######## design 1 ########
--- config.mk ---
export PLATFORM = sky130hd
export DESIGN_NAME = usb_bitstuff_flat
export DESIGN_NICKNAME = d
export VERILOG_FILES = /design/src/rtl/usb_pkg.sv /design/src/rtl/usb_bitstuff_if.sv /design/src/rtl/usb_bitstuff_fsm.sv /design/src/rtl/usb_bitstuff.sv /design/src/flat_wrapper.sv
export SDC_FILE = /design/constraint.sdc
export NUM_CORES = 1
export LEC_CHECK = 0
export CORE_AREA = 2 2 39 41
export DETAILED_ROUTE_END_ITERATION = 12
export DIE_AREA = 0 0 41 43
export PLACE_DENSITY_LB_ADDON = 0.25
export REMOVE_ABC_BUFFERS = 1
export SYNTH_ARGS = -nofsm -noshare
export SYNTH_HDL_FRONTEND = slang
export SYNTH_SLANG_ARGS = --single-unit
export TNS_END_PERCENT = 30
--- constraint.sdc ---
create_clock -name clk -period 1.86 [get_ports clk]
set_input_delay 0.558 -clock clk [delete_from_list [all_inputs] [get_ports clk]]
set_output_delay 0.558 -clock clk [all_outputs]
set_load 0.05 [all_outputs]
--- src/rtl/usb_pkg.sv ---
// usb_pkg: shared types and constants for the USB transmit path.
package usb_pkg;
    localparam int USB_STUFF_LIMIT = 6;
    typedef enum logic [2:0] {IDLE, START, SEND, STUFF, FIN} bitstuff_state_t;
endpackage

--- src/rtl/usb_bitstuff_if.sv ---
// usb_bitstuff_if: serializer-side handshake and NRZI-side framing signals of the bit stuffer.
interface usb_bitstuff_if;
    logic start_stuff;
    logic s_in;
    logic bit_valid;
    logic last_in;
    logic bit_ready;
    logic s_out;
    logic start_nrzi;
    logic done;
    logic underrun;
    modport master (
        output start_stuff, s_in, bit_valid, last_in,
        input  bit_ready, s_out, start_nrzi, done, underrun
    );
    modport slave (
        input  start_stuff, s_in, bit_valid, last_in,
        output bit_ready, s_out, start_nrzi, done, underrun
    );
endinterface

--- src/rtl/usb_bitstuff_fsm.sv ---
// bitstuff_fsm: packet sequencing for the bit stuffer and decode of its framing/handshake strobes.
module bitstuff_fsm
    import usb_pkg::*;
(
    input  logic            clk,
    input  logic            rst,
    input  logic            start_stuff_i,
    input  logic            hit_i,
    input  logic            last_i,
    input  logic            last_seen_i,
    output bitstuff_state_t state_o,
    output logic            bit_ready_o,
    output logic            start_nrzi_o,
    output logic            done_o
);
    bitstuff_state_t state_q, state_d;
    always_ff @(posedge clk or posedge rst) begin
        if (rst) state_q <= IDLE;
        else     state_q <= state_d;
    end
    always_comb begin
        state_d = IDLE;
        case (state_q)
            IDLE:    state_d = start_stuff_i ? START : IDLE;
            START:   state_d = SEND;
            // a stuff trigger wins over last_in so the trailing 0 is never dropped
            SEND:    state_d = hit_i ? STUFF : last_i ? FIN : SEND;
            STUFF:   state_d = last_seen_i ? FIN : SEND;
            default: state_d = IDLE;
        endcase
    end
    assign state_o      = state_q;
    assign bit_ready_o  = state_q == SEND;
    assign start_nrzi_o = state_q == START;
    assign done_o       = state_q == FIN;
endmodule

--- src/rtl/usb_bitstuff.sv ---
// usb_bitstuff: inserts a 0 after every STUFF_LIMIT consecutive 1s of the raw transmit stream
// and frames the stuffed stream for the NRZI encoder.
module usb_bitstuff
    import usb_pkg::*;
#(
    parameter int STUFF_LIMIT = USB_STUFF_LIMIT
) (
    input logic           clk,
    input logic           rst,
    usb_bitstuff_if.slave bus
);
    localparam int CW = $clog2(STUFF_LIMIT + 1);
    bitstuff_state_t state;
    logic [CW-1:0] ones_cnt_q, ones_cnt_d;
    logic s_out_q, s_out_d;
    logic last_seen_q, last_seen_d;
    logic underrun_q, underrun_d;
    logic one, hit;
    // an underrun bit is consumed as a 0, so it breaks any run of ones
    assign one = state == SEND && bus.bit_valid && bus.s_in;
    assign hit = one && ones_cnt_q == CW'(STUFF_LIMIT - 1);
    bitstuff_fsm u_fsm (
        .clk          (clk),
        .rst          (rst),
        .start_stuff_i(bus.start_stuff),
        .hit_i        (hit),
        .last_i       (bus.last_in),
        .last_seen_i  (last_seen_q),
        .state_o      (state),
        .bit_ready_o  (bus.bit_ready),
        .start_nrzi_o (bus.start_nrzi),
        .done_o       (bus.done)
    );
    always_comb begin
        s_out_d     = one;
        ones_cnt_d  = (one && !hit) ? ones_cnt_q + CW'(1) : '0;
        last_seen_d = state == SEND ? bus.last_in : last_seen_q;
        underrun_d  = (state == IDLE && bus.start_stuff) ? 1'b0 :
                      (state == SEND && !bus.bit_valid) ? 1'b1 : underrun_q;
    end
    always_ff @(posedge clk or posedge rst) begin
        if (rst) begin
            s_out_q     <= 1'b0;
            ones_cnt_q  <= '0;
            last_seen_q <= 1'b0;
            underrun_q  <= 1'b0;
        end else begin
            s_out_q     <= s_out_d;
            ones_cnt_q  <= ones_cnt_d;
            last_seen_q <= last_seen_d;
            underrun_q  <= underrun_d;
        end
    end
    assign bus.s_out    = s_out_q;
    assign bus.underrun = underrun_q;
endmodule

--- src/flat_wrapper.sv ---
// flat-port wrapper written by rule: the top's interface ports become plain ports
module usb_bitstuff_flat import usb_pkg::*;
#(
    parameter int STUFF_LIMIT = USB_STUFF_LIMIT
)
  (clk, rst, bus_start_stuff, bus_s_in, bus_bit_valid, bus_last_in, bus_bit_ready, bus_s_out, bus_start_nrzi, bus_done, bus_underrun);
  usb_bitstuff_if bus_i ();
  input logic clk;
  input logic rst;
  input wire logic [$bits(bus_i.start_stuff)-1:0] bus_start_stuff;
  input wire logic [$bits(bus_i.s_in)-1:0] bus_s_in;
  input wire logic [$bits(bus_i.bit_valid)-1:0] bus_bit_valid;
  input wire logic [$bits(bus_i.last_in)-1:0] bus_last_in;
  output wire logic [$bits(bus_i.bit_ready)-1:0] bus_bit_ready;
  output wire logic [$bits(bus_i.s_out)-1:0] bus_s_out;
  output wire logic [$bits(bus_i.start_nrzi)-1:0] bus_start_nrzi;
  output wire logic [$bits(bus_i.done)-1:0] bus_done;
  output wire logic [$bits(bus_i.underrun)-1:0] bus_underrun;
  assign bus_i.start_stuff = bus_start_stuff;
  assign bus_i.s_in = bus_s_in;
  assign bus_i.bit_valid = bus_bit_valid;
  assign bus_i.last_in = bus_last_in;
  assign bus_bit_ready = bus_i.bit_ready;
  assign bus_s_out = bus_i.s_out;
  assign bus_start_nrzi = bus_i.start_nrzi;
  assign bus_done = bus_i.done;
  assign bus_underrun = bus_i.underrun;
  usb_bitstuff #(.STUFF_LIMIT(STUFF_LIMIT)) u_core (.clk(clk), .rst(rst), .bus(bus_i));
endmodule
==> design_1/congestion.png <==
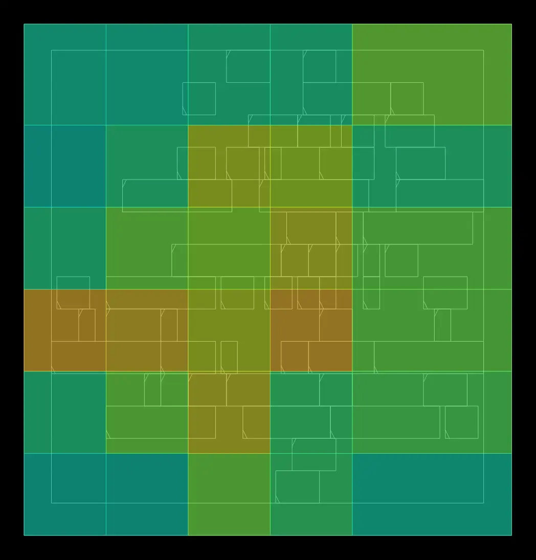
routed length per instance: 11.01 um
post-layout util: 47.92%

==> flow_metrics.py <==
# Auto-generated metrics
metrics = {
    "status": {
        "outcome": "complete, no violations",
    },
    "pwr": {
        "power_density_nw_per_um2": 1477,
        "netSwitchingFraction_pct": 40.53,
        "seqPwrFrac_pct": 29.4,
        "pwr-share-clk_pct": 15.2,
        "p_seq_uw": 288,
        "ir_drop_uv": 773.6,
        "p_comb_uw": 543,
        "power_uw": 979.6,
        "p_comb_share_pct": 55.4,
    },
    "sta": {
        "setup_tns_ns": 0,
        "clock_skew_ns": 0.007905,
        "final-setup-viol-count": 0,
        "tightest_slew_ns": 0.3409,
        "relSlewSlack_pct": 77.25,
        "fmax_mhz": 556.8,
        "finalHoldViolCount": 0,
    },
    "hold_path": {
        "hp-class": "reg -> reg",
    },
    "cells_and_area": {
        "fin_area_um2": 663.1,
        "logic_gate_count": 27,
        "n_fill_cell": 129,
        "diodes": 0,
        "final_nets": 66,
        "buf_share_pct": 23.40,
        "lay_top_count": "dfrtp_1",
        "n_clock_buffer": 4,
        "clkCellAreaFrac_pct": 3.962,
        "layout_top_cells": "dfrtp_1 (9), buf_4 (6), clkdlybuf4s50_1 (5), nand2_1 (4)",
        "combGateArea_um2": 222.7,
        "areaGrowthSynthToFinish_pct": 50.14,
        "buffers": 14,
        "dominant_cells": "flip-flops and latches",
        "drive_above_1_share_pct": 38.60,
    },
    "clock_tree": {
        "clockRootBuffer": "clkbuf_4",
        "ctsHoldBuffers": 0,
        "cts_setup_buffers": 3,
        "clk_pin_slew_ns": 0.05,
        "numCtsBuffers": 3,
    },
    "floorplan": {
        "fp.dieH_um": 43,
        "ios": 11,
        "die_x_um": 41,
    },
    "logic_synthesis": {
        "synth.area.top_cells": "dfrtp_1 (51%), ha_1 (5.7%), nand4_4 (4.8%)",
        "top_cell_area_share_pct": 50.99,
        "yosysTopAreaCell": "dfrtp_1",
        "fa_ha_area_share_pct": 5.666,
        "ys_top_cells_by_count": "dfrtp_1 (9), nand2_1 (4), nor2_1 (3), o22ai_1 (3)",
        "synth_flops": 9,
        "syn_inst": 39,
        "syn_avg_cell_area_um2": 11.32,
        "synth_seq_share_pct": 50.99,
        "ys_area_um2": 441.7,
    },
    "placed_design": {
        "place_inst": 66,
        "numPortBuffers": 10,
        "gp_congestion": 0.6737,
    },
    "detailed_routing": {
        "drcViolationCount": 0,
        "wl_met3_um": 45,
        "wl_met1_um": 349,
    },
    "setup_path": {
        "worstPathRequired_ns": 1.30,
        "crit_chain": "buf_4 > nor2_4 > nand2_4 > inv_4 > buf_12",
        "cp_max_fo": 4,
        "r2r_setup_slack_ns": 0.62,
        "reg2reg_from": "u_core.u_fsm.state_o[0]",
        "cp-startpoint": "u_core.u_fsm.state_o[0]",
        "crit_type": "reg -> out",
    },
    "global_routing": {
        "grtUsageMet3_pct": 9.424,
        "grt_use_met2_pct": 16.88,
        "grt_pass1_wl_um": 1304,
        "busiest_layer": "met2",
        "grt_max_degree": 10,
    },
    "job": {
        "maxCapViolations": 0,
    },
}
==> design_1/wires.png <==
The bar under the picture is 10 um long. Only two layers are drawn.
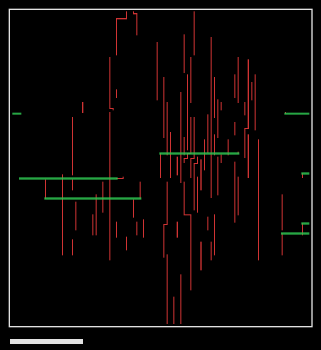
Key: metal 3 = green [wire length 45.8 um]; metal 2 = red [wire length 400 um]


######## design 2 ########
==> design_2/placement_by_type.png <==
The bar under the picture is 20 um long. Fill, decap, tap and diode cells in grey.
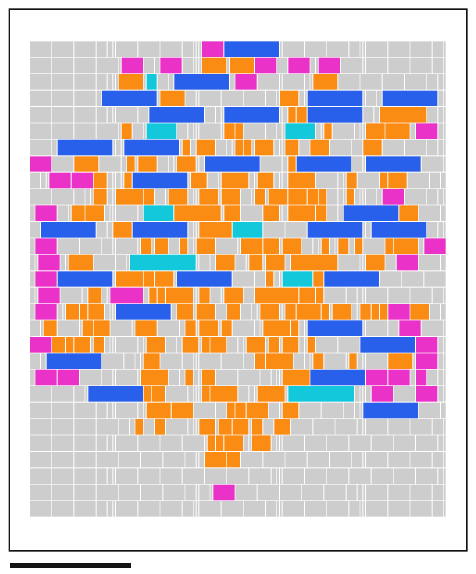
==> design_2/cell_density.png <==
The die is cut into 8 by 9 equal tiles; black is low, pale yellow is high, 0 to 100% covered.
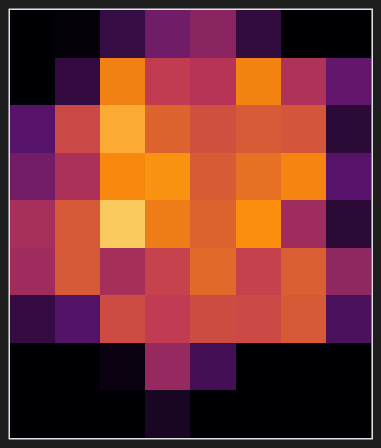
**src/rtl/counter_mode_p_if.sv**
```systemverilog
// Control/status bundle for counter_mode_p: run controls and settings in, count and flags out.
// The master side drives controls; the slave side is the counter itself.
interface counter_mode_p_if #(
    parameter int WIDTH = 8
);
    logic             start;
    logic             stop;
    logic             en;
    logic             mode;
    logic             dir;
    logic [WIDTH-1:0] init;
    logic [WIDTH-1:0] limit;
    logic [WIDTH-1:0] count;
    logic             busy;
    logic             done;
    logic             tick;

    modport master (
        output start, stop, en, mode, dir, init, limit,
        input  count, busy, done, tick
    );

    modport slave (
        input  start, stop, en, mode, dir, init, limit,
        output count, busy, done, tick
    );
endinterface

```
**src/rtl/counter_mode_p.sv**
```systemverilog
// Programmable up/down counter with one-shot or auto-reload runs, started on a rising edge
// of start; settings are latched at that edge so later input changes cannot disturb a run.
module counter_mode_p #(
    parameter int WIDTH = 8
) (
    input  logic           clk,
    input  logic           nrst,
    counter_mode_p_if.slave bus
);
    typedef enum logic [1:0] {
        IDLE = 2'd0,
        RUN  = 2'd1,
        DONE = 2'd2
    } state_t;

    localparam logic [WIDTH-1:0] ONE = WIDTH'(1);

    state_t           state_reg, state_next;
    logic [WIDTH-1:0] count_reg, count_next;
    logic [WIDTH-1:0] init_reg, limit_reg;
    logic             mode_reg, dir_reg;
    logic             start_q;

    logic start_edge;
    logic capture;
    logic free_run;
    logic at_limit;

    assign start_edge = bus.start & ~start_q;
    assign capture    = start_edge & ~bus.stop;
    // A run whose terminal value equals its start value never terminates.
    assign free_run   = (init_reg == limit_reg);
    assign at_limit   = (count_reg == limit_reg);

    always_ff @(posedge clk or negedge nrst) begin
        if (!nrst) begin
            state_reg <= IDLE;
            count_reg <= '0;
            start_q   <= 1'b0;
            init_reg  <= '0;
            limit_reg <= '0;
            mode_reg  <= 1'b0;
            dir_reg   <= 1'b0;
        end else begin
            state_reg <= state_next;
            count_reg <= count_next;
            start_q   <= bus.start;
            if (capture) begin
                init_reg  <= bus.init;
                limit_reg <= bus.limit;
                mode_reg  <= bus.mode;
                dir_reg   <= bus.dir;
            end
        end
    end

    always_comb begin
        state_next = state_reg;
        count_next = count_reg;
        if (bus.stop) begin
            state_next = IDLE;
        end else if (start_edge) begin
            state_next = RUN;
            count_next = bus.init;
        end else if (state_reg == RUN && bus.en) begin
            if (at_limit && !free_run) begin
                if (mode_reg) begin
                    count_next = init_reg;
                end else begin
                    state_next = DONE;
                end
            end else if (dir_reg) begin
                count_next = count_reg - ONE;
            end else begin
                count_next = count_reg + ONE;
            end
        end
    end

    assign bus.count = count_reg;
    assign bus.busy  = (state_reg == RUN);
    assign bus.done  = (state_reg == DONE);
    assign bus.tick  = (state_reg == RUN) & bus.en & at_limit & ~free_run
                     & ~bus.stop & ~start_edge;
endmodule

```
**src/flat_wrapper.sv**
```systemverilog
// flat-port wrapper written by rule: the top's interface ports become plain ports
module counter_mode_p_flat 
#(
    parameter int WIDTH = 8
)
  (clk, nrst, bus_start, bus_stop, bus_en, bus_mode, bus_dir, bus_init, bus_limit, bus_count, bus_busy, bus_done, bus_tick);
  counter_mode_p_if #(.WIDTH(WIDTH)) bus_i ();
  input  logic clk;
  input  logic nrst;
  input wire logic [$bits(bus_i.start)-1:0] bus_start;
  input wire logic [$bits(bus_i.stop)-1:0] bus_stop;
  input wire logic [$bits(bus_i.en)-1:0] bus_en;
  input wire logic [$bits(bus_i.mode)-1:0] bus_mode;
  input wire logic [$bits(bus_i.dir)-1:0] bus_dir;
  input wire logic [$bits(bus_i.init)-1:0] bus_init;
  input wire logic [$bits(bus_i.limit)-1:0] bus_limit;
  output wire logic [$bits(bus_i.count)-1:0] bus_count;
  output wire logic [$bits(bus_i.busy)-1:0] bus_busy;
  output wire logic [$bits(bus_i.done)-1:0] bus_done;
  output wire logic [$bits(bus_i.tick)-1:0] bus_tick;
  assign bus_i.start = bus_start;
  assign bus_i.stop = bus_stop;
  assign bus_i.en = bus_en;
  assign bus_i.mode = bus_mode;
  assign bus_i.dir = bus_dir;
  assign bus_i.init = bus_init;
  assign bus_i.limit = bus_limit;
  assign bus_count = bus_i.count;
  assign bus_busy = bus_i.busy;
  assign bus_done = bus_i.done;
  assign bus_tick = bus_i.tick;
  counter_mode_p #(.WIDTH(WIDTH)) u_core (.clk(clk), .nrst(nrst), .bus(bus_i));
endmodule
```
**config.mk**
```make
export PLATFORM = sky130hd
export DESIGN_NAME = counter_mode_p_flat
export DESIGN_NICKNAME = d
export VERILOG_FILES = /design/src/rtl/counter_mode_p_if.sv /design/src/rtl/counter_mode_p.sv /design/src/flat_wrapper.sv
export SDC_FILE = /design/constraint.sdc
export NUM_CORES = 1
export LEC_CHECK = 0
export CORE_ASPECT_RATIO = 1.2
export CORE_MARGIN = 3
export CORE_UTILIZATION = 34
export DETAILED_ROUTE_END_ITERATION = 16
export GPL_TIMING_DRIVEN = 0
export PLACE_DENSITY = 0.63
export REMOVE_ABC_BUFFERS = 1
export SETUP_SLACK_MARGIN = 0.1
export SLEW_MARGIN = 20
export SYNTH_ARGS = -nofsm -noshare
export SYNTH_HDL_FRONTEND = slang
export SYNTH_SLANG_ARGS = --single-unit
```
**constraint.sdc**
```tcl
create_clock -name clk -period 6 [get_ports clk]
set_clock_uncertainty 0.1 [all_clocks]
set_input_delay 1.2 -clock clk [delete_from_list [all_inputs] [get_ports clk]]
set_output_delay 1.2 -clock clk [all_outputs]
set_load 0.005 [all_outputs]
```
==> flow_metrics.py <==
# Auto-generated metrics
metrics = {
    "status": {
        "outcome": "complete, no violations",
    },
    "clock_tree": {
        "ctsHoldBuffers": 0,
        "cts.sinks": 29,
        "numCtsBuffers": 5,
        "clk_latency_ns": 0.28,
        "cts_tree": "yes",
    },
    "sta": {
        "setup_ws_ns": 1.822,
        "finalCritPeriodShare_pct": 69.64,
        "final-setup-viol-count": 0,
        "drv_slew": 0,
        "rsz0062_at_grt": "false",
        "finalHoldViolCount": 0,
        "finalCriticalPeriod_ns": 4.178,
    },
    "logic_synthesis": {
        "mux_area_share_pct": 6.218,
        "top_logic_kind": "AND-OR/OR-AND gates",
        "syn_inst": 197,
        "synth_flops": 29,
        "ff_type": "dfrtp_1",
        "synth.area.top_cells": "dfrtp_1 (37%), mux2_2 (5.7%), o21ai_0 (4.8%)",
        "ys_warn_count": 0,
        "top_cell_area_share_pct": 36.80,
    },
    "setup_path": {
        "rr_worst_depth": 5,
        "slowest_stage": "nor2b_1",
        "crit_path_frequent_cell": "clkdlybuf4s50_1",
        "reg2reg_from": "u_core.bus.count[0]",
        "end_kind": "primary output",
        "crit_type": "in -> out",
        "path_depth": 4,
        "crit_end": "bus_tick",
    },
    "detailed_routing": {
        "drcViolationCount": 0,
        "postRouteAntennaNets": 0,
        "drt_iter0_drc": 83,
    },
    "floorplan": {
        "taps": 62,
        "ios": 34,
    },
    "cells_and_area": {
        "drive_above_1_share_pct": 15.52,
        "fin_area_um2": 2490,
        "dominant_cells": "logic gates",
        "final-instance-count-excl-fill": 294,
        "seq_share_pct": 29.15,
        "logic_gate_count": 147,
        "areaGrowthSynthToFinish_pct": 26.27,
    },
    "placed_design": {
        "gp_congestion": 0.8264,
        "numPortBuffers": 33,
        "place_inst": 286,
        "pre_cts_ws_ns": 1.810,
    },
    "global_routing": {
        "antenna_found_initial": 0,
        "busiest_layer": "met2",
        "gr-total-overflow": 0,
        "grt_use_met1_pct": 20.45,
        "grt_max_degree": 30,
    },
    "pwr": {
        "seqPwrFrac_pct": 29.1,
        "p_seq_uw": 314,
        "p_comb_uw": 521,
    },
    "hold_path": {
        "hp-class": "reg -> reg",
    },
}
Notes on design_2/placement_by_type.png above:
Key: sequential cells = blue [cells 29, share of their area 30%]; remaining buffers and delay cells = magenta [cells 34, share of their area 14%]; clock drivers and dummy loads = cyan [cells 8, share of their area 5.5%]; combinational and other logic = orange [cells 161, share of their area 50%]

Notes on design_2/cell_density.png above:
The mean over all tiles is 36%. The fullest tile reaches 89%. 5.6% of the tiles are over 75% full.


######## design 3 ########
==> design_3/cell_density.png <==
The die is cut into 8 by 8 equal tiles; black is low, pale yellow is high, 0 to 100% covered.
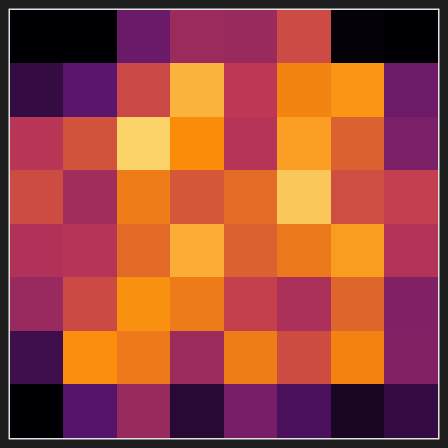
==> config.mk <==
export PLATFORM = sky130hd
export DESIGN_NAME = seq_divider_8
export DESIGN_NICKNAME = d
export VERILOG_FILES = /design/src/rtl/seq_divider_8.sv
export SDC_FILE = /design/constraint.sdc
export NUM_CORES = 1
export LEC_CHECK = 0
export CORE_MARGIN = 1.5
export CORE_UTILIZATION = 45
export DETAILED_ROUTE_END_ITERATION = 8
export GPL_ROUTABILITY_DRIVEN = 0
export PLACE_DENSITY = 0.69
export SLEW_MARGIN = 20
export SYNTH_ARGS = -nofsm -noshare
export SYNTH_HDL_FRONTEND = slang
export SYNTH_SLANG_ARGS = --single-unit
==> constraint.sdc <==
create_clock -name clk -period 10.7 [get_ports clk]
set_input_delay 2.14 -clock clk [delete_from_list [all_inputs] [get_ports clk]]
set_output_delay 2.14 -clock clk [all_outputs]
set_load 0.005 [all_outputs]
==> src/rtl/seq_divider_8.sv <==
// Multi-cycle unsigned 8-bit restoring divider built around one shared ripple
// adder in subtract mode; one trial subtraction per clock, start/done handshake.
`timescale 1ns/1ps

module byte_ripple_add_sub (
  input  logic [7:0] a_i,
  input  logic [7:0] b_i,
  input  logic       sub_i,
  output logic [7:0] sum_o,
  output logic       cout_o
);
  logic [8:0] carry;
  logic [7:0] bEff;

  // Subtraction is A + ~B + 1, so carry-out high means no borrow (A >= B).
  assign bEff     = b_i ^ {8{sub_i}};
  assign carry[0] = sub_i;

  for (genvar i = 0; i < 8; i++) begin : gFullAdder
    assign sum_o[i]   = a_i[i] ^ bEff[i] ^ carry[i];
    assign carry[i+1] = (a_i[i] & bEff[i]) | (carry[i] & (a_i[i] ^ bEff[i]));
  end

  assign cout_o = carry[8];
endmodule

module seq_divider_8 (
  input  logic       clk,
  input  logic       rst_n,
  input  logic       start,
  input  logic [7:0] dividend,
  input  logic [7:0] divisor,
  output logic       busy,
  output logic       done,
  output logic [7:0] quotient,
  output logic [7:0] remainder,
  output logic       div_by_zero
);
  typedef enum logic [1:0] {IDLE, RUN, DONE} state_e;

  state_e     state_q, state_d;
  logic [7:0] r_q, r_d;
  logic [7:0] q_q, q_d;
  logic [7:0] d_q, d_d;
  logic [3:0] cnt_q, cnt_d;
  logic [7:0] quotient_q, quotient_d;
  logic [7:0] remainder_q, remainder_d;
  logic       dbz_q, dbz_d;

  logic [7:0] shifted;
  logic [7:0] diff;
  logic       carryOut;
  logic       ge;
  logic [7:0] rNext;
  logic [7:0] qNext;

  assign shifted = {r_q[6:0], q_q[7]};

  byte_ripple_add_sub uAddSub (
    .a_i    (shifted),
    .b_i    (d_q),
    .sub_i  (1'b1),
    .sum_o  (diff),
    .cout_o (carryOut)
  );

  // r_q[7] is structurally zero for 8-bit operands but kept in the compare.
  assign ge    = r_q[7] | carryOut;
  assign rNext = ge ? diff : shifted;
  assign qNext = {q_q[6:0], ge};

  always_ff @(posedge clk or negedge rst_n) begin
    if (!rst_n) begin
      state_q     <= IDLE;
      r_q         <= '0;
      q_q         <= '0;
      d_q         <= '0;
      cnt_q       <= '0;
      quotient_q  <= '0;
      remainder_q <= '0;
      dbz_q       <= 1'b0;
    end else begin
      state_q     <= state_d;
      r_q         <= r_d;
      q_q         <= q_d;
      d_q         <= d_d;
      cnt_q       <= cnt_d;
      quotient_q  <= quotient_d;
      remainder_q <= remainder_d;
      dbz_q       <= dbz_d;
    end
  end

  always_comb begin
    state_d = state_q;
    case (state_q)
      IDLE: if (start) state_d = (divisor == 8'd0) ? DONE : RUN;
      RUN:  if (cnt_q == 4'd7) state_d = DONE;
      DONE: state_d = IDLE;
      default: state_d = IDLE;
    endcase
  end

  always_comb begin
    busy = (state_q == RUN);
    done = (state_q == DONE);
  end

  // Results are written on the edge entering DONE so they are valid with done.
  always_comb begin
    r_d         = r_q;
    q_d         = q_q;
    d_d         = d_q;
    cnt_d       = cnt_q;
    quotient_d  = quotient_q;
    remainder_d = remainder_q;
    dbz_d       = dbz_q;
    case (state_q)
      IDLE: begin
        if (start && divisor != 8'd0) begin
          r_d   = '0;
          q_d   = dividend;
          d_d   = divisor;
          cnt_d = '0;
        end else if (start) begin
          quotient_d  = 8'hFF;
          remainder_d = dividend;
          dbz_d       = 1'b1;
        end
      end
      RUN: begin
        r_d   = rNext;
        q_d   = qNext;
        cnt_d = cnt_q + 4'd1;
        if (cnt_q == 4'd7) begin
          quotient_d  = qNext;
          remainder_d = rNext;
          dbz_d       = 1'b0;
        end
      end
      default: ;
    endcase
  end

  assign quotient    = quotient_q;
  assign remainder   = remainder_q;
  assign div_by_zero = dbz_q;
endmodule

==> flow_metrics.py <==
# Auto-generated metrics
metrics = {
    "cells_and_area": {
        "regArea_um2": 1176,
        "layout_top_cells": "dfrtp_1 (47), clkdlybuf4s50_1 (36), nand2_1 (25), mux2_2 (21), inv_1 (20)",
        "seq_share_pct": 41.39,
        "combGateArea_um2": 1042,
        "areaGrowthSynthToFinish_pct": 19.91,
        "n_fill_cell": 494,
    },
    "sta": {
        "final-setup-viol-count": 0,
        "tightest_slew_ns": 1.037,
        "setup_tns_ns": 0,
        "relSlewSlack_pct": 30.87,
    },
    "pwr": {
        "power_leakage_uw": 0.001268,
        "ir_drop_uv": 127.7,
    },
    "setup_path": {
        "rr_worst_depth": 15,
        "r2r-end": "remainder[4]",
        "crit_end": "remainder[2]",
        "crit_chain": "clkdlybuf4s50_1 > or4_4 > nor2_1 > a32o_1 > mux2_2",
        "crit_type": "in -> reg",
        "slowest_stage": "a32o_1",
    },
    "logic_synthesis": {
        "syn_area_um2": 2370,
        "syn_nets": 233,
        "xor_share_pct": 0,
        "yosys.area_share.aoi_pct": 8.712,
    },
    "job": {
        "maxCapViolations": 0,
    },
    "hold_path": {
        "holdPathStages": 1,
        "hold_end": "cnt_q[3]",
        "min-delay-start": "cnt_q[3]",
    },
    "detailed_routing": {
        "drcViolationCount": 0,
    },
    "status": {
        "outcome": "complete, no violations",
    },
    "global_routing": {
        "antenna_found_initial": 0,
        "grt_use_met2_pct": 27.58,
        "grt_pass1_vias": 1504,
    },
    "floorplan": {
        "rows": 26,
        "floorplan.core_util_pct": 46.40,
        "die_x_um": 75.57,
    },
    "placed_design": {
        "place_inst": 305,
    },
    "clock_tree": {
        "clk_latency_ns": 0.30,
    },
}
## Picture notes: design_3/cell_density.png
The fullest tile reaches 90%. 7.8% of the tiles are nearly empty. The emptiest ninth of the die: upper left. The mean over all tiles is 48%. 14% of the tiles are over 75% full.
post-layout util: 55.63%
Core Region: 5107 um2


######## design 4 ########
--- config.mk ---
export PLATFORM = sky130hd
export DESIGN_NAME = seg7_scan_decoder
export DESIGN_NICKNAME = d
export VERILOG_FILES = /design/src/rtl/seg7_scan_decoder.sv
export SDC_FILE = /design/constraint.sdc
export NUM_CORES = 1
export LEC_CHECK = 0
export CORE_ASPECT_RATIO = 1.25
export CORE_MARGIN = 5
export CORE_UTILIZATION = 40
export CTS_BUF_LIST = sky130_fd_sc_hd__clkbuf_8
export CTS_CLUSTER_DIAMETER = 60
export DETAILED_ROUTE_END_ITERATION = 16
export GPL_TIMING_DRIVEN = 1
export PLACE_DENSITY = 0.67
export SYNTH_ARGS = -nofsm -noshare
export SYNTH_HDL_FRONTEND = slang
export SYNTH_SLANG_ARGS = --single-unit
--- constraint.sdc ---
create_clock -name i_clk -period 1.8 [get_ports i_clk]
set_clock_uncertainty 0.1 [all_clocks]
set_input_delay 0.18 -clock i_clk [delete_from_list [all_inputs] [get_ports i_clk]]
set_output_delay 0.18 -clock i_clk [all_outputs]
set_load 0.01 [all_outputs]
--- src/rtl/seg7_scan_decoder.sv ---
`default_nettype none
// ============================================================================
// seg7_scan_decoder : recovers per-digit BCD values from a multiplexed,
//                     common-anode (active-low) 7-segment bus.
// Revision 1.0
// ============================================================================
module seg7_scan_decoder #(
  parameter int N_DIGITS      = 4,
  parameter int STABLE_CYCLES = 4
) (
  input  logic                  i_clk,
  input  logic                  i_reset,
  input  logic [6:0]            i_seg,
  input  logic [N_DIGITS-1:0]   i_an,
  output logic [4*N_DIGITS-1:0] o_bcd,
  output logic [N_DIGITS-1:0]   o_valid,
  output logic [N_DIGITS-1:0]   o_blank,
  output logic [N_DIGITS-1:0]   o_err,
  output logic                  o_update,
  output logic                  o_frame_done,
  output logic                  o_collision
);

  localparam int                c_run_w   = $clog2(STABLE_CYCLES + 1);
  localparam logic [c_run_w-1:0] c_run_max = c_run_w'(STABLE_CYCLES);
  localparam logic [N_DIGITS-1:0] c_one   = N_DIGITS'(1);

  logic [6:0]            seg_q;
  logic [N_DIGITS-1:0]   an_q;
  logic [c_run_w-1:0]    run_q, run_d;
  logic                  captured_q, captured_d;
  logic [N_DIGITS-1:0]   seen_q, seen_d;
  logic [4*N_DIGITS-1:0] bcd_q, bcd_d;
  logic [N_DIGITS-1:0]   valid_q, valid_d, blank_q, blank_d, err_q, err_d;
  logic                  update_q, update_d, frame_q, frame_d;

  logic [N_DIGITS-1:0]   w_in_sel, w_sel, w_seen_next;
  logic                  w_in_active, w_active, w_change, w_capture;
  logic [5:0]            w_dec;

  // Returns {bcd, valid, blank}; a pattern that is neither is an error.
  function automatic logic [5:0] decode(input logic [6:0] seg);
    case (seg)
      7'b1000000: decode = {4'd0, 2'b10};
      7'b1111001: decode = {4'd1, 2'b10};
      7'b0100100: decode = {4'd2, 2'b10};
      7'b0110000: decode = {4'd3, 2'b10};
      7'b0011001: decode = {4'd4, 2'b10};
      7'b0010010: decode = {4'd5, 2'b10};
      7'b0000010: decode = {4'd6, 2'b10};
      7'b1111000: decode = {4'd7, 2'b10};
      7'b0000000: decode = {4'd8, 2'b10};
      7'b0010000: decode = {4'd9, 2'b10};
      7'b1111111: decode = {4'hF, 2'b01};
      default:    decode = {4'hF, 2'b00};
    endcase
  endfunction

  assign w_in_sel    = ~i_an;
  assign w_in_active = (w_in_sel != '0) && ((w_in_sel & (w_in_sel - c_one)) == '0);
  assign w_sel       = ~an_q;
  assign w_active    = (w_sel != '0) && ((w_sel & (w_sel - c_one)) == '0);
  assign o_collision = (w_sel != '0) && !w_active;
  assign w_change    = {i_an, i_seg} != {an_q, seg_q};
  assign w_capture   = w_active && (run_q == c_run_max) && !captured_q;
  assign w_dec       = decode(seg_q);
  assign w_seen_next = seen_q | w_sel;

  // The run counter tracks how long the sample now entering the input
  // register will have been stable, so the capture lands STABLE_CYCLES
  // edges after that sample was first registered.
  always_comb begin
    run_d      = run_q;
    captured_d = w_change ? 1'b0 : (captured_q | w_capture);
    seen_d     = seen_q;
    bcd_d      = bcd_q;
    valid_d    = valid_q;
    blank_d    = blank_q;
    err_d      = err_q;
    update_d   = w_capture;
    frame_d    = 1'b0;

    if (!w_in_active)           run_d = '0;
    else if (w_change)          run_d = c_run_w'(1);
    else if (run_q != c_run_max) run_d = run_q + c_run_w'(1);

    if (w_capture) begin
      for (int k = 0; k < N_DIGITS; k++) begin
        if (w_sel[k]) begin
          bcd_d[4*k +: 4] = w_dec[5:2];
          valid_d[k]      = w_dec[1];
          blank_d[k]      = w_dec[0];
          err_d[k]        = ~w_dec[1] & ~w_dec[0];
        end
      end
      if (&w_seen_next) begin
        frame_d = 1'b1;
        seen_d  = '0;
      end else begin
        seen_d  = w_seen_next;
      end
    end
  end

  always_ff @(posedge i_clk) begin
    if (i_reset) begin
      seg_q      <= 7'b1111111;
      an_q       <= '1;
      run_q      <= '0;
      captured_q <= 1'b0;
      seen_q     <= '0;
      bcd_q      <= '1;
      valid_q    <= '0;
      blank_q    <= '0;
      err_q      <= '0;
      update_q   <= 1'b0;
      frame_q    <= 1'b0;
    end else begin
      seg_q      <= i_seg;
      an_q       <= i_an;
      run_q      <= run_d;
      captured_q <= captured_d;
      seen_q     <= seen_d;
      bcd_q      <= bcd_d;
      valid_q    <= valid_d;
      blank_q    <= blank_d;
      err_q      <= err_d;
      update_q   <= update_d;
      frame_q    <= frame_d;
    end
  end

  assign o_bcd        = bcd_q;
  assign o_valid      = valid_q;
  assign o_blank      = blank_q;
  assign o_err        = err_q;
  assign o_update     = update_q;
  assign o_frame_done = frame_q;

endmodule
`default_nettype wire

==> design_4/congestion.png <==
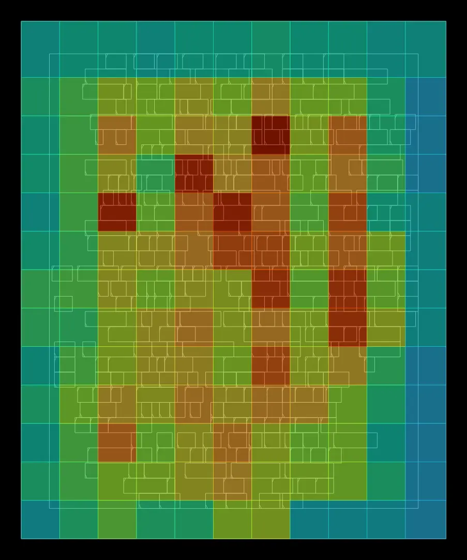
met1 usage: 17.11%
GRT busiest layer: met2
post-layout util: 61.06%
routed length per instance: 15.36 um

==> design_4/flops_by_reg.png <==
The bar under the picture is 20 um long. Other sequential cells in the stronger grey, the rest of the logic in the fainter grey.
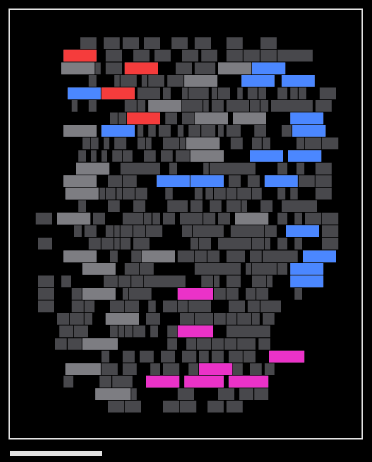
Key: `o_bcd` = blue [flops 16]; `o_blank` = red [flops 4]; `seg_q` = magenta [flops 7, where bottom centre]

==> flow_metrics.py <==
# Auto-generated metrics
metrics = {
    "logic_synthesis": {
        "yosys.area_share.aoi_pct": 15.54,
        "ys_area_um2": 2198,
        "syn_avg_cell_area_um2": 9.237,
        "xor_share_pct": 5.976,
        "syn_inst": 238,
        "fa_ha_area_share_pct": 1.138,
        "syn_nets": 253,
        "syn_area_um2": 2198,
    },
    "floorplan": {
        "floorplan.core_util_pct": 40.67,
        "ios": 44,
        "fp.dieH_um": 92.89,
        "core_um2": 5405,
        "taps": 64,
        "chipArea_um2": 7088,
        "rows": 30,
    },
    "cells_and_area": {
        "layout_top_cells": "buf_4 (45), clkdlybuf4s50_1 (42), dfxtp_1 (41), nor3_1 (25), nor2_1 (21)",
        "comb_share_pct": 38.51,
        "fin_area_um2": 3301,
        "n_fill_cell": 479,
        "buffers": 93,
        "lay_top_count": "buf_4",
        "largest_reg_flops": 16,
        "clkCellAreaFrac_pct": 2.729,
        "diodes": 0,
        "inverters": 4,
        "buf_share_pct": 25.70,
    },
    "sta": {
        "tightest_slew_ns": 0.6263,
        "final-setup-viol-count": 23,
        "fmax_mhz": 530.8,
        "setup_tns_ns": -1.178,
        "setup_ws_ns": -0.08410,
        "finalHoldViolCount": 0,
        "finalCriticalPeriod_ns": 1.884,
    },
    "pwr": {
        "pwr-share-clk_pct": 32.8,
        "power_density_nw_per_um2": 612.3,
        "netSwitchingFraction_pct": 25.89,
        "p_comb_uw": 241,
        "ir_drop_uv": 405.2,
        "p_int_uw": 1498,
    },
    "setup_path": {
        "worstPathRequired_ns": 1.89,
        "reg2reg_from": "seg_q[3]",
        "rr_worst_depth": 5,
        "critical_path.max_stage_delay_ns": 0.40,
        "path_depth": 5,
        "path_buffers": 1,
        "r2r-end": "o_bcd[7]",
        "crit_end": "o_bcd[7]",
        "slowest_stage": "or3b_4",
        "critPathTopFamily": "simple AND/OR/NAND/NOR gates",
    },
    "clock_tree": {
        "cts_resized": 6,
        "cts_tree": "yes",
        "cts_setup_buffers": 1,
        "cts.sinks": 49,
        "clk_latency_ns": 0.31,
        "htree_levels": 2,
    },
    "placed_design": {
        "pre_cts_ws_ns": -0.1051,
        "numPortBuffers": 43,
        "place_inst": 370,
    },
    "detailed_routing": {
        "drt_iter0_drc": 98,
        "postRouteAntennaNets": 0,
    },
    "hold_path": {
        "hp-class": "in -> reg",
    },
    "global_routing": {
        "grt_pass1_wl_um": 8983,
        "antenna_found_initial": 0,
        "track_usage_pct": 15.36,
        "grt_max_degree": 49,
        "grt_pass1_vias": 1992,
    },
    "status": {
        "violations": "setup timing",
        "outcome": "complete, but fails checks",
    },
    "job": {
        "maxCapViolations": 0,
    },
}

######## design 5 ########
**src/rtl/clkdiv_pkg.sv**
```systemverilog
// Shared constants and helpers for the multi-channel clock divider.
package clkdiv_pkg;

    localparam int unsigned CLKDIV_DIV_W_DEFAULT = 18;
    localparam int unsigned DIV_DISABLED         = 0;

    // Channel-select width; never below one bit so a single channel still has a port.
    function automatic int unsigned clog2_min1(input int unsigned n);
        return (n <= 2) ? 1 : $clog2(n);
    endfunction

endpackage

```
**src/rtl/clkdiv_chan.sv**
```systemverilog
// One divider slice: counter, shadow divisor, registered tick and square wave.
module clkdiv_chan
    import clkdiv_pkg::*;
#(
    parameter int unsigned DIV_W = CLKDIV_DIV_W_DEFAULT
) (
    input  logic             clk,
    input  logic             clr,
    input  logic             adv,
    input  logic             resync,
    input  logic             wr,
    input  logic [DIV_W-1:0] wr_val,
    output logic             tick,
    output logic             sq,
    output logic             busy
);

    logic [DIV_W-1:0] cnt_q, cnt_d;
    logic [DIV_W-1:0] act_q, act_d;
    logic [DIV_W-1:0] pend_q, pend_d;
    logic             pend_valid_q, pend_valid_d;
    logic             tick_q, tick_d;
    logic             sq_q, sq_d;
    logic             apply;
    logic             enabled;
    logic             term;

    assign enabled = (act_q != DIV_W'(DIV_DISABLED));
    // >= keeps the counter bounded if a smaller divisor is applied while frozen
    assign term    = (cnt_q >= (act_q - DIV_W'(1)));

    always_comb begin
        cnt_d        = cnt_q;
        act_d        = act_q;
        pend_d       = pend_q;
        pend_valid_d = pend_valid_q;
        tick_d       = 1'b0;
        sq_d         = sq_q;
        apply        = 1'b0;

        if (resync) begin
            cnt_d = '0;
            sq_d  = 1'b0;
            apply = 1'b1;
        end else if (!adv) begin
            apply = 1'b1;
        end else if (!enabled) begin
            cnt_d = '0;
            apply = 1'b1;
        end else if (term) begin
            cnt_d  = '0;
            tick_d = 1'b1;
            sq_d   = ~sq_q;
            apply  = 1'b1;
        end else begin
            cnt_d = cnt_q + DIV_W'(1);
        end

        // Old pending value is consumed before a same-cycle write replaces it.
        if (apply && pend_valid_q) begin
            act_d        = pend_q;
            pend_valid_d = 1'b0;
        end
        if (wr) begin
            pend_d       = wr_val;
            pend_valid_d = 1'b1;
        end
    end

    always_ff @(posedge clk or posedge clr) begin
        if (clr) begin
            cnt_q        <= '0;
            act_q        <= '0;
            pend_q       <= '0;
            pend_valid_q <= 1'b0;
            tick_q       <= 1'b0;
            sq_q         <= 1'b0;
        end else begin
            cnt_q        <= cnt_d;
            act_q        <= act_d;
            pend_q       <= pend_d;
            pend_valid_q <= pend_valid_d;
            tick_q       <= tick_d;
            sq_q         <= sq_d;
        end
    end

    assign tick = tick_q;
    assign sq   = sq_q;
    assign busy = pend_valid_q;

endmodule

```
**src/rtl/clkdiv_multi.sv**
```systemverilog
// Multi-channel clock-enable / divided-clock generator.
// Define CLKDIV_CASCADE_EN to chain channel i>0 off the registered tick of channel i-1.
module clkdiv_multi
    import clkdiv_pkg::*;
#(
    parameter  int unsigned NUM_CH = 4,
    parameter  int unsigned DIV_W  = CLKDIV_DIV_W_DEFAULT,
    localparam int unsigned CH_W   = clog2_min1(NUM_CH)
) (
    input  logic              clk,
    input  logic              clr,
    input  logic              run,
    input  logic              resync,
    input  logic              div_we,
    input  logic [CH_W-1:0]   div_sel,
    input  logic [DIV_W-1:0]  div_val,
    output logic [NUM_CH-1:0] tick,
    output logic [NUM_CH-1:0] sq,
    output logic [NUM_CH-1:0] busy
);

    logic [NUM_CH-1:0] adv;
    logic [NUM_CH-1:0] wr;

    for (genvar gi = 0; gi < NUM_CH; gi++) begin : g_ch
        // Out-of-range selects match no channel and are dropped.
        assign wr[gi] = div_we && (div_sel == CH_W'(gi));

`ifdef CLKDIV_CASCADE_EN
        if (gi == 0) begin : g_adv_root
            assign adv[gi] = run;
        end else begin : g_adv_chain
            assign adv[gi] = run & tick[gi-1];
        end
`else
        assign adv[gi] = run;
`endif

        clkdiv_chan #(
            .DIV_W (DIV_W)
        ) u_chan (
            .clk    (clk),
            .clr    (clr),
            .adv    (adv[gi]),
            .resync (resync),
            .wr     (wr[gi]),
            .wr_val (div_val),
            .tick   (tick[gi]),
            .sq     (sq[gi]),
            .busy   (busy[gi])
        );
    end

endmodule

```
**config.mk**
```make
export PLATFORM = sky130hd
export DESIGN_NAME = clkdiv_multi
export DESIGN_NICKNAME = d
export VERILOG_FILES = /design/src/rtl/clkdiv_pkg.sv /design/src/rtl/clkdiv_chan.sv /design/src/rtl/clkdiv_multi.sv
export SDC_FILE = /design/constraint.sdc
export NUM_CORES = 1
export LEC_CHECK = 0
export ABC_AREA = 1
export CAP_MARGIN = 20
export CELL_PAD_IN_SITES_DETAIL_PLACEMENT = 2
export CELL_PAD_IN_SITES_GLOBAL_PLACEMENT = 2
export CORE_UTILIZATION = 40
export DETAILED_ROUTE_END_ITERATION = 16
export PLACE_DENSITY_LB_ADDON = 0.1
export SLEW_MARGIN = 15
export SYNTH_ARGS = -nofsm -noshare
export SYNTH_HDL_FRONTEND = slang
export SYNTH_SLANG_ARGS = --single-unit
export TNS_END_PERCENT = 1
```
**constraint.sdc**
```tcl
create_clock -name clk -period 21.3 [get_ports clk]
set_clock_uncertainty 0.2 [all_clocks]
set_input_delay 4.26 -clock clk [delete_from_list [all_inputs] [get_ports clk]]
set_output_delay 4.26 -clock clk [all_outputs]
set_load 0.05 [all_outputs]
```
==> design_5/wires.png <==
The bar under the picture is 50 um long. Only two layers are drawn.
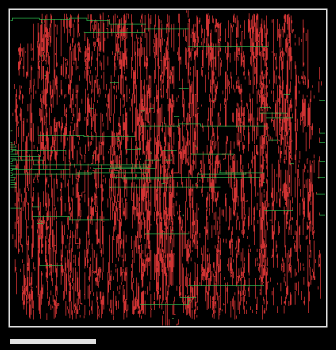
Key: metal 2 = red [wire length 20.2 mm]; metal 3 = green [wire length 1260 um]
routed length per instance: 18.85 um
DRT Wirelength: 40400 um
via count: 11310
Tot GR Track Use: 24.85%

==> design_5/congestion.png <==
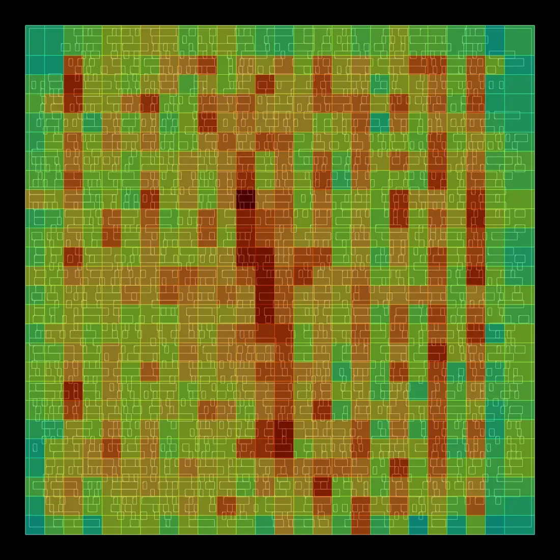
M2 GR Usage: 44.43%
GRT met3 Usage: 3.177%
met1 usage: 32.00%
GRT busiest layer: met2
post-layout util: 45.82%

==> flow_metrics.py <==
# Auto-generated metrics
metrics = {
    "logic_synthesis": {
        "ys_cells": 1657,
        "top_logic_kind": "simple AND/OR/NAND/NOR gates",
        "simple_gate_area_share_pct": 26.23,
        "ff_type": "dfrtp_1",
        "synth-edff-count": 0,
        "ys_top_cells_by_count": "nand2_1 (448), dfrtp_1 (228), inv_1 (179)",
        "syn_inst": 1657,
        "syn_nets": 1762,
        "ys_warn_count": 0,
        "mux_area_share_pct": 0,
        "ys_area_um2": 13150,
        "yosys.area_share.aoi_pct": 7.748,
    },
    "clock_tree": {
        "clk_path_buf_depth": 3,
        "clk_pin_slew_ns": 0.05,
        "cts_setup_buffers": 0,
        "cts_resized": 0,
        "numCtsBuffers": 29,
    },
    "sta": {
        "setup_ws_ns": 14.47,
        "setup_tns_ns": 0,
        "rsz0062_at_grt": "false",
        "finalCriticalPeriod_ns": 6.834,
        "drv_slew": 0,
        "fmax_mhz": 146.3,
        "finalCritPeriodShare_pct": 32.08,
    },
    "floorplan": {
        "rows": 66,
        "fp.dieH_um": 183.3,
        "die_x_um": 183.3,
        "core_um2": 32450,
        "ios": 37,
    },
    "setup_path": {
        "r2r_setup_slack_ns": 17.06,
        "arrival_ns": 2.37,
        "critPathTopFamily": "buffers and inverters",
        "path_depth": 1,
        "crit_type": "reg -> out",
        "reg2reg_from": "g_ch[3].u_chan.act_q[0]",
        "cp-start-kind": "flip-flop",
        "end_kind": "primary output",
        "r2r-end": "g_ch[3].u_chan.act_q[6]",
    },
    "pwr": {
        "power_density_nw_per_um2": 100.9,
        "power_uw": 1501,
        "ir_drop_uv": 69.69,
        "netSwitchingFraction_pct": 35.66,
        "power-top-group": "sequential cells",
    },
    "cells_and_area": {
        "diodes": 0,
        "n_clock_buffer": 39,
        "layout_top_cells": "nand2_1 (448), dfrtp_1 (228), inv_1 (178), nor2_1 (147), nand3_1 (126)",
        "lay_top_count": "nand2_1",
        "buffers": 48,
        "reg_top3": "g_ch.u_chan.act_q: 72 flops, g_ch.u_chan.cnt_q: 72 flops, g_ch.u_chan.pend_q: 72 flops",
        "regArea_um2": 5705,
        "clkCellAreaFrac_pct": 6.756,
        "seq_share_pct": 38.37,
    },
    "placed_design": {
        "numPortBuffers": 36,
    },
    "global_routing": {
        "grt_max_degree": 81,
        "gr-total-overflow": 0,
        "grt_pass1_wl_um": 66380,
    },
    "detailed_routing": {
        "drtPass1Iterations": 4,
        "wl_met3_um": 1262,
    },
    "hold_path": {
        "hp-class": "reg -> reg",
    },
    "status": {
        "outcome": "complete, no violations",
    },
}

######## design 6 ########
==> design_6/io_placement.png <==
The bar under the picture is 20 um long. Pins as bars across the die edge, other pins in grey.
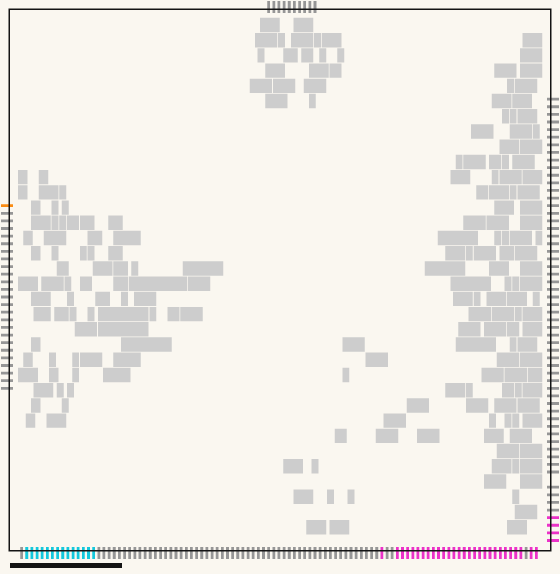
==> design_6/congestion.png <==
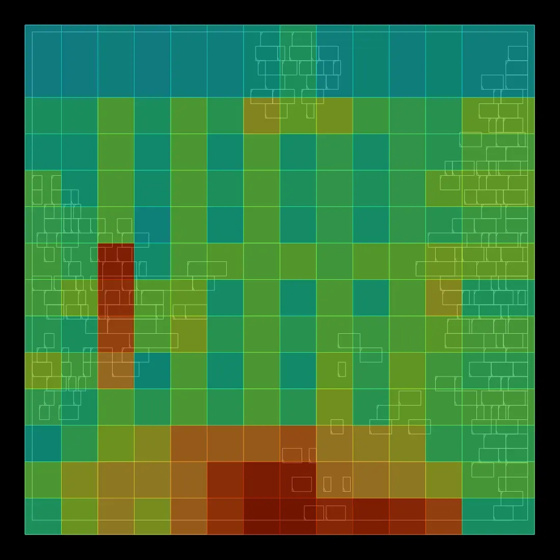
[src/rtl/wb_tdpram32_pkg.sv]
// Shared FSM encodings and Wishbone CTI constants for wb_tdpram32_slave.
// The BURST encoding only exists when WB_TDPRAM32_BURST_EN is defined.
package wb_tdpram32_pkg;

    typedef enum logic [1:0] {
        ST_IDLE  = 2'b00,
`ifdef WB_TDPRAM32_BURST_EN
        ST_BURST = 2'b10,
`endif
        ST_ACK   = 2'b01
    } state_e;

    localparam logic [2:0] CTI_CLASSIC = 3'b000;
    localparam logic [2:0] CTI_INCR    = 3'b010;
    localparam logic [2:0] CTI_EOB     = 3'b111;

endpackage

[src/rtl/wb_tdpram32_slave.sv]
// Wishbone slave onto the 32-bit port of the 64/32 true dual-port RAM.
// Incrementing bursts are built only with WB_TDPRAM32_BURST_EN defined.
module wb_tdpram32_slave
    import wb_tdpram32_pkg::*;
#(
    parameter int ADDR_WIDTH = 13
) (
    input  logic                  clk,
    input  logic                  rst_n,
    input  logic                  wb_cyc_i,
    input  logic                  wb_stb_i,
    input  logic                  wb_we_i,
    input  logic [3:0]            wb_sel_i,
    input  logic [31:0]           wb_adr_i,
    input  logic [31:0]           wb_dat_i,
    input  logic [2:0]            wb_cti_i,
    output logic [31:0]           wb_dat_o,
    output logic                  wb_ack_o,
    output logic                  wb_err_o,
    output logic                  ram_we,
    output logic                  ram_rd,
    output logic [3:0]            ram_byte_en,
    output logic [ADDR_WIDTH:0]   ram_addr,
    output logic [31:0]           ram_wdata,
    input  logic [31:0]           ram_rdata
);

    localparam int AW = ADDR_WIDTH + 1;

    state_e        state_q;
    logic          ack_q;
    logic          err_q;
    logic          rd_q;
    logic          req;
    logic          oor;
    logic          strobe;
    logic [AW-1:0] adr_word;
    logic [AW-1:0] addr;
    logic          unused;
`ifdef WB_TDPRAM32_BURST_EN
    logic [AW-1:0] cnt_q;
`endif

    assign req      = wb_cyc_i & wb_stb_i;
    assign adr_word = wb_adr_i[ADDR_WIDTH+2:2];
    assign oor      = |wb_adr_i[31:ADDR_WIDTH+3];
    assign unused   = ^{wb_adr_i[1:0], wb_cti_i};

    always_comb begin
        strobe = 1'b0;
        addr   = adr_word;
        unique case (state_q)
            ST_IDLE: strobe = req & ~oor;
`ifdef WB_TDPRAM32_BURST_EN
            // Beats stream at the counter; anything but INCR stops issuing.
            ST_BURST: begin
                strobe = req & (wb_cti_i == CTI_INCR);
                addr   = cnt_q;
            end
`endif
            default: strobe = 1'b0;
        endcase
    end

    always_ff @(posedge clk or negedge rst_n) begin
        if (!rst_n) begin
            state_q <= ST_IDLE;
            ack_q   <= 1'b0;
            err_q   <= 1'b0;
            rd_q    <= 1'b0;
`ifdef WB_TDPRAM32_BURST_EN
            cnt_q   <= '0;
`endif
        end else begin
            ack_q <= strobe;
            rd_q  <= strobe & ~wb_we_i;
            err_q <= 1'b0;
            unique case (state_q)
                ST_IDLE: begin
                    if (req) begin
                        err_q   <= oor;
                        state_q <= ST_ACK;
`ifdef WB_TDPRAM32_BURST_EN
                        if (!oor && wb_cti_i == CTI_INCR) begin
                            state_q <= ST_BURST;
                            cnt_q   <= adr_word + AW'(1);
                        end
`endif
                    end
                end
                ST_ACK: state_q <= ST_IDLE;
`ifdef WB_TDPRAM32_BURST_EN
                ST_BURST: begin
                    if (strobe) cnt_q <= cnt_q + AW'(1);
                    else state_q <= ST_IDLE;
                end
`endif
                default: state_q <= ST_IDLE;
            endcase
        end
    end

    assign ram_we      = rst_n & strobe & wb_we_i;
    assign ram_rd      = rst_n & strobe & ~wb_we_i;
    assign ram_byte_en = wb_sel_i;
    assign ram_addr    = addr;
    assign ram_wdata   = wb_dat_i;

    // A master that drops cyc no longer wants the pending response.
    assign wb_ack_o = ack_q & wb_cyc_i;
    assign wb_err_o = err_q & wb_cyc_i;
    assign wb_dat_o = (ack_q & rd_q & wb_cyc_i) ? ram_rdata : '0;

endmodule

[config.mk]
export PLATFORM = sky130hd
export DESIGN_NAME = wb_tdpram32_slave
export DESIGN_NICKNAME = d
export VERILOG_FILES = /design/src/rtl/wb_tdpram32_pkg.sv /design/src/rtl/wb_tdpram32_slave.sv
export SDC_FILE = /design/constraint.sdc
export NUM_CORES = 1
export LEC_CHECK = 0
export ABC_AREA = 1
export CAP_MARGIN = 20
export CELL_PAD_IN_SITES_DETAIL_PLACEMENT = 0
export CELL_PAD_IN_SITES_GLOBAL_PLACEMENT = 2
export CORE_UTILIZATION = 10
export DETAILED_ROUTE_END_ITERATION = 6
export PLACE_DENSITY = 0.95
export REMOVE_ABC_BUFFERS = 1
export SLEW_MARGIN = 40
export SYNTH_ARGS = -nofsm -noshare
export SYNTH_HDL_FRONTEND = slang
export SYNTH_SLANG_ARGS = --single-unit
[constraint.sdc]
create_clock -name clk -period 1.2 [get_ports clk]
set_input_delay 0.24 -clock clk [delete_from_list [all_inputs] [get_ports clk]]
set_output_delay 0.24 -clock clk [all_outputs]
set_load 0.03 [all_outputs]
==> flow_metrics.py <==
# Auto-generated metrics
metrics = {
    "pwr": {
        "p_int_uw": 496.3,
        "p_clk_uw": 280,
        "power_density_nw_per_um2": 348.5,
        "switchingPower_uw": 147.7,
    },
    "placed_design": {
        "place_inst": 298,
        "pre_cts_ws_ns": -0.5783,
        "dpl.hpwl_um": 4328,
        "gp_congestion": 0.7206,
    },
    "setup_path": {
        "path_depth": 3,
        "cp-startpoint": "rd_q",
        "r2r_setup_slack_ns": 0.09,
        "cp-start-kind": "flip-flop",
        "path_buffers": 1,
        "reg2reg_from": "state_q[0]",
        "end_kind": "primary output",
        "cp_max_fo": 8,
        "critical_path.max_stage_delay_ns": 0.55,
        "crit_end": "wb_dat_o[15]",
    },
    "clock_tree": {
        "cts_tree": "yes",
        "cts_resized": 84,
        "cts_setup_buffers": 3,
        "cts.sinks": 4,
    },
    "cells_and_area": {
        "lay_top_count": "inv_1",
        "final-instance-count-excl-fill": 307,
        "regArea_um2": 103.9,
        "diodes": 0,
        "buffers": 94,
        "layout_top_cells": "inv_1 (37), clkdlybuf4s50_1 (34), buf_6 (31), nor2_4 (24), nor2_1 (12)",
        "drive_above_1_share_pct": 49.25,
        "combGateArea_um2": 508.0,
    },
    "sta": {
        "clock_skew_ns": 0.002489,
        "drv_slew": 0,
        "hold_slack_ns": 0.3558,
        "fmax_mhz": 691.7,
        "relSlewSlack_pct": 84.35,
        "final-setup-viol-count": 35,
        "setup_ws_ns": -0.2457,
    },
    "detailed_routing": {
        "wl_um": 6149,
        "drtPass1Iterations": 4,
        "wl_met1_um": 2175,
        "postRouteAntennaNets": 0,
        "highest_layer": "met4",
    },
    "status": {
        "outcome": "complete, but fails checks",
        "violations": "setup timing",
    },
    "logic_synthesis": {
        "fa_ha_area_share_pct": 0,
        "mux_area_share_pct": 0,
        "xor_share_pct": 0,
        "synth.area.top_cells": "buf_4 (42%), nor2_1 (17%), inv_1 (16%)",
        "syn_avg_cell_area_um2": 5.877,
        "simple_gate_area_share_pct": 26.19,
        "ys_cells": 152,
        "ys_area_um2": 893.4,
        "synth-edff-count": 0,
        "top_cell_area_share_pct": 42.02,
        "ys_types": 12,
        "syn_inst": 152,
        "synth.most_common_cell": "buf_4",
    },
    "floorplan": {
        "chipArea_um2": 9315,
        "ios": 194,
        "core_um2": 8678,
    },
    "global_routing": {
        "grt_pass1_wl_um": 7548,
        "track_usage_pct": 12.35,
        "antenna_found_initial": 0,
        "grt_max_degree": 9,
    },
    "hold_path": {
        "hp-class": "in -> async",
    },
}
Notes on design_6/io_placement.png above:
Key: `ram_addr` = cyan [pins 14, direction output, edge bottom]; `ram_rd` = orange [pins 1, direction output, edge left]; `wb_dat_i` = magenta [pins 32, direction input, edge 28 bottom, 4 right]
All pins by edge: 101 bottom, 58 right, 25 left, 10 top.
Port Buf Inserts: 88
Die X-Extent: 96.52 um
Die H: 96.52 um

Notes on design_6/congestion.png above:
post-layout util: 21.29%
M2 GR Usage: 14.73%


######## design 7 ########
**config.mk**
```make
export PLATFORM = sky130hd
export DESIGN_NAME = led_pattern_gen
export DESIGN_NICKNAME = d
export VERILOG_FILES = /design/src/rtl/led_pattern_pkg.sv /design/src/rtl/led_tick_div.sv /design/src/rtl/led_pattern_gen.sv
export SDC_FILE = /design/constraint.sdc
export NUM_CORES = 1
export LEC_CHECK = 0
export CAP_MARGIN = 20
export CORE_UTILIZATION = 59
export CTS_CLUSTER_SIZE = 20
export DETAILED_ROUTE_END_ITERATION = 8
export GPL_TIMING_DRIVEN = 0
export PLACE_DENSITY_LB_ADDON = 0.3
export SLEW_MARGIN = 30
export SYNTH_ARGS = -nofsm -noshare
export SYNTH_HDL_FRONTEND = slang
export SYNTH_HIERARCHICAL = 1
export SYNTH_SLANG_ARGS = --single-unit
```
**constraint.sdc**
```tcl
create_clock -name clk_100MHz -period 2.9 [get_ports clk_100MHz]
set_input_delay 0.725 -clock clk_100MHz [delete_from_list [all_inputs] [get_ports clk_100MHz]]
set_output_delay 0.725 -clock clk_100MHz [all_outputs]
set_load 0.02 [all_outputs]
```
**src/rtl/led_pattern_pkg.sv**
```systemverilog
// led_pattern_pkg
//   Shared definitions for the LED pattern generator: 2-bit mode encodings
//   and the mode decode used at every pattern step.
//   Build option: LED_PATTERN_GEN_BREATHE_EN enables the BREATHE (PWM) mode.
//   Without it, mode 2'b11 is folded onto BLINK.
package led_pattern_pkg;

  localparam int MODE_W = 2;

  typedef logic [MODE_W-1:0] mode_t;

  localparam mode_t MODE_BLINK   = 2'b00;
  localparam mode_t MODE_CHASE   = 2'b01;
  localparam mode_t MODE_BOUNCE  = 2'b10;
  localparam mode_t MODE_BREATHE = 2'b11;

  // Mode as seen by the pattern FSM; BREATHE collapses to BLINK when not built.
  function automatic mode_t decode_mode(input mode_t m);
`ifdef LED_PATTERN_GEN_BREATHE_EN
    return m;
`else
    return (m == MODE_BREATHE) ? MODE_BLINK : m;
`endif
  endfunction

endpackage

```
**src/rtl/led_tick_div.sv**
```systemverilog
// led_tick_div
//   Step divider for the LED pattern generator. Counts 0..DIVISOR-1 while
//   enabled and wraps; the wrap edge is the pattern step edge.
// Ports
//   clk_100MHz  in   system clock
//   reset       in   synchronous, active-high
//   enable      in   1 = count, 0 = hold count, tick low
//   tick        out  registered one-cycle strobe, high in the cycle after a step edge
//   step        out  combinational step-edge qualifier (enable && count at terminal),
//                    lets the parent register its new pattern on the same edge as tick
module led_tick_div #(
  parameter int DIVISOR = 50_000_000
) (
  input  logic clk_100MHz,
  input  logic reset,
  input  logic enable,
  output logic tick,
  output logic step
);

  localparam int CNT_W = $clog2(DIVISOR);
  localparam logic [CNT_W-1:0] CNT_LAST = CNT_W'(DIVISOR - 1);

  logic [CNT_W-1:0] cnt;

  assign step = enable && (cnt == CNT_LAST);

  always_ff @(posedge clk_100MHz) begin
    if (reset) begin
      cnt  <= '0;
      tick <= 1'b0;
    end else begin
      tick <= step;
      if (enable) begin
        cnt <= step ? '0 : cnt + CNT_W'(1);
      end
    end
  end

endmodule

```
**src/rtl/led_pattern_gen.sv**
```systemverilog
// led_pattern_gen
//   Multi-mode LED pattern generator: BLINK, CHASE, BOUNCE and (optionally)
//   BREATHE. A divider paces pattern steps; the mode input is only looked at
//   on step edges.
//   Build option: LED_PATTERN_GEN_BREATHE_EN builds the PWM counter and duty
//   logic for BREATHE; otherwise mode 2'b11 behaves exactly like BLINK.
// Ports
//   clk_100MHz  in   system clock
//   reset       in   synchronous, active-high
//   enable      in   1 = run, 0 = freeze divider, PWM counter and pattern
//   mode        in   00 BLINK, 01 CHASE, 10 BOUNCE, 11 BREATHE
//   led         out  registered LED drive
//   tick        out  one-cycle strobe, high in the cycle the pattern steps
//
// Pattern FSM (mode_q)
//   state    | meaning
//   BLINK    | all LEDs toggle each step
//   CHASE    | single lit LED rotates left
//   BOUNCE   | single lit LED walks up then down, dir_up gives direction
//   BREATHE  | duty ramps 0..max..0 (dir_up), LEDs follow pwm_cnt < duty
//   init_pending forces the next step to load a pattern instead of advancing.
module led_pattern_gen
  import led_pattern_pkg::*;
#(
  parameter int NUM_LEDS = 4,
  parameter int DIVISOR  = 50_000_000,
  parameter int PWM_BITS = 8
) (
  input  logic                clk_100MHz,
  input  logic                reset,
  input  logic                enable,
  input  logic [1:0]          mode,
  output logic [NUM_LEDS-1:0] led,
  output logic                tick
);

  localparam logic [NUM_LEDS-1:0] LED_ONE = NUM_LEDS'(1);

  logic                step;
  mode_t               mode_eff;
  mode_t               mode_q;
  mode_t               mode_nxt;
  logic                init_pending;
  logic                init_nxt;
  logic                load;
  logic                dir_up;
  logic                dir_nxt;
  logic [NUM_LEDS-1:0] led_nxt;
  logic [NUM_LEDS-1:0] chase_next;
  logic [NUM_LEDS-1:0] bounce_shift;

  led_tick_div #(
    .DIVISOR(DIVISOR)
  ) u_tick_div (
    .clk_100MHz(clk_100MHz),
    .reset     (reset),
    .enable    (enable),
    .tick      (tick),
    .step      (step)
  );

  assign mode_eff = decode_mode(mode);
  assign load     = init_pending || (mode_eff != mode_q);

  // Rotate left; for a single LED the two terms overlap and the bit stays put.
  assign chase_next   = (led << 1) | (led >> (NUM_LEDS - 1));
  assign bounce_shift = dir_up ? (led << 1) : (led >> 1);

`ifdef LED_PATTERN_GEN_BREATHE_EN
  logic [PWM_BITS-1:0] pwm_cnt;
  logic [PWM_BITS-1:0] duty;
  logic [PWM_BITS-1:0] duty_nxt;
  logic [PWM_BITS-1:0] duty_step;

  assign duty_step = dir_up ? duty + PWM_BITS'(1) : duty - PWM_BITS'(1);
`endif

  always_comb begin
    mode_nxt = mode_q;
    init_nxt = init_pending;
    led_nxt  = led;
    dir_nxt  = dir_up;
`ifdef LED_PATTERN_GEN_BREATHE_EN
    duty_nxt = duty;
`endif
    if (step) begin
      mode_nxt = mode_eff;
      init_nxt = 1'b0;
      if (load) begin
        dir_nxt = 1'b1;
        case (mode_eff)
          MODE_CHASE, MODE_BOUNCE: led_nxt = LED_ONE;
`ifdef LED_PATTERN_GEN_BREATHE_EN
          MODE_BREATHE: duty_nxt = '0;
`endif
          default: led_nxt = '1;
        endcase
      end else begin
        case (mode_q)
          MODE_CHASE: led_nxt = chase_next;
          MODE_BOUNCE: begin
            // Direction flips on arrival at an end, so each end is shown once.
            if (NUM_LEDS > 1) begin
              led_nxt = bounce_shift;
              if (bounce_shift[NUM_LEDS-1]) begin
                dir_nxt = 1'b0;
              end else if (bounce_shift[0]) begin
                dir_nxt = 1'b1;
              end
            end
          end
`ifdef LED_PATTERN_GEN_BREATHE_EN
          MODE_BREATHE: begin
            duty_nxt = duty_step;
            if (duty_step == '1) begin
              dir_nxt = 1'b0;
            end else if (duty_step == '0) begin
              dir_nxt = 1'b1;
            end
          end
`endif
          default: led_nxt = ~led;
        endcase
      end
    end
`ifdef LED_PATTERN_GEN_BREATHE_EN
    // In BREATHE the LEDs follow the PWM compare every enabled cycle,
    // using the duty that is valid from this edge on.
    if (mode_nxt == MODE_BREATHE) begin
      led_nxt = {NUM_LEDS{pwm_cnt < duty_nxt}};
    end
`endif
  end

  always_ff @(posedge clk_100MHz) begin
    if (reset) begin
      led          <= '0;
      mode_q       <= MODE_BLINK;
      init_pending <= 1'b1;
      dir_up       <= 1'b1;
`ifdef LED_PATTERN_GEN_BREATHE_EN
      pwm_cnt      <= '0;
      duty         <= '0;
`endif
    end else if (enable) begin
      led          <= led_nxt;
      mode_q       <= mode_nxt;
      init_pending <= init_nxt;
      dir_up       <= dir_nxt;
`ifdef LED_PATTERN_GEN_BREATHE_EN
      pwm_cnt      <= pwm_cnt + PWM_BITS'(1);
      duty         <= duty_nxt;
`endif
    end
  end

endmodule

```
==> design_7/flops_by_reg.png <==
The bar under the picture is 20 um long. Other sequential cells in the stronger grey, the rest of the logic in the fainter grey.
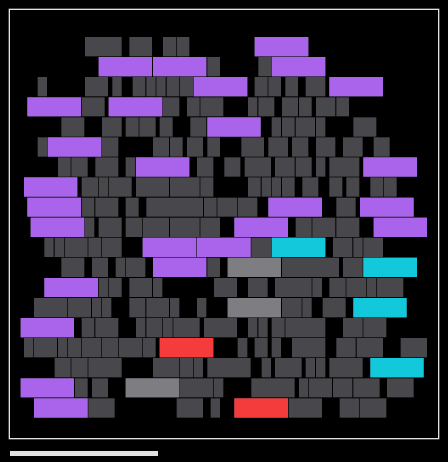
Key: `mode_q` = red [flops 2]; `led` = cyan [flops 4]; `u_tick_div/cnt` = purple [flops 26]
register area: 700.7 um2
P_seq: 485 uW
post-layout util: 71.89%
sequential portion of the cell area: 34.17%

==> flow_metrics.py <==
# Auto-generated metrics
metrics = {
    "logic_synthesis": {
        "synth_seq_share_pct": 37.86,
        "ys_cells": 207,
        "syn_area_um2": 1851,
        "ff_type": "dfxtp_1",
        "synth-edff-count": 0,
        "xor_share_pct": 6.491,
    },
    "detailed_routing": {
        "drtPass1Iterations": 6,
        "drcViolationCount": 1,
        "wl_met1_um": 1700,
    },
    "cells_and_area": {
        "combGateArea_um2": 1074,
        "final_nets": 233,
        "buffers": 17,
    },
    "sta": {
        "finalCriticalPeriod_ns": 2.480,
        "finalHoldViolCount": 0,
        "finalCritPeriodShare_pct": 85.51,
        "tightest_slew_ns": 0.3662,
        "rsz0062_at_grt": "false",
    },
    "status": {
        "outcome": "complete, but fails checks",
        "violations": "DRC",
    },
    "floorplan": {
        "chipArea_um2": 3365,
        "floorplan.core_util_pct": 64.87,
    },
    "clock_tree": {
        "cts_setup_buffers": 0,
    },
    "setup_path": {
        "crit_type": "in -> reg",
        "rr_worst_depth": 9,
        "crit_end": "dir_up",
    },
    "pwr": {
        "p_int_uw": 638.0,
    },
    "global_routing": {
        "grt_pass1_vias": 1567,
    },
    "placed_design": {
        "place_area_um2": 1979,
    },
}
==> design_7/wires.png <==
The bar under the picture is 20 um long. Only two layers are drawn.
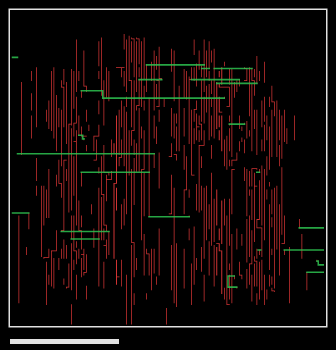
Key: metal 2 = red [wire length 1950 um]; metal 3 = green [wire length 155 um]


######## design 8 ########
==> design_8/wires.png <==
The bar under the picture is 20 um long. Only two layers are drawn.
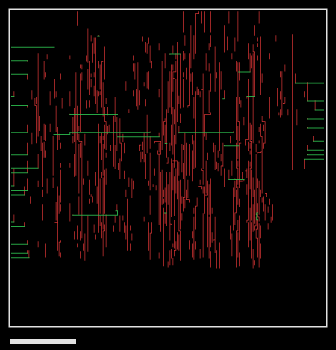
===== config.mk =====
export PLATFORM = sky130hd
export DESIGN_NAME = shift_sub_divider
export DESIGN_NICKNAME = d
export VERILOG_FILES = /design/src/rtl/shift_sub_divider_pkg.sv /design/src/rtl/shift_sub_divider_div_step.sv /design/src/rtl/shift_sub_divider.sv
export SDC_FILE = /design/constraint.sdc
export NUM_CORES = 1
export LEC_CHECK = 0
export CAP_MARGIN = 20
export CORE_MARGIN = 3
export CORE_UTILIZATION = 37
export CTS_BUF_LIST = sky130_fd_sc_hd__clkbuf_4 sky130_fd_sc_hd__clkbuf_8
export CTS_CLUSTER_SIZE = 24
export DETAILED_ROUTE_END_ITERATION = 10
export SYNTH_ARGS = -nofsm -noshare
export SYNTH_HDL_FRONTEND = slang
export SYNTH_SLANG_ARGS = --single-unit

===== constraint.sdc =====
create_clock -name clk -period 4.2 [get_ports clk]
set_input_delay 0.84 -clock clk [delete_from_list [all_inputs] [get_ports clk]]
set_output_delay 0.84 -clock clk [all_outputs]
set_load 0.03 [all_outputs]

===== src/rtl/shift_sub_divider_pkg.sv =====
// Shared board definitions for the shift-add multiplier and shift-subtract divider:
// FSM state encoding and the {remainder, quotient} LED packing.
package shift_sub_divider_pkg;

    // Widest operand the packing helper carries; operand widths above this are unsupported.
    localparam int MAX_W = 32;

    typedef enum logic [1:0] {
        IDLE = 2'd0,
        LOAD = 2'd1,
        CALC = 2'd2,
        DONE = 2'd3
    } state_t;

    // Places rem directly above the n-bit quo; callers cast the result to 2n bits.
    function automatic logic [2*MAX_W-1:0] pack_result(
        input logic [MAX_W-1:0] rem,
        input logic [MAX_W-1:0] quo,
        input int unsigned      n
    );
        return ({{MAX_W{1'b0}}, rem} << n) | {{MAX_W{1'b0}}, quo};
    endfunction

endpackage


===== src/rtl/shift_sub_divider_div_step.sv =====
// One restoring-division iteration: shift the next dividend bit into the partial
// remainder, subtract the divisor if it fits, and shift the outcome into the quotient.
module shift_sub_divider_div_step #(
    parameter int N = 8
) (
    input  logic [N-1:0] i_rem,
    input  logic [N-1:0] i_quo,
    input  logic [N-1:0] i_div,
    output logic [N-1:0] o_rem,
    output logic [N-1:0] o_quo
);

    logic [N:0] w_trial;

    always_comb begin
        // NOTE: every output gets a default first, so no path through the block can infer a latch.
        w_trial = {i_rem, i_quo[N-1]};
        o_rem   = w_trial[N-1:0];
        o_quo   = {i_quo[N-2:0], 1'b0};
        if (w_trial >= {1'b0, i_div}) begin
            // The difference is below the divisor, so N bits hold it exactly.
            o_rem = w_trial[N-1:0] - i_div;
            o_quo = {i_quo[N-2:0], 1'b1};
        end
    end

endmodule


===== src/rtl/shift_sub_divider.sv =====
// Sequential restoring divider for the lab board: operands from the switches, the last
// complete {remainder, quotient} on the LEDs, recomputed whenever the switches change.
module shift_sub_divider
    import shift_sub_divider_pkg::*;
#(
    parameter int N   = 8,
    parameter bit INV = 1'b0
) (
    input  logic         clk,
    input  logic         rst_n,
    input  logic [2*N-1:0] sw,
    output logic [2*N-1:0] led,
    output logic         busy
);

    localparam int CNT_W = $clog2(N);
    localparam int LED_W = 2 * N;

    logic [LED_W-1:0] r_sw_q;
    logic             r_chg;
    state_t           r_state;
    state_t           w_state_next;
    logic [N-1:0]     r_quo;
    logic [N-1:0]     r_div;
    // The partial remainder never reaches the divisor, so its top bit is always zero and is not stored.
    logic [N-1:0]     r_rem;
    logic [CNT_W-1:0] r_cnt;
    logic [LED_W-1:0] r_res;
    logic [N-1:0]     w_rem_next;
    logic [N-1:0]     w_quo_next;
    logic [LED_W-1:0] w_res;

    shift_sub_divider_div_step #(.N(N)) u_div_step (
        .i_rem (r_rem),
        .i_quo (r_quo),
        .i_div (r_div),
        .o_rem (w_rem_next),
        .o_quo (w_quo_next)
    );

    // A zero divisor skips CALC, so r_quo still holds the dividend when DONE packs it.
    assign w_res = (r_div == '0)
                 ? LED_W'(pack_result(MAX_W'(r_quo), MAX_W'({N{1'b1}}), N))
                 : LED_W'(pack_result(MAX_W'(r_rem), MAX_W'(r_quo), N));

    always_comb begin
        w_state_next = r_state;
        case (r_state)
            IDLE: w_state_next = IDLE;
            LOAD: w_state_next = (r_sw_q[2*N-1:N] == '0) ? DONE : CALC;
            CALC: if (r_cnt == CNT_W'(N - 1)) w_state_next = DONE;
            DONE: w_state_next = IDLE;
            default: w_state_next = IDLE;
        endcase
        // A switch change restarts from any state; DONE still commits its result first.
        if (r_chg) w_state_next = LOAD;
    end

    // NOTE: non-blocking assignments so every register updates from pre-edge values.
    always_ff @(posedge clk) begin
        if (!rst_n) begin
            r_sw_q  <= '0;
            r_chg   <= 1'b0;
            r_state <= IDLE;
            r_quo   <= '0;
            r_div   <= '0;
            r_rem   <= '0;
            r_cnt   <= '0;
            r_res   <= '0;
        end else begin
            r_sw_q  <= sw;
            r_chg   <= (sw != r_sw_q);
            r_state <= w_state_next;
            case (r_state)
                LOAD: begin
                    r_quo <= r_sw_q[N-1:0];
                    r_div <= r_sw_q[2*N-1:N];
                    r_rem <= '0;
                    r_cnt <= '0;
                end
                CALC: begin
                    r_rem <= w_rem_next;
                    r_quo <= w_quo_next;
                    r_cnt <= r_cnt + CNT_W'(1);
                end
                DONE:    r_res <= w_res;
                default: ;
            endcase
        end
    end

    assign led  = INV ? ~r_res : r_res;
    assign busy = (r_state != IDLE);

endmodule


==> flow_metrics.py <==
# Auto-generated metrics
metrics = {
    "setup_path": {
        "slowest_stage": "nor2_1",
        "path_buffers": 3,
        "cp-start-kind": "input pin",
        "crit_chain": "clkdlybuf4s50_1 > buf_4 > inv_1 > nor2_1 > nand2_1 > o311a_2 > a22oi_1",
        "critical_path.max_stage_delay_ns": 0.59,
        "reg2reg_from": "r_state[0]",
        "path_depth": 7,
    },
    "hold_path": {
        "hp-class": "reg -> reg",
        "hold_end": "r_state[1]",
        "holdPathStages": 1,
    },
    "global_routing": {
        "grt_max_degree": 33,
        "track_usage_pct": 15.48,
        "grtUsageMet3_pct": 4.300,
        "antenna_found_initial": 0,
        "grt_use_met2_pct": 23.35,
    },
    "pwr": {
        "pwr-share-clk_pct": 35.5,
        "p_clk_uw": 461,
        "p_int_uw": 941.6,
        "p_seq_uw": 636,
        "power-top-group": "sequential cells",
        "ir_drop_uv": 230.0,
    },
    "logic_synthesis": {
        "ys_cells": 327,
        "fa_ha_area_share_pct": 6.514,
        "simple_gate_area_share_pct": 17.83,
        "syn_inst": 327,
        "syn_area_um2": 2997,
        "syn_avg_cell_area_um2": 9.164,
        "synth.area.top_cells": "dfxtp_1 (41%), mux2i_1 (6.3%), ha_1 (5.8%)",
        "synth-edff-count": 0,
        "xor_share_pct": 5.846,
        "ff_type": "dfxtp_1",
        "async_flop_share_pct": 0,
        "ys_warn_count": 0,
        "top_logic_kind": "simple AND/OR/NAND/NOR gates",
    },
    "detailed_routing": {
        "highest_layer": "met4",
        "drtPass1Iterations": 4,
        "wl_met3_um": 233,
        "vias_per_cell": 5.035,
        "postRouteAntennaNets": 0,
        "drcViolationCount": 0,
    },
    "cells_and_area": {
        "lay_top_count": "dfxtp_1",
        "dominant_cells": "logic gates",
        "fin_area_um2": 3558,
        "flops": 62,
        "regArea_um2": 1241,
        "areaGrowthSynthToFinish_pct": 18.75,
        "seq_share_pct": 34.88,
        "utilization_pct": 45.58,
        "logic_gate_count": 231,
        "n_clock_buffer": 12,
        "final-instance-count-excl-fill": 463,
        "drive_above_1_share_pct": 7.756,
    },
    "floorplan": {
        "chipArea_um2": 9215,
        "core_um2": 7807,
        "die_x_um": 96.00,
    },
    "status": {
        "outcome": "complete, no violations",
    },
    "sta": {
        "tightest_slew_ns": 0.9759,
        "setup_tns_ns": 0,
        "finalCritPeriodShare_pct": 67.36,
        "final-setup-viol-count": 0,
        "rsz0062_at_grt": "false",
        "finalCriticalPeriod_ns": 2.829,
        "fmax_mhz": 353.5,
        "setup_ws_ns": 1.371,
    },
    "placed_design": {
        "gp_congestion": 0.8485,
        "place_area_um2": 3383,
        "numPortBuffers": 34,
        "pre_cts_ws_ns": 1.057,
    },
    "clock_tree": {
        "numCtsBuffers": 9,
    },
}
About design_8/wires.png:
Key: metal 2 = red [wire length 2810 um]; metal 3 = green [wire length 234 um]


######## design 9 ########
===== src/rtl/traffic_signal_pkg.sv =====
// Shared lamp codes, fault codes and monitor state encoding for the traffic
// signal monitor and controller.
package traffic_signal_pkg;

  typedef logic [1:0] lamp_t;
  typedef logic [2:0] fault_code_t;

  localparam lamp_t RED     = 2'b00;
  localparam lamp_t YELLOW  = 2'b01;
  localparam lamp_t GREEN   = 2'b10;
  localparam lamp_t ILLEGAL = 2'b11;

  localparam fault_code_t FC_NONE         = 3'd0;
  localparam fault_code_t FC_ILLEGAL      = 3'd1;
  localparam fault_code_t FC_CONFLICT     = 3'd2;
  localparam fault_code_t FC_BAD_TRANS    = 3'd3;
  localparam fault_code_t FC_SHORT_YELLOW = 3'd4;
  localparam fault_code_t FC_SHORT_ALLRED = 3'd5;

  typedef enum logic [1:0] {
    ST_INIT    = 2'd0,
    ST_MONITOR = 2'd1,
    ST_FAULT   = 2'd2
  } mon_state_t;

  function automatic logic [7:0] sat_inc(input logic [7:0] v);
    return (v == 8'hFF) ? v : v + 8'd1;
  endfunction

endpackage


===== src/rtl/lamp_seq_checker.sv =====
// Per-approach lamp sequence checker: flags illegal transitions and yellow
// phases that end before MIN_YELLOW consecutive cycles.
module lamp_seq_checker
  import traffic_signal_pkg::*;
#(
  parameter int unsigned MIN_YELLOW = 1
) (
  input  logic  clk_i,
  input  logic  rst_i,
  input  logic  clear_i,
  input  lamp_t cur_i,
  input  lamp_t prev_i,
  output logic  bad_trans_o,
  output logic  short_yellow_o
);

  logic [7:0] yel_run_q, yel_run_d;

  always_comb begin
    yel_run_d = (cur_i == YELLOW) ? sat_inc(yel_run_q) : '0;
    if (clear_i) yel_run_d = '0;
  end

  always_ff @(posedge clk_i) begin
    if (rst_i) yel_run_q <= '0;
    else       yel_run_q <= yel_run_d;
  end

  // yel_run_q holds the length of the yellow run that ended on prev_i
  always_comb begin
    bad_trans_o = ((prev_i == GREEN)  && (cur_i == RED))    ||
                  ((prev_i == YELLOW) && (cur_i == GREEN))  ||
                  ((prev_i == RED)    && (cur_i == YELLOW));
    short_yellow_o = (prev_i == YELLOW) && (cur_i == RED) &&
                     (32'(yel_run_q) < MIN_YELLOW);
  end

endmodule


===== src/rtl/traffic_signal_monitor.sv =====
// Traffic signal conflict monitor: detects illegal lamp codes, conflicting
// greens/yellows, bad sequences and short clearance intervals, then latches.
module traffic_signal_monitor
  import traffic_signal_pkg::*;
#(
  parameter int unsigned MIN_YELLOW = 1,
  parameter int unsigned MIN_ALLRED = 0
) (
  input  logic       clk,
  input  logic       reset,
  input  logic [1:0] Hwy,
  input  logic [1:0] Cnrty,
  input  logic       clr_fault,
  output logic       fault,
  output logic [2:0] fault_code,
  output logic       flash_en,
  output logic [7:0] fault_count
);

  mon_state_t  state_q, state_d;
  lamp_t       prev_hwy_q, prev_cnrty_q;
  logic [7:0]  allred_q, allred_d;
  fault_code_t code_q, code_d;
  logic [7:0]  count_q, count_d;
  fault_code_t viol_code;

  logic counters_clr;
  logic hwy_bad, hwy_short_y, cn_bad, cn_short_y;
  logic illegal, conflict, short_allred;

  assign counters_clr = (state_q == ST_INIT);

  lamp_seq_checker #(.MIN_YELLOW(MIN_YELLOW)) u_hwy_chk (
    .clk_i          (clk),
    .rst_i          (reset),
    .clear_i        (counters_clr),
    .cur_i          (Hwy),
    .prev_i         (prev_hwy_q),
    .bad_trans_o    (hwy_bad),
    .short_yellow_o (hwy_short_y)
  );

  lamp_seq_checker #(.MIN_YELLOW(MIN_YELLOW)) u_cnrty_chk (
    .clk_i          (clk),
    .rst_i          (reset),
    .clear_i        (counters_clr),
    .cur_i          (Cnrty),
    .prev_i         (prev_cnrty_q),
    .bad_trans_o    (cn_bad),
    .short_yellow_o (cn_short_y)
  );

  always_comb begin
    allred_d = ((Hwy == RED) && (Cnrty == RED)) ? sat_inc(allred_q) : '0;
    if (counters_clr) allred_d = '0;
  end

  always_comb begin
    illegal      = (Hwy == ILLEGAL) || (Cnrty == ILLEGAL);
    conflict     = (Hwy != RED) && (Cnrty != RED);
    short_allred = (MIN_ALLRED > 0) &&
                   (((prev_hwy_q == RED)   && (Hwy == GREEN)) ||
                    ((prev_cnrty_q == RED) && (Cnrty == GREEN))) &&
                   (32'(allred_q) < MIN_ALLRED);
    viol_code = FC_NONE;
    if (illegal)                        viol_code = FC_ILLEGAL;
    else if (conflict)                  viol_code = FC_CONFLICT;
    else if (hwy_bad || cn_bad)         viol_code = FC_BAD_TRANS;
    else if (hwy_short_y || cn_short_y) viol_code = FC_SHORT_YELLOW;
    else if (short_allred)              viol_code = FC_SHORT_ALLRED;
  end

  always_ff @(posedge clk) begin
    if (reset) state_q <= ST_INIT;
    else       state_q <= state_d;
  end

  always_comb begin
    state_d = state_q;
    unique case (state_q)
      ST_INIT:    state_d = ST_MONITOR;
      ST_MONITOR: if (viol_code != FC_NONE) state_d = ST_FAULT;
      ST_FAULT:   if (clr_fault) state_d = ST_INIT;
      default:    state_d = ST_INIT;
    endcase
  end

  always_comb begin
    fault       = (state_q == ST_FAULT);
    flash_en    = (state_q == ST_FAULT);
    fault_code  = code_q;
    fault_count = count_q;
  end

  // Fault code and count latch only on MONITOR->FAULT entry
  always_comb begin
    code_d  = code_q;
    count_d = count_q;
    if ((state_q == ST_MONITOR) && (viol_code != FC_NONE)) begin
      code_d  = viol_code;
      count_d = sat_inc(count_q);
    end else if ((state_q == ST_FAULT) && clr_fault) begin
      code_d = FC_NONE;
    end
  end

  always_ff @(posedge clk) begin
    if (reset) begin
      prev_hwy_q   <= RED;
      prev_cnrty_q <= RED;
      allred_q     <= '0;
      code_q       <= FC_NONE;
      count_q      <= '0;
    end else begin
      prev_hwy_q   <= Hwy;
      prev_cnrty_q <= Cnrty;
      allred_q     <= allred_d;
      code_q       <= code_d;
      count_q      <= count_d;
    end
  end

endmodule


===== config.mk =====
export PLATFORM = sky130hd
export DESIGN_NAME = traffic_signal_monitor
export DESIGN_NICKNAME = d
export VERILOG_FILES = /design/src/rtl/traffic_signal_pkg.sv /design/src/rtl/lamp_seq_checker.sv /design/src/rtl/traffic_signal_monitor.sv
export SDC_FILE = /design/constraint.sdc
export NUM_CORES = 1
export LEC_CHECK = 0
export CORE_AREA = 2 2 66 68
export CTS_CLUSTER_SIZE = 16
export DETAILED_ROUTE_END_ITERATION = 10
export DIE_AREA = 0 0 68 70
export PLACE_DENSITY = 0.76
export SLEW_MARGIN = 20
export SYNTH_ARGS = -nofsm -noshare
export SYNTH_HDL_FRONTEND = slang
export SYNTH_HIERARCHICAL = 1
export SYNTH_SLANG_ARGS = --single-unit

===== constraint.sdc =====
create_clock -name clk -period 6.15 [get_ports clk]
set_clock_uncertainty 0.05 [all_clocks]
set_input_delay 0.9225 -clock clk [delete_from_list [all_inputs] [get_ports clk]]
set_output_delay 0.9225 -clock clk [all_outputs]
set_load 0.01 [all_outputs]

==> design_9/flops_by_reg.png <==
The bar under the picture is 20 um long. Other sequential cells in the stronger grey, the rest of the logic in the fainter grey.
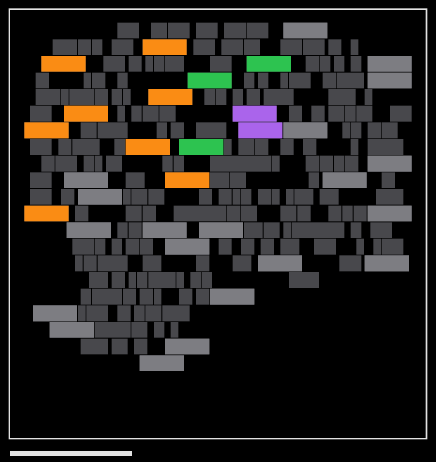
Key: `fault_count` = orange [flops 8]; `fault_code` = green [flops 3]; `state_q` = purple [flops 2]
Another 20 sequential cells are not coloured.
sequential portion of the cell area: 31.65%
post-layout util: 50.36%
P_seq: 225 uW

==> flow_metrics.py <==
# Auto-generated metrics
metrics = {
    "logic_synthesis": {
        "top_logic_kind": "simple AND/OR/NAND/NOR gates",
        "synth_seq_share_pct": 37.24,
        "ys_area_um2": 1774,
        "fa_ha_area_share_pct": 3.526,
        "async_flop_share_pct": 0,
        "synth.area.top_cells": "dfxtp_1 (37%), and3_1 (3.5%), ha_1 (3.5%)",
        "ff_type": "dfxtp_1",
    },
    "cells_and_area": {
        "drive_above_1_share_pct": 9.722,
        "final_nets": 228,
        "regArea_um2": 660.6,
    },
    "pwr": {
        "power_density_nw_per_um2": 213.4,
        "power_uw": 445.3,
        "p_clk_uw": 167,
        "p_int_uw": 333.8,
    },
    "placed_design": {
        "numPortBuffers": 19,
        "dpl.hpwl_um": 2543,
        "place_area_um2": 2001,
    },
    "sta": {
        "hold_slack_ns": 0.4158,
        "relSlewSlack_pct": 44.99,
        "tightest_slew_ns": 0.8224,
    },
    "hold_path": {
        "hold_end": "fault_code[0]",
        "min-delay-start": "fault_code[0]",
    },
    "setup_path": {
        "r2r-end": "fault_count[6]",
        "critPathTopFamily": "AND-OR/OR-AND gates",
        "cp_max_fo": 17,
        "cp-start-kind": "input pin",
        "r2r_setup_slack_ns": 3.48,
    },
    "detailed_routing": {
        "wl_met1_um": 1723,
        "drt_iter0_drc": 65,
        "highest_layer": "met4",
    },
    "global_routing": {
        "track_usage_pct": 16.16,
    },
    "floorplan": {
        "chipArea_um2": 4760,
        "ios": 20,
    },
    "status": {
        "outcome": "complete, no violations",
    },
    "clock_tree": {
        "numCtsBuffers": 5,
    },
}
==> design_9/placement_by_type.png <==
The bar under the picture is 20 um long. Fill, decap, tap and diode cells in grey.
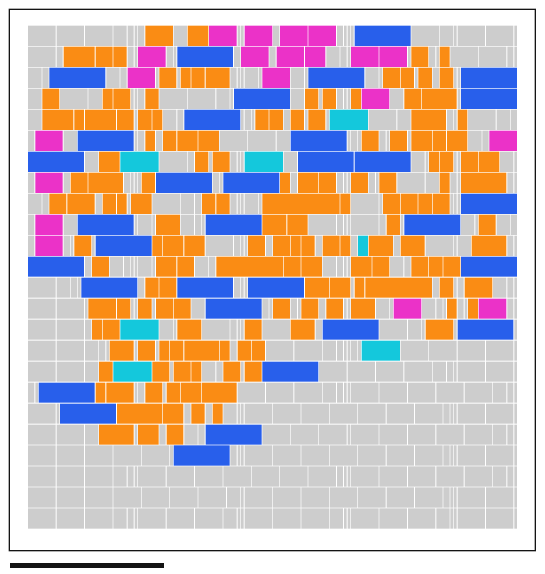
Key: remaining buffers and delay cells = magenta [cells 20, share of their area 9.8%]; combinational and other logic = orange [cells 156, share of their area 53%]; sequential cells = blue [cells 33, share of their area 33%]; clock drivers and dummy loads = cyan [cells 7, share of their area 4.3%]


######## design 10 ########
==> design_10/cell_density.png <==
The die is cut into 17 by 17 equal tiles; black is low, pale yellow is high, 0 to 100% covered.
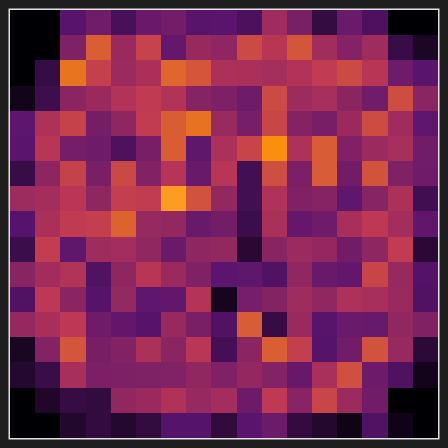
==> design_10/wires.png <==
The bar under the picture is 50 um long. Only two layers are drawn.
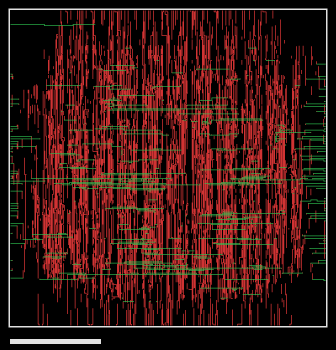
===== src/rtl/fetch_sequencer.sv =====
// Next-PC controller for the pipelined MIPS fetch stage: sequences boot, imem wait states,
// branch/jump redirects, load-use stalls and exception entry, and drives the pipeline flushes.
module fetch_sequencer #(
    parameter int                    DATA_WIDTH   = 32,
    parameter logic [DATA_WIDTH-1:0] RESET_VECTOR = 32'h0000_0000,
    parameter logic [DATA_WIDTH-1:0] EXC_VECTOR   = 32'h8000_0180,
    parameter int                    WAIT_LIMIT   = 16
) (
    input  logic                  clk,
    input  logic                  rst,
    input  logic [DATA_WIDTH-1:0] pc_cur,
    output logic [DATA_WIDTH-1:0] pc_next,
    output logic                  pc_hold,
    output logic                  imem_req,
    input  logic                  imem_ready,
    input  logic                  load_use_stall,
    input  logic                  br_taken,
    input  logic [DATA_WIDTH-1:0] br_target,
    input  logic                  jump,
    input  logic [DATA_WIDTH-1:0] jump_target,
    input  logic                  exc_req,
    input  logic [DATA_WIDTH-1:0] exc_pc,
    output logic                  ifid_flush,
    output logic                  idex_flush,
    output logic                  exc_ack,
    output logic [DATA_WIDTH-1:0] epc,
    output logic [1:0]            exc_cause
);

    localparam int CNT_W = $clog2(WAIT_LIMIT + 1);

    typedef enum logic [1:0] {BOOT, FETCH, WAIT, EXC} state_t;
    typedef enum logic [1:0] {PEND_NONE, PEND_JUMP, PEND_BR, PEND_EXC} pend_t;

    localparam logic [1:0] CAUSE_EXT     = 2'b01;
    localparam logic [1:0] CAUSE_TIMEOUT = 2'b10;

    state_t                  state, state_nxt;
    pend_t                   pend_kind, pend_kind_nxt, merged_kind;
    logic [DATA_WIDTH-1:0]   pend_addr, pend_addr_nxt, merged_addr;
    logic [CNT_W-1:0]        wait_cnt, cnt_nxt;
    logic                    exc_enter;
    logic [DATA_WIDTH-1:0]   epc_val;
    logic [1:0]              cause_val;
    logic [DATA_WIDTH-1:0]   pc_inc;

    assign pc_inc = pc_cur + DATA_WIDTH'(4);

    always_ff @(posedge clk or negedge rst) begin
        if (!rst) begin
            state     <= BOOT;
            pend_kind <= PEND_NONE;
            pend_addr <= '0;
            wait_cnt  <= '0;
            exc_ack   <= 1'b0;
            epc       <= '0;
            exc_cause <= 2'b00;
        end else begin
            state     <= state_nxt;
            pend_kind <= pend_kind_nxt;
            pend_addr <= pend_addr_nxt;
            wait_cnt  <= cnt_nxt;
            exc_ack   <= exc_enter;
            if (exc_enter) begin
                epc       <= epc_val;
                exc_cause <= cause_val;
            end
        end
    end

    always_comb begin
        state_nxt     = state;
        pend_kind_nxt = pend_kind;
        pend_addr_nxt = pend_addr;
        cnt_nxt       = wait_cnt;
        merged_kind   = pend_kind;
        merged_addr   = pend_addr;
        pc_next       = pc_cur;
        pc_hold       = 1'b1;
        imem_req      = 1'b0;
        ifid_flush    = 1'b0;
        idex_flush    = 1'b0;
        exc_enter     = 1'b0;
        epc_val       = epc;
        cause_val     = exc_cause;

        case (state)
            BOOT: begin
                pc_next   = RESET_VECTOR;
                pc_hold   = 1'b0;
                state_nxt = FETCH;
            end

            FETCH: begin
                imem_req = 1'b1;
                if (exc_req) begin
                    exc_enter  = 1'b1;
                    epc_val    = exc_pc;
                    cause_val  = CAUSE_EXT;
                    ifid_flush = 1'b1;
                    idex_flush = 1'b1;
                    state_nxt  = EXC;
                end else if (br_taken) begin
                    pc_next    = br_target;
                    pc_hold    = 1'b0;
                    ifid_flush = 1'b1;
                    idex_flush = 1'b1;
                end else if (jump) begin
                    pc_next    = jump_target;
                    pc_hold    = 1'b0;
                    ifid_flush = 1'b1;
                end else if (load_use_stall) begin
                    idex_flush = 1'b1;
                end else if (imem_ready) begin
                    pc_next = pc_inc;
                    pc_hold = 1'b0;
                end else begin
                    cnt_nxt   = CNT_W'(1);
                    state_nxt = WAIT;
                end
            end

            WAIT: begin
                imem_req = 1'b1;
                // Fold this cycle's request into the single pending slot by priority.
                if (exc_req) begin
                    merged_kind = PEND_EXC;
                    merged_addr = exc_pc;
                    ifid_flush  = 1'b1;
                    idex_flush  = 1'b1;
                end else if (br_taken) begin
                    if (pend_kind != PEND_EXC) begin
                        merged_kind = PEND_BR;
                        merged_addr = br_target;
                    end
                    ifid_flush = 1'b1;
                    idex_flush = 1'b1;
                end else if (jump) begin
                    if (pend_kind == PEND_NONE || pend_kind == PEND_JUMP) begin
                        merged_kind = PEND_JUMP;
                        merged_addr = jump_target;
                    end
                    ifid_flush = 1'b1;
                end

                if (imem_ready) begin
                    cnt_nxt       = '0;
                    pend_kind_nxt = PEND_NONE;
                    state_nxt     = FETCH;
                    case (merged_kind)
                        PEND_EXC: begin
                            exc_enter  = 1'b1;
                            epc_val    = merged_addr;
                            cause_val  = CAUSE_EXT;
                            ifid_flush = 1'b1;
                            idex_flush = 1'b1;
                            state_nxt  = EXC;
                        end
                        PEND_BR, PEND_JUMP: begin
                            pc_next    = merged_addr;
                            pc_hold    = 1'b0;
                            ifid_flush = 1'b1;
                        end
                        default: begin
                            pc_next = pc_inc;
                            pc_hold = 1'b0;
                        end
                    endcase
                end else if (wait_cnt == CNT_W'(WAIT_LIMIT)) begin
                    exc_enter     = 1'b1;
                    epc_val       = pc_cur;
                    cause_val     = CAUSE_TIMEOUT;
                    ifid_flush    = 1'b1;
                    idex_flush    = 1'b1;
                    cnt_nxt       = '0;
                    pend_kind_nxt = PEND_NONE;
                    state_nxt     = EXC;
                end else begin
                    cnt_nxt       = wait_cnt + CNT_W'(1);
                    pend_kind_nxt = merged_kind;
                    pend_addr_nxt = merged_addr;
                end
            end

            EXC: begin
                pc_next       = EXC_VECTOR;
                pc_hold       = 1'b0;
                cnt_nxt       = '0;
                pend_kind_nxt = PEND_NONE;
                state_nxt     = FETCH;
            end

            default: state_nxt = BOOT;
        endcase

        // While reset is asserted the PC must stay parked at the reset vector.
        if (!rst) begin
            pc_next    = RESET_VECTOR;
            pc_hold    = 1'b1;
            imem_req   = 1'b0;
            ifid_flush = 1'b0;
            idex_flush = 1'b0;
            exc_enter  = 1'b0;
        end
    end

endmodule


===== config.mk =====
export PLATFORM = sky130hd
export DESIGN_NAME = fetch_sequencer
export DESIGN_NICKNAME = d
export VERILOG_FILES = /design/src/rtl/fetch_sequencer.sv
export SDC_FILE = /design/constraint.sdc
export NUM_CORES = 1
export LEC_CHECK = 0
export CAP_MARGIN = 20
export CELL_PAD_IN_SITES_DETAIL_PLACEMENT = 1
export CELL_PAD_IN_SITES_GLOBAL_PLACEMENT = 2
export CORE_MARGIN = 3
export CORE_UTILIZATION = 30
export DETAILED_ROUTE_END_ITERATION = 7
export PLACE_DENSITY_LB_ADDON = 0.1
export SYNTH_ARGS = -nofsm -noshare
export SYNTH_HDL_FRONTEND = slang
export SYNTH_SLANG_ARGS = --single-unit

===== constraint.sdc =====
create_clock -name clk -period 17.8 [get_ports clk]
set_input_delay 5.34 -clock clk [delete_from_list [all_inputs] [get_ports clk]]
set_output_delay 5.34 -clock clk [all_outputs]
set_load 0.03 [all_outputs]

==> flow_metrics.py <==
# Auto-generated metrics
metrics = {
    "status": {
        "outcome": "complete, no violations",
    },
    "setup_path": {
        "crit_end": "pc_next[16]",
        "path_depth": 14,
        "path_buffers": 6,
        "reg2reg_from": "pend_kind[1]",
        "r2r-end": "epc[6]",
        "critPathTopFamily": "buffers and inverters",
    },
    "clock_tree": {
        "numCtsBuffers": 9,
        "cts_setup_buffers": 0,
        "cts.sinks": 76,
        "htree_levels": 3,
    },
    "cells_and_area": {
        "buf_share_pct": 20.81,
        "seq_share_pct": 17.53,
        "final-instance-count-excl-fill": 1662,
        "regArea_um2": 1902,
        "n_fill_cell": 3338,
        "clkCellAreaFrac_pct": 3.345,
        "inverters": 26,
    },
    "sta": {
        "finalCritPeriodShare_pct": 83.87,
        "hold_slack_ns": 0.4800,
    },
    "placed_design": {
        "gp_congestion": 0.9445,
    },
    "logic_synthesis": {
        "yosys.area_share.aoi_pct": 31.97,
        "top_cell_area_share_pct": 22.80,
        "xor_share_pct": 3.149,
        "simple_gate_area_share_pct": 24.67,
        "syn_area_um2": 8343,
        "ys_types": 78,
        "syn_nets": 1304,
    },
    "global_routing": {
        "busiest_layer": "met2",
        "grt_max_degree": 52,
        "grt_use_met2_pct": 52.83,
    },
    "floorplan": {
        "taps": 372,
    },
    "pwr": {
        "power_density_nw_per_um2": 125.8,
    },
    "detailed_routing": {
        "wl_met2_um": 23010,
    },
}
Notes on design_10/cell_density.png above:
The fullest tile reaches 79%. 4.5% of the tiles are nearly empty. The mean over all tiles is 35%. The densest ninth of the die: top centre. 0.70% of the tiles are over 75% full.
post-layout util: 39.92%
FP Core Util: 30.70%

Notes on design_10/wires.png above:
Key: metal 3 = green [wire length 3200 um]; metal 2 = red [wire length 23.0 mm]
Tot GR Track Use: 30.48%
DRT Wirelength: 47320 um
routed length per instance: 28.47 um


######## design 11 ########
==> design_11/placement_by_type.png <==
The bar under the picture is 10 um long. Fill, decap, tap and diode cells in grey.
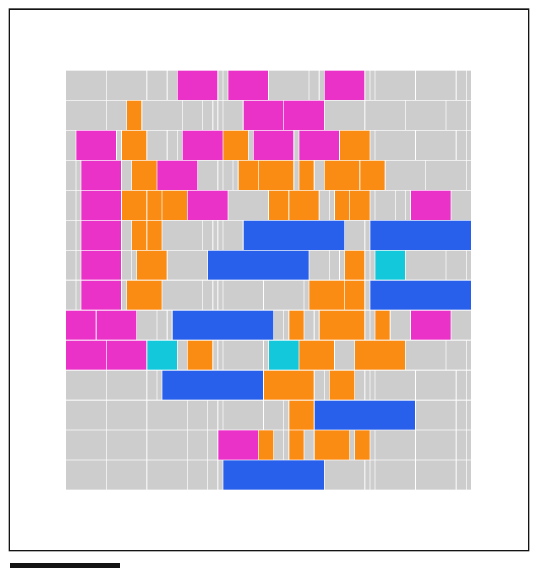
==> design_11/wires.png <==
The bar under the picture is 10 um long. Only two layers are drawn.
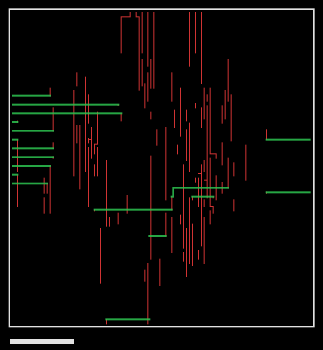
File: src/rtl/hilo_issue_ctrl.sv
// Requester-side issue controller for the HI/LO mult/div unit (E stage).
// Drives start/from, tracks unit occupancy, stalls D on HI/LO hazards, watchdogs a stuck unit.
module hilo_issue_ctrl #(
  parameter int MAX_WAIT = 16,
  parameter int CNT_W    = 5
) (
  input  logic       clk,
  input  logic       reset,
  input  logic [3:0] d_op,
  input  logic [3:0] e_op,
  input  logic       e_valid,
  input  logic       req,
  input  logic       isbusy,
  output logic [3:0] start,
  output logic [1:0] from,
  output logic       stall,
  output logic       md_err,
  output logic [1:0] state_dbg
);

  localparam logic [1:0] IDLE   = 2'd0;
  localparam logic [1:0] ISSUED = 2'd1;
  localparam logic [1:0] BUSY   = 2'd2;

  localparam logic [3:0] OP_MFHI = 4'b0110;
  localparam logic [3:0] OP_MFLO = 4'b1000;

  localparam logic [CNT_W-1:0] WD_LAST = CNT_W'(MAX_WAIT - 1);
  localparam logic [CNT_W-1:0] WD_SAT  = CNT_W'(MAX_WAIT);

  logic [1:0]       state, state_nxt;
  logic [CNT_W-1:0] wd_cnt, wd_nxt;
  logic             err_nxt;
  logic             e_start;
  logic             unit_done;

  // Issue is purely combinational: an exception request in E squashes the op.
  assign start     = (e_valid && !req) ? e_op : 4'b0000;
  assign e_start   = start[0];
  assign from      = (start == OP_MFHI || start == OP_MFLO) ? 2'b11 : 2'b00;
  assign stall     = (d_op != 4'b0000) &&
                     (e_start || state == ISSUED || (state == BUSY && isbusy));
  assign unit_done = (state == BUSY) && !isbusy;
  assign state_dbg = state;

  always_comb begin
    state_nxt = state;
    wd_nxt    = wd_cnt;
    err_nxt   = md_err;
    if (state == IDLE) begin
      // The issue cycle itself counts toward the watchdog window.
      wd_nxt = '0;
      if (e_start) begin
        state_nxt = ISSUED;
        wd_nxt    = CNT_W'(1);
      end
    end else if (unit_done) begin
      state_nxt = IDLE;
      wd_nxt    = '0;
    end else if (wd_cnt >= WD_LAST) begin
      state_nxt = IDLE;
      wd_nxt    = WD_SAT;
      err_nxt   = 1'b1;
    end else begin
      state_nxt = BUSY;
      wd_nxt    = wd_cnt + CNT_W'(1);
    end
    // A new long op while the unit is occupied means D was not stalled properly.
    if (e_start && state != IDLE) begin
      err_nxt = 1'b1;
    end
  end

  always_ff @(posedge clk or posedge reset) begin
    if (reset) begin
      state  <= IDLE;
      wd_cnt <= '0;
      md_err <= 1'b0;
    end else begin
      state  <= state_nxt;
      wd_cnt <= wd_nxt;
      md_err <= err_nxt;
    end
  end

endmodule
File: config.mk
export PLATFORM = sky130hd
export DESIGN_NAME = hilo_issue_ctrl
export DESIGN_NICKNAME = d
export VERILOG_FILES = /design/src/rtl/hilo_issue_ctrl.sv
export SDC_FILE = /design/constraint.sdc
export NUM_CORES = 1
export LEC_CHECK = 0
export CAP_MARGIN = 20
export CORE_AREA = 5 5 42 44
export DETAILED_ROUTE_END_ITERATION = 10
export DIE_AREA = 0 0 47 49
export GPL_TIMING_DRIVEN = 0
export HOLD_SLACK_MARGIN = 0.15
export PLACE_DENSITY = 0.69
export SLEW_MARGIN = 20
export SYNTH_ARGS = -nofsm -noshare
export SYNTH_HDL_FRONTEND = slang
export SYNTH_SLANG_ARGS = --single-unit
export TNS_END_PERCENT = 50
File: constraint.sdc
create_clock -name clk -period 3.4 [get_ports clk]
set_input_delay 0.51 -clock clk [delete_from_list [all_inputs] [get_ports clk]]
set_output_delay 0.51 -clock clk [all_outputs]
set_load 0.005 [all_outputs]
==> flow_metrics.py <==
# Auto-generated metrics
metrics = {
    "status": {
        "outcome": "complete, no violations",
    },
    "logic_synthesis": {
        "fa_ha_area_share_pct": 5.666,
        "synth_flops": 8,
        "syn_inst": 46,
        "synth-edff-count": 0,
        "synth_seq_share_pct": 45.33,
        "ys_cells": 46,
        "syn_avg_cell_area_um2": 9.602,
        "syn_area_um2": 441.7,
        "top_cell_area_share_pct": 45.33,
        "ys_top_cells_by_count": "dfrtp_1 (8), and2_1 (4), inv_1 (4), nor2_1 (4), nor3_1 (3)",
        "yosys.area_share.aoi_pct": 13.03,
    },
    "pwr": {
        "ir_drop_uv": 232.6,
        "p_seq_uw": 104,
        "seqPwrFrac_pct": 47.1,
        "power-top-group": "sequential cells",
        "pwr-share-clk_pct": 32.5,
        "power_density_nw_per_um2": 312.5,
        "power_uw": 220.2,
    },
    "cells_and_area": {
        "utilization_pct": 50.27,
        "buffers": 23,
        "logic_gate_count": 32,
        "areaGrowthSynthToFinish_pct": 59.49,
        "n_fill_cell": 152,
        "final-instance-count-excl-fill": 87,
        "drive_above_1_share_pct": 12.68,
        "regArea_um2": 200.2,
        "dominant_cells": "non-clock buffers",
        "largest-register": "wd_cnt",
        "final_nets": 88,
    },
    "setup_path": {
        "path_depth": 6,
        "cp-start-kind": "input pin",
        "r2r_setup_slack_ns": 1.58,
        "worstPathRequired_ns": 2.89,
        "critical_path.max_stage_delay_ns": 0.52,
        "crit_end": "from[1]",
        "arrival_ns": 2.31,
        "reg2reg_from": "wd_cnt[0]",
        "crit_chain": "clkdlybuf4s50_1 > nor2_1 > nand2_1 > a2111oi_0 > buf_4 > clkdlybuf4s50_1",
        "cp-startpoint": "e_op[2]",
    },
    "sta": {
        "hold_slack_ns": 0.4929,
        "finalHoldViolCount": 0,
        "tightest_slew_ns": 0.5325,
        "finalCriticalPeriod_ns": 2.823,
        "setup_tns_ns": 0,
        "relSlewSlack_pct": 63.58,
    },
    "global_routing": {
        "grt_pass1_wl_um": 1587,
        "busiest_layer": "met2",
        "grt_use_met2_pct": 14.71,
        "grt_use_met1_pct": 10.11,
        "grt_max_degree": 9,
    },
    "clock_tree": {
        "numCtsBuffers": 3,
        "cts_setup_buffers": 0,
        "cts.sinks": 8,
        "ctsHoldBuffers": 0,
    },
    "floorplan": {
        "rows": 14,
        "fp.dieH_um": 49,
        "chipArea_um2": 2303,
    },
    "placed_design": {
        "numPortBuffers": 22,
        "place_area_um2": 681.9,
    },
    "detailed_routing": {
        "wl_met3_um": 118,
        "drcViolationCount": 0,
        "wl_met1_um": 400,
        "postRouteAntennaNets": 0,
    },
    "hold_path": {
        "hp-class": "in -> async",
    },
}
## Picture notes: design_11/placement_by_type.png
Key: combinational and other logic = orange [cells 37, share of their area 34%]; remaining buffers and delay cells = magenta [cells 23, share of their area 33%]; clock drivers = cyan [cells 3, share of their area 3.3%]; sequential cells = blue [cells 8, share of their area 29%]
Core Region: 1401 um2
post-route cell area: 704.4 um2

## Picture notes: design_11/wires.png
Key: metal 2 = red [wire length 469 um]; metal 3 = green [wire length 118 um]


######## design 12 ########
==> design_12/wires.png <==
The bar under the picture is 50 um long. Only two layers are drawn.
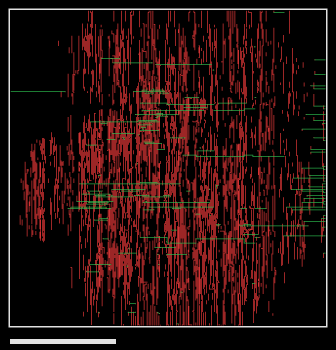
==> design_12/placement_by_type.png <==
The bar under the picture is 50 um long. Fill, decap, tap and diode cells in grey.
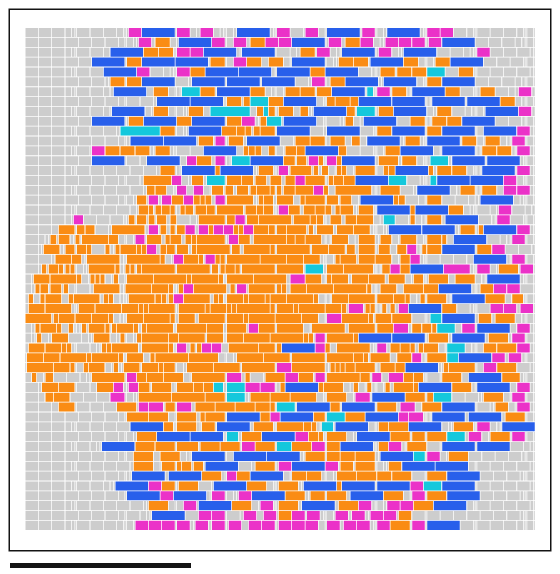
[config.mk]
export PLATFORM = sky130hd
export DESIGN_NAME = screen_coords
export DESIGN_NICKNAME = d
export VERILOG_FILES = /design/src/rtl/screen_coords_pkg.sv /design/src/rtl/screen_coords_mm_scale.sv /design/src/rtl/screen_coords.sv
export SDC_FILE = /design/constraint.sdc
export NUM_CORES = 1
export LEC_CHECK = 0
export CORE_MARGIN = 4
export CORE_UTILIZATION = 54
export CTS_BUF_LIST = sky130_fd_sc_hd__clkbuf_8
export CTS_CLUSTER_DIAMETER = 60
export DETAILED_ROUTE_END_ITERATION = 8
export PLACE_DENSITY = 0.8
export SLEW_MARGIN = 20
export SYNTH_ARGS = -nofsm -noshare
export SYNTH_HDL_FRONTEND = slang
export SYNTH_HIERARCHICAL = 1
export SYNTH_SLANG_ARGS = --single-unit
[constraint.sdc]
create_clock -name clk -period 6.8 [get_ports clk]
set_input_delay 1.36 -clock clk [delete_from_list [all_inputs] [get_ports clk]]
set_output_delay 1.36 -clock clk [all_outputs]
set_load 0.05 [all_outputs]
[src/rtl/screen_coords_pkg.sv]
// Shared game parameters for the screen-side and global-coordinate-side logic,
// plus the axis selector used by the single shared mm-to-pixel scaler.
package screen_coords_pkg;

   localparam int GAME_H_PIX   = 1024;
   localparam int GAME_V_PIX   = 768;
   localparam int GAME_SCALE_K = 6554;   // pixels per mm, Q16 fixed point
   localparam int MM_PER_M     = 1000;

   typedef enum logic {
      AXIS_X = 1'b0,
      AXIS_Y = 1'b1
   } axis_e;

endpackage

[src/rtl/screen_coords_mm_scale.sv]
// Combinational mm-to-pixel conversion for one axis: origin offset, Q16 multiply,
// clamp, and y flip so that row 0 is the top of the screen.
module mm_scale
   import screen_coords_pkg::*;
#(
   parameter int SCALE_K     = GAME_SCALE_K,
   parameter int H_PIX       = GAME_H_PIX,
   parameter int V_PIX       = GAME_V_PIX,
   parameter int X_ORIGIN_MM = 0
) (
   input  logic [15:0] coord,
   input  axis_e       mode,
   output logic [10:0] pix_x,
   output logic [9:0]  pix_y,
   output logic        on_axis
);

   localparam logic [15:0] H_MAX = 16'(H_PIX - 1);
   localparam logic [15:0] V_MAX = 16'(V_PIX - 1);

   logic [16:0] rel;
   logic [15:0] operand;
   logic [31:0] prod;
   logic [15:0] p;

   // One multiplier serves both axes; rel[16] is the sign of the origin-relative x.
   always_comb begin
      rel     = {1'b0, coord} - 17'(X_ORIGIN_MM);
      operand = (mode == AXIS_Y) ? coord : rel[15:0];
      prod    = 32'(operand) * 32'(SCALE_K);
      p       = 16'(prod >> 16);
      pix_x   = '0;
      pix_y   = '0;
      on_axis = 1'b0;
      if (mode == AXIS_X) begin
         if (rel[16]) begin
            pix_x = '0;
         end else if (p > H_MAX) begin
            pix_x = 11'(H_MAX);
         end else begin
            pix_x   = 11'(p);
            on_axis = 1'b1;
         end
      end else begin
         if (p > V_MAX) begin
            pix_y = '0;
         end else begin
            pix_y   = 10'(V_MAX - p);
            on_axis = 1'b1;
         end
      end
   end

endmodule

[src/rtl/screen_coords.sv]
// Converts two gloves' global mm coordinates to screen pixels, one axis per clock
// through a single shared scaler, and publishes all results together with a valid pulse.
module screen_coords
   import screen_coords_pkg::*;
#(
   parameter int SCALE_K     = GAME_SCALE_K,
   parameter int H_PIX       = GAME_H_PIX,
   parameter int V_PIX       = GAME_V_PIX,
   parameter int X_ORIGIN_MM = 0
) (
   input  logic        clk,
   input  logic        reset,
   input  logic        start,
   input  logic [15:0] glob_glove1x,
   input  logic [15:0] glob_glove1y,
   input  logic [15:0] glob_glove2x,
   input  logic [15:0] glob_glove2y,
   output logic [10:0] pix_glove1x,
   output logic [9:0]  pix_glove1y,
   output logic [10:0] pix_glove2x,
   output logic [9:0]  pix_glove2y,
   output logic        onscreen1,
   output logic        onscreen2,
   output logic        busy,
   output logic        valid
);

   typedef enum logic [2:0] {IDLE, G1X, G1Y, G2X, G2Y, DONE} state_e;

   state_e      state_q, state_d;
   logic [15:0] snap_q  [4];
   logic [15:0] snap_d  [4];
   logic [10:0] res_x_q [2];
   logic [10:0] res_x_d [2];
   logic [9:0]  res_y_q [2];
   logic [9:0]  res_y_d [2];
   logic [3:0]  res_on_q, res_on_d;
   logic [10:0] pix1x_q, pix1x_d, pix2x_q, pix2x_d;
   logic [9:0]  pix1y_q, pix1y_d, pix2y_q, pix2y_d;
   logic        on1_q, on1_d, on2_q, on2_d;
   logic        valid_q, valid_d;

   logic [15:0] sc_coord;
   axis_e       sc_mode;
   logic [10:0] sc_pix_x;
   logic [9:0]  sc_pix_y;
   logic        sc_on;

   mm_scale #(
      .SCALE_K    (SCALE_K),
      .H_PIX      (H_PIX),
      .V_PIX      (V_PIX),
      .X_ORIGIN_MM(X_ORIGIN_MM)
   ) u_mm_scale (
      .coord  (sc_coord),
      .mode   (sc_mode),
      .pix_x  (sc_pix_x),
      .pix_y  (sc_pix_y),
      .on_axis(sc_on)
   );

   // Snapshot index order is g1x, g1y, g2x, g2y; the state picks what feeds the scaler.
   always_comb begin
      sc_coord = snap_q[0];
      sc_mode  = AXIS_X;
      case (state_q)
         G1Y:     begin sc_coord = snap_q[1]; sc_mode = AXIS_Y; end
         G2X:     begin sc_coord = snap_q[2]; sc_mode = AXIS_X; end
         G2Y:     begin sc_coord = snap_q[3]; sc_mode = AXIS_Y; end
         default: ;
      endcase
   end

   always_comb begin
      state_d  = state_q;
      snap_d   = snap_q;
      res_x_d  = res_x_q;
      res_y_d  = res_y_q;
      res_on_d = res_on_q;
      pix1x_d  = pix1x_q;
      pix1y_d  = pix1y_q;
      pix2x_d  = pix2x_q;
      pix2y_d  = pix2y_q;
      on1_d    = on1_q;
      on2_d    = on2_q;
      valid_d  = 1'b0;
      case (state_q)
         IDLE: if (start) begin
            state_d   = G1X;
            snap_d[0] = glob_glove1x;
            snap_d[1] = glob_glove1y;
            snap_d[2] = glob_glove2x;
            snap_d[3] = glob_glove2y;
         end
         G1X:  begin state_d = G1Y;  res_x_d[0] = sc_pix_x; res_on_d[0] = sc_on; end
         G1Y:  begin state_d = G2X;  res_y_d[0] = sc_pix_y; res_on_d[1] = sc_on; end
         G2X:  begin state_d = G2Y;  res_x_d[1] = sc_pix_x; res_on_d[2] = sc_on; end
         G2Y:  begin state_d = DONE; res_y_d[1] = sc_pix_y; res_on_d[3] = sc_on; end
         DONE: begin
            state_d = IDLE;
            pix1x_d = res_x_q[0];
            pix1y_d = res_y_q[0];
            pix2x_d = res_x_q[1];
            pix2y_d = res_y_q[1];
            on1_d   = res_on_q[0] & res_on_q[1];
            on2_d   = res_on_q[2] & res_on_q[3];
            valid_d = 1'b1;
         end
         default: state_d = IDLE;
      endcase
   end

   always_ff @(posedge clk or posedge reset) begin
      if (reset) begin
         state_q  <= IDLE;
         snap_q   <= '{default: '0};
         res_x_q  <= '{default: '0};
         res_y_q  <= '{default: '0};
         res_on_q <= '0;
         pix1x_q  <= '0;
         pix1y_q  <= '0;
         pix2x_q  <= '0;
         pix2y_q  <= '0;
         on1_q    <= 1'b0;
         on2_q    <= 1'b0;
         valid_q  <= 1'b0;
      end else begin
         state_q  <= state_d;
         snap_q   <= snap_d;
         res_x_q  <= res_x_d;
         res_y_q  <= res_y_d;
         res_on_q <= res_on_d;
         pix1x_q  <= pix1x_d;
         pix1y_q  <= pix1y_d;
         pix2x_q  <= pix2x_d;
         pix2y_q  <= pix2y_d;
         on1_q    <= on1_d;
         on2_q    <= on2_d;
         valid_q  <= valid_d;
      end
   end

   assign pix_glove1x = pix1x_q;
   assign pix_glove1y = pix1y_q;
   assign pix_glove2x = pix2x_q;
   assign pix_glove2y = pix2y_q;
   assign onscreen1   = on1_q;
   assign onscreen2   = on2_q;
   assign valid       = valid_q;
   assign busy        = (state_q != IDLE);

endmodule

==> flow_metrics.py <==
# Auto-generated metrics
metrics = {
    "status": {
        "outcome": "complete, no violations",
    },
    "detailed_routing": {
        "drcViolationCount": 0,
        "wl_met3_um": 1146,
        "num_vias": 7219,
        "postRouteAntennaNets": 0,
    },
    "logic_synthesis": {
        "xor_share_pct": 1.538,
        "synth-edff-count": 0,
        "async_flop_share_pct": 100.0,
        "syn_avg_cell_area_um2": 12.53,
        "yosysTopAreaCell": "dfrtp_1",
        "ff_type": "dfrtp_1",
        "syn_nets": 1086,
        "top_cell_area_share_pct": 36.82,
    },
    "sta": {
        "setup_ws_ns": 0.02014,
        "final-setup-viol-count": 0,
        "finalHoldViolCount": 0,
        "tightest_slew_ns": 1.050,
        "relSlewSlack_pct": 29.99,
        "clock_skew_ns": 0.01462,
        "hold_slack_ns": 0.5065,
        "drv_slew": 0,
        "fmax_mhz": 147.5,
        "finalCritPeriodShare_pct": 99.70,
    },
    "clock_tree": {
        "cts.sinks": 158,
        "clk_pin_slew_ns": 0.09,
        "clk_latency_ns": 0.47,
        "cts_tree": "yes",
        "clockRootBuffer": "clkbuf_8",
    },
    "global_routing": {
        "grt_pass1_wl_um": 37780,
        "grt_use_met1_pct": 29.36,
        "grtUsageMet3_pct": 3.889,
        "busiest_layer": "met2",
        "grt_use_met2_pct": 35.32,
    },
    "cells_and_area": {
        "final-instance-count-excl-fill": 1304,
        "layout_top_cells": "dfrtp_1 (158), clkdlybuf4s50_1 (112), inv_1 (101), mux2_2 (95), ha_1 (75)",
        "dominant_cells": "logic gates",
        "logic_gate_count": 553,
        "inverters": 115,
        "utilization_pct": 69.29,
        "buf_share_pct": 12.62,
        "largest-register": "snap_q",
        "drive_above_1_share_pct": 34.94,
        "buffers": 181,
        "reg_top3": "snap_q: 64 flops, res_x_q: 22 flops, res_y_q: 20 flops",
        "n_clock_buffer": 18,
        "largest_reg_flops": 64,
        "n_fill_cell": 1314,
        "areaGrowthSynthToFinish_pct": 26.01,
    },
    "setup_path": {
        "cp-start-kind": "flip-flop",
        "reg2reg_from": "state_q[1]",
        "end_kind": "flip-flop",
        "arrival_ns": 7.13,
        "slowest_stage": "fa_1",
        "worstPathRequired_ns": 7.15,
        "r2r-end": "res_on_q[3]",
        "crit_type": "reg -> reg",
        "crit_end": "res_on_q[3]",
    },
    "floorplan": {
        "die_x_um": 149.0,
    },
    "hold_path": {
        "holdPathStages": 1,
        "hold_end": "res_y_q[5]",
    },
    "placed_design": {
        "place_inst": 1249,
        "pre_cts_ws_ns": -0.2094,
    },
    "job": {
        "maxCapViolations": 0,
    },
}
Notes on design_12/wires.png above:
Key: metal 3 = green [wire length 1150 um]; metal 2 = red [wire length 12400 um]

Notes on design_12/placement_by_type.png above:
Key: combinational and other logic = orange [cells 668, share of their area 54%]; sequential cells = blue [cells 158, share of their area 30%]; clock drivers and dummy loads = cyan [cells 32, share of their area 3.1%]; remaining buffers and delay cells = magenta [cells 181, share of their area 13%]
post-route cell area: 13530 um2
Site Rows: 51
Core Region: 19530 um2
sequential portion of the cell area: 29.22%


######## design 13 ########
$ cat config.mk
export PLATFORM = sky130hd
export DESIGN_NAME = if_fetch_unit
export DESIGN_NICKNAME = d
export VERILOG_FILES = /design/src/rtl/if_fetch_unit_pkg.sv /design/src/rtl/if_fetch_unit_next_pc.sv /design/src/rtl/if_fetch_unit.sv
export SDC_FILE = /design/constraint.sdc
export NUM_CORES = 1
export LEC_CHECK = 0
export CAP_MARGIN = 15
export CORE_MARGIN = 2
export CORE_UTILIZATION = 40
export CTS_CLUSTER_DIAMETER = 30
export DETAILED_ROUTE_END_ITERATION = 7
export PLACE_DENSITY = 0.75
export SYNTH_ARGS = -nofsm -noshare
export SYNTH_HDL_FRONTEND = slang
export SYNTH_SLANG_ARGS = --single-unit
$ cat constraint.sdc
create_clock -name clk -period 4.1 [get_ports clk]
set_input_delay 0.615 -clock clk [delete_from_list [all_inputs] [get_ports clk]]
set_output_delay 0.615 -clock clk [all_outputs]
set_load 0.02 [all_outputs]
$ cat src/rtl/if_fetch_unit_pkg.sv
// Shared pipeline definitions used by the fetch stage and the IF/ID and ID
// stages.
// Contents:
//   XLEN          - datapath width
//   RESET_PC      - PC value loaded on reset
//   NOP_INSN      - canonical bubble instruction (addi x0,x0,0)
//   fetch_state_e - fetch FSM state encoding
//   word_align    - clears the two low address bits
package if_fetch_unit_pkg;

  localparam int unsigned       XLEN     = 32;
  localparam logic [XLEN-1:0]   RESET_PC = 32'h0000_0000;
  localparam logic [XLEN-1:0]   NOP_INSN = 32'h0000_0013;

  // FETCH: the outstanding response belongs to the current path.
  // KILL : a redirect arrived during a wait; the outstanding response is stale.
  typedef enum logic {
    FETCH = 1'b0,
    KILL  = 1'b1
  } fetch_state_e;

  function automatic logic [XLEN-1:0] word_align(input logic [XLEN-1:0] addr);
    return {addr[XLEN-1:2], 2'b00};
  endfunction

endpackage

$ cat src/rtl/if_fetch_unit_next_pc.sv
// Combinational next-PC / next-state select for the fetch stage.
// Ports:
//   pc_i, pend_pc_i, state_i - current register values
//   redirect_i, redirect_pc_i - EX-resolved branch/jump (target gets word-aligned)
//   ready_i                  - instruction memory response this cycle
//   stall_i                  - load-use stall from the hazard unit
//   pc_d_o, pend_pc_d_o, state_d_o - next values (the top applies the enable)
// Priority: redirect > stall > sequential increment.
module if_fetch_unit_next_pc
  import if_fetch_unit_pkg::*;
(
  input  logic [XLEN-1:0] pc_i,
  input  logic [XLEN-1:0] pend_pc_i,
  input  logic [XLEN-1:0] redirect_pc_i,
  input  fetch_state_e    state_i,
  input  logic            ready_i,
  input  logic            stall_i,
  input  logic            redirect_i,
  output logic [XLEN-1:0] pc_d_o,
  output logic [XLEN-1:0] pend_pc_d_o,
  output fetch_state_e    state_d_o
);

  logic [XLEN-1:0] target;
  logic [XLEN-1:0] pc_inc;

  assign target = word_align(redirect_pc_i);
  assign pc_inc = pc_i + 32'd4;  // wraps modulo 2^32

  always_comb begin
    pc_d_o      = pc_i;
    pend_pc_d_o = pend_pc_i;
    state_d_o   = state_i;
    if (state_i == FETCH) begin
      if (ready_i) begin
        if (redirect_i) begin
          pc_d_o = target;
        end else if (!stall_i) begin
          pc_d_o = pc_inc;
        end
      end else if (redirect_i) begin
        // Address must stay stable during the wait, so park the target.
        pend_pc_d_o = target;
        state_d_o   = KILL;
      end
    end else begin
      if (ready_i) begin
        // Stale response returns; a same-cycle redirect is newer than pend_pc.
        pc_d_o    = redirect_i ? target : pend_pc_i;
        state_d_o = FETCH;
      end else if (redirect_i) begin
        pend_pc_d_o = target;
      end
    end
  end

endmodule

$ cat src/rtl/if_fetch_unit.sv
// Instruction-fetch stage: owns the PC, issues instruction-memory requests
// with wait-state support, and presents PCOUT/IR to the IF/ID latch.
// Ports:
//   clk, rst        - clock, asynchronous active-high reset
//   en              - pipeline enable; low freezes pc/state/pend_pc
//   stall           - load-use stall (pc holds, same address re-fetched)
//   redirect, redirect_pc - taken branch/jump from EX
//   imem_req/imem_addr    - fetch request, word-aligned address
//   imem_ready/imem_rdata - memory response
//   PCOUT, IR, if_valid   - instruction to IF/ID (NOP_INSN when invalid)
//   fetch_busy      - request outstanding without response this cycle
//   state_o         - fetch FSM state, for observation
// Memory handshake: a request is held (imem_req=1, imem_addr stable) until a
// cycle with imem_ready=1; that cycle's imem_rdata is the response, consumed
// combinationally and the PC advances on the following posedge.
module if_fetch_unit
  import if_fetch_unit_pkg::*;
(
  input  logic            clk,
  input  logic            rst,
  input  logic            en,
  input  logic            stall,
  input  logic            redirect,
  input  logic [XLEN-1:0] redirect_pc,
  output logic            imem_req,
  output logic [XLEN-1:0] imem_addr,
  input  logic            imem_ready,
  input  logic [XLEN-1:0] imem_rdata,
  output logic [XLEN-1:0] PCOUT,
  output logic [XLEN-1:0] IR,
  output logic            if_valid,
  output logic            fetch_busy,
  output fetch_state_e    state_o
);

  logic [XLEN-1:0] pc_q, pc_d;
  logic [XLEN-1:0] pend_pc_q, pend_pc_d;
  fetch_state_e    state_q, state_d;

  if_fetch_unit_next_pc u_next_pc (
    .pc_i          (pc_q),
    .pend_pc_i     (pend_pc_q),
    .redirect_pc_i (redirect_pc),
    .state_i       (state_q),
    .ready_i       (imem_ready),
    .stall_i       (stall),
    .redirect_i    (redirect),
    .pc_d_o        (pc_d),
    .pend_pc_d_o   (pend_pc_d),
    .state_d_o     (state_d)
  );

  always_ff @(posedge clk or posedge rst) begin
    if (rst) begin
      pc_q      <= RESET_PC;
      pend_pc_q <= '0;
      state_q   <= FETCH;
    end else if (en) begin
      pc_q      <= pc_d;
      pend_pc_q <= pend_pc_d;
      state_q   <= state_d;
    end
  end

  // Request drops during reset so any in-flight response is ignored.
  assign imem_req   = ~rst;
  assign imem_addr  = pc_q;
  assign PCOUT      = pc_q;
  // A response is in-path only in FETCH and only if EX is not redirecting away.
  assign if_valid   = ~rst & (state_q == FETCH) & imem_ready & ~redirect;
  assign IR         = if_valid ? imem_rdata : NOP_INSN;
  assign fetch_busy = imem_req & ~imem_ready;
  assign state_o    = state_q;

endmodule

==> design_13/congestion.png <==
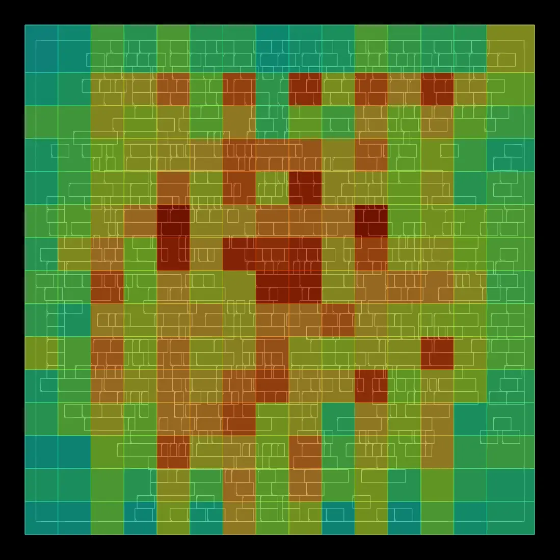
GRT busiest layer: met2
post-layout util: 57.65%
Tot GR Track Use: 22.72%

==> design_13/io_placement.png <==
The bar under the picture is 20 um long. Pins as bars across the die edge, other pins in grey.
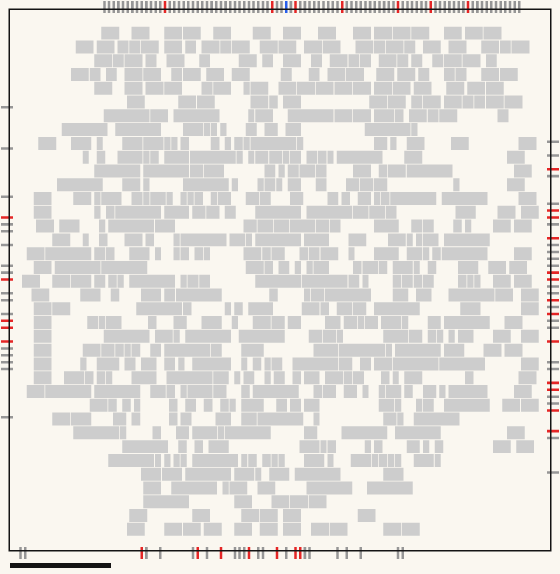
Key: `PCOUT` = red [pins 32, direction output, edge 13 right, 7 top, 7 bottom, 5 left]; `redirect` = blue [pins 1, direction input, edge top]

==> flow_metrics.py <==
# Auto-generated metrics
metrics = {
    "status": {
        "outcome": "complete, no violations",
    },
    "logic_synthesis": {
        "synth_flops": 65,
        "xor_share_pct": 0,
        "syn_nets": 545,
        "synth_seq_share_pct": 38.66,
        "simple_gate_area_share_pct": 25.69,
        "synth.most_common_cell": "nand2_1",
        "top_cell_area_share_pct": 38.66,
        "fa_ha_area_share_pct": 0.2974,
    },
    "pwr": {
        "p_clk_uw": 526,
        "power_density_nw_per_um2": 402.2,
        "p_int_uw": 1510,
        "p_comb_share_pct": 38.0,
        "pwr-share-clk_pct": 22.1,
        "switchingPower_uw": 872.1,
        "p_seq_uw": 950,
        "netSwitchingFraction_pct": 36.60,
        "ir_drop_uv": 233.8,
    },
    "cells_and_area": {
        "flops": 65,
        "drive_above_1_share_pct": 10.61,
        "areaGrowthSynthToFinish_pct": 40.80,
        "n_fill_cell": 900,
        "buf_share_pct": 29.14,
        "final_nets": 669,
        "comb_share_pct": 36.83,
        "layout_top_cells": "clkdlybuf4s50_1 (166), nand2_1 (76), dfrtp_1 (65), o21ai_0 (34), and2_1 (34)",
        "lay_top_count": "clkdlybuf4s50_1",
        "n_clock_buffer": 14,
    },
    "sta": {
        "setup_tns_ns": 0,
        "final-setup-viol-count": 0,
        "drv_slew": 0,
    },
    "placed_design": {
        "pre_cts_ws_ns": 0.7035,
        "dpl.hpwl_um": 8921,
        "place_inst": 723,
    },
    "detailed_routing": {
        "drt_iter0_drc": 330,
        "drcViolationCount": 0,
        "postRouteAntennaNets": 0,
        "wl_um": 12600,
        "routedWlPerCell_um": 17.04,
        "drtPass1Iterations": 5,
    },
    "setup_path": {
        "reg2reg_from": "PCOUT[2]",
        "crit_path_frequent_cell": "clkdlybuf4s50_1",
        "cp-start-kind": "input pin",
        "crit_type": "in -> out",
        "r2r-end": "PCOUT[26]",
        "critical_path.max_stage_delay_ns": 0.73,
        "slowest_stage": "and3_1",
        "rr_worst_depth": 5,
        "end_kind": "primary output",
    },
    "clock_tree": {
        "cts_resized": 0,
    },
    "global_routing": {
        "grt_use_met1_pct": 32.56,
        "grt_max_degree": 66,
    },
    "floorplan": {
        "die_x_um": 106.6,
        "fp.dieH_um": 106.6,
        "floorplan.core_util_pct": 40.94,
        "chipArea_um2": 11360,
    },
    "hold_path": {
        "hold_end": "pend_pc_q[0]",
    },
}

######## design 14 ########
==> design_14/flops_by_reg.png <==
The bar under the picture is 20 um long. Other sequential cells in the stronger grey, the rest of the logic in the fainter grey.
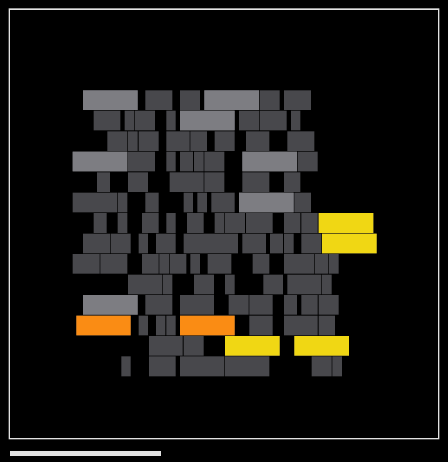
File: src/rtl/miter_sequencer.sv
// rtl/miter_sequencer.sv - exhaustive input sweep comparing a golden and a revised circuit.
// MITER_SEQUENCER_COUNT_EN: sweep all vectors and count mismatches instead of stopping at the first.
module miter_sequencer #(
   parameter int N_IN   = 2,
   parameter int N_OUT  = 1,
   parameter int SETTLE = 1
) (
   input  logic              clk,
   input  logic              rst,
   input  logic              start,
   input  logic [N_OUT-1:0]  ref_out,
   input  logic [N_OUT-1:0]  dut_out,
   output logic [N_IN-1:0]   vec_out,
   output logic              busy,
   output logic              done,
   output logic              mismatch,
   output logic [N_IN-1:0]   fail_vec,
   output logic [N_IN:0]     mismatch_cnt
);

   localparam logic [1:0] S_IDLE   = 2'd0;
   localparam logic [1:0] S_SETTLE = 2'd1;
   localparam logic [1:0] S_CHECK  = 2'd2;
   localparam logic [1:0] S_DONE   = 2'd3;

   localparam logic [3:0] SETTLE_LOAD = 4'(SETTLE - 1);

   logic [1:0]      state_q, state_d;
   logic [3:0]      scnt_q, scnt_d;
   logic [N_IN-1:0] vec_q, vec_d;
   logic            busy_q, busy_d;
   logic            done_q, done_d;
   logic            mis_q, mis_d;
   logic [N_IN-1:0] fail_q, fail_d;
   logic            diff;
   logic            last_vec;
   logic            stop;
`ifdef MITER_SEQUENCER_COUNT_EN
   logic [N_IN:0]   mcnt_q, mcnt_d;
`endif

   assign diff     = (ref_out != dut_out);
   assign last_vec = (vec_q == {N_IN{1'b1}});

   always_comb begin
      state_d = state_q;
      scnt_d  = scnt_q;
      vec_d   = vec_q;
      busy_d  = busy_q;
      done_d  = done_q;
      mis_d   = mis_q;
      fail_d  = fail_q;
      stop    = 1'b0;
`ifdef MITER_SEQUENCER_COUNT_EN
      mcnt_d  = mcnt_q;
`endif
      case (state_q)
         S_IDLE, S_DONE: begin
            if (start) begin
               state_d = S_SETTLE;
               scnt_d  = SETTLE_LOAD;
               vec_d   = '0;
               busy_d  = 1'b1;
               done_d  = 1'b0;
               mis_d   = 1'b0;
               fail_d  = '0;
`ifdef MITER_SEQUENCER_COUNT_EN
               mcnt_d  = '0;
`endif
            end
         end
         S_SETTLE: begin
            if (scnt_q == 4'd0) state_d = S_CHECK;
            else                scnt_d  = scnt_q - 4'd1;
         end
         default: begin
            if (diff && !mis_q) begin
               mis_d  = 1'b1;
               fail_d = vec_q;
            end
`ifdef MITER_SEQUENCER_COUNT_EN
            if (diff) mcnt_d = mcnt_q + (N_IN+1)'(1);
            stop = last_vec;
`else
            stop = last_vec || diff;
`endif
            // vec_out freezes on the final vector rather than wrapping
            if (stop) begin
               state_d = S_DONE;
               busy_d  = 1'b0;
               done_d  = 1'b1;
            end else begin
               state_d = S_SETTLE;
               scnt_d  = SETTLE_LOAD;
               vec_d   = vec_q + N_IN'(1);
            end
         end
      endcase
   end

   always_ff @(posedge clk) begin
      if (rst) begin
         state_q <= S_IDLE;
         scnt_q  <= '0;
         vec_q   <= '0;
         busy_q  <= 1'b0;
         done_q  <= 1'b0;
         mis_q   <= 1'b0;
         fail_q  <= '0;
`ifdef MITER_SEQUENCER_COUNT_EN
         mcnt_q  <= '0;
`endif
      end else begin
         state_q <= state_d;
         scnt_q  <= scnt_d;
         vec_q   <= vec_d;
         busy_q  <= busy_d;
         done_q  <= done_d;
         mis_q   <= mis_d;
         fail_q  <= fail_d;
`ifdef MITER_SEQUENCER_COUNT_EN
         mcnt_q  <= mcnt_d;
`endif
      end
   end

   assign vec_out  = vec_q;
   assign busy     = busy_q;
   assign done     = done_q;
   assign mismatch = mis_q;
   assign fail_vec = fail_q;
`ifdef MITER_SEQUENCER_COUNT_EN
   assign mismatch_cnt = mcnt_q;
`else
   assign mismatch_cnt = '0;
`endif

endmodule
File: config.mk
export PLATFORM = sky130hd
export DESIGN_NAME = miter_sequencer
export DESIGN_NICKNAME = d
export VERILOG_FILES = /design/src/rtl/miter_sequencer.sv
export SDC_FILE = /design/constraint.sdc
export NUM_CORES = 1
export LEC_CHECK = 0
export ABC_AREA = 0
export ABC_CLOCK_PERIOD_IN_PS = 1900
export CAP_MARGIN = 20
export CORE_MARGIN = 8
export CORE_UTILIZATION = 50
export CTS_BUF_LIST = sky130_fd_sc_hd__clkbuf_4 sky130_fd_sc_hd__clkbuf_8 sky130_fd_sc_hd__clkbuf_16
export DETAILED_ROUTE_END_ITERATION = 8
export HOLD_SLACK_MARGIN = 0.05
export PLACE_DENSITY = 0.79
export SLEW_MARGIN = 40
export SYNTH_ARGS = -nofsm -noshare
export SYNTH_HDL_FRONTEND = slang
export SYNTH_SLANG_ARGS = --single-unit
File: constraint.sdc
create_clock -name clk -period 1.9 [get_ports clk]
set_clock_uncertainty 0.05 [all_clocks]
set_input_delay 0.285 -clock clk [delete_from_list [all_inputs] [get_ports clk]]
set_output_delay 0.285 -clock clk [all_outputs]
set_load 0.05 [all_outputs]
==> flow_metrics.py <==
# Auto-generated metrics
metrics = {
    "setup_path": {
        "slowest_stage": "clkdlybuf4s50_1",
        "r2r_setup_slack_ns": 0.14,
        "cp-startpoint": "mismatch",
    },
    "cells_and_area": {
        "flops": 13,
        "fin_area_um2": 988.4,
        "diodes": 0,
    },
    "placed_design": {
        "gp_congestion": 0.8346,
    },
    "job": {
        "maxCapViolations": 0,
    },
    "pwr": {
        "power_uw": 1109,
    },
    "detailed_routing": {
        "wl_met2_um": 903,
        "vias_per_cell": 5.688,
    },
    "floorplan": {
        "core_um2": 1541,
        "taps": 16,
    },
    "logic_synthesis": {
        "synth-edff-count": 0,
        "ys_types": 38,
        "top_cell_area_share_pct": 31.18,
        "syn_avg_cell_area_um2": 8.974,
        "yosys.area_share.aoi_pct": 23.24,
    },
    "clock_tree": {
        "cts_setup_buffers": 0,
    },
    "sta": {
        "drv_slew": 0,
    },
    "status": {
        "outcome": "complete, no violations",
    },
}
Notes on design_14/flops_by_reg.png above:
Key: `state_q` = orange [flops 2]; `scnt_q` = yellow [flops 4]


######## design 15 ########
==> design_15/congestion.png <==
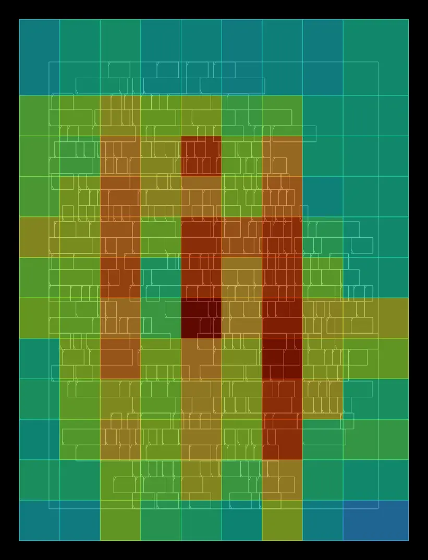
==> design_15/cell_density.png <==
The die is cut into 7 by 9 equal tiles; black is low, pale yellow is high, 0 to 100% covered.
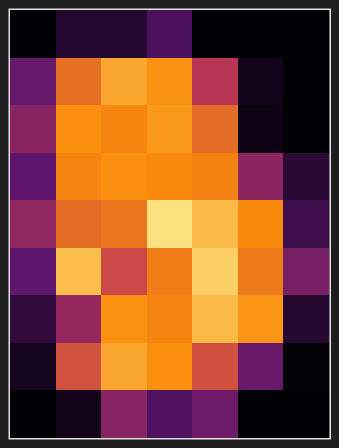
==> design_15/placement_by_type.png <==
The bar under the picture is 20 um long. Fill, decap, tap and diode cells in grey.
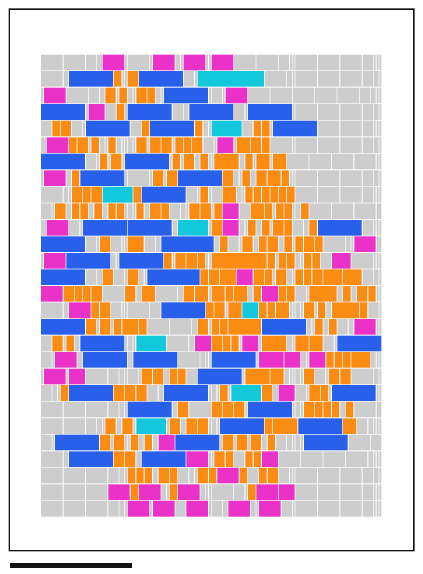
## config.mk

```make
export PLATFORM = sky130hd
export DESIGN_NAME = spi_slave_param
export DESIGN_NICKNAME = d
export VERILOG_FILES = /design/src/rtl/spi_slave_param.sv
export SDC_FILE = /design/constraint.sdc
export NUM_CORES = 1
export LEC_CHECK = 0
export ABC_AREA = 1
export CORE_ASPECT_RATIO = 1.4
export CORE_MARGIN = 5
export CORE_UTILIZATION = 45
export DETAILED_ROUTE_END_ITERATION = 16
export HOLD_SLACK_MARGIN = 0.15
export PLACE_DENSITY = 0.74
export SYNTH_ARGS = -nofsm -noshare
export SYNTH_HDL_FRONTEND = slang
export SYNTH_SLANG_ARGS = --single-unit
```

## constraint.sdc

```tcl
create_clock -name clk -period 1.8 [get_ports clk]
set_input_delay 0.18 -clock clk [delete_from_list [all_inputs] [get_ports clk]]
set_output_delay 0.18 -clock clk [all_outputs]
set_load 0.03 [all_outputs]
```

## src/rtl/spi_slave_param.sv

```systemverilog
// spi_slave_param: parametrised SPI slave for the single-port RAM front end.
// A frame is one direction bit followed by DATA_W+2 bits, {cmd[1:0], data}.
// When a read-data command follows a completed read-address command, the
// slave waits a bounded time for tx_valid and then shifts DATA_W bits out on
// MISO. Several frames may follow each other under one SS_n assertion.
// DATA_W must be at least 2.
module spi_slave_param #(
  parameter int DATA_W     = 8,
  parameter bit MSB_FIRST  = 1'b1,
  parameter int TX_TIMEOUT = 16
) (
  input  logic              clk,
  input  logic              rst,
  input  logic              SS_n,
  input  logic              MOSI,
  output logic              MISO,
  output logic [DATA_W+1:0] rx_data,
  output logic              rx_valid,
  input  logic [DATA_W-1:0] tx_data,
  input  logic              tx_valid,
  output logic              busy,
  output logic              frame_err,
  output logic              seq_err,
  output logic              tx_timeout
);

  localparam int RX_W   = DATA_W + 2;
  localparam int BCNT_W = $clog2(RX_W + 1);
  localparam int WCNT_W = $clog2(TX_TIMEOUT + 1);

  localparam logic [BCNT_W-1:0] RX_LAST   = BCNT_W'(RX_W - 1);
  localparam logic [BCNT_W-1:0] TX_LAST   = BCNT_W'(DATA_W - 1);
  localparam logic [WCNT_W-1:0] WAIT_LAST = WCNT_W'(TX_TIMEOUT - 1);

  typedef enum logic [2:0] {
    IDLE     = 3'd0,
    CHK_CMD  = 3'd1,
    RX_SHIFT = 3'd2,
    WAIT_TX  = 3'd3,
    TX_SHIFT = 3'd4
  } state_t;

  state_t              state_reg;
  logic [BCNT_W-1:0]   bit_cnt_reg;
  logic [WCNT_W-1:0]   wait_cnt_reg;
  // Holds only the bits already received; the bit on MOSI this cycle
  // completes the word, so one fewer flop than the word width is needed.
  logic [RX_W-2:0]     rx_sr_reg;
  logic [DATA_W-1:0]   tx_sr_reg;
  logic                addr_ok_reg;

  logic [RX_W-1:0]     rx_word_next;
  logic [RX_W-2:0]     rx_sr_next;
  logic [DATA_W-1:0]   tx_sr_shifted;
  logic                tx_bit;
  logic [1:0]          cmd_next;

  // Bit-order dependent placement of incoming and outgoing bits.
  generate
    if (MSB_FIRST) begin : g_msb_first
      assign rx_word_next  = {rx_sr_reg, MOSI};
      assign rx_sr_next    = rx_word_next[RX_W-2:0];
      assign tx_bit        = tx_sr_reg[DATA_W-1];
      assign tx_sr_shifted = {tx_sr_reg[DATA_W-2:0], 1'b0};
    end else begin : g_lsb_first
      assign rx_word_next  = {MOSI, rx_sr_reg};
      assign rx_sr_next    = rx_word_next[RX_W-1:1];
      assign tx_bit        = tx_sr_reg[0];
      assign tx_sr_shifted = {1'b0, tx_sr_reg[DATA_W-1:1]};
    end
  endgenerate

  assign cmd_next = rx_word_next[RX_W-1:RX_W-2];

  // busy is a direct decode of the state register.
  assign busy = (state_reg != IDLE);

  // Frame FSM with registered outputs; strobes default low every cycle.
  always_ff @(posedge clk) begin
    if (rst) begin
      state_reg    <= IDLE;
      bit_cnt_reg  <= '0;
      wait_cnt_reg <= '0;
      rx_sr_reg    <= '0;
      tx_sr_reg    <= '0;
      addr_ok_reg  <= 1'b0;
      MISO         <= 1'b0;
      rx_data      <= '0;
      rx_valid     <= 1'b0;
      frame_err    <= 1'b0;
      seq_err      <= 1'b0;
      tx_timeout   <= 1'b0;
    end else begin
      rx_valid  <= 1'b0;
      frame_err <= 1'b0;
      seq_err   <= 1'b0;
      case (state_reg)
        IDLE: begin
          MISO <= 1'b0;
          if (!SS_n) state_reg <= CHK_CMD;
        end
        // The direction bit on MOSI is informational only; the cmd field
        // of the frame decides what happens, so it is not stored.
        CHK_CMD: begin
          MISO        <= 1'b0;
          bit_cnt_reg <= '0;
          state_reg   <= SS_n ? IDLE : RX_SHIFT;
        end
        RX_SHIFT: begin
          MISO <= 1'b0;
          if (SS_n) begin
            frame_err <= 1'b1;
            state_reg <= IDLE;
          end else begin
            rx_sr_reg   <= rx_sr_next;
            bit_cnt_reg <= bit_cnt_reg + 1'b1;
            if (bit_cnt_reg == RX_LAST) begin
              rx_data   <= rx_word_next;
              rx_valid  <= 1'b1;
              state_reg <= CHK_CMD;
              if (cmd_next == 2'b10) begin
                addr_ok_reg <= 1'b1;
              end else if (cmd_next == 2'b11) begin
                if (addr_ok_reg) begin
                  addr_ok_reg  <= 1'b0;
                  wait_cnt_reg <= '0;
                  state_reg    <= WAIT_TX;
                end else begin
                  seq_err <= 1'b1;
                end
              end
            end
          end
        end
        // tx_valid wins over expiry on the last allowed cycle.
        WAIT_TX: begin
          MISO <= 1'b0;
          if (SS_n) begin
            frame_err <= 1'b1;
            state_reg <= IDLE;
          end else if (tx_valid) begin
            tx_sr_reg   <= tx_data;
            tx_timeout  <= 1'b0;
            bit_cnt_reg <= '0;
            state_reg   <= TX_SHIFT;
          end else if (wait_cnt_reg == WAIT_LAST) begin
            tx_sr_reg   <= '0;
            tx_timeout  <= 1'b1;
            bit_cnt_reg <= '0;
            state_reg   <= TX_SHIFT;
          end else begin
            wait_cnt_reg <= wait_cnt_reg + 1'b1;
          end
        end
        // MISO is registered, so each bit shows up one cycle after the
        // edge that selects it; the last bit is visible in the following
        // CHK_CMD cycle and MISO drops back to 0 after that.
        TX_SHIFT: begin
          if (SS_n) begin
            frame_err <= 1'b1;
            MISO      <= 1'b0;
            state_reg <= IDLE;
          end else begin
            MISO        <= tx_bit;
            tx_sr_reg   <= tx_sr_shifted;
            bit_cnt_reg <= bit_cnt_reg + 1'b1;
            if (bit_cnt_reg == TX_LAST) state_reg <= CHK_CMD;
          end
        end
        default: begin
          MISO      <= 1'b0;
          state_reg <= IDLE;
        end
      endcase
    end
  end

endmodule
```

==> flow_metrics.py <==
# Auto-generated metrics
metrics = {
    "logic_synthesis": {
        "syn_nets": 296,
        "synth.most_common_cell": "nand2_1",
        "synth.area.top_cells": "dfxtp_1 (45%), nand2_1 (11%), nor2_1 (8.1%)",
        "ff_type": "dfxtp_1",
        "simple_gate_area_share_pct": 28.54,
        "ys_cells": 279,
        "syn_inst": 279,
        "syn_area_um2": 1999,
        "fa_ha_area_share_pct": 2.503,
        "ys_area_um2": 1999,
    },
    "setup_path": {
        "crit_end": "tx_sr_reg[4]",
        "slowest_stage": "dfxtp_4",
        "path_depth": 11,
        "arrival_ns": 1.93,
        "reg2reg_from": "wait_cnt_reg[1]",
        "path_buffers": 1,
        "cp-startpoint": "wait_cnt_reg[1]",
    },
    "detailed_routing": {
        "drcViolationCount": 0,
        "wl_met2_um": 2412,
        "num_vias": 1921,
        "wl_met3_um": 139,
        "wl_um": 4594,
    },
    "sta": {
        "finalCriticalPeriod_ns": 1.696,
        "rsz0062_at_grt": "true",
    },
    "global_routing": {
        "grt_use_met1_pct": 18.49,
        "grt_pass1_wl_um": 7617,
        "track_usage_pct": 16.50,
        "grt_max_degree": 27,
    },
    "pwr": {
        "power_uw": 2213,
        "ir_drop_uv": 512.8,
        "seqPwrFrac_pct": 48.2,
        "power-top-group": "sequential cells",
    },
    "clock_tree": {
        "cts.sinks": 45,
        "ctsHoldBuffers": 0,
    },
    "floorplan": {
        "rows": 28,
        "ios": 29,
    },
    "status": {
        "outcome": "complete, no violations",
    },
    "hold_path": {
        "holdPathStages": 2,
    },
    "cells_and_area": {
        "n_fill_cell": 408,
        "fin_area_um2": 2597,
    },
    "job": {
        "maxCapViolations": 0,
    },
}
Notes on design_15/congestion.png above:
routed length per instance: 12.03 um
M2 GR Usage: 30.08%

Notes on design_15/cell_density.png above:
22% of the tiles are over 75% full. The densest ninth of the die: centre. The fullest tile reaches 94%. The emptiest ninth of the die: upper right.
post-layout util: 60.77%
Core Region: 4274 um2
FP Core Util: 46.78%

Notes on design_15/placement_by_type.png above:
Key: combinational and other logic = orange [cells 225, share of their area 43%]; sequential cells = blue [cells 45, share of their area 36%]; clock drivers and dummy loads = cyan [cells 8, share of their area 4.8%]; remaining buffers and delay cells = magenta [cells 44, share of their area 16%]


######## design 16 ########
<file path="src/rtl/instr_fetch_cache.sv">
// Direct-mapped, one-word-per-entry instruction cache between the fetch port and instruction memory.
// Hits are combinational; misses and idle-cycle hint prefetches use a single outstanding memory read.
module instr_fetch_cache #(
  parameter int ENTRIES  = 16,
  parameter int CNT_W    = 16,
  parameter int LEN_WORD = 32
) (
  input  logic                clk,
  input  logic                rst,
  input  logic                init,
  input  logic                fetch_order,
  input  logic [LEN_WORD-1:0] fetch_pc,
  output logic                fetch_done,
  output logic [LEN_WORD-1:0] fetch_instr,
  input  logic [LEN_WORD-1:0] fetch_hint,
  output logic                mem_req,
  output logic [LEN_WORD-1:0] mem_addr,
  input  logic                mem_gnt,
  input  logic                mem_rvalid,
  input  logic [LEN_WORD-1:0] mem_rdata,
  output logic [CNT_W-1:0]    perf_hit,
  output logic [CNT_W-1:0]    perf_miss
);

  localparam int IDX_W = $clog2(ENTRIES);
  localparam int TAG_W = LEN_WORD - 2 - IDX_W;
  localparam logic [CNT_W-1:0] CNT_ONE = {{(CNT_W-1){1'b0}}, 1'b1};

  typedef enum logic [1:0] {
    ST_IDLE = 2'd0,
    ST_REQ  = 2'd1,
    ST_WAIT = 2'd2
  } state_t;

  state_t              state_r;
  logic                drop_r;
  logic [LEN_WORD-1:0] last_pref_r;
  logic [ENTRIES-1:0]  valid_r;
  logic [TAG_W-1:0]    tag_r  [ENTRIES];
  logic [LEN_WORD-1:0] data_r [ENTRIES];

  logic [IDX_W-1:0] pc_idx_s, hint_idx_s, fill_idx_s;
  logic [TAG_W-1:0] pc_tag_s, hint_tag_s, fill_tag_s;
  logic             hit_s, hint_hit_s, fill_en_s;
  logic             unused_s;

  assign pc_idx_s   = fetch_pc[2 +: IDX_W];
  assign pc_tag_s   = fetch_pc[LEN_WORD-1 : 2+IDX_W];
  assign hint_idx_s = fetch_hint[2 +: IDX_W];
  assign hint_tag_s = fetch_hint[LEN_WORD-1 : 2+IDX_W];
  assign fill_idx_s = mem_addr[2 +: IDX_W];
  assign fill_tag_s = mem_addr[LEN_WORD-1 : 2+IDX_W];
  assign unused_s   = ^{fetch_pc[1:0], fetch_hint[1:0], mem_addr[1:0]};

  assign hit_s       = fetch_order & valid_r[pc_idx_s] & (tag_r[pc_idx_s] == pc_tag_s) & ~init;
  assign hint_hit_s  = valid_r[hint_idx_s] & (tag_r[hint_idx_s] == hint_tag_s);
  // A fill that coincides with init or follows one is discarded.
  assign fill_en_s   = (state_r == ST_WAIT) & mem_rvalid & ~drop_r & ~init;
  assign fetch_done  = hit_s;
  assign fetch_instr = data_r[pc_idx_s];

  // Valid bits: cleared by reset or init, set by an accepted fill.
  always_ff @(posedge clk) begin
    if (rst) begin
      valid_r <= '0;
    end else if (init) begin
      valid_r <= '0;
    end else if (fill_en_s) begin
      valid_r[fill_idx_s] <= 1'b1;
    end else begin
      valid_r <= valid_r;
    end
  end

  // Tag and data storage, written only on an accepted fill.
  always_ff @(posedge clk) begin
    if (fill_en_s) begin
      tag_r[fill_idx_s]  <= fill_tag_s;
      data_r[fill_idx_s] <= mem_rdata;
    end
  end

  // Fill controller, memory request outputs and performance counters.
  always_ff @(posedge clk) begin
    if (rst) begin
      state_r     <= ST_IDLE;
      mem_req     <= 1'b0;
      mem_addr    <= '0;
      drop_r      <= 1'b0;
      last_pref_r <= '0;
      perf_hit    <= '0;
      perf_miss   <= '0;
    end else begin
      if (hit_s && (perf_hit != {CNT_W{1'b1}})) begin
        perf_hit <= perf_hit + CNT_ONE;
      end
      case (state_r)
        ST_IDLE: begin
          if (!init) begin
            if (fetch_order && !hit_s) begin
              state_r  <= ST_REQ;
              mem_req  <= 1'b1;
              mem_addr <= {fetch_pc[LEN_WORD-1:2], 2'b00};
              if (perf_miss != {CNT_W{1'b1}}) begin
                perf_miss <= perf_miss + CNT_ONE;
              end
            end else if (!hint_hit_s && (fetch_hint != last_pref_r)) begin
              state_r     <= ST_REQ;
              mem_req     <= 1'b1;
              mem_addr    <= {fetch_hint[LEN_WORD-1:2], 2'b00};
              last_pref_r <= fetch_hint;
            end
          end
        end
        ST_REQ: begin
          // The bus request is never withdrawn; init only marks the result for discard.
          if (mem_gnt) begin
            state_r <= ST_WAIT;
            mem_req <= 1'b0;
          end
          if (init) begin
            drop_r <= 1'b1;
          end
        end
        ST_WAIT: begin
          if (mem_rvalid) begin
            state_r <= ST_IDLE;
            drop_r  <= 1'b0;
          end else if (init) begin
            drop_r <= 1'b1;
          end
        end
        default: begin
          state_r <= ST_IDLE;
          mem_req <= 1'b0;
          drop_r  <= 1'b0;
        end
      endcase
      if (init) begin
        last_pref_r <= '0;
      end
    end
  end

endmodule
</file>
<file path="config.mk">
export PLATFORM = sky130hd
export DESIGN_NAME = instr_fetch_cache
export DESIGN_NICKNAME = d
export VERILOG_FILES = /design/src/rtl/instr_fetch_cache.sv
export SDC_FILE = /design/constraint.sdc
export NUM_CORES = 1
export LEC_CHECK = 0
export CORE_ASPECT_RATIO = 0.5
export CORE_MARGIN = 8
export CORE_UTILIZATION = 30
export DETAILED_ROUTE_END_ITERATION = 8
export HOLD_SLACK_MARGIN = 0.12
export PLACE_DENSITY_LB_ADDON = 0.08
export SYNTH_ARGS = -nofsm -noshare
export SYNTH_HDL_FRONTEND = slang
export SYNTH_SLANG_ARGS = --single-unit
</file>
<file path="constraint.sdc">
create_clock -name clk -period 6.81 [get_ports clk]
set_input_delay 1.362 -clock clk [delete_from_list [all_inputs] [get_ports clk]]
set_output_delay 1.362 -clock clk [all_outputs]
set_load 0.01 [all_outputs]
</file>
==> flow_metrics.py <==
# Auto-generated metrics
metrics = {
    "pwr": {
        "netSwitchingFraction_pct": 25.09,
        "pwr-share-clk_pct": 38.8,
        "seqPwrFrac_pct": 51.0,
        "power_leakage_uw": 0.01696,
        "power_density_nw_per_um2": 271.1,
        "ir_drop_uv": 193.6,
        "power-top-group": "sequential cells",
    },
    "cells_and_area": {
        "areaGrowthSynthToFinish_pct": 18.12,
        "inverters": 15,
        "final-instance-count-excl-fill": 4759,
        "clkCellAreaFrac_pct": 6.040,
        "utilization_pct": 35.82,
        "regArea_um2": 30150,
        "largest-register": "data_r",
        "n_clock_buffer": 144,
    },
    "global_routing": {
        "grt_pass1_vias": 26140,
        "grt_max_degree": 94,
    },
    "sta": {
        "finalHoldViolCount": 0,
        "relSlewSlack_pct": 20.99,
        "clock_skew_ns": 0.03844,
        "fmax_mhz": 153.0,
    },
    "logic_synthesis": {
        "synth.most_common_cell": "edfxtp_1",
        "ys_warn_count": 0,
        "syn_inst": 2430,
        "top_cell_area_share_pct": 61.57,
        "fa_ha_area_share_pct": 0.1382,
        "synth-edff-count": 928,
        "synth.area.top_cells": "edfxtp_1 (62%), mux4_2 (17%), dfxtp_1 (5.0%)",
    },
    "setup_path": {
        "reg2reg_from": "tag_r[7][22]",
        "path_buffers": 3,
        "arrival_ns": 5.17,
        "critPathTopFamily": "buffers and inverters",
        "r2r-end": "mem_addr[19]",
        "r2r_setup_slack_ns": 2.70,
        "crit_type": "in -> out",
    },
    "status": {
        "outcome": "complete, no violations",
    },
    "floorplan": {
        "core_um2": 149300,
    },
    "clock_tree": {
        "numCtsBuffers": 103,
        "cts.sinks": 1042,
        "cts_tree": "yes",
    },
    "detailed_routing": {
        "postRouteAntennaNets": 0,
        "wl_um": 149400,
        "wl_met2_um": 69340,
    },
}
==> design_16/cell_density.png <==
The die is cut into 28 by 15 equal tiles; black is low, pale yellow is high, 0 to 100% covered.
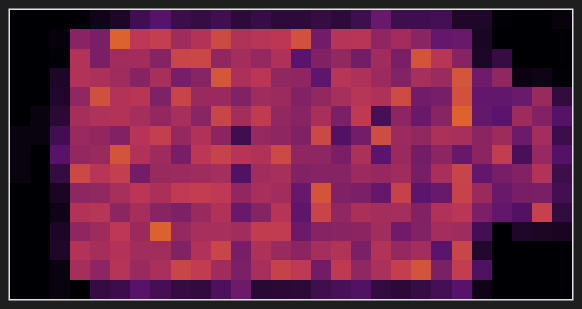
13% of the tiles are nearly empty. The densest ninth of the die: centre. The mean over all tiles is 31%. The fullest tile reaches 63%.

==> design_16/congestion.png <==
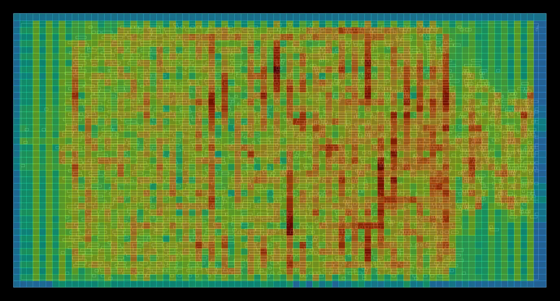
GRT busiest layer: met2
met1 usage: 25.28%
M2 GR Usage: 28.29%
GRT met3 Usage: 3.558%
routed length per instance: 31.39 um

==> design_16/placement_by_type.png <==
The bar under the picture is 200 um long. Fill, decap, tap and diode cells in grey.
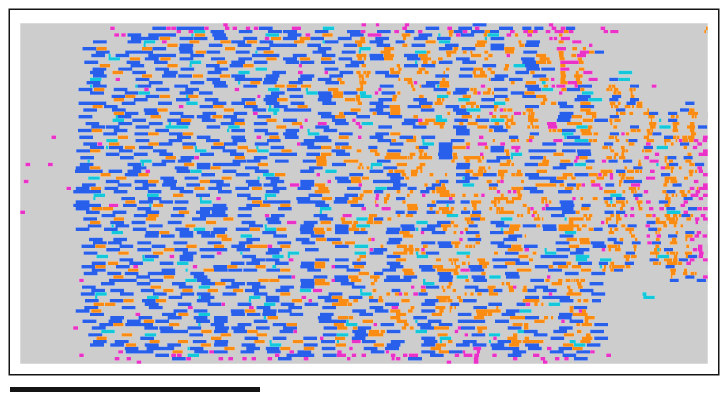
Key: sequential cells = blue [cells 1042, share of their area 59%]; combinational and other logic = orange [cells 1217, share of their area 28%]; remaining buffers and delay cells = magenta [cells 317, share of their area 6.3%]; clock drivers and dummy loads = cyan [cells 191, share of their area 6.3%]


######## design 17 ########
==> design_17/cell_density.png <==
The die is cut into 7 by 7 equal tiles; black is low, pale yellow is high, 0 to 100% covered.
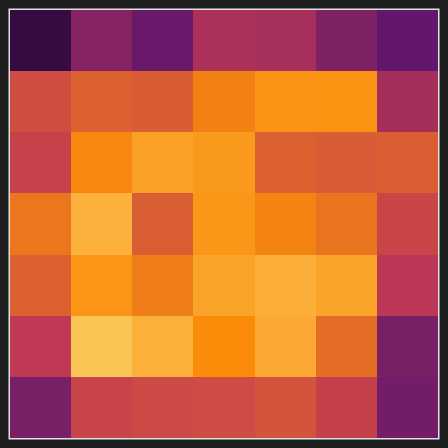
==> design_17/placement_by_type.png <==
The bar under the picture is 20 um long. Fill, decap, tap and diode cells in grey.
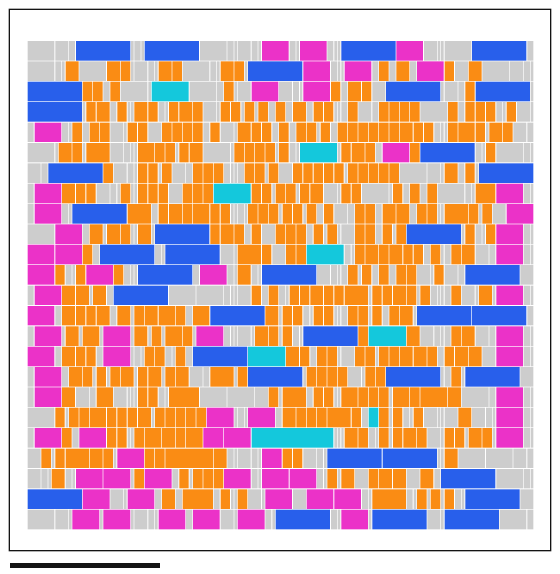
==> design_17/wires.png <==
The bar under the picture is 20 um long. Only two layers are drawn.
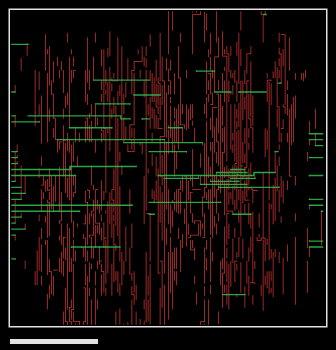
==> src/rtl/riscv_pkg.sv <==
// Shared definitions for the multicycle RISC-V controller: state encoding,
// major opcodes, ALUOp encodings, ALU operand selects and the DECODE dispatch.
package riscv_pkg;

  typedef enum logic [3:0] {
    FETCH    = 4'd0,
    DECODE   = 4'd1,
    EXEC_R   = 4'd2,
    EXEC_I   = 4'd3,
    MEM_ADDR = 4'd4,
    MEM_RD   = 4'd5,
    MEM_WR   = 4'd6,
    WB_MEM   = 4'd7,
    WB_ALU   = 4'd8,
    BRANCH   = 4'd9,
    TRAP     = 4'd10
  } mc_state_t;

  localparam logic [6:0] OP_RTYPE  = 7'b0110011;
  localparam logic [6:0] OP_ITYPE  = 7'b0010011;
  localparam logic [6:0] OP_LOAD   = 7'b0000011;
  localparam logic [6:0] OP_STORE  = 7'b0100011;
  localparam logic [6:0] OP_BRANCH = 7'b1100011;

  typedef enum logic [1:0] {
    ALUOP_ADD   = 2'b00,
    ALUOP_SUB   = 2'b01,
    ALUOP_FUNCT = 2'b10
  } alu_op_t;

  localparam logic [1:0] SRC_A_PC     = 2'b00;
  localparam logic [1:0] SRC_A_RS1    = 2'b01;
  localparam logic [1:0] SRC_A_OLD_PC = 2'b10;

  localparam logic [1:0] SRC_B_RS2    = 2'b00;
  localparam logic [1:0] SRC_B_IMM    = 2'b01;
  localparam logic [1:0] SRC_B_FOUR   = 2'b10;

  // Successor of DECODE for a given major opcode; anything unsupported traps.
  function automatic mc_state_t decode_next(input logic [6:0] opcode);
    case (opcode)
      OP_RTYPE:           return EXEC_R;
      OP_ITYPE:           return EXEC_I;
      OP_LOAD, OP_STORE:  return MEM_ADDR;
      OP_BRANCH:          return BRANCH;
      default:            return TRAP;
    endcase
  endfunction

endpackage

==> src/rtl/mc_output_decode.sv <==
// Moore-style control strobe decode for the multicycle controller.
// Only the FETCH IR/PC writes (mem_ready) and the BRANCH PC write (zero)
// depend on anything other than the current state.
module mc_output_decode
  import riscv_pkg::*;
(
  input  mc_state_t  state,
  input  logic       mem_ready,
  input  logic       zero,
  output alu_op_t    alu_op,
  output logic [1:0] alu_src_a,
  output logic [1:0] alu_src_b,
  output logic       iord,
  output logic       mem_read,
  output logic       mem_write,
  output logic       ir_write,
  output logic       pc_write,
  output logic       reg_write,
  output logic       mem_to_reg
);

  // Per-state datapath selects and strobes; unlisted states leave all strobes low.
  always_comb begin
    alu_op     = ALUOP_ADD;
    alu_src_a  = SRC_A_PC;
    alu_src_b  = SRC_B_RS2;
    iord       = 1'b0;
    mem_read   = 1'b0;
    mem_write  = 1'b0;
    ir_write   = 1'b0;
    pc_write   = 1'b0;
    reg_write  = 1'b0;
    mem_to_reg = 1'b0;
    case (state)
      FETCH: begin
        alu_src_b = SRC_B_FOUR;
        mem_read  = 1'b1;
        ir_write  = mem_ready;
        pc_write  = mem_ready;
      end
      DECODE: begin
        alu_src_a = SRC_A_OLD_PC;
        alu_src_b = SRC_B_IMM;
      end
      EXEC_R: begin
        alu_src_a = SRC_A_RS1;
        alu_op    = ALUOP_FUNCT;
      end
      EXEC_I: begin
        alu_src_a = SRC_A_RS1;
        alu_src_b = SRC_B_IMM;
        alu_op    = ALUOP_FUNCT;
      end
      MEM_ADDR: begin
        alu_src_a = SRC_A_RS1;
        alu_src_b = SRC_B_IMM;
      end
      MEM_RD: begin
        iord     = 1'b1;
        mem_read = 1'b1;
      end
      MEM_WR: begin
        iord      = 1'b1;
        mem_write = 1'b1;
      end
      WB_MEM: begin
        reg_write  = 1'b1;
        mem_to_reg = 1'b1;
      end
      WB_ALU: begin
        reg_write = 1'b1;
      end
      BRANCH: begin
        alu_src_a = SRC_A_RS1;
        alu_op    = ALUOP_SUB;
        pc_write  = zero;
      end
      default: ;
    endcase
  end

endmodule

==> src/rtl/multicycle_control.sv <==
// Multicycle RISC-V main controller: state register, next-state logic,
// sticky illegal-opcode flag and retired-instruction counter.
module multicycle_control
  import riscv_pkg::*;
(
  input  logic        clk,
  input  logic        reset,
  input  logic [6:0]  opcode,
  input  logic        zero,
  input  logic        mem_ready,
  output logic        alu_op0,
  output logic        alu_op1,
  output logic [1:0]  alu_src_a,
  output logic [1:0]  alu_src_b,
  output logic        iord,
  output logic        mem_read,
  output logic        mem_write,
  output logic        ir_write,
  output logic        pc_write,
  output logic        reg_write,
  output logic        mem_to_reg,
  output logic        illegal,
  output logic [31:0] retired,
  output logic [3:0]  state_dbg
);

  mc_state_t   state;
  mc_state_t   decode_tgt;
  logic [31:0] retired_q;
  logic        illegal_q;

  alu_op_t     alu_op;
  logic        dec_mem_read;
  logic        dec_mem_write;
  logic        dec_ir_write;
  logic        dec_pc_write;
  logic        dec_reg_write;

  assign decode_tgt = decode_next(opcode);

  // State sequencing, retire counting on every return to FETCH, illegal latch.
  always_ff @(posedge clk) begin
    if (reset) begin
      state     <= FETCH;
      retired_q <= '0;
      illegal_q <= 1'b0;
    end else begin
      case (state)
        FETCH:    if (mem_ready) state <= DECODE;
        DECODE: begin
          state <= decode_tgt;
          if (decode_tgt == TRAP) illegal_q <= 1'b1;
        end
        EXEC_R,
        EXEC_I:   state <= WB_ALU;
        MEM_ADDR: state <= (opcode == OP_LOAD) ? MEM_RD : MEM_WR;
        MEM_RD:   if (mem_ready) state <= WB_MEM;
        MEM_WR: begin
          if (mem_ready) begin
            state     <= FETCH;
            retired_q <= retired_q + 32'd1;
          end
        end
        WB_MEM,
        WB_ALU,
        BRANCH: begin
          state     <= FETCH;
          retired_q <= retired_q + 32'd1;
        end
        TRAP:     state <= TRAP;
        default:  state <= FETCH;
      endcase
    end
  end

  mc_output_decode u_decode (
    .state      (state),
    .mem_ready  (mem_ready),
    .zero       (zero),
    .alu_op     (alu_op),
    .alu_src_a  (alu_src_a),
    .alu_src_b  (alu_src_b),
    .iord       (iord),
    .mem_read   (dec_mem_read),
    .mem_write  (dec_mem_write),
    .ir_write   (dec_ir_write),
    .pc_write   (dec_pc_write),
    .reg_write  (dec_reg_write),
    .mem_to_reg (mem_to_reg)
  );

  // Reset suppresses every write/memory strobe combinationally, so the FETCH
  // read only appears in the first cycle after reset drops.
  assign mem_read  = dec_mem_read  & ~reset;
  assign mem_write = dec_mem_write & ~reset;
  assign ir_write  = dec_ir_write  & ~reset;
  assign pc_write  = dec_pc_write  & ~reset;
  assign reg_write = dec_reg_write & ~reset;

  assign alu_op1   = alu_op[1];
  assign alu_op0   = alu_op[0];
  assign illegal   = illegal_q;
  assign retired   = retired_q;
  assign state_dbg = state;

endmodule
==> config.mk <==
export PLATFORM = sky130hd
export DESIGN_NAME = multicycle_control
export DESIGN_NICKNAME = d
export VERILOG_FILES = /design/src/rtl/riscv_pkg.sv /design/src/rtl/mc_output_decode.sv /design/src/rtl/multicycle_control.sv
export SDC_FILE = /design/constraint.sdc
export NUM_CORES = 1
export LEC_CHECK = 0
export ABC_AREA = 1
export CORE_MARGIN = 2
export CORE_UTILIZATION = 53
export DETAILED_ROUTE_END_ITERATION = 10
export PLACE_DENSITY = 0.83
export SYNTH_ARGS = -nofsm -noshare
export SYNTH_HDL_FRONTEND = slang
export SYNTH_SLANG_ARGS = --single-unit
==> constraint.sdc <==
create_clock -name clk -period 4.2 [get_ports clk]
set_input_delay 1.26 -clock clk [delete_from_list [all_inputs] [get_ports clk]]
set_output_delay 1.26 -clock clk [all_outputs]
set_load 0.02 [all_outputs]
==> flow_metrics.py <==
# Auto-generated metrics
metrics = {
    "setup_path": {
        "cp-startpoint": "reset",
        "slowest_stage": "clkdlybuf4s50_1",
        "crit_end": "pc_write",
    },
    "cells_and_area": {
        "largest_reg_flops": 32,
        "diodes": 0,
        "flops": 37,
        "logic_gate_count": 330,
        "final-instance-count-excl-fill": 542,
    },
    "detailed_routing": {
        "num_vias": 2813,
        "highest_layer": "met4",
    },
    "pwr": {
        "netSwitchingFraction_pct": 35.01,
        "pwr-share-clk_pct": 30.7,
    },
    "logic_synthesis": {
        "synth_seq_share_pct": 30.14,
        "ff_type": "dfxtp_1",
        "ys_top_cells_by_count": "nand2_1 (159), nor2_1 (67), inv_1 (50)",
    },
    "global_routing": {
        "grt_pass1_vias": 2526,
        "grt_max_degree": 34,
        "grtUsageMet3_pct": 5.556,
        "grt_use_met1_pct": 33.94,
        "busiest_layer": "met2",
    },
    "clock_tree": {
        "cts_tree": "yes",
    },
    "floorplan": {
        "chipArea_um2": 5197,
    },
    "status": {
        "outcome": "complete, no violations",
    },
}
About design_17/cell_density.png:
The fullest tile reaches 87%. 29% of the tiles are over 75% full. The mean over all tiles is 60%.
Core Region: 4414 um2
post-layout util: 72.39%
FP Core Util: 55.67%

About design_17/placement_by_type.png:
Key: combinational and other logic = orange [cells 383, share of their area 53%]; clock drivers and dummy loads = cyan [cells 8, share of their area 3.7%]; remaining buffers and delay cells = magenta [cells 62, share of their area 20%]; sequential cells = blue [cells 37, share of their area 24%]
sequential portion of the cell area: 23.18%
post-route cell area: 3196 um2

About design_17/wires.png:
Key: metal 2 = red [wire length 3080 um]; metal 3 = green [wire length 392 um]


######## design 18 ########
==> design_18/wires.png <==
The bar under the picture is 50 um long. Only two layers are drawn.
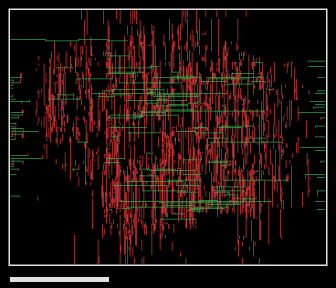
==> design_18/cell_density.png <==
The die is cut into 16 by 13 equal tiles; black is low, pale yellow is high, 0 to 100% covered.
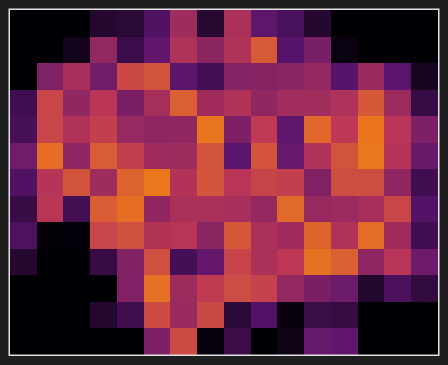
===== src/rtl/ieee_normalize_pack.sv =====
// Output end of the single-precision adder path: takes the raw significand
// sum, normalizes it one shift per clock, rounds to nearest-even and packs
// the IEEE-754 word behind a valid/ready handshake.
module ieee_normalize_pack #(
  parameter int EXPO_LEN  = 8,
  parameter int FRAC_LEN  = 23,
  parameter int GUARDBITS = 3
) (
  input  logic                             clk,
  input  logic                             rst,
  input  logic                             in_valid,
  output logic                             in_ready,
  input  logic                             in_sign,
  input  logic [EXPO_LEN-1:0]              in_exponent,
  input  logic [FRAC_LEN+GUARDBITS+1:0]    in_significand,
  output logic                             out_valid,
  input  logic                             out_ready,
  output logic [EXPO_LEN+FRAC_LEN:0]       out_result,
  output logic                             out_overflow,
  output logic                             out_inexact
);

  // Significand layout: {carry, hidden, fraction, G, R, S...}
  localparam int SIG_W      = FRAC_LEN + GUARDBITS + 2;
  localparam int EXP_W      = EXPO_LEN + 1;
  localparam int MANT_W     = FRAC_LEN + 1;
  localparam int CARRY_BIT  = SIG_W - 1;
  localparam int HIDDEN_BIT = SIG_W - 2;

  // The exponent is tracked one bit wider so that reaching all-ones
  // (or beyond) is visible as overflow rather than wrapping.
  localparam logic [EXP_W-1:0] EXP_MAX  = {1'b0, {EXPO_LEN{1'b1}}};
  localparam logic [EXP_W-1:0] EXP_ONE  = EXP_W'(1);
  localparam logic [EXP_W-1:0] EXP_ZERO = '0;

  typedef enum logic [1:0] {
    IDLE,
    SHIFT,
    ROUND,
    DONE
  } state_t;

  state_t                      state_q, state_d;
  logic                        sign_q, sign_d;
  logic [EXP_W-1:0]            exp_q, exp_d;
  logic [SIG_W-1:0]            sig_q, sig_d;
  logic [EXPO_LEN+FRAC_LEN:0]  result_q, result_d;
  logic                        overflow_q, overflow_d;
  logic                        inexact_q, inexact_d;

  // Shift helpers: right shift keeps the dropped bit alive in the sticky
  // position so rounding still sees it; left shift fills with zero.
  logic [EXP_W-1:0] expInc;
  logic [EXP_W-1:0] expDec;
  logic [SIG_W-1:0] sigRight;
  logic [SIG_W-1:0] sigLeft;
  logic             carryBit;
  logic             hiddenBit;

  // Rounding helpers (nearest-even on the hidden+fraction mantissa).
  logic              guardBit;
  logic              roundBit;
  logic              stickyBit;
  logic              roundUp;
  logic [MANT_W:0]   mantSum;
  logic [FRAC_LEN-1:0] fracRounded;
  logic [EXP_W-1:0]  expRounded;

  // Sign-preserving infinity used by every overflow path.
  logic [EXPO_LEN+FRAC_LEN:0] infWord;

  // Shift and round datapath derived from the working registers.
  always_comb begin
    expInc    = exp_q + EXP_ONE;
    expDec    = exp_q - EXP_ONE;
    carryBit  = sig_q[CARRY_BIT];
    hiddenBit = sig_q[HIDDEN_BIT];
    sigRight  = {1'b0, sig_q[SIG_W-1:1]} | {{(SIG_W-1){1'b0}}, sig_q[0]};
    sigLeft   = {sig_q[SIG_W-2:0], 1'b0};

    guardBit  = sig_q[GUARDBITS-1];
    roundBit  = sig_q[GUARDBITS-2];
    stickyBit = |sig_q[GUARDBITS-3:0];
    roundUp   = guardBit & (roundBit | stickyBit | sig_q[GUARDBITS]);
    mantSum   = {1'b0, sig_q[HIDDEN_BIT:GUARDBITS]} + {{MANT_W{1'b0}}, roundUp};

    if (mantSum[MANT_W]) begin
      fracRounded = mantSum[FRAC_LEN:1];
      expRounded  = expInc;
    end else begin
      fracRounded = mantSum[FRAC_LEN-1:0];
      if (exp_q == EXP_ZERO && mantSum[MANT_W-1]) begin
        expRounded = EXP_ONE;
      end else begin
        expRounded = exp_q;
      end
    end

    infWord = {sign_q, {EXPO_LEN{1'b1}}, {FRAC_LEN{1'b0}}};
  end

  // Next-state logic: capture, one normalization action per SHIFT cycle,
  // round-and-pack, then hold the result until the consumer takes it.
  always_comb begin
    state_d    = state_q;
    sign_d     = sign_q;
    exp_d      = exp_q;
    sig_d      = sig_q;
    result_d   = result_q;
    overflow_d = overflow_q;
    inexact_d  = inexact_q;

    unique case (state_q)
      IDLE: begin
        if (in_valid && in_ready) begin
          sign_d     = in_sign;
          exp_d      = {1'b0, in_exponent};
          sig_d      = in_significand;
          overflow_d = 1'b0;
          inexact_d  = 1'b0;
          state_d    = SHIFT;
        end
      end

      SHIFT: begin
        if (exp_q == EXP_MAX) begin
          // Inf/NaN pass through with their fraction bits untouched.
          result_d   = {sign_q, exp_q[EXPO_LEN-1:0], sig_q[GUARDBITS +: FRAC_LEN]};
          overflow_d = 1'b0;
          inexact_d  = 1'b0;
          state_d    = DONE;
        end else if (sig_q == '0) begin
          result_d   = {sign_q, {(EXPO_LEN+FRAC_LEN){1'b0}}};
          inexact_d  = 1'b0;
          state_d    = DONE;
        end else if (carryBit) begin
          sig_d = sigRight;
          exp_d = expInc;
          if (expInc >= EXP_MAX) begin
            result_d   = infWord;
            overflow_d = 1'b1;
            inexact_d  = 1'b1;
            state_d    = DONE;
          end
        end else if (exp_q == EXP_ZERO && hiddenBit) begin
          exp_d   = EXP_ONE;
          state_d = ROUND;
        end else if (!hiddenBit && exp_q > EXP_ONE) begin
          sig_d = sigLeft;
          exp_d = expDec;
        end else if (!hiddenBit) begin
          exp_d   = EXP_ZERO;
          state_d = ROUND;
        end else begin
          state_d = ROUND;
        end
      end

      ROUND: begin
        inexact_d = guardBit | roundBit | stickyBit;
        if (expRounded >= EXP_MAX) begin
          result_d   = infWord;
          overflow_d = 1'b1;
          inexact_d  = 1'b1;
        end else begin
          result_d = {sign_q, expRounded[EXPO_LEN-1:0], fracRounded};
        end
        exp_d   = expRounded;
        state_d = DONE;
      end

      DONE: begin
        if (out_valid && out_ready) begin
          state_d = IDLE;
        end
      end

      default: begin
        state_d = IDLE;
      end
    endcase
  end

  // State and working registers; reset drops any operation in flight.
  always_ff @(posedge clk) begin
    if (rst) begin
      state_q    <= IDLE;
      sign_q     <= 1'b0;
      exp_q      <= '0;
      sig_q      <= '0;
      result_q   <= '0;
      overflow_q <= 1'b0;
      inexact_q  <= 1'b0;
    end else begin
      state_q    <= state_d;
      sign_q     <= sign_d;
      exp_q      <= exp_d;
      sig_q      <= sig_d;
      result_q   <= result_d;
      overflow_q <= overflow_d;
      inexact_q  <= inexact_d;
    end
  end

  // Handshake outputs are forced quiet for every cycle reset is asserted.
  always_comb begin
    in_ready     = (state_q == IDLE) && !rst;
    out_valid    = (state_q == DONE) && !rst;
    out_result   = rst ? '0 : result_q;
    out_overflow = rst ? 1'b0 : overflow_q;
    out_inexact  = rst ? 1'b0 : inexact_q;
  end

endmodule


===== config.mk =====
export PLATFORM = sky130hd
export DESIGN_NAME = ieee_normalize_pack
export DESIGN_NICKNAME = d
export VERILOG_FILES = /design/src/rtl/ieee_normalize_pack.sv
export SDC_FILE = /design/constraint.sdc
export NUM_CORES = 1
export LEC_CHECK = 0
export CORE_ASPECT_RATIO = 0.8
export CORE_MARGIN = 2
export CORE_UTILIZATION = 30
export CTS_CLUSTER_DIAMETER = 30
export DETAILED_ROUTE_END_ITERATION = 10
export HOLD_SLACK_MARGIN = 0.08
export PLACE_DENSITY = 0.53
export SETUP_SLACK_MARGIN = 0.4
export SYNTH_ARGS = -nofsm -noshare
export SYNTH_HDL_FRONTEND = slang
export SYNTH_SLANG_ARGS = --single-unit
export TNS_END_PERCENT = 50

===== constraint.sdc =====
create_clock -name clk -period 9.8 [get_ports clk]
set_input_delay 1.47 -clock clk [delete_from_list [all_inputs] [get_ports clk]]
set_output_delay 1.47 -clock clk [all_outputs]
set_load 0.02 [all_outputs]

==> flow_metrics.py <==
# Auto-generated metrics
metrics = {
    "pwr": {
        "p_comb_share_pct": 56.1,
        "p_int_uw": 1120,
        "power_uw": 2308,
        "pwr-share-clk_pct": 16.1,
        "netSwitchingFraction_pct": 51.47,
        "switchingPower_uw": 1188,
        "power_density_nw_per_um2": 333.2,
        "power_leakage_uw": 0.002275,
    },
    "detailed_routing": {
        "wl_met1_um": 10560,
        "drtPass1Iterations": 6,
        "wl_met3_um": 1719,
    },
    "cells_and_area": {
        "logic_gate_count": 650,
        "n_clock_buffer": 10,
        "final-instance-count-excl-fill": 1104,
        "n_fill_cell": 2053,
        "comb_share_pct": 56.15,
        "reg_top3": "result_q: 32 flops, sig_q: 28 flops, exp_q: 9 flops",
        "largest_reg_flops": 32,
        "layout_top_cells": "nand2_1 (145), a21oi_1 (77), clkdlybuf4s50_1 (75), dfxtp_1 (73), nor2_1 (59)",
        "fin_area_um2": 6928,
        "drive_above_1_share_pct": 6.738,
        "utilization_pct": 36.62,
    },
    "floorplan": {
        "rows": 45,
        "fp.dieH_um": 128.2,
        "ios": 77,
        "floorplan.core_util_pct": 30.56,
    },
    "setup_path": {
        "rr_worst_depth": 10,
        "r2r-end": "sig_q[2]",
        "slowest_stage": "buf_4",
        "critPathTopFamily": "buffers and inverters",
        "path_buffers": 4,
        "arrival_ns": 3.23,
        "path_depth": 5,
    },
    "logic_synthesis": {
        "fa_ha_area_share_pct": 2.597,
        "top_cell_area_share_pct": 25.63,
        "synth_seq_share_pct": 25.63,
        "syn_inst": 828,
        "yosys.area_share.aoi_pct": 30.06,
    },
    "status": {
        "outcome": "complete, no violations",
    },
    "clock_tree": {
        "cts_tree": "yes",
        "cts_setup_buffers": 0,
        "cts_resized": 0,
    },
    "job": {
        "tool_warnings": 34,
    },
    "global_routing": {
        "gr-total-overflow": 0,
    },
    "sta": {
        "rsz0062_at_grt": "false",
        "finalHoldViolCount": 0,
        "setup_ws_ns": 5.096,
    },
    "placed_design": {
        "numPortBuffers": 76,
    },
}
About design_18/wires.png:
Key: metal 2 = red [wire length 8000 um]; metal 3 = green [wire length 1720 um]
via count: 6114
Tot GR Track Use: 19.95%

About design_18/cell_density.png:
The fullest tile reaches 69%. 17% of the tiles are nearly empty. The mean over all tiles is 32%.


######## design 19 ########
File: config.mk
export PLATFORM = sky130hd
export DESIGN_NAME = serializer_param_flat
export DESIGN_NICKNAME = d
export VERILOG_FILES = /design/src/rtl/serializer_pkg.sv /design/src/rtl/serializer_param_if.sv /design/src/rtl/serializer_param_preload_buf.sv /design/src/rtl/serializer_param.sv /design/src/flat_wrapper.sv
export SDC_FILE = /design/constraint.sdc
export NUM_CORES = 1
export LEC_CHECK = 0
export CAP_MARGIN = 30
export CORE_MARGIN = 4
export CORE_UTILIZATION = 51
export CTS_CLUSTER_DIAMETER = 120
export DETAILED_ROUTE_END_ITERATION = 7
export PLACE_DENSITY_LB_ADDON = 0.3
export REMOVE_ABC_BUFFERS = 1
export SYNTH_ARGS = -nofsm -noshare
export SYNTH_HDL_FRONTEND = slang
export SYNTH_SLANG_ARGS = --single-unit
File: constraint.sdc
create_clock -name clk_i -period 2.1 [get_ports clk_i]
set_input_delay 0.21 -clock clk_i [delete_from_list [all_inputs] [get_ports clk_i]]
set_output_delay 0.21 -clock clk_i [all_outputs]
set_load 0.01 [all_outputs]
File: src/rtl/serializer_pkg.sv
// Shared types and helpers for the parametrised serializer.
package serializer_pkg;

  localparam int unsigned DEF_DATA_W = 16;
  localparam int unsigned DEF_CNT_W  = $clog2(DEF_DATA_W) + 1;

  typedef enum logic {
    IDLE_S  = 1'b0,
    SHIFT_S = 1'b1
  } state_t;

  // Captured word: payload, decoded length (counts up to DATA_W) and bit order.
  typedef struct packed {
    logic [DEF_DATA_W-1:0] data;
    logic [DEF_CNT_W-1:0]  len;
    logic                  msb_first;
  } word_t;

  // A length field of zero stands for a full-width word.
  function automatic int unsigned decode_len(input int unsigned mod, input int unsigned data_w);
    return (mod == 0) ? data_w : mod;
  endfunction

endpackage

File: src/rtl/serializer_param_if.sv
// Word-side valid/ready handshake between a producer and serializer_param.
interface serializer_param_if #(
  parameter int unsigned DATA_W = 16
);
  import serializer_pkg::*;

  localparam int unsigned LEN_W = $clog2(DATA_W);

  logic [DATA_W-1:0] data_i;
  logic [LEN_W-1:0]  mod_i;
  logic              msb_first_i;
  logic              data_val_i;
  logic              ready_o;

  modport master (
    output data_i, mod_i, msb_first_i, data_val_i,
    input  ready_o
  );

  modport slave (
    input  data_i, mod_i, msb_first_i, data_val_i,
    output ready_o
  );

endinterface

File: src/rtl/serializer_param_preload_buf.sv
// One-entry holding register for the word queued behind the one being shifted.
module ser_preload_buf #(
  parameter type word_t_p = serializer_pkg::word_t
) (
  input  logic    clk_i,
  input  logic    arst_n_i,
  input  logic    push,
  input  word_t_p wr_word,
  input  logic    pop,
  output logic    full,
  output word_t_p rd_word
);

  // Fill on push, empty on pop; never both in one cycle.
  always_ff @(posedge clk_i or negedge arst_n_i) begin
    if (!arst_n_i) begin
      full    <= 1'b0;
      rd_word <= '0;
    end else if (push) begin
      full    <= 1'b1;
      rd_word <= wr_word;
    end else if (pop) begin
      full    <= 1'b0;
    end
  end

endmodule

File: src/rtl/serializer_param.sv
// Parallel-to-serial converter with per-word length and bit order.
// Build option: SERIALIZER_PRELOAD_EN adds a one-entry preload buffer so
// consecutive words are emitted without an idle cycle between them.
module serializer_param
  import serializer_pkg::*;
#(
  parameter int unsigned DATA_W  = 16,
  parameter int unsigned MIN_LEN = 3
) (
  input  logic              clk_i,
  input  logic              arst_n_i,
  serializer_param_if.slave in_if,
  output logic              ser_data_o,
  output logic              ser_data_val_o,
  output logic              busy_o,
  output logic              drop_o
);

  localparam int unsigned LEN_W = $clog2(DATA_W);
  localparam int unsigned CNT_W = LEN_W + 1;

  typedef struct packed {
    logic [DATA_W-1:0] data;
    logic [CNT_W-1:0]  len;
    logic              msb_first;
  } word_p_t;

  state_t            state_q, state_d;
  word_p_t           in_word_c, next_word_c;
  logic [DATA_W-1:0] ordered_c, sr_q;
  logic [CNT_W-1:0]  len_q, bit_cnt_q;
  logic              ready_en_q, drop_q;
  logic              accept_c, len_ok_c, take_c, load_c, last_bit_c;

  assign in_word_c = '{data:      in_if.data_i,
                       len:       CNT_W'(decode_len(32'(in_if.mod_i), DATA_W)),
                       msb_first: in_if.msb_first_i};

  assign accept_c   = in_if.data_val_i && in_if.ready_o;
  assign len_ok_c   = in_word_c.len >= CNT_W'(MIN_LEN);
  assign take_c     = accept_c && len_ok_c;
  assign last_bit_c = (state_q == SHIFT_S) && (bit_cnt_q == len_q - CNT_W'(1));

`ifdef SERIALIZER_PRELOAD_EN
  logic    buf_full, buf_push_c, buf_pop_c, direct_load_c;
  word_p_t buf_word;

  // An accept goes straight to the shifter when it is idle or finishing.
  assign direct_load_c  = take_c && ((state_q == IDLE_S) || last_bit_c);
  assign buf_push_c     = take_c && !direct_load_c;
  assign buf_pop_c      = last_bit_c && buf_full;
  assign load_c         = direct_load_c || buf_pop_c;
  assign next_word_c    = buf_full ? buf_word : in_word_c;
  assign in_if.ready_o  = ready_en_q && !buf_full;

  ser_preload_buf #(.word_t_p(word_p_t)) u_preload_buf (
    .clk_i    (clk_i),
    .arst_n_i (arst_n_i),
    .push     (buf_push_c),
    .wr_word  (in_word_c),
    .pop      (buf_pop_c),
    .full     (buf_full),
    .rd_word  (buf_word)
  );
`else
  assign load_c         = take_c;
  assign next_word_c    = in_word_c;
  assign in_if.ready_o  = ready_en_q && (state_q == IDLE_S);
`endif

  // Arrange the word so the first bit to send sits at the MSB of the shifter.
  assign ordered_c = next_word_c.msb_first ? next_word_c.data : {<<{next_word_c.data}};

  // State register.
  always_ff @(posedge clk_i or negedge arst_n_i) begin
    if (!arst_n_i) state_q <= IDLE_S;
    else           state_q <= state_d;
  end

  // Next-state logic.
  always_comb begin
    state_d = state_q;
    case (state_q)
      IDLE_S:  if (load_c) state_d = SHIFT_S;
      SHIFT_S: if (last_bit_c && !load_c) state_d = IDLE_S;
      default: state_d = IDLE_S;
    endcase
  end

  // Shifter, bit counter, ready enable and drop pulse; shifter is zero when idle.
  always_ff @(posedge clk_i or negedge arst_n_i) begin
    if (!arst_n_i) begin
      sr_q       <= '0;
      len_q      <= '0;
      bit_cnt_q  <= '0;
      ready_en_q <= 1'b0;
      drop_q     <= 1'b0;
    end else begin
      ready_en_q <= 1'b1;
      drop_q     <= accept_c && !len_ok_c;
      if (load_c) begin
        sr_q      <= ordered_c;
        len_q     <= next_word_c.len;
        bit_cnt_q <= '0;
      end else if (last_bit_c) begin
        sr_q      <= '0;
        bit_cnt_q <= '0;
      end else if (state_q == SHIFT_S) begin
        sr_q      <= sr_q << 1;
        bit_cnt_q <= bit_cnt_q + CNT_W'(1);
      end
    end
  end

  assign ser_data_o     = sr_q[DATA_W-1];
  assign ser_data_val_o = (state_q == SHIFT_S);
  assign busy_o         = (state_q == SHIFT_S);
  assign drop_o         = drop_q;

endmodule

File: src/flat_wrapper.sv
// flat-port wrapper written by rule: the top's interface ports become plain ports
module serializer_param_flat import serializer_pkg::*;
#(
  parameter int unsigned DATA_W  = 16,
  parameter int unsigned MIN_LEN = 3
)
  (clk_i, arst_n_i, ser_data_o, ser_data_val_o, busy_o, drop_o, in_if_data_i, in_if_mod_i, in_if_msb_first_i, in_if_data_val_i, in_if_ready_o);
  serializer_param_if #(.DATA_W(DATA_W)) in_if_i ();
  input  logic clk_i;
  input  logic arst_n_i;
  output logic ser_data_o;
  output logic ser_data_val_o;
  output logic busy_o;
  output logic drop_o;
  input wire logic [$bits(in_if_i.data_i)-1:0] in_if_data_i;
  input wire logic [$bits(in_if_i.mod_i)-1:0] in_if_mod_i;
  input wire logic [$bits(in_if_i.msb_first_i)-1:0] in_if_msb_first_i;
  input wire logic [$bits(in_if_i.data_val_i)-1:0] in_if_data_val_i;
  output wire logic [$bits(in_if_i.ready_o)-1:0] in_if_ready_o;
  assign in_if_i.data_i = in_if_data_i;
  assign in_if_i.mod_i = in_if_mod_i;
  assign in_if_i.msb_first_i = in_if_msb_first_i;
  assign in_if_i.data_val_i = in_if_data_val_i;
  assign in_if_ready_o = in_if_i.ready_o;
  serializer_param #(.DATA_W(DATA_W), .MIN_LEN(MIN_LEN)) u_core (.clk_i(clk_i), .arst_n_i(arst_n_i), .in_if(in_if_i), .ser_data_o(ser_data_o), .ser_data_val_o(ser_data_val_o), .busy_o(busy_o), .drop_o(drop_o));
endmodule
==> design_19/placement_by_type.png <==
The bar under the picture is 20 um long. Fill, decap, tap and diode cells in grey.
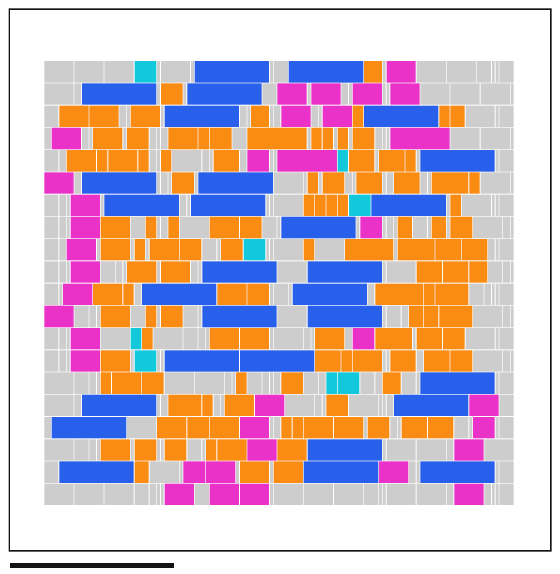
Key: remaining buffers and delay cells = magenta [cells 35, share of their area 18%]; combinational and other logic = orange [cells 119, share of their area 45%]; clock drivers and dummy loads = cyan [cells 8, share of their area 2.4%]; sequential cells = blue [cells 29, share of their area 36%]
post-layout util: 67.00%
Site Rows: 20
post-route cell area: 2096 um2
Core Region: 3128 um2

==> flow_metrics.py <==
# Auto-generated metrics
metrics = {
    "status": {
        "outcome": "complete, no violations",
    },
    "cells_and_area": {
        "largest_reg_flops": 16,
        "reg_top3": "u_core.sr_q: 16 flops, u_core.bit_cnt_q: 5 flops, u_core.len_q: 5 flops",
        "final-instance-count-excl-fill": 235,
    },
    "sta": {
        "setup_tns_ns": 0,
        "drv_slew": 0,
        "setup_ws_ns": 0.1188,
        "hold_slack_ns": 0.2552,
    },
    "setup_path": {
        "rr_worst_depth": 7,
    },
    "pwr": {
        "pwr-share-clk_pct": 12.9,
        "p_comb_uw": 1180,
    },
    "logic_synthesis": {
        "yosysTopAreaCell": "dfrtp_1",
    },
    "global_routing": {
        "grtUsageMet3_pct": 4.422,
        "grt_pass1_vias": 1353,
        "grt_pass1_wl_um": 5871,
    },
    "clock_tree": {
        "cts_tree": "yes",
        "clk_latency_ns": 0.33,
    },
    "detailed_routing": {
        "vias_per_cell": 5.638,
        "postRouteAntennaNets": 0,
        "wl_met1_um": 1489,
    },
    "job": {
        "tool_warnings": 25,
        "maxCapViolations": 0,
    },
    "placed_design": {
        "place_inst": 227,
    },
}

######## design 20 ########
==> design_20/cell_density.png <==
The die is cut into 7 by 7 equal tiles; black is low, pale yellow is high, 0 to 100% covered.
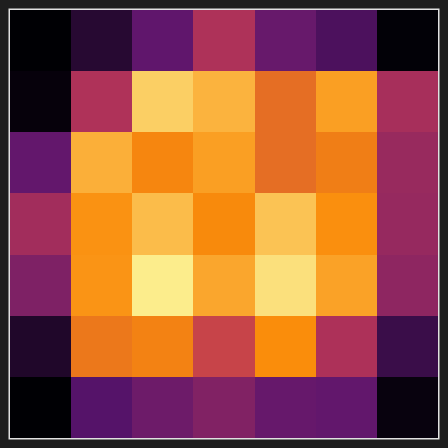
==> design_20/flops_by_reg.png <==
The bar under the picture is 20 um long. Other sequential cells in the stronger grey, the rest of the logic in the fainter grey.
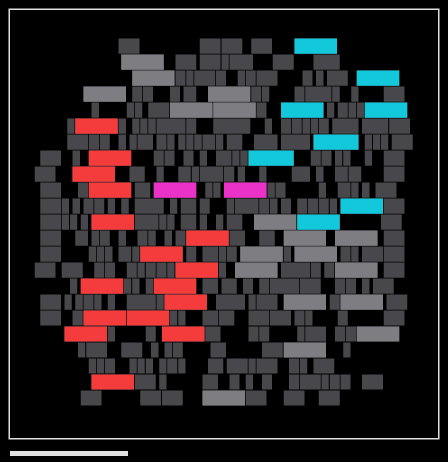
==> design_20/placement_by_type.png <==
The bar under the picture is 20 um long. Fill, decap, tap and diode cells in grey.
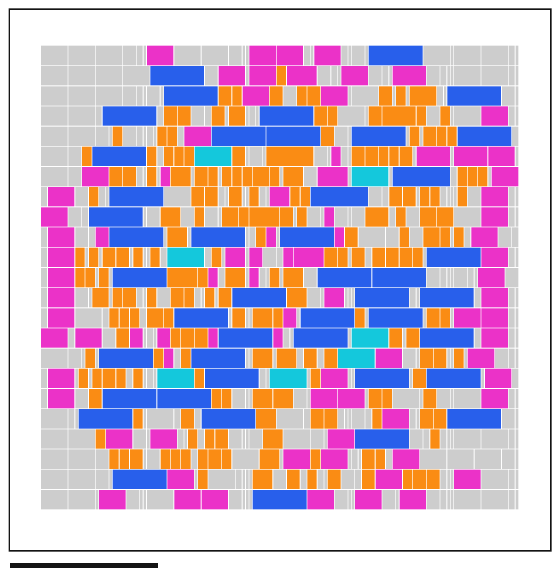
==> config.mk <==
export PLATFORM = sky130hd
export DESIGN_NAME = word_half_serializer
export DESIGN_NICKNAME = d
export VERILOG_FILES = /design/src/rtl/word_half_serializer_pkg.sv /design/src/rtl/word_half_serializer_half_select.sv /design/src/rtl/word_half_serializer.sv
export SDC_FILE = /design/constraint.sdc
export NUM_CORES = 1
export LEC_CHECK = 0
export ABC_AREA = 1
export ABC_CLOCK_PERIOD_IN_PS = 2100
export CAP_MARGIN = 20
export CORE_MARGIN = 4
export CORE_UTILIZATION = 45
export DETAILED_ROUTE_END_ITERATION = 10
export GPL_TIMING_DRIVEN = 0
export HOLD_SLACK_MARGIN = 0.05
export PLACE_DENSITY = 0.79
export SETUP_SLACK_MARGIN = 0.15
export SLEW_MARGIN = 20
export SYNTH_ARGS = -nofsm -noshare
export SYNTH_HDL_FRONTEND = slang
export SYNTH_SLANG_ARGS = --single-unit
==> constraint.sdc <==
create_clock -name clk -period 2.1 [get_ports clk]
set_clock_uncertainty 0.15 [all_clocks]
set_input_delay 0.525 -clock clk [delete_from_list [all_inputs] [get_ports clk]]
set_output_delay 0.525 -clock clk [all_outputs]
set_load 0.01 [all_outputs]
==> src/rtl/word_half_serializer_pkg.sv <==
// Shared widths, FSM state encoding and a small helper for the word-to-halfword serializer.
package word_half_serializer_pkg;

    localparam int WORD_W = 32;
    localparam int HALF_W = 16;

    typedef enum logic [1:0] {
        ST_IDLE  = 2'd0,
        ST_FIRST = 2'd1,
        ST_LAST  = 2'd2
    } state_t;

    // A word whose upper half is zero is a zero-extended halfword.
    function automatic logic is_zero_ext(input logic [WORD_W-1:0] word);
        return (word[WORD_W-1:HALF_W] == 16'h0000);
    endfunction

endpackage

==> src/rtl/word_half_serializer_half_select.sv <==
// Picks the halfword of a word to present for a given beat phase and half ordering.
module word_half_serializer_half_select
    import word_half_serializer_pkg::*;
#(
    parameter int LOW_FIRST = 1
) (
    input  logic [WORD_W-1:0] word,
    input  logic              phase,
    output logic [HALF_W-1:0] half
);

    logic take_low_s;

    // Low half goes out on the first beat when LOW_FIRST is set, otherwise on the second.
    always_comb begin
        take_low_s = 1'b0;
        if (LOW_FIRST != 0) begin
            take_low_s = (phase == 1'b0);
        end else begin
            take_low_s = (phase == 1'b1);
        end
        if (take_low_s) begin
            half = word[HALF_W-1:0];
        end else begin
            half = word[WORD_W-1:HALF_W];
        end
    end

endmodule

==> src/rtl/word_half_serializer.sv <==
// Serializes 32-bit words into 16-bit beats with valid/ready on both sides,
// optionally sending zero-extended words as a single beat.
module word_half_serializer
    import word_half_serializer_pkg::*;
#(
    parameter int LOW_FIRST = 1,
    parameter int COMPRESS  = 1,
    parameter int CNT_W     = 8
) (
    input  logic              clk,
    input  logic              rst_n,
    input  logic              in_valid,
    output logic              in_ready,
    input  logic [WORD_W-1:0] in_data,
    output logic              out_valid,
    input  logic              out_ready,
    output logic [HALF_W-1:0] out_data,
    output logic              out_last,
    output logic [CNT_W-1:0]  words_done
);

    state_t              state_r;
    logic [WORD_W-1:0]   hold_r;
    logic                out_valid_r;
    logic [HALF_W-1:0]   out_data_r;
    logic                out_last_r;
    logic [CNT_W-1:0]    words_done_r;

    logic                in_ready_s;
    logic                accept_s;
    logic                compress_s;
    logic [WORD_W-1:0]   sel_word_s;
    logic                sel_phase_s;
    logic [HALF_W-1:0]   sel_half_s;

    // Ready and accept decode; a finishing LAST beat frees the slot in the same cycle.
    always_comb begin
        in_ready_s = rst_n && ((state_r == ST_IDLE) || ((state_r == ST_LAST) && out_ready));
        accept_s   = in_valid && in_ready_s;
        compress_s = (COMPRESS != 0) && is_zero_ext(in_data);
    end

    // The single half selector serves both the incoming word's first beat and the held word's second.
    always_comb begin
        sel_word_s  = hold_r;
        sel_phase_s = 1'b1;
        if (accept_s) begin
            sel_word_s  = in_data;
            sel_phase_s = 1'b0;
        end else begin
            sel_word_s  = hold_r;
            sel_phase_s = 1'b1;
        end
    end

    word_half_serializer_half_select #(
        .LOW_FIRST (LOW_FIRST)
    ) u_half_select (
        .word  (sel_word_s),
        .phase (sel_phase_s),
        .half  (sel_half_s)
    );

    // Serializer FSM with registered beat outputs and completed-word counter.
    always_ff @(posedge clk) begin
        if (!rst_n) begin
            state_r      <= ST_IDLE;
            hold_r       <= 32'h0000_0000;
            out_valid_r  <= 1'b0;
            out_data_r   <= 16'h0000;
            out_last_r   <= 1'b0;
            words_done_r <= '0;
        end else begin
            case (state_r)
                ST_IDLE, ST_LAST: begin
                    if ((state_r == ST_LAST) && out_ready) begin
                        words_done_r <= words_done_r + {{(CNT_W-1){1'b0}}, 1'b1};
                    end
                    if (accept_s) begin
                        hold_r      <= in_data;
                        out_valid_r <= 1'b1;
                        if (compress_s) begin
                            state_r    <= ST_LAST;
                            out_data_r <= in_data[HALF_W-1:0];
                            out_last_r <= 1'b1;
                        end else begin
                            state_r    <= ST_FIRST;
                            out_data_r <= sel_half_s;
                            out_last_r <= 1'b0;
                        end
                    end else if ((state_r == ST_LAST) && out_ready) begin
                        state_r     <= ST_IDLE;
                        out_valid_r <= 1'b0;
                    end else begin
                        state_r <= state_r;
                    end
                end
                ST_FIRST: begin
                    if (out_ready) begin
                        state_r    <= ST_LAST;
                        out_data_r <= sel_half_s;
                        out_last_r <= 1'b1;
                    end else begin
                        state_r <= ST_FIRST;
                    end
                end
                default: begin
                    state_r     <= ST_IDLE;
                    out_valid_r <= 1'b0;
                    out_last_r  <= 1'b0;
                end
            endcase
        end
    end

    assign in_ready   = in_ready_s;
    assign out_valid  = out_valid_r;
    assign out_data   = out_data_r;
    assign out_last   = out_last_r;
    assign words_done = words_done_r;

endmodule

==> flow_metrics.py <==
# Auto-generated metrics
metrics = {
    "setup_path": {
        "reg2reg_from": "state_r[1]",
        "cp-start-kind": "input pin",
        "slowest_stage": "clkdlybuf4s15_2",
    },
    "detailed_routing": {
        "postRouteAntennaNets": 0,
        "highest_layer": "met4",
        "vias_per_cell": 5.130,
        "drtPass1Iterations": 4,
        "drcViolationCount": 0,
        "routedWlPerCell_um": 12.91,
        "num_vias": 1934,
        "wl_met2_um": 2413,
    },
    "hold_path": {
        "hold_end": "words_done[3]",
        "hp-class": "reg -> reg",
    },
    "cells_and_area": {
        "lay_top_count": "nand2_1",
        "logic_gate_count": 180,
        "final_nets": 364,
        "flops": 44,
        "layout_top_cells": "nand2_1 (65), clkdlybuf4s50_1 (56), dfxtp_1 (42), a21oi_1 (38), nor2_1 (20)",
        "regArea_um2": 883.3,
        "diodes": 0,
    },
    "clock_tree": {
        "cts.sinks": 44,
        "clk_latency_ns": 0.29,
        "clk_path_buf_depth": 2,
        "clockRootBuffer": "clkbuf_8",
        "htree_levels": 2,
        "clk_pin_slew_ns": 0.08,
        "numCtsBuffers": 5,
    },
    "global_routing": {
        "grt_max_degree": 13,
        "antenna_found_initial": 0,
        "grt_use_met1_pct": 24.25,
        "gr-total-overflow": 0,
    },
    "status": {
        "outcome": "complete, no violations",
    },
    "logic_synthesis": {
        "synth-edff-count": 0,
        "yosys.area_share.aoi_pct": 22.93,
        "ys_warn_count": 0,
        "syn_area_um2": 1888,
        "xor_share_pct": 0.4639,
        "synth_seq_share_pct": 46.65,
        "synth.most_common_cell": "nand2_1",
    },
    "pwr": {
        "p_int_uw": 1338,
        "pwr-share-clk_pct": 31.2,
        "ir_drop_uv": 442.4,
        "power-top-group": "sequential cells",
        "p_seq_uw": 905,
    },
    "sta": {
        "hold_slack_ns": 0.3102,
        "tightest_slew_ns": 0.4879,
        "setup_tns_ns": 0,
    },
    "floorplan": {
        "rows": 23,
        "taps": 50,
        "chipArea_um2": 5296,
    },
    "placed_design": {
        "dpl.hpwl_um": 3783,
        "pre_cts_ws_ns": -0.5853,
    },
}
Notes on design_20/cell_density.png above:
31% of the tiles are over 75% full. 8.2% of the tiles are nearly empty. The fullest tile reaches 96%. The mean over all tiles is 50%. The emptiest ninth of the die: upper left. The densest ninth of the die: centre.

Notes on design_20/flops_by_reg.png above:
Key: `hold_r` = red [flops 16]; `words_done` = cyan [flops 8]; `state_r` = magenta [flops 2]

Notes on design_20/placement_by_type.png above:
Key: sequential cells = blue [cells 44, share of their area 33%]; combinational and other logic = orange [cells 194, share of their area 35%]; remaining buffers and delay cells = magenta [cells 82, share of their area 28%]; clock drivers and dummy loads = cyan [cells 7, share of their area 3.6%]


######## design 21 ########
==> design_21/cell_density.png <==
The die is cut into 8 by 8 equal tiles; black is low, pale yellow is high, 0 to 100% covered.
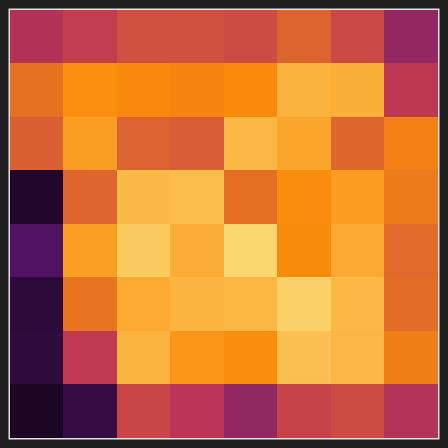
==> design_21/wires.png <==
The bar under the picture is 20 um long. Only two layers are drawn.
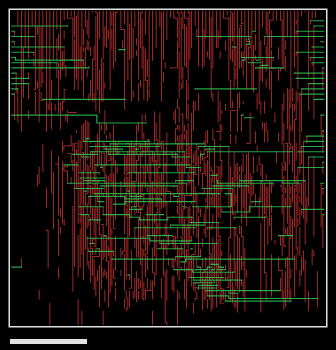
==> design_21/placement_by_type.png <==
The bar under the picture is 20 um long. Fill, decap, tap and diode cells in grey.
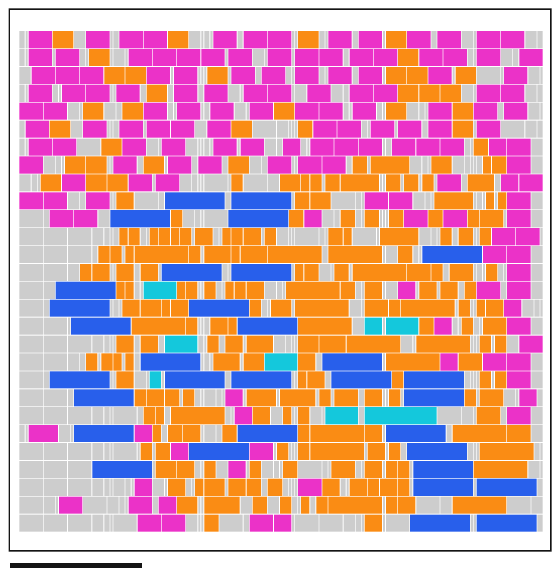
File: src/rtl/regfile_wb_arbiter.sv
// Round-robin writeback arbiter for the register file write port with a pending-write scoreboard.
// Optional macro REGFILE_WB_SAME_CYCLE_CLEAR_EN: hazard outputs treat the register written this cycle as free.
module regfile_wb_arbiter #(
    parameter int XLEN     = 32,
    parameter int REG_BITS = 5
) (
    input  logic                clk,
    input  logic                rst,
    input  logic                in_issue_valid,
    input  logic [REG_BITS-1:0] in_issue_reg,
    output logic                out_issue_ready,
    input  logic [REG_BITS-1:0] in_rs1_number,
    input  logic [REG_BITS-1:0] in_rs2_number,
    output logic                out_rs1_busy,
    output logic                out_rs2_busy,
    input  logic                in_a_valid,
    input  logic [REG_BITS-1:0] in_a_number,
    input  logic [XLEN-1:0]     in_a_value,
    input  logic                in_b_valid,
    input  logic [REG_BITS-1:0] in_b_number,
    input  logic [XLEN-1:0]     in_b_value,
    output logic                out_a_ready,
    output logic                out_b_ready,
    output logic                out_write_enable,
    output logic [REG_BITS-1:0] out_write_number,
    output logic [XLEN-1:0]     out_write_value
);

    localparam int NREG = 1 << REG_BITS;

    logic [NREG-1:0] busy;
    logic [NREG-1:0] busy_next;
    logic [NREG-1:0] pending;
    logic            last_grant;
    logic            grant_a;
    logic            grant_b;
    logic            set_en;

    // last_grant = 1 means B went last, so A wins a tie
    always_comb begin
        grant_a = 1'b0;
        grant_b = 1'b0;
        if (!rst) begin
            if (in_a_valid && in_b_valid) begin
                grant_a = last_grant;
                grant_b = !last_grant;
            end else begin
                grant_a = in_a_valid;
                grant_b = in_b_valid;
            end
        end
    end

    assign out_a_ready = grant_a;
    assign out_b_ready = grant_b;

    always_comb begin
        out_write_enable = 1'b0;
        out_write_number = '0;
        out_write_value  = '0;
        unique case (1'b1)
            grant_a: begin
                out_write_enable = 1'b1;
                out_write_number = in_a_number;
                out_write_value  = in_a_value;
            end
            grant_b: begin
                out_write_enable = 1'b1;
                out_write_number = in_b_number;
                out_write_value  = in_b_value;
            end
            default: ;
        endcase
    end

    always_comb begin
        pending = busy;
`ifdef REGFILE_WB_SAME_CYCLE_CLEAR_EN
        if (out_write_enable) pending[out_write_number] = 1'b0;
`endif
    end

    assign out_issue_ready = !rst && !pending[in_issue_reg];
    assign out_rs1_busy    = !rst && pending[in_rs1_number];
    assign out_rs2_busy    = !rst && pending[in_rs2_number];

    assign set_en = in_issue_valid && out_issue_ready
                    && (in_issue_reg != '0);

    // set is applied after clear so an issue wins over a same-cycle writeback
    always_comb begin
        busy_next = busy;
        if (out_write_enable) busy_next[out_write_number] = 1'b0;
        if (set_en) busy_next[in_issue_reg] = 1'b1;
        busy_next[0] = 1'b0;
    end

    always_ff @(posedge clk or posedge rst) begin
        if (rst) begin
            busy       <= '0;
            last_grant <= 1'b0;
        end else begin
            busy <= busy_next;
            if (grant_b)      last_grant <= 1'b1;
            else if (grant_a) last_grant <= 1'b0;
        end
    end

endmodule

File: config.mk
export PLATFORM = sky130hd
export DESIGN_NAME = regfile_wb_arbiter
export DESIGN_NICKNAME = d
export VERILOG_FILES = /design/src/rtl/regfile_wb_arbiter.sv
export SDC_FILE = /design/constraint.sdc
export NUM_CORES = 1
export LEC_CHECK = 0
export CAP_MARGIN = 20
export CORE_UTILIZATION = 45
export DETAILED_ROUTE_END_ITERATION = 12
export PLACE_DENSITY_LB_ADDON = 0.3
export SETUP_SLACK_MARGIN = 0.05
export SLEW_MARGIN = 20
export SYNTH_ARGS = -nofsm -noshare
export SYNTH_HDL_FRONTEND = slang
export SYNTH_SLANG_ARGS = --single-unit
File: constraint.sdc
create_clock -name clk -period 4.3 [get_ports clk]
set_input_delay 0.86 -clock clk [delete_from_list [all_inputs] [get_ports clk]]
set_output_delay 0.86 -clock clk [all_outputs]
set_load 0.01 [all_outputs]
==> flow_metrics.py <==
# Auto-generated metrics
metrics = {
    "clock_tree": {
        "clockRootBuffer": "clkbuf_8",
        "cts_tree": "yes",
        "cts_resized": 0,
        "cts_setup_buffers": 0,
        "htree_levels": 2,
        "numCtsBuffers": 5,
    },
    "logic_synthesis": {
        "xor_share_pct": 0,
        "syn_inst": 295,
        "ys_area_um2": 2882,
        "yosysTopAreaCell": "dfrtp_1",
        "async_flop_share_pct": 100.0,
        "syn_avg_cell_area_um2": 9.768,
        "ys_top_cells_by_count": "a22o_1 (32), dfrtp_1 (32), o31ai_1 (25)",
        "yosys.area_share.aoi_pct": 31.22,
        "top_logic_kind": "AND-OR/OR-AND gates",
        "syn_nets": 389,
    },
    "detailed_routing": {
        "wl_met2_um": 5217,
        "drtPass1Iterations": 5,
        "postRouteAntennaNets": 0,
        "wl_um": 11260,
        "routedWlPerCell_um": 22.47,
        "wl_met3_um": 1148,
    },
    "pwr": {
        "p_seq_uw": 448,
        "power_leakage_uw": 0.001660,
        "p_int_uw": 831.1,
        "netSwitchingFraction_pct": 33.60,
        "ir_drop_uv": 212.9,
        "power_uw": 1252,
        "p_comb_share_pct": 40.7,
        "p_comb_uw": 510,
        "power_density_nw_per_um2": 282.7,
        "pwr-share-clk_pct": 23.5,
        "p_clk_uw": 294,
    },
    "hold_path": {
        "holdPathStages": 2,
        "min-delay-start": "last_grant",
    },
    "global_routing": {
        "antenna_found_initial": 0,
        "grt_pass1_wl_um": 16280,
    },
    "setup_path": {
        "r2r_setup_slack_ns": 2.06,
        "crit_type": "in -> out",
        "cp-startpoint": "in_rs2_number[1]",
        "critPathTopFamily": "buffers and inverters",
        "cp-start-kind": "input pin",
        "r2r-end": "busy[12]",
        "worstPathRequired_ns": 3.44,
        "crit_chain": "clkdlybuf4s50_1 > mux4_2 > nor2b_1 > a211oi_1 > a21oi_1 > a32o_1 > clkdlybuf4s50_1",
        "crit_path_frequent_cell": "clkdlybuf4s50_1",
        "crit_end": "out_rs2_busy",
    },
    "cells_and_area": {
        "n_clock_buffer": 5,
        "drive_above_1_share_pct": 14.79,
        "regArea_um2": 800.8,
        "dominant_cells": "logic gates",
        "clkCellAreaFrac_pct": 2.516,
    },
    "sta": {
        "fmax_mhz": 242.9,
        "final-setup-viol-count": 0,
        "finalCritPeriodShare_pct": 95.75,
        "tightest_slew_ns": 0.7190,
        "clock_skew_ns": 0.009014,
    },
    "floorplan": {
        "fp.dieH_um": 82.02,
        "chipArea_um2": 6727,
        "die_x_um": 82.02,
    },
    "status": {
        "outcome": "complete, no violations",
    },
    "placed_design": {
        "gp_congestion": 0.9160,
    },
    "job": {
        "maxCapViolations": 0,
    },
}
## Picture notes: design_21/cell_density.png
39% of the tiles are over 75% full. The emptiest ninth of the die: lower left. The fullest tile reaches 91%. The mean over all tiles is 64%. The densest ninth of the die: centre.
Core Region: 6061 um2
post-layout util: 73.04%
FP Core Util: 47.54%

## Picture notes: design_21/wires.png
Key: metal 3 = green [wire length 1150 um]; metal 2 = red [wire length 5220 um]

## Picture notes: design_21/placement_by_type.png
Key: sequential cells = blue [cells 32, share of their area 18%]; remaining buffers and delay cells = magenta [cells 153, share of their area 34%]; combinational and other logic = orange [cells 233, share of their area 45%]; clock drivers and dummy loads = cyan [cells 8, share of their area 2.6%]
Site Rows: 28
post-route cell area: 4427 um2
sequential portion of the cell area: 18.09%


######## design 22 ########
$ cat config.mk
export PLATFORM = sky130hd
export DESIGN_NAME = bounce_generator
export DESIGN_NICKNAME = d
export VERILOG_FILES = /design/src/rtl/bounce_generator_pkg.sv /design/src/rtl/lfsr_galois16.sv /design/src/rtl/bounce_generator.sv
export SDC_FILE = /design/constraint.sdc
export NUM_CORES = 1
export LEC_CHECK = 0
export ABC_CLOCK_PERIOD_IN_PS = 5100
export CAP_MARGIN = 20
export CORE_UTILIZATION = 65
export DETAILED_ROUTE_END_ITERATION = 6
export PLACE_DENSITY = 0.85
export SYNTH_ARGS = -nofsm -noshare
export SYNTH_HDL_FRONTEND = slang
export SYNTH_SLANG_ARGS = --single-unit
$ cat constraint.sdc
create_clock -name clk -period 5.1 [get_ports clk]
set_clock_uncertainty 0.1 [all_clocks]
set_input_delay 0.51 -clock clk [delete_from_list [all_inputs] [get_ports clk]]
set_output_delay 0.51 -clock clk [all_outputs]
set_load 0.02 [all_outputs]
$ cat src/rtl/bounce_generator_pkg.sv
// Shared types and constants for the switch-bounce emulator.
//   state_e      : FSM states (IDLE, BOUNCE)
//   LFSR_WIDTH   : width of the jitter LFSR
//   LFSR_TAPS    : Galois feedback mask
//   DEFAULT_SEED : LFSR reset value used when none is given
//   lfsr_fix_seed: maps an all-zero seed (LFSR lock-up) to 1
package bounce_generator_pkg;

  localparam int unsigned LFSR_WIDTH = 16;
  localparam logic [LFSR_WIDTH-1:0] LFSR_TAPS = 16'hB400;
  localparam logic [LFSR_WIDTH-1:0] DEFAULT_SEED = 16'hACE1;

  typedef enum logic {
    IDLE,
    BOUNCE
  } state_e;

  function automatic logic [LFSR_WIDTH-1:0] lfsr_fix_seed(input logic [LFSR_WIDTH-1:0] seed);
    return (seed == '0) ? LFSR_WIDTH'(1) : seed;
  endfunction

endpackage

$ cat src/rtl/lfsr_galois16.sv
// 16-bit Galois LFSR, free-running every clock cycle out of reset.
// Ports:
//   clk     : clock
//   reset_n : asynchronous active-low reset, loads SEED (0 replaced by 1)
//   lfsr_o  : current LFSR state
module lfsr_galois16
  import bounce_generator_pkg::*;
#(
  parameter logic [LFSR_WIDTH-1:0] SEED = DEFAULT_SEED
) (
  input  logic                  clk,
  input  logic                  reset_n,
  output logic [LFSR_WIDTH-1:0] lfsr_o
);

  localparam logic [LFSR_WIDTH-1:0] ResetVal = lfsr_fix_seed(SEED);

  logic [LFSR_WIDTH-1:0] lfsr_q, lfsr_d;

  // Right-shifting Galois form: feedback from bit 0 into the tap mask.
  always_comb begin
    lfsr_d = {1'b0, lfsr_q[LFSR_WIDTH-1:1]};
    if (lfsr_q[0]) begin
      lfsr_d = lfsr_d ^ LFSR_TAPS;
    end
  end

  always_ff @(posedge clk or negedge reset_n) begin
    if (!reset_n) begin
      lfsr_q <= ResetVal;
    end else begin
      lfsr_q <= lfsr_d;
    end
  end

  assign lfsr_o = lfsr_q;

endmodule

$ cat src/rtl/bounce_generator.sv
// Switch-bounce emulator. A change on clean_input starts a window of BOUNCE_CYCLES cycles in
// which noisy_output toggles at pseudo-random spacings (MIN_PULSE + LFSR jitter), after which
// it settles to the new level. A reversal mid-window restarts the window length only.
// Optional macro BOUNCE_GENERATOR_COUNT_EN adds bounce_count (toggles in the current window,
// saturating at 255).
// Ports:
//   clk          : clock
//   reset_n      : asynchronous active-low reset
//   en           : 1 = emulate bounce, 0 = pass clean_input through with 1-cycle latency
//   clean_input  : ideal switch level
//   noisy_output : bouncing switch level
//   bounce_count : (BOUNCE_GENERATOR_COUNT_EN only) toggles in the current/last window
//   bouncing     : high while inside the bounce window
module bounce_generator
  import bounce_generator_pkg::*;
#(
  parameter int unsigned           BOUNCE_CYCLES = 1_000_000,
  parameter int unsigned           MIN_PULSE     = 4,
  parameter int unsigned           JITTER_BITS   = 4,
  parameter logic [LFSR_WIDTH-1:0] LFSR_SEED     = DEFAULT_SEED
) (
  input  logic       clk,
  input  logic       reset_n,
  input  logic       en,
  input  logic       clean_input,
  output logic       noisy_output,
`ifdef BOUNCE_GENERATOR_COUNT_EN
  output logic [7:0] bounce_count,
`endif
  output logic       bouncing
);

  localparam int unsigned WinW = $clog2(BOUNCE_CYCLES);
  // Largest interval is MIN_PULSE + 2^JITTER_BITS - 1.
  localparam int unsigned GapW = $clog2(MIN_PULSE + 2 ** JITTER_BITS);
  localparam logic [WinW-1:0] WinLast = WinW'(BOUNCE_CYCLES - 1);

  logic [LFSR_WIDTH-1:0] lfsr;
  logic [GapW-1:0]       interval;

  state_e          state_q, state_d;
  logic            target_q, target_d;
  logic            noisy_q, noisy_d;
  logic [WinW-1:0] win_q, win_d;
  logic [GapW-1:0] gap_q, gap_d;

  lfsr_galois16 #(
    .SEED(LFSR_SEED)
  ) u_lfsr (
    .clk    (clk),
    .reset_n(reset_n),
    .lfsr_o (lfsr)
  );

  always_comb begin
    interval = GapW'(MIN_PULSE) + GapW'(lfsr[JITTER_BITS-1:0]);
  end

  always_comb begin
    state_d  = state_q;
    target_d = target_q;
    noisy_d  = noisy_q;
    win_d    = win_q;
    gap_d    = gap_q;

    if (!en) begin
      state_d  = IDLE;
      noisy_d  = clean_input;
      target_d = clean_input;
      win_d    = '0;
      gap_d    = '0;
    end else begin
      unique case (state_q)
        IDLE: begin
          noisy_d = target_q;
          if (clean_input != target_q) begin
            target_d = clean_input;
            noisy_d  = ~noisy_q;
            win_d    = '0;
            gap_d    = interval;
            state_d  = BOUNCE;
          end
        end
        BOUNCE: begin
          win_d = win_q + 1'b1;
          gap_d = gap_q - 1'b1;
          if (gap_q == GapW'(1)) begin
            noisy_d = ~noisy_q;
            gap_d   = interval;
          end
          // A reversal only restarts the window; the toggle schedule carries on.
          if (clean_input != target_q) begin
            target_d = clean_input;
            win_d    = '0;
          end else if (win_q == WinLast) begin
            noisy_d = target_q;
            win_d   = '0;
            gap_d   = '0;
            state_d = IDLE;
          end
        end
        default: state_d = IDLE;
      endcase
    end
  end

  always_ff @(posedge clk or negedge reset_n) begin
    if (!reset_n) begin
      state_q  <= IDLE;
      target_q <= 1'b0;
      noisy_q  <= 1'b0;
      win_q    <= '0;
      gap_q    <= '0;
    end else begin
      state_q  <= state_d;
      target_q <= target_d;
      noisy_q  <= noisy_d;
      win_q    <= win_d;
      gap_q    <= gap_d;
    end
  end

  assign noisy_output = noisy_q;
  assign bouncing     = (state_q == BOUNCE);

`ifdef BOUNCE_GENERATOR_COUNT_EN
  logic [7:0] count_q, count_d;
  logic       win_entry, win_toggle;

  always_comb begin
    win_entry  = en && (state_q == IDLE) && (clean_input != target_q);
    // A toggle coinciding with the settle cycle is overridden, so it is not counted.
    win_toggle = en && (state_q == BOUNCE) && (gap_q == GapW'(1)) &&
                 !((clean_input == target_q) && (win_q == WinLast));
    count_d    = count_q;
    if (win_entry) begin
      count_d = 8'd1;
    end else if (win_toggle && (count_q != 8'hFF)) begin
      count_d = count_q + 8'd1;
    end
  end

  always_ff @(posedge clk or negedge reset_n) begin
    if (!reset_n) begin
      count_q <= 8'd0;
    end else begin
      count_q <= count_d;
    end
  end

  assign bounce_count = count_q;
`else
  // Toggle counter not built; the interface ends at bouncing.
`endif

endmodule

==> design_22/cell_density.png <==
The die is cut into 12 by 12 equal tiles; black is low, pale yellow is high, 0 to 100% covered.
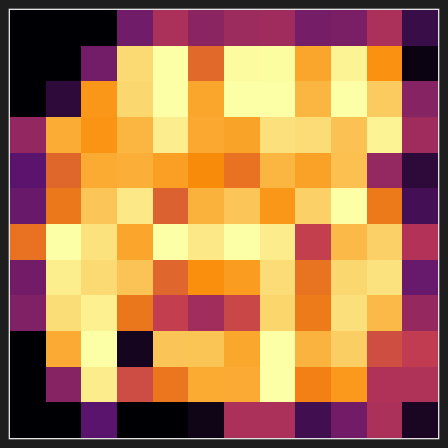
8.3% of the tiles are nearly empty. The emptiest ninth of the die: upper left. 51% of the tiles are over 75% full.

==> flow_metrics.py <==
# Auto-generated metrics
metrics = {
    "status": {
        "outcome": "complete, no violations",
    },
    "logic_synthesis": {
        "mux_area_share_pct": 1.438,
        "top_cell_area_share_pct": 41.43,
        "top_logic_kind": "simple AND/OR/NAND/NOR gates",
        "synth_flops": 44,
        "syn_avg_cell_area_um2": 10.61,
        "ys_area_um2": 2175,
        "yosysTopAreaCell": "dfrtp_1",
        "synth_seq_share_pct": 51.09,
        "ys_types": 42,
        "yosys.area_share.aoi_pct": 15.13,
        "ff_type": "dfrtp_1",
        "synth-edff-count": 0,
    },
    "sta": {
        "final-setup-viol-count": 0,
        "setup_ws_ns": 2.029,
        "fmax_mhz": 325.6,
    },
    "hold_path": {
        "hp-class": "in -> async",
    },
    "floorplan": {
        "core_um2": 3103,
        "chipArea_um2": 3581,
        "fp.dieH_um": 59.84,
        "taps": 44,
    },
    "pwr": {
        "power_uw": 650.1,
        "p_seq_uw": 365,
        "ir_drop_uv": 191.5,
        "power_density_nw_per_um2": 281.5,
        "p_int_uw": 488.0,
    },
    "cells_and_area": {
        "flops": 44,
        "largest_reg_flops": 20,
        "layout_top_cells": "dfrtp_1 (36), nand2_1 (22), nand3_1 (14), a31oi_1 (11), a21oi_1 (9)",
        "regArea_um2": 1111,
        "logic_gate_count": 143,
        "buf_share_pct": 2.817,
        "clkCellAreaFrac_pct": 3.304,
    },
    "global_routing": {
        "track_usage_pct": 26.00,
        "gr-total-overflow": 0,
    },
    "clock_tree": {
        "htree_levels": 2,
        "clk_path_buf_depth": 2,
        "clockRootBuffer": "clkbuf_4",
        "cts_setup_buffers": 0,
        "clk_pin_slew_ns": 0.13,
    },
    "detailed_routing": {
        "postRouteAntennaNets": 0,
        "drt_iter0_drc": 142,
        "num_vias": 1612,
        "wl_met1_um": 1916,
    },
    "setup_path": {
        "r2r_setup_slack_ns": 2.03,
        "rr_worst_depth": 7,
        "r2r-end": "win_q[18]",
        "crit_end": "win_q[18]",
        "arrival_ns": 3.26,
        "cp-start-kind": "flip-flop",
    },
    "placed_design": {
        "pre_cts_ws_ns": 1.722,
    },
    "job": {
        "maxCapViolations": 0,
    },
}

######## design 23 ########
==> design_23/placement_by_type.png <==
The bar under the picture is 100 um long. Fill, decap, tap and diode cells in grey.
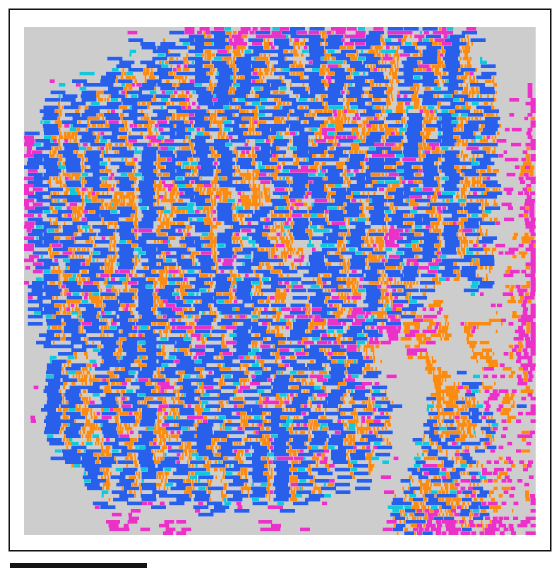
`config.mk`:
```
export PLATFORM = sky130hd
export DESIGN_NAME = dti_pr_tniu_async_noc_side
export DESIGN_NICKNAME = d
export VERILOG_FILES = /design/src/rtl/dti_pr_tniu_async_noc_side.sv
export SDC_FILE = /design/constraint.sdc
export NUM_CORES = 2
export LEC_CHECK = 0
export ABC_AREA = 1
export ABC_CLOCK_PERIOD_IN_PS = 8900
export CORE_MARGIN = 10
export CORE_UTILIZATION = 55
export CTS_BUF_LIST = sky130_fd_sc_hd__clkbuf_8
export DETAILED_ROUTE_END_ITERATION = 16
export PLACE_DENSITY = 0.78
export SLEW_MARGIN = 15
export SYNTH_ARGS = -nofsm -noshare
export SYNTH_HDL_FRONTEND = slang
export SYNTH_SLANG_ARGS = --single-unit
```
`constraint.sdc`:
```
create_clock -name clk -period 8.9 [get_ports clk]
set_input_delay 1.335 -clock clk [delete_from_list [all_inputs] [get_ports clk]]
set_output_delay 1.335 -clock clk [all_outputs]
set_load 0.1 [all_outputs]
```
`src/rtl/dti_pr_tniu_async_noc_side.sv`:
```
// NoC-side half of a dual-clock TNIU link: request FIFO write port with local storage,
// response FIFO read port against far-side storage, Johnson-coded crossing pointers.
module dti_pr_tniu_async_noc_side #(
    parameter int ASYNC_FIFO_DEPTH = 16,
    parameter int SYNC_STAGES      = 2
) (
    input  logic                        clk,
    input  logic                        rst_n,

    input  logic                        req_valid,
    input  logic [89:0]                 req_payload,
    input  logic                        req_last,
    input  logic [5:0]                  req_srcid,
    input  logic [5:0]                  req_tgtid,
    input  logic                        req_qos,
    output logic                        req_ready,
    output logic                        req_threshold,
    output logic [ASYNC_FIFO_DEPTH-1:0] req_wptr_async,
    input  logic [ASYNC_FIFO_DEPTH-1:0] req_rptr_async,
    input  logic [ASYNC_FIFO_DEPTH-1:0] req_rptr_sync,
    output logic [104:0]                req_pld_sync,

    output logic                        rsp_valid,
    output logic [89:0]                 rsp_payload,
    output logic                        rsp_last,
    output logic [5:0]                  rsp_srcid,
    output logic [5:0]                  rsp_tgtid,
    output logic                        rsp_qos,
    input  logic                        rsp_ready,
    input  logic                        rsp_threshold,
    input  logic [ASYNC_FIFO_DEPTH-1:0] rsp_wptr_async,
    output logic [ASYNC_FIFO_DEPTH-1:0] rsp_rptr_async,
    output logic [ASYNC_FIFO_DEPTH-1:0] rsp_rptr_sync,
    input  logic [104:0]                rsp_pld_sync,
    output logic                        rsp_par_err,

    output logic                        idle
);

    localparam int D  = ASYNC_FIFO_DEPTH;
    localparam int IW = $clog2(ASYNC_FIFO_DEPTH);
    localparam int CW = $clog2(ASYNC_FIFO_DEPTH + 1);
    localparam logic [CW-1:0] DEPTH_C = CW'(ASYNC_FIFO_DEPTH);

    function automatic logic [D-1:0] jinc(input logic [D-1:0] p);
        return {p[D-2:0], ~p[D-1]};
    endfunction

    // Johnson state to storage slot: rising half counts ones, falling half counts back down.
    function automatic logic [IW-1:0] jidx(input logic [D-1:0] p);
        logic [CW-1:0] cnt;
        cnt = '0;
        for (int i = 0; i < D; i++) begin
            cnt = cnt + {{(CW-1){1'b0}}, p[i]};
        end
        if (p[D-1]) begin
            return IW'(DEPTH_C - cnt);
        end else begin
            return IW'(cnt);
        end
    endfunction

    function automatic logic par_even(input logic [103:0] d);
        return ^d;
    endfunction

    function automatic logic [103:0] pack(input logic [89:0] pl, input logic [5:0] src,
                                          input logic [5:0] tgt, input logic qos,
                                          input logic last);
        return {pl, src, tgt, qos, last};
    endfunction

    logic [103:0] mem_r [D];
    logic [D-1:0] wptr_r;
    logic [D-1:0] rptr_r;
    logic [D-1:0] req_sync_r [SYNC_STAGES];
    logic [D-1:0] rsp_sync_r [SYNC_STAGES];
    logic         full_r;
    logic         valid_r;
    logic         par_err_r;
    logic         idle_r;

    logic [D-1:0] rptr_s;
    logic [D-1:0] wptr_s;
    logic [D-1:0] wptr_nxt_s;
    logic [D-1:0] rptr_nxt_s;
    logic         push_s;
    logic         pop_s;
    logic         par_bad_s;
    logic [103:0] req_data_s;
    logic [103:0] sel_data_s;
    logic         unused_s;

    assign rptr_s = req_sync_r[SYNC_STAGES-1];
    assign wptr_s = rsp_sync_r[SYNC_STAGES-1];

    // Handshakes and next pointer values; push is held off while reset is asserted.
    always_comb begin
        push_s     = req_valid & ~full_r & rst_n;
        pop_s      = valid_r & rsp_ready & rst_n;
        req_data_s = pack(req_payload, req_srcid, req_tgtid, req_qos, req_last);
        par_bad_s  = rsp_pld_sync[104] ^ par_even(rsp_pld_sync[103:0]);
        if (push_s) begin
            wptr_nxt_s = jinc(wptr_r);
        end else begin
            wptr_nxt_s = wptr_r;
        end
        if (pop_s) begin
            rptr_nxt_s = jinc(rptr_r);
        end else begin
            rptr_nxt_s = rptr_r;
        end
    end

    // Pointer synchronizers for both crossings.
    always_ff @(posedge clk) begin
        if (!rst_n) begin
            for (int i = 0; i < SYNC_STAGES; i++) begin
                req_sync_r[i] <= '0;
                rsp_sync_r[i] <= '0;
            end
        end else begin
            req_sync_r[0] <= req_rptr_async;
            rsp_sync_r[0] <= rsp_wptr_async;
            for (int i = 1; i < SYNC_STAGES; i++) begin
                req_sync_r[i] <= req_sync_r[i-1];
                rsp_sync_r[i] <= rsp_sync_r[i-1];
            end
        end
    end

    // Pointers and status flags; flags compare against the lagging synced pointer, so they only err safe.
    always_ff @(posedge clk) begin
        if (!rst_n) begin
            wptr_r    <= '0;
            rptr_r    <= '0;
            full_r    <= 1'b0;
            valid_r   <= 1'b0;
            par_err_r <= 1'b0;
            idle_r    <= 1'b1;
        end else begin
            wptr_r    <= wptr_nxt_s;
            rptr_r    <= rptr_nxt_s;
            full_r    <= (wptr_nxt_s == ~rptr_s);
            valid_r   <= (rptr_nxt_s != wptr_s);
            par_err_r <= pop_s & par_bad_s;
            idle_r    <= (wptr_nxt_s == rptr_s) & (rptr_nxt_s == wptr_s);
        end
    end

    // Request storage is deliberately not reset; a slot is only read after the far side sees it written.
    always_ff @(posedge clk) begin
        if (push_s) begin
            mem_r[jidx(wptr_r)] <= req_data_s;
        end
    end

    assign sel_data_s    = mem_r[jidx(req_rptr_sync)];
    assign req_pld_sync  = {par_even(sel_data_s), sel_data_s};
    assign req_ready     = ~full_r;
    assign req_threshold = 1'b1;
    assign req_wptr_async = wptr_r;

    assign rsp_valid      = valid_r;
    assign rsp_payload    = rsp_pld_sync[103:14];
    assign rsp_srcid      = rsp_pld_sync[13:8];
    assign rsp_tgtid      = rsp_pld_sync[7:2];
    assign rsp_qos        = rsp_pld_sync[1];
    assign rsp_last       = rsp_pld_sync[0];
    assign rsp_rptr_async = rptr_r;
    assign rsp_rptr_sync  = rptr_r;
    assign rsp_par_err    = par_err_r;
    assign idle           = idle_r;

    assign unused_s = rsp_threshold;

endmodule

```
==> flow_metrics.py <==
# Auto-generated metrics
metrics = {
    "status": {
        "outcome": "complete, but fails checks",
        "violations": "setup timing",
    },
    "sta": {
        "setup_ws_ns": -0.4462,
        "clock_skew_ns": 0.08171,
        "fmax_mhz": 107.0,
        "final-setup-viol-count": 1,
    },
    "placed_design": {
        "dpl.hpwl_um": 140400,
    },
    "clock_tree": {
        "clk_pin_slew_ns": 0.06,
    },
    "logic_synthesis": {
        "fa_ha_area_share_pct": 0.7188,
        "synth_seq_share_pct": 67.86,
        "syn_inst": 7289,
        "mux_area_share_pct": 0.01307,
        "xor_share_pct": 1.635,
    },
    "hold_path": {
        "hp-class": "reg -> reg",
        "hold_end": "req_sync_r[0][16]",
    },
    "cells_and_area": {
        "regArea_um2": 51970,
        "dominant_cells": "flip-flops and latches",
        "comb_share_pct": 23.10,
        "reg_top3": "mem_r: 1664 flops, req_sync_r: 32 flops, rsp_sync_r: 32 flops",
        "combGateArea_um2": 21500,
    },
    "detailed_routing": {
        "vias_per_cell": 5.718,
        "highest_layer": "met5",
        "postRouteAntennaNets": 0,
        "drt_iter0_drc": 7826,
    },
    "setup_path": {
        "end_kind": "primary output",
        "cp_max_fo": 12,
        "arrival_ns": 8.01,
    },
    "global_routing": {
        "antenna_found_initial": 64,
        "gr-total-overflow": 0,
        "grt_use_met2_pct": 49.36,
        "grtUsageMet3_pct": 8.345,
    },
    "floorplan": {
        "die_x_um": 393.2,
    },
}
Notes on design_23/placement_by_type.png above:
Key: sequential cells = blue [cells 1764, share of their area 57%]; combinational and other logic = orange [cells 5029, share of their area 25%]; clock drivers and dummy loads = cyan [cells 503, share of their area 5.8%]; remaining buffers and delay cells = magenta [cells 948, share of their area 12%]
sequential portion of the cell area: 55.84%
post-route cell area: 93070 um2


######## design 24 ########
===== src/rtl/seg_display_ctrl.sv =====
// Debug display controller: per-channel capture registers, manual/auto-scroll/freeze
// channel select and registered hex seven-segment decode. Optional: LEADING_ZERO_BLANK_EN.
module seg_display_ctrl #(
    parameter int unsigned NUM_CH       = 4,
    parameter int unsigned DATA_W       = 32,
    parameter int unsigned DWELL_CYCLES = 50_000_000,
    localparam int unsigned SEL_W       = (NUM_CH > 1) ? $clog2(NUM_CH) : 1,
    localparam int unsigned NUM_DIGITS  = DATA_W / 4
) (
    input  logic                       clk,
    input  logic                       reset,
    input  logic [NUM_CH*DATA_W-1:0]   ch_data,
    input  logic [NUM_CH-1:0]          ch_valid,
    input  logic [1:0]                 mode,
    input  logic [SEL_W-1:0]           manual_sel,
    output logic [NUM_DIGITS*7-1:0]    seg,
    output logic [SEL_W-1:0]           active_ch,
    output logic                       frozen
);

    localparam int unsigned CNT_W = (DWELL_CYCLES > 2) ? $clog2(DWELL_CYCLES) : 1;
    localparam logic [1:0]  MODE_AUTO   = 2'b01;
    localparam logic [1:0]  MODE_FREEZE = 2'b10;

    logic [DATA_W-1:0]       cap_q [NUM_CH];
    logic [DATA_W-1:0]       cap_d [NUM_CH];
    logic [SEL_W-1:0]        active_q, active_d;
    logic [CNT_W-1:0]        cnt_q, cnt_d;
    logic                    frozen_q, frozen_d;
    logic [NUM_DIGITS*7-1:0] seg_q, seg_d;
    logic [DATA_W-1:0]       shown;
`ifdef LEADING_ZERO_BLANK_EN
    logic                    zero_above;
`endif

    function automatic logic [6:0] hex7(input logic [3:0] n);
        case (n)
            4'h0: hex7 = 7'b1000000;
            4'h1: hex7 = 7'b1111001;
            4'h2: hex7 = 7'b0100100;
            4'h3: hex7 = 7'b0110000;
            4'h4: hex7 = 7'b0011001;
            4'h5: hex7 = 7'b0010010;
            4'h6: hex7 = 7'b0000010;
            4'h7: hex7 = 7'b1111000;
            4'h8: hex7 = 7'b0000000;
            4'h9: hex7 = 7'b0010000;
            4'hA: hex7 = 7'b0001000;
            4'hB: hex7 = 7'b0000011;
            4'hC: hex7 = 7'b1000110;
            4'hD: hex7 = 7'b0100001;
            4'hE: hex7 = 7'b0000110;
            default: hex7 = 7'b0001110;
        endcase
    endfunction

    // Capture and channel-select next state; the dwell counter only runs in auto mode
    always_comb begin
        cap_d    = cap_q;
        active_d = active_q;
        cnt_d    = '0;
        frozen_d = (mode == MODE_FREEZE);

        if (mode != MODE_FREEZE) begin
            for (int k = 0; k < int'(NUM_CH); k++) begin
                if (ch_valid[k]) cap_d[k] = ch_data[k*DATA_W +: DATA_W];
            end
        end

        case (mode)
            MODE_FREEZE: active_d = active_q;
            MODE_AUTO: begin
                if (cnt_q == CNT_W'(DWELL_CYCLES - 1)) begin
                    active_d = (active_q == SEL_W'(NUM_CH - 1)) ? '0 : active_q + SEL_W'(1);
                end else begin
                    cnt_d = cnt_q + CNT_W'(1);
                end
            end
            default: begin
                if ((SEL_W + 1)'(manual_sel) >= (SEL_W + 1)'(NUM_CH)) active_d = SEL_W'(NUM_CH - 1);
                else active_d = manual_sel;
            end
        endcase
    end

    // Hex decode of the channel selected by the registered active_ch
    always_comb begin
        seg_d = '1;
        shown = cap_q[active_q];
`ifdef LEADING_ZERO_BLANK_EN
        zero_above = 1'b1;
`endif
        for (int d = int'(NUM_DIGITS) - 1; d >= 0; d--) begin
            seg_d[d*7 +: 7] = hex7(shown[d*4 +: 4]);
`ifdef LEADING_ZERO_BLANK_EN
            zero_above = zero_above && (shown[d*4 +: 4] == 4'h0);
            if (zero_above && (d != 0)) seg_d[d*7 +: 7] = 7'b1111111;
`endif
        end
    end

    always_ff @(posedge clk or posedge reset) begin
        if (reset) begin
            for (int k = 0; k < int'(NUM_CH); k++) cap_q[k] <= '0;
            active_q <= '0;
            cnt_q    <= '0;
            frozen_q <= 1'b0;
            seg_q    <= '1;
        end else begin
            cap_q    <= cap_d;
            active_q <= active_d;
            cnt_q    <= cnt_d;
            frozen_q <= frozen_d;
            seg_q    <= seg_d;
        end
    end

    assign seg       = seg_q;
    assign active_ch = active_q;
    assign frozen    = frozen_q;

endmodule

===== config.mk =====
export PLATFORM = sky130hd
export DESIGN_NAME = seg_display_ctrl
export DESIGN_NICKNAME = d
export VERILOG_FILES = /design/src/rtl/seg_display_ctrl.sv
export SDC_FILE = /design/constraint.sdc
export NUM_CORES = 1
export LEC_CHECK = 0
export ABC_AREA = 1
export CAP_MARGIN = 5
export CORE_AREA = 2 2 139 141
export CTS_BUF_LIST = sky130_fd_sc_hd__clkbuf_4 sky130_fd_sc_hd__clkbuf_8
export DETAILED_ROUTE_END_ITERATION = 7
export DIE_AREA = 0 0 141 143
export PLACE_DENSITY = 0.88
export SYNTH_ARGS = -nofsm -noshare
export SYNTH_HDL_FRONTEND = slang
export SYNTH_SLANG_ARGS = --single-unit

===== constraint.sdc =====
create_clock -name clk -period 21.1 [get_ports clk]
set_input_delay 4.22 -clock clk [delete_from_list [all_inputs] [get_ports clk]]
set_output_delay 4.22 -clock clk [all_outputs]
set_load 0.01 [all_outputs]

==> design_24/cell_density.png <==
The die is cut into 14 by 14 equal tiles; black is low, pale yellow is high, 0 to 100% covered.
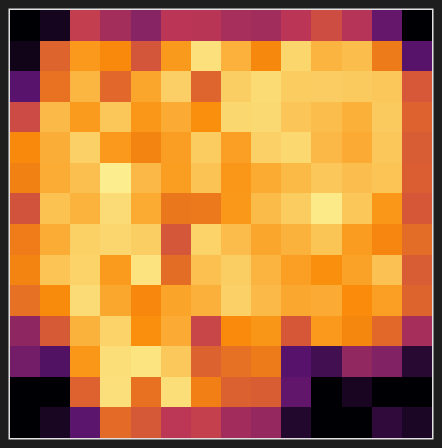
The fullest tile reaches 96%. The emptiest ninth of the die: lower right. 53% of the tiles are over 75% full.

==> flow_metrics.py <==
# Auto-generated metrics
metrics = {
    "floorplan": {
        "chipArea_um2": 20160,
    },
    "cells_and_area": {
        "areaGrowthSynthToFinish_pct": 25.74,
        "n_fill_cell": 1302,
    },
    "global_routing": {
        "grt_use_met2_pct": 46.24,
    },
    "clock_tree": {
        "clk_latency_ns": 0.52,
        "cts_tree": "yes",
    },
    "setup_path": {
        "critical_path.max_stage_delay_ns": 0.67,
        "path_depth": 2,
        "arrival_ns": 2.12,
    },
    "status": {
        "outcome": "complete, no violations",
    },
    "logic_synthesis": {
        "synth.area.top_cells": "dfrtp_1 (36%), dfstp_2 (14%), mux2_2 (13%)",
        "top_logic_kind": "simple AND/OR/NAND/NOR gates",
        "top_cell_area_share_pct": 36.05,
    },
    "detailed_routing": {
        "highest_layer": "met4",
        "wl_met3_um": 1704,
    },
    "sta": {
        "final-setup-viol-count": 0,
    },
    "pwr": {
        "power_density_nw_per_um2": 101.0,
    },
    "job": {
        "tool_warnings": 69,
    },
}

######## design 25 ########
## src/rtl/uart_pkg.sv

```systemverilog
// uart_pkg -- shared types and legal-range constants for the UART transmitter.
//   uart_state_t  : transmitter FSM state encoding
//   DATA_BITS_MIN / DATA_BITS_MAX / STOP_BITS_MAX : parameter limits
// Optional feature macro: UART_TX_PARITY_EN (adds the PARITY state).
package uart_pkg;

  localparam int DATA_BITS_MIN = 5;
  localparam int DATA_BITS_MAX = 8;
  localparam int STOP_BITS_MAX = 2;

  typedef enum logic [2:0] {
    IDLE   = 3'd0,
    START  = 3'd1,
    DATA   = 3'd2,
`ifdef UART_TX_PARITY_EN
    PARITY = 3'd3,
`endif
    STOP   = 3'd4
  } uart_state_t;

endpackage

```

## src/rtl/uart_baud_gen.sv

```systemverilog
// uart_baud_gen -- bit-period timer for the UART transmitter.
//   clk  : clock
//   rst  : synchronous active-high reset
//   en   : count enable; counter is held at zero while low
//   tick : high in the last cycle of each CLK_DIV-cycle bit period
module uart_baud_gen #(
  parameter int CLK_DIV = 104
) (
  input  logic clk,
  input  logic rst,
  input  logic en,
  output logic tick
);

  localparam int CW = $clog2(CLK_DIV + 1);

  if (CLK_DIV < 1) begin : g_bad_clk_div
    $error("uart_baud_gen: CLK_DIV must be >= 1");
  end

  logic [CW-1:0] cnt;
  logic          last;

  assign last = (cnt == CW'(CLK_DIV - 1));
  assign tick = en && last;

  // Clearing while disabled means a frame always starts on a full bit period.
  always_ff @(posedge clk) begin
    if (rst || !en)  cnt <= '0;
    else if (last)   cnt <= '0;
    else             cnt <= cnt + CW'(1);
  end

endmodule

```

## src/rtl/uart_tx_param.sv

```systemverilog
// uart_tx_param -- parameterized UART transmitter (start, LSB-first data,
// optional parity, 1..2 stop bits), valid/ready byte input.
//   clk      : clock
//   rst      : synchronous active-high reset
//   tx_data  : byte to send (bits above DATA_BITS-1 ignored)
//   tx_valid : send request, taken when tx_ready is high
//   tx_ready : block idle and able to accept a byte
//   tx_done  : one-cycle pulse after the last stop cycle
//   tx       : serial line, idle high
// Optional feature macro: UART_TX_PARITY_EN -- inserts a parity bit after the
// data bits (even, or odd when PARITY_ODD=1). Undefined: no parity logic.
module uart_tx_param
  import uart_pkg::*;
#(
  parameter int CLK_DIV    = 104,
  parameter int DATA_BITS  = 8,
  parameter int STOP_BITS  = 1,
  parameter int PARITY_ODD = 0
) (
  input  logic       clk,
  input  logic       rst,
  input  logic [7:0] tx_data,
  input  logic       tx_valid,
  output logic       tx_ready,
  output logic       tx_done,
  output logic       tx
);

  localparam int BW = $clog2(DATA_BITS + 1);

  if (CLK_DIV < 1 || DATA_BITS < DATA_BITS_MIN || DATA_BITS > DATA_BITS_MAX ||
      STOP_BITS < 1 || STOP_BITS > STOP_BITS_MAX ||
      PARITY_ODD < 0 || PARITY_ODD > 1) begin : g_bad_param
    $error("uart_tx_param: illegal parameter value");
  end

  uart_state_t          state;
  logic [DATA_BITS-1:0] shreg;
  logic [BW-1:0]        bit_cnt;
  logic                 tick;
`ifdef UART_TX_PARITY_EN
  logic                 par;
`endif

  uart_baud_gen #(.CLK_DIV(CLK_DIV)) u_baud (
    .clk  (clk),
    .rst  (rst),
    .en   (state != IDLE),
    .tick (tick)
  );

  assign tx_ready = (state == IDLE);

  always_comb begin
    tx = 1'b1;
    case (state)
      START:  tx = 1'b0;
      DATA:   tx = shreg[0];
`ifdef UART_TX_PARITY_EN
      PARITY: tx = par;
`endif
      default: tx = 1'b1;
    endcase
  end

  // bit_cnt counts data bits in DATA and is reused to count stop bits in STOP.
  always_ff @(posedge clk) begin
    if (rst) begin
      state   <= IDLE;
      shreg   <= '0;
      bit_cnt <= '0;
      tx_done <= 1'b0;
`ifdef UART_TX_PARITY_EN
      par     <= 1'b0;
`endif
    end else begin
      tx_done <= 1'b0;
      case (state)
        IDLE: begin
          if (tx_valid) begin
            state   <= START;
            shreg   <= tx_data[DATA_BITS-1:0];
            bit_cnt <= '0;
`ifdef UART_TX_PARITY_EN
            // Parity is fixed at accept time so later tx_data changes are moot.
            par     <= (^tx_data[DATA_BITS-1:0]) ^ (PARITY_ODD != 0);
`endif
          end
        end
        START: if (tick) state <= DATA;
        DATA: begin
          if (tick) begin
            shreg <= shreg >> 1;
            if (bit_cnt == BW'(DATA_BITS - 1)) begin
              bit_cnt <= '0;
`ifdef UART_TX_PARITY_EN
              state   <= PARITY;
`else
              state   <= STOP;
`endif
            end else begin
              bit_cnt <= bit_cnt + BW'(1);
            end
          end
        end
`ifdef UART_TX_PARITY_EN
        PARITY: if (tick) state <= STOP;
`endif
        STOP: begin
          if (tick) begin
            if (bit_cnt == BW'(STOP_BITS - 1)) begin
              bit_cnt <= '0;
              state   <= IDLE;
              tx_done <= 1'b1;
            end else begin
              bit_cnt <= bit_cnt + BW'(1);
            end
          end
        end
        default: state <= IDLE;
      endcase
    end
  end

endmodule

```

## config.mk

```make
export PLATFORM = sky130hd
export DESIGN_NAME = uart_tx_param
export DESIGN_NICKNAME = d
export VERILOG_FILES = /design/src/rtl/uart_pkg.sv /design/src/rtl/uart_baud_gen.sv /design/src/rtl/uart_tx_param.sv
export SDC_FILE = /design/constraint.sdc
export NUM_CORES = 1
export LEC_CHECK = 0
export CAP_MARGIN = 20
export CORE_MARGIN = 2
export CORE_UTILIZATION = 55
export CTS_CLUSTER_DIAMETER = 80
export DETAILED_ROUTE_END_ITERATION = 12
export PLACE_DENSITY = 0.82
export SYNTH_ARGS = -nofsm -noshare
export SYNTH_HDL_FRONTEND = slang
export SYNTH_SLANG_ARGS = --single-unit
```

## constraint.sdc

```tcl
create_clock -name clk -period 2.33 [get_ports clk]
set_clock_uncertainty 0.15 [all_clocks]
set_input_delay 0.5825 -clock clk [delete_from_list [all_inputs] [get_ports clk]]
set_output_delay 0.5825 -clock clk [all_outputs]
set_load 0.03 [all_outputs]
```

==> design_25/wires.png <==
The bar under the picture is 20 um long. Only two layers are drawn.
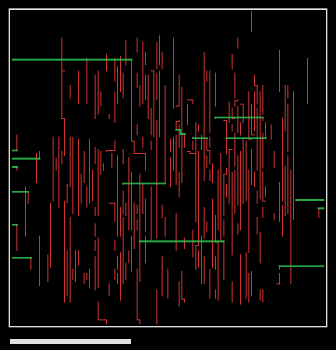
Key: metal 2 = red [wire length 1300 um]; metal 3 = green [wire length 83.3 um]

==> design_25/placement_by_type.png <==
The bar under the picture is 20 um long. Fill, decap, tap and diode cells in grey.
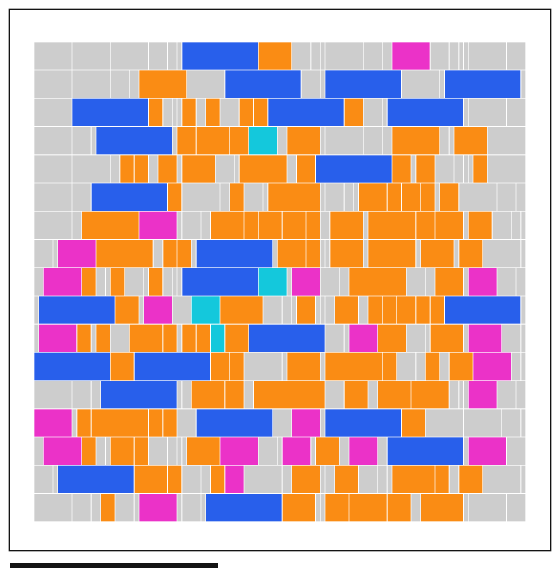
Key: clock drivers and dummy loads = cyan [cells 4, share of their area 1.9%]; sequential cells = blue [cells 23, share of their area 32%]; combinational and other logic = orange [cells 112, share of their area 53%]; remaining buffers and delay cells = magenta [cells 21, share of their area 13%]
post-route cell area: 1454 um2
Core Region: 2191 um2
Site Rows: 17
sequential portion of the cell area: 31.67%
post-layout util: 66.36%

==> flow_metrics.py <==
# Auto-generated metrics
metrics = {
    "detailed_routing": {
        "wl_met3_um": 83,
        "drt_iter0_drc": 37,
        "num_vias": 1081,
    },
    "clock_tree": {
        "cts.sinks": 23,
    },
    "floorplan": {
        "ios": 14,
    },
    "logic_synthesis": {
        "ff_type": "dfxtp_1",
        "top_logic_kind": "simple AND/OR/NAND/NOR gates",
    },
    "status": {
        "outcome": "complete, no violations",
    },
    "sta": {
        "setup_tns_ns": 0,
        "final-setup-viol-count": 0,
    },
    "cells_and_area": {
        "combGateArea_um2": 714.4,
    },
    "hold_path": {
        "hp-class": "reg -> reg",
    },
    "global_routing": {
        "grt_pass1_wl_um": 4560,
    },
    "placed_design": {
        "place_inst": 184,
        "gp_congestion": 0.7996,
        "numPortBuffers": 13,
    },
    "setup_path": {
        "cp_max_fo": 11,
        "path_buffers": 2,
        "rr_worst_depth": 4,
    },
    "pwr": {
        "netSwitchingFraction_pct": 32.78,
    },
}

######## design 26 ########
--- src/rtl/intc_ctrl.sv ---
// intc_ctrl: edge/level interrupt controller with a PEND/MASK/EDGE/CLR bus window, driving CP0 HWInt.
// Build option INTC_SYNC_EN: adds a 2-flop synchronizer on every src line (+2 cycles of latency).
module intc_ctrl #(
    parameter int          N_SRC     = 6,              // 1..6, width of hw_int
    parameter logic [31:0] BASE_ADDR = 32'h0000_7F40   // 16-byte, word-aligned window
) (
    input  logic             clk,
    input  logic             reset,
    input  logic [N_SRC-1:0] src,
    input  logic [31:0]      bus_addr,
    input  logic             bus_we,
    input  logic [31:0]      bus_wdata,
    output logic [31:0]      bus_rdata,
    output logic [N_SRC-1:0] hw_int,
    output logic             irq_valid,
    output logic [2:0]       irq_id
);

    typedef enum logic [1:0] {
        REG_PEND = 2'd0,
        REG_MASK = 2'd1,
        REG_EDGE = 2'd2,
        REG_CLR  = 2'd3
    } reg_sel_e;

    logic             in_win;
    reg_sel_e         reg_sel;
    logic             mask_we;
    logic             edge_we;
    logic [N_SRC-1:0] clr_bits;

    logic [N_SRC-1:0] s;
    logic [N_SRC-1:0] src_q;
    logic [N_SRC-1:0] pend;
    logic [N_SRC-1:0] mask;
    logic [N_SRC-1:0] edge_q;
    logic [N_SRC-1:0] pend_next;

    // Byte-lane bits and the write-data bits above N_SRC carry no information here.
    logic unused_bits;
    assign unused_bits = ^{bus_addr[1:0], bus_wdata[31:N_SRC]};

    // ------------------------------------------------------------------
    // Bus decode
    // ------------------------------------------------------------------
    assign in_win   = (bus_addr[31:4] == BASE_ADDR[31:4]);
    assign reg_sel  = reg_sel_e'(bus_addr[3:2]);
    assign mask_we  = bus_we && in_win && (reg_sel == REG_MASK);
    assign edge_we  = bus_we && in_win && (reg_sel == REG_EDGE);
    assign clr_bits = (bus_we && in_win && (reg_sel == REG_CLR)) ? bus_wdata[N_SRC-1:0]
                                                                  : '0;

    // ------------------------------------------------------------------
    // Source conditioning
    // ------------------------------------------------------------------
`ifdef INTC_SYNC_EN
    logic [N_SRC-1:0] sync_q1;
    logic [N_SRC-1:0] sync_q2;

    always_ff @(posedge clk) begin
        if (reset) begin
            sync_q1 <= '0;
            sync_q2 <= '0;
        end else begin
            sync_q1 <= src;
            sync_q2 <= sync_q1;
        end
    end

    assign s = sync_q2;
`else
    assign s = src;
`endif

    // ------------------------------------------------------------------
    // Pending update: level bits follow s, edge bits latch rising edges.
    // A rising edge outranks a same-cycle CLR because the set term is ORed last.
    // ------------------------------------------------------------------
    assign pend_next = (edge_q & ((pend & ~clr_bits) | (s & ~src_q)))
                     | (~edge_q & s);

    // NOTE: state registers use non-blocking (<=) so every flop samples pre-edge values.
    always_ff @(posedge clk) begin
        if (reset) begin
            src_q  <= '0;
            pend   <= '0;
            mask   <= '0;
            edge_q <= '0;
        end else begin
            src_q <= s;
            pend  <= pend_next;
            if (mask_we) mask   <= bus_wdata[N_SRC-1:0];
            if (edge_we) edge_q <= bus_wdata[N_SRC-1:0];
        end
    end

    // ------------------------------------------------------------------
    // Interrupt outputs, purely from registered pend/mask
    // ------------------------------------------------------------------
    assign hw_int    = pend & mask;
    assign irq_valid = |hw_int;

    // NOTE: default assignment first so the combinational block cannot infer a latch.
    always_comb begin
        irq_id = 3'd0;
        // Scan downward so the lowest-numbered active bit is the last one written.
        for (int i = N_SRC - 1; i >= 0; i--) begin
            if (hw_int[i]) irq_id = 3'(i);
        end
    end

    // ------------------------------------------------------------------
    // Read mux: shows register state before any same-cycle write
    // ------------------------------------------------------------------
    always_comb begin
        bus_rdata = '0;
        if (in_win) begin
            case (reg_sel)
                REG_PEND: bus_rdata = {{(32 - N_SRC){1'b0}}, pend};
                REG_MASK: bus_rdata = {{(32 - N_SRC){1'b0}}, mask};
                REG_EDGE: bus_rdata = {{(32 - N_SRC){1'b0}}, edge_q};
                default:  bus_rdata = '0;
            endcase
        end
    end

endmodule

--- config.mk ---
export PLATFORM = sky130hd
export DESIGN_NAME = intc_ctrl
export DESIGN_NICKNAME = d
export VERILOG_FILES = /design/src/rtl/intc_ctrl.sv
export SDC_FILE = /design/constraint.sdc
export NUM_CORES = 1
export LEC_CHECK = 0
export CAP_MARGIN = 20
export CORE_MARGIN = 4
export CORE_UTILIZATION = 34
export DETAILED_ROUTE_END_ITERATION = 10
export GPL_TIMING_DRIVEN = 0
export MAX_ROUTING_LAYER = met4
export PLACE_DENSITY = 0.8
export SLEW_MARGIN = 30
export SYNTH_ARGS = -nofsm -noshare
export SYNTH_HDL_FRONTEND = slang
export SYNTH_SLANG_ARGS = --single-unit
--- constraint.sdc ---
create_clock -name clk -period 2.4 [get_ports clk]
set_input_delay 0.48 -clock clk [delete_from_list [all_inputs] [get_ports clk]]
set_output_delay 0.48 -clock clk [all_outputs]
set_load 0.01 [all_outputs]
==> design_26/congestion.png <==
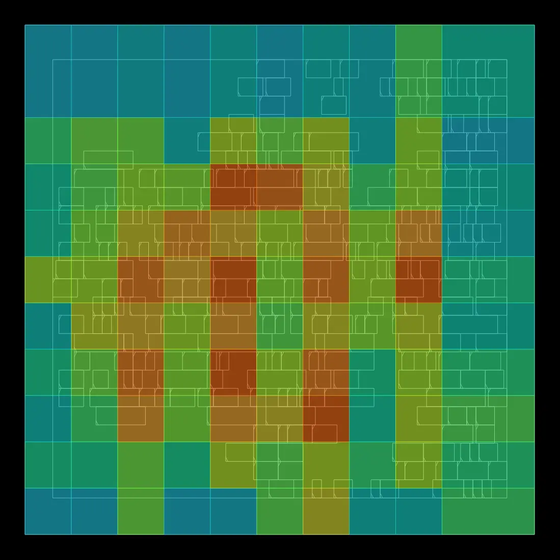
GRT met3 Usage: 3.166%
GRT busiest layer: met2
post-layout util: 56.01%
routed length per instance: 13.29 um

==> design_26/io_placement.png <==
The bar under the picture is 20 um long. Pins as bars across the die edge, other pins in grey.
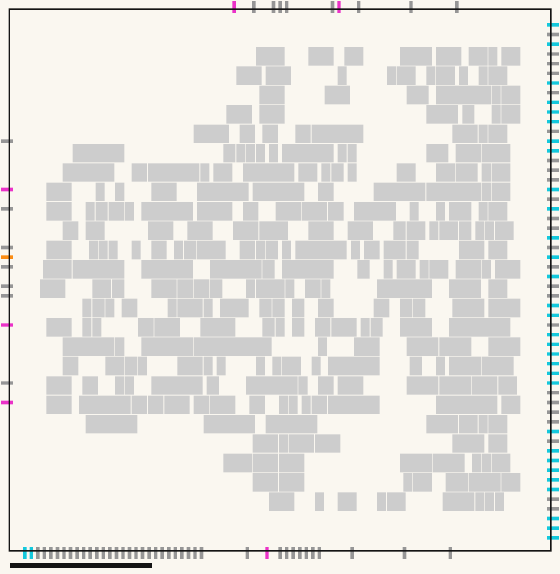
Key: `reset` = orange [pins 1, direction input, edge left]; `src` = magenta [pins 6, direction input, edge 3 left, 2 top, 1 bottom]; `bus_addr` = cyan [pins 32, direction input, edge 30 right, 2 bottom]

==> design_26/wires.png <==
The bar under the picture is 20 um long. Only two layers are drawn.
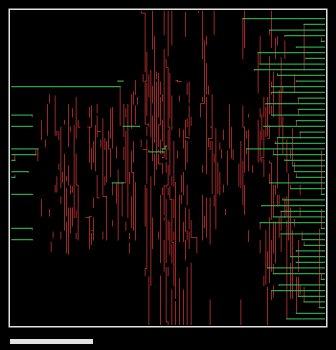
Key: metal 3 = green [wire length 588 um]; metal 2 = red [wire length 2100 um]

==> flow_metrics.py <==
# Auto-generated metrics
metrics = {
    "status": {
        "outcome": "complete, no violations",
    },
    "logic_synthesis": {
        "fa_ha_area_share_pct": 0,
        "ys_area_um2": 1567,
        "ys_types": 28,
        "syn_avg_cell_area_um2": 8.159,
        "top_logic_kind": "simple AND/OR/NAND/NOR gates",
        "syn_inst": 192,
    },
    "setup_path": {
        "cp_max_fo": 6,
        "r2r-end": "pend[1]",
    },
    "job": {
        "maxCapViolations": 0,
    },
    "sta": {
        "tightest_slew_ns": 0.6413,
        "relSlewSlack_pct": 56.93,
        "drv_slew": 0,
        "setup_ws_ns": 0.06590,
    },
    "cells_and_area": {
        "final_nets": 355,
        "fin_area_um2": 2472,
        "regArea_um2": 480.5,
    },
    "global_routing": {
        "grt_pass1_vias": 1426,
        "grt_use_met1_pct": 16.02,
        "grt_pass1_wl_um": 6348,
        "antenna_found_initial": 0,
    },
    "clock_tree": {
        "clk_path_buf_depth": 2,
        "clk_pin_slew_ns": 0.09,
    },
    "pwr": {
        "power-top-group": "sequential cells",
        "p_int_uw": 736.8,
        "power_leakage_uw": 0.001256,
        "netSwitchingFraction_pct": 22.45,
    },
    "floorplan": {
        "taps": 52,
    },
    "detailed_routing": {
        "postRouteAntennaNets": 0,
    },
    "hold_path": {
        "min-delay-start": "mask[5]",
    },
}


==> notes/layouts.md <==
Pictures saved along the way, in no particular order.

Local utilization.
image #1
The die is cut into 7 by 7 equal tiles; black is low, pale yellow is high, 0 to 100% covered.
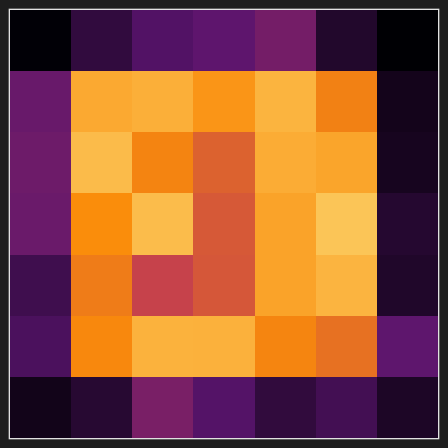
image #2
The die is cut into 8 by 9 equal tiles; black is low, pale yellow is high, 0 to 100% covered.
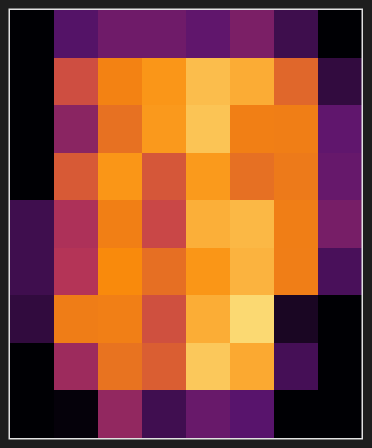
image #3
The die is cut into 18 by 18 equal tiles; black is low, pale yellow is high, 0 to 100% covered.
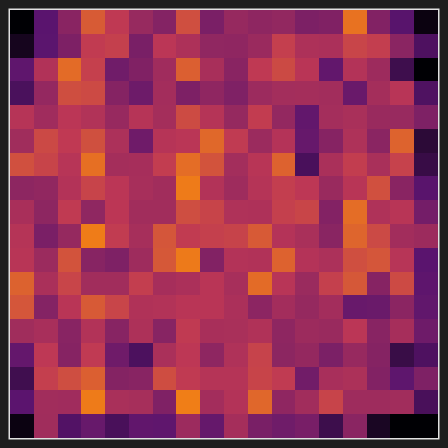
image #4
The die is cut into 39 by 39 equal tiles; black is low, pale yellow is high, 0 to 100% covered.
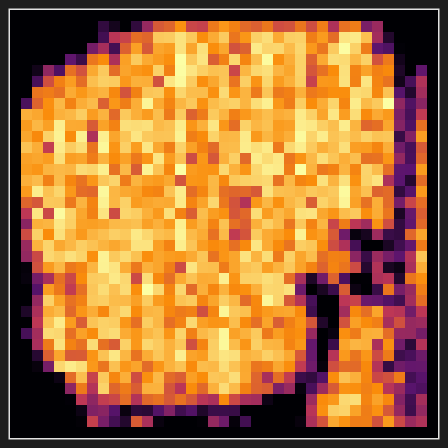
image #5
The die is cut into 8 by 8 equal tiles; black is low, pale yellow is high, 0 to 100% covered.
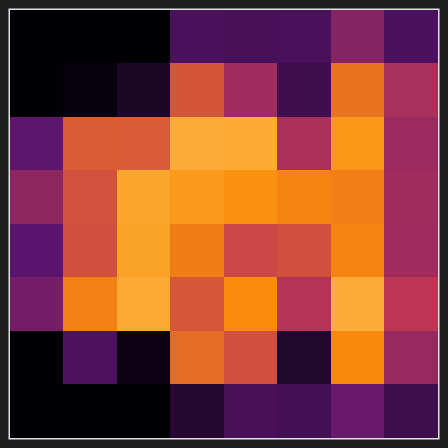
image #6
The die is cut into 12 by 12 equal tiles; black is low, pale yellow is high, 0 to 100% covered.
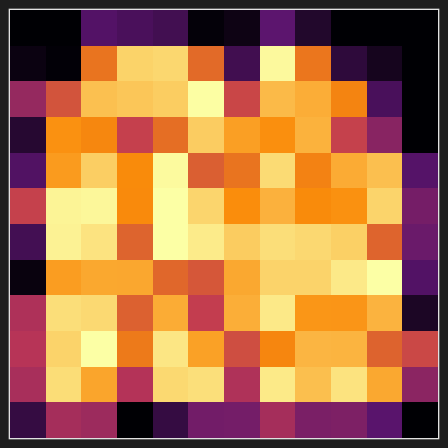
design 7 -> image #6
design 26 -> image #5
design 4 -> image #2
design 19 -> image #1
design 5 -> image #3
design 23 -> image #4
The one with the lowest utilization is image #3.


==> screenshots <==
Where the registers sit.
panel A
The bar under the picture is 50 um long. Other sequential cells in the stronger grey, the rest of the logic in the fainter grey.
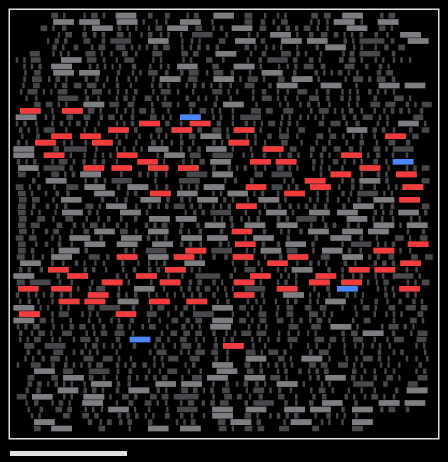
panel B
The bar under the picture is 10 um long. Other sequential cells in the stronger grey, the rest of the logic in the fainter grey.
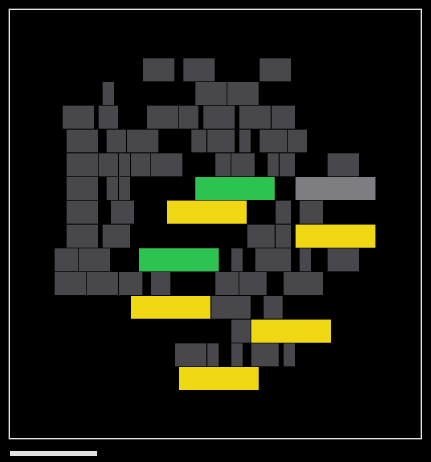
panel C
The bar under the picture is 20 um long. Other sequential cells in the stronger grey, the rest of the logic in the fainter grey.
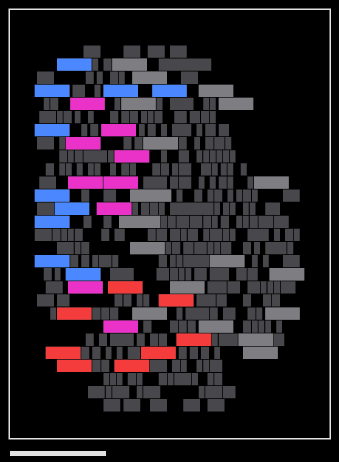
panel D
The bar under the picture is 50 um long. Other sequential cells in the stronger grey, the rest of the logic in the fainter grey.
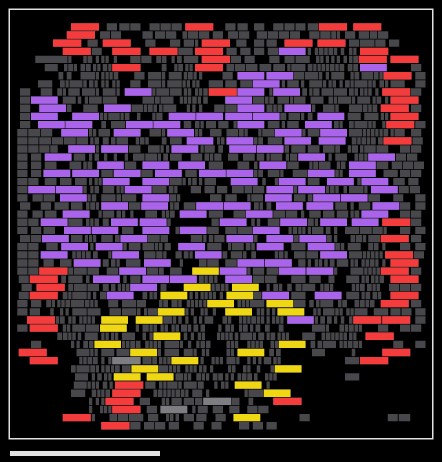
panel E
The bar under the picture is 100 um long. Other sequential cells in the stronger grey, the rest of the logic in the fainter grey.
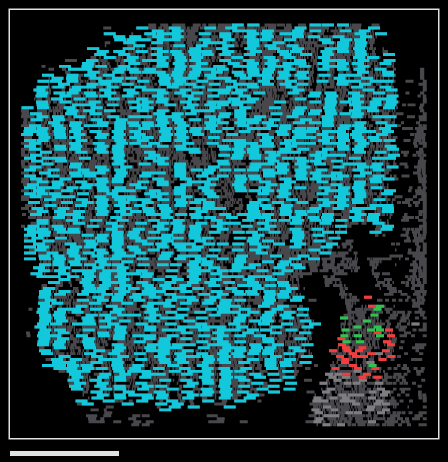
panel F
The bar under the picture is 20 um long. Other sequential cells in the stronger grey, the rest of the logic in the fainter grey.
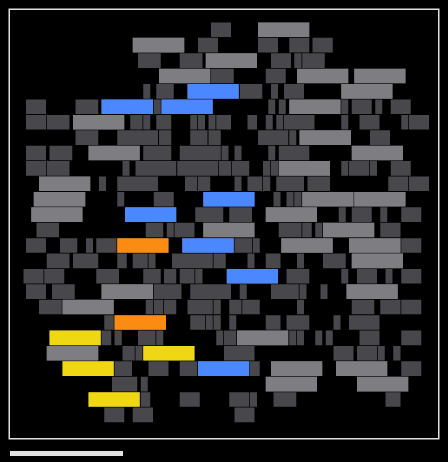
For design 23, see panel E.
For design 5, see panel A.
For design 3, see panel F.
For design 15, see panel C.
For design 11, see panel B.
For design 24, see panel D.
Of these, most cells: panel E

No activity file was given, so power comes from the tool's default toggle rates.
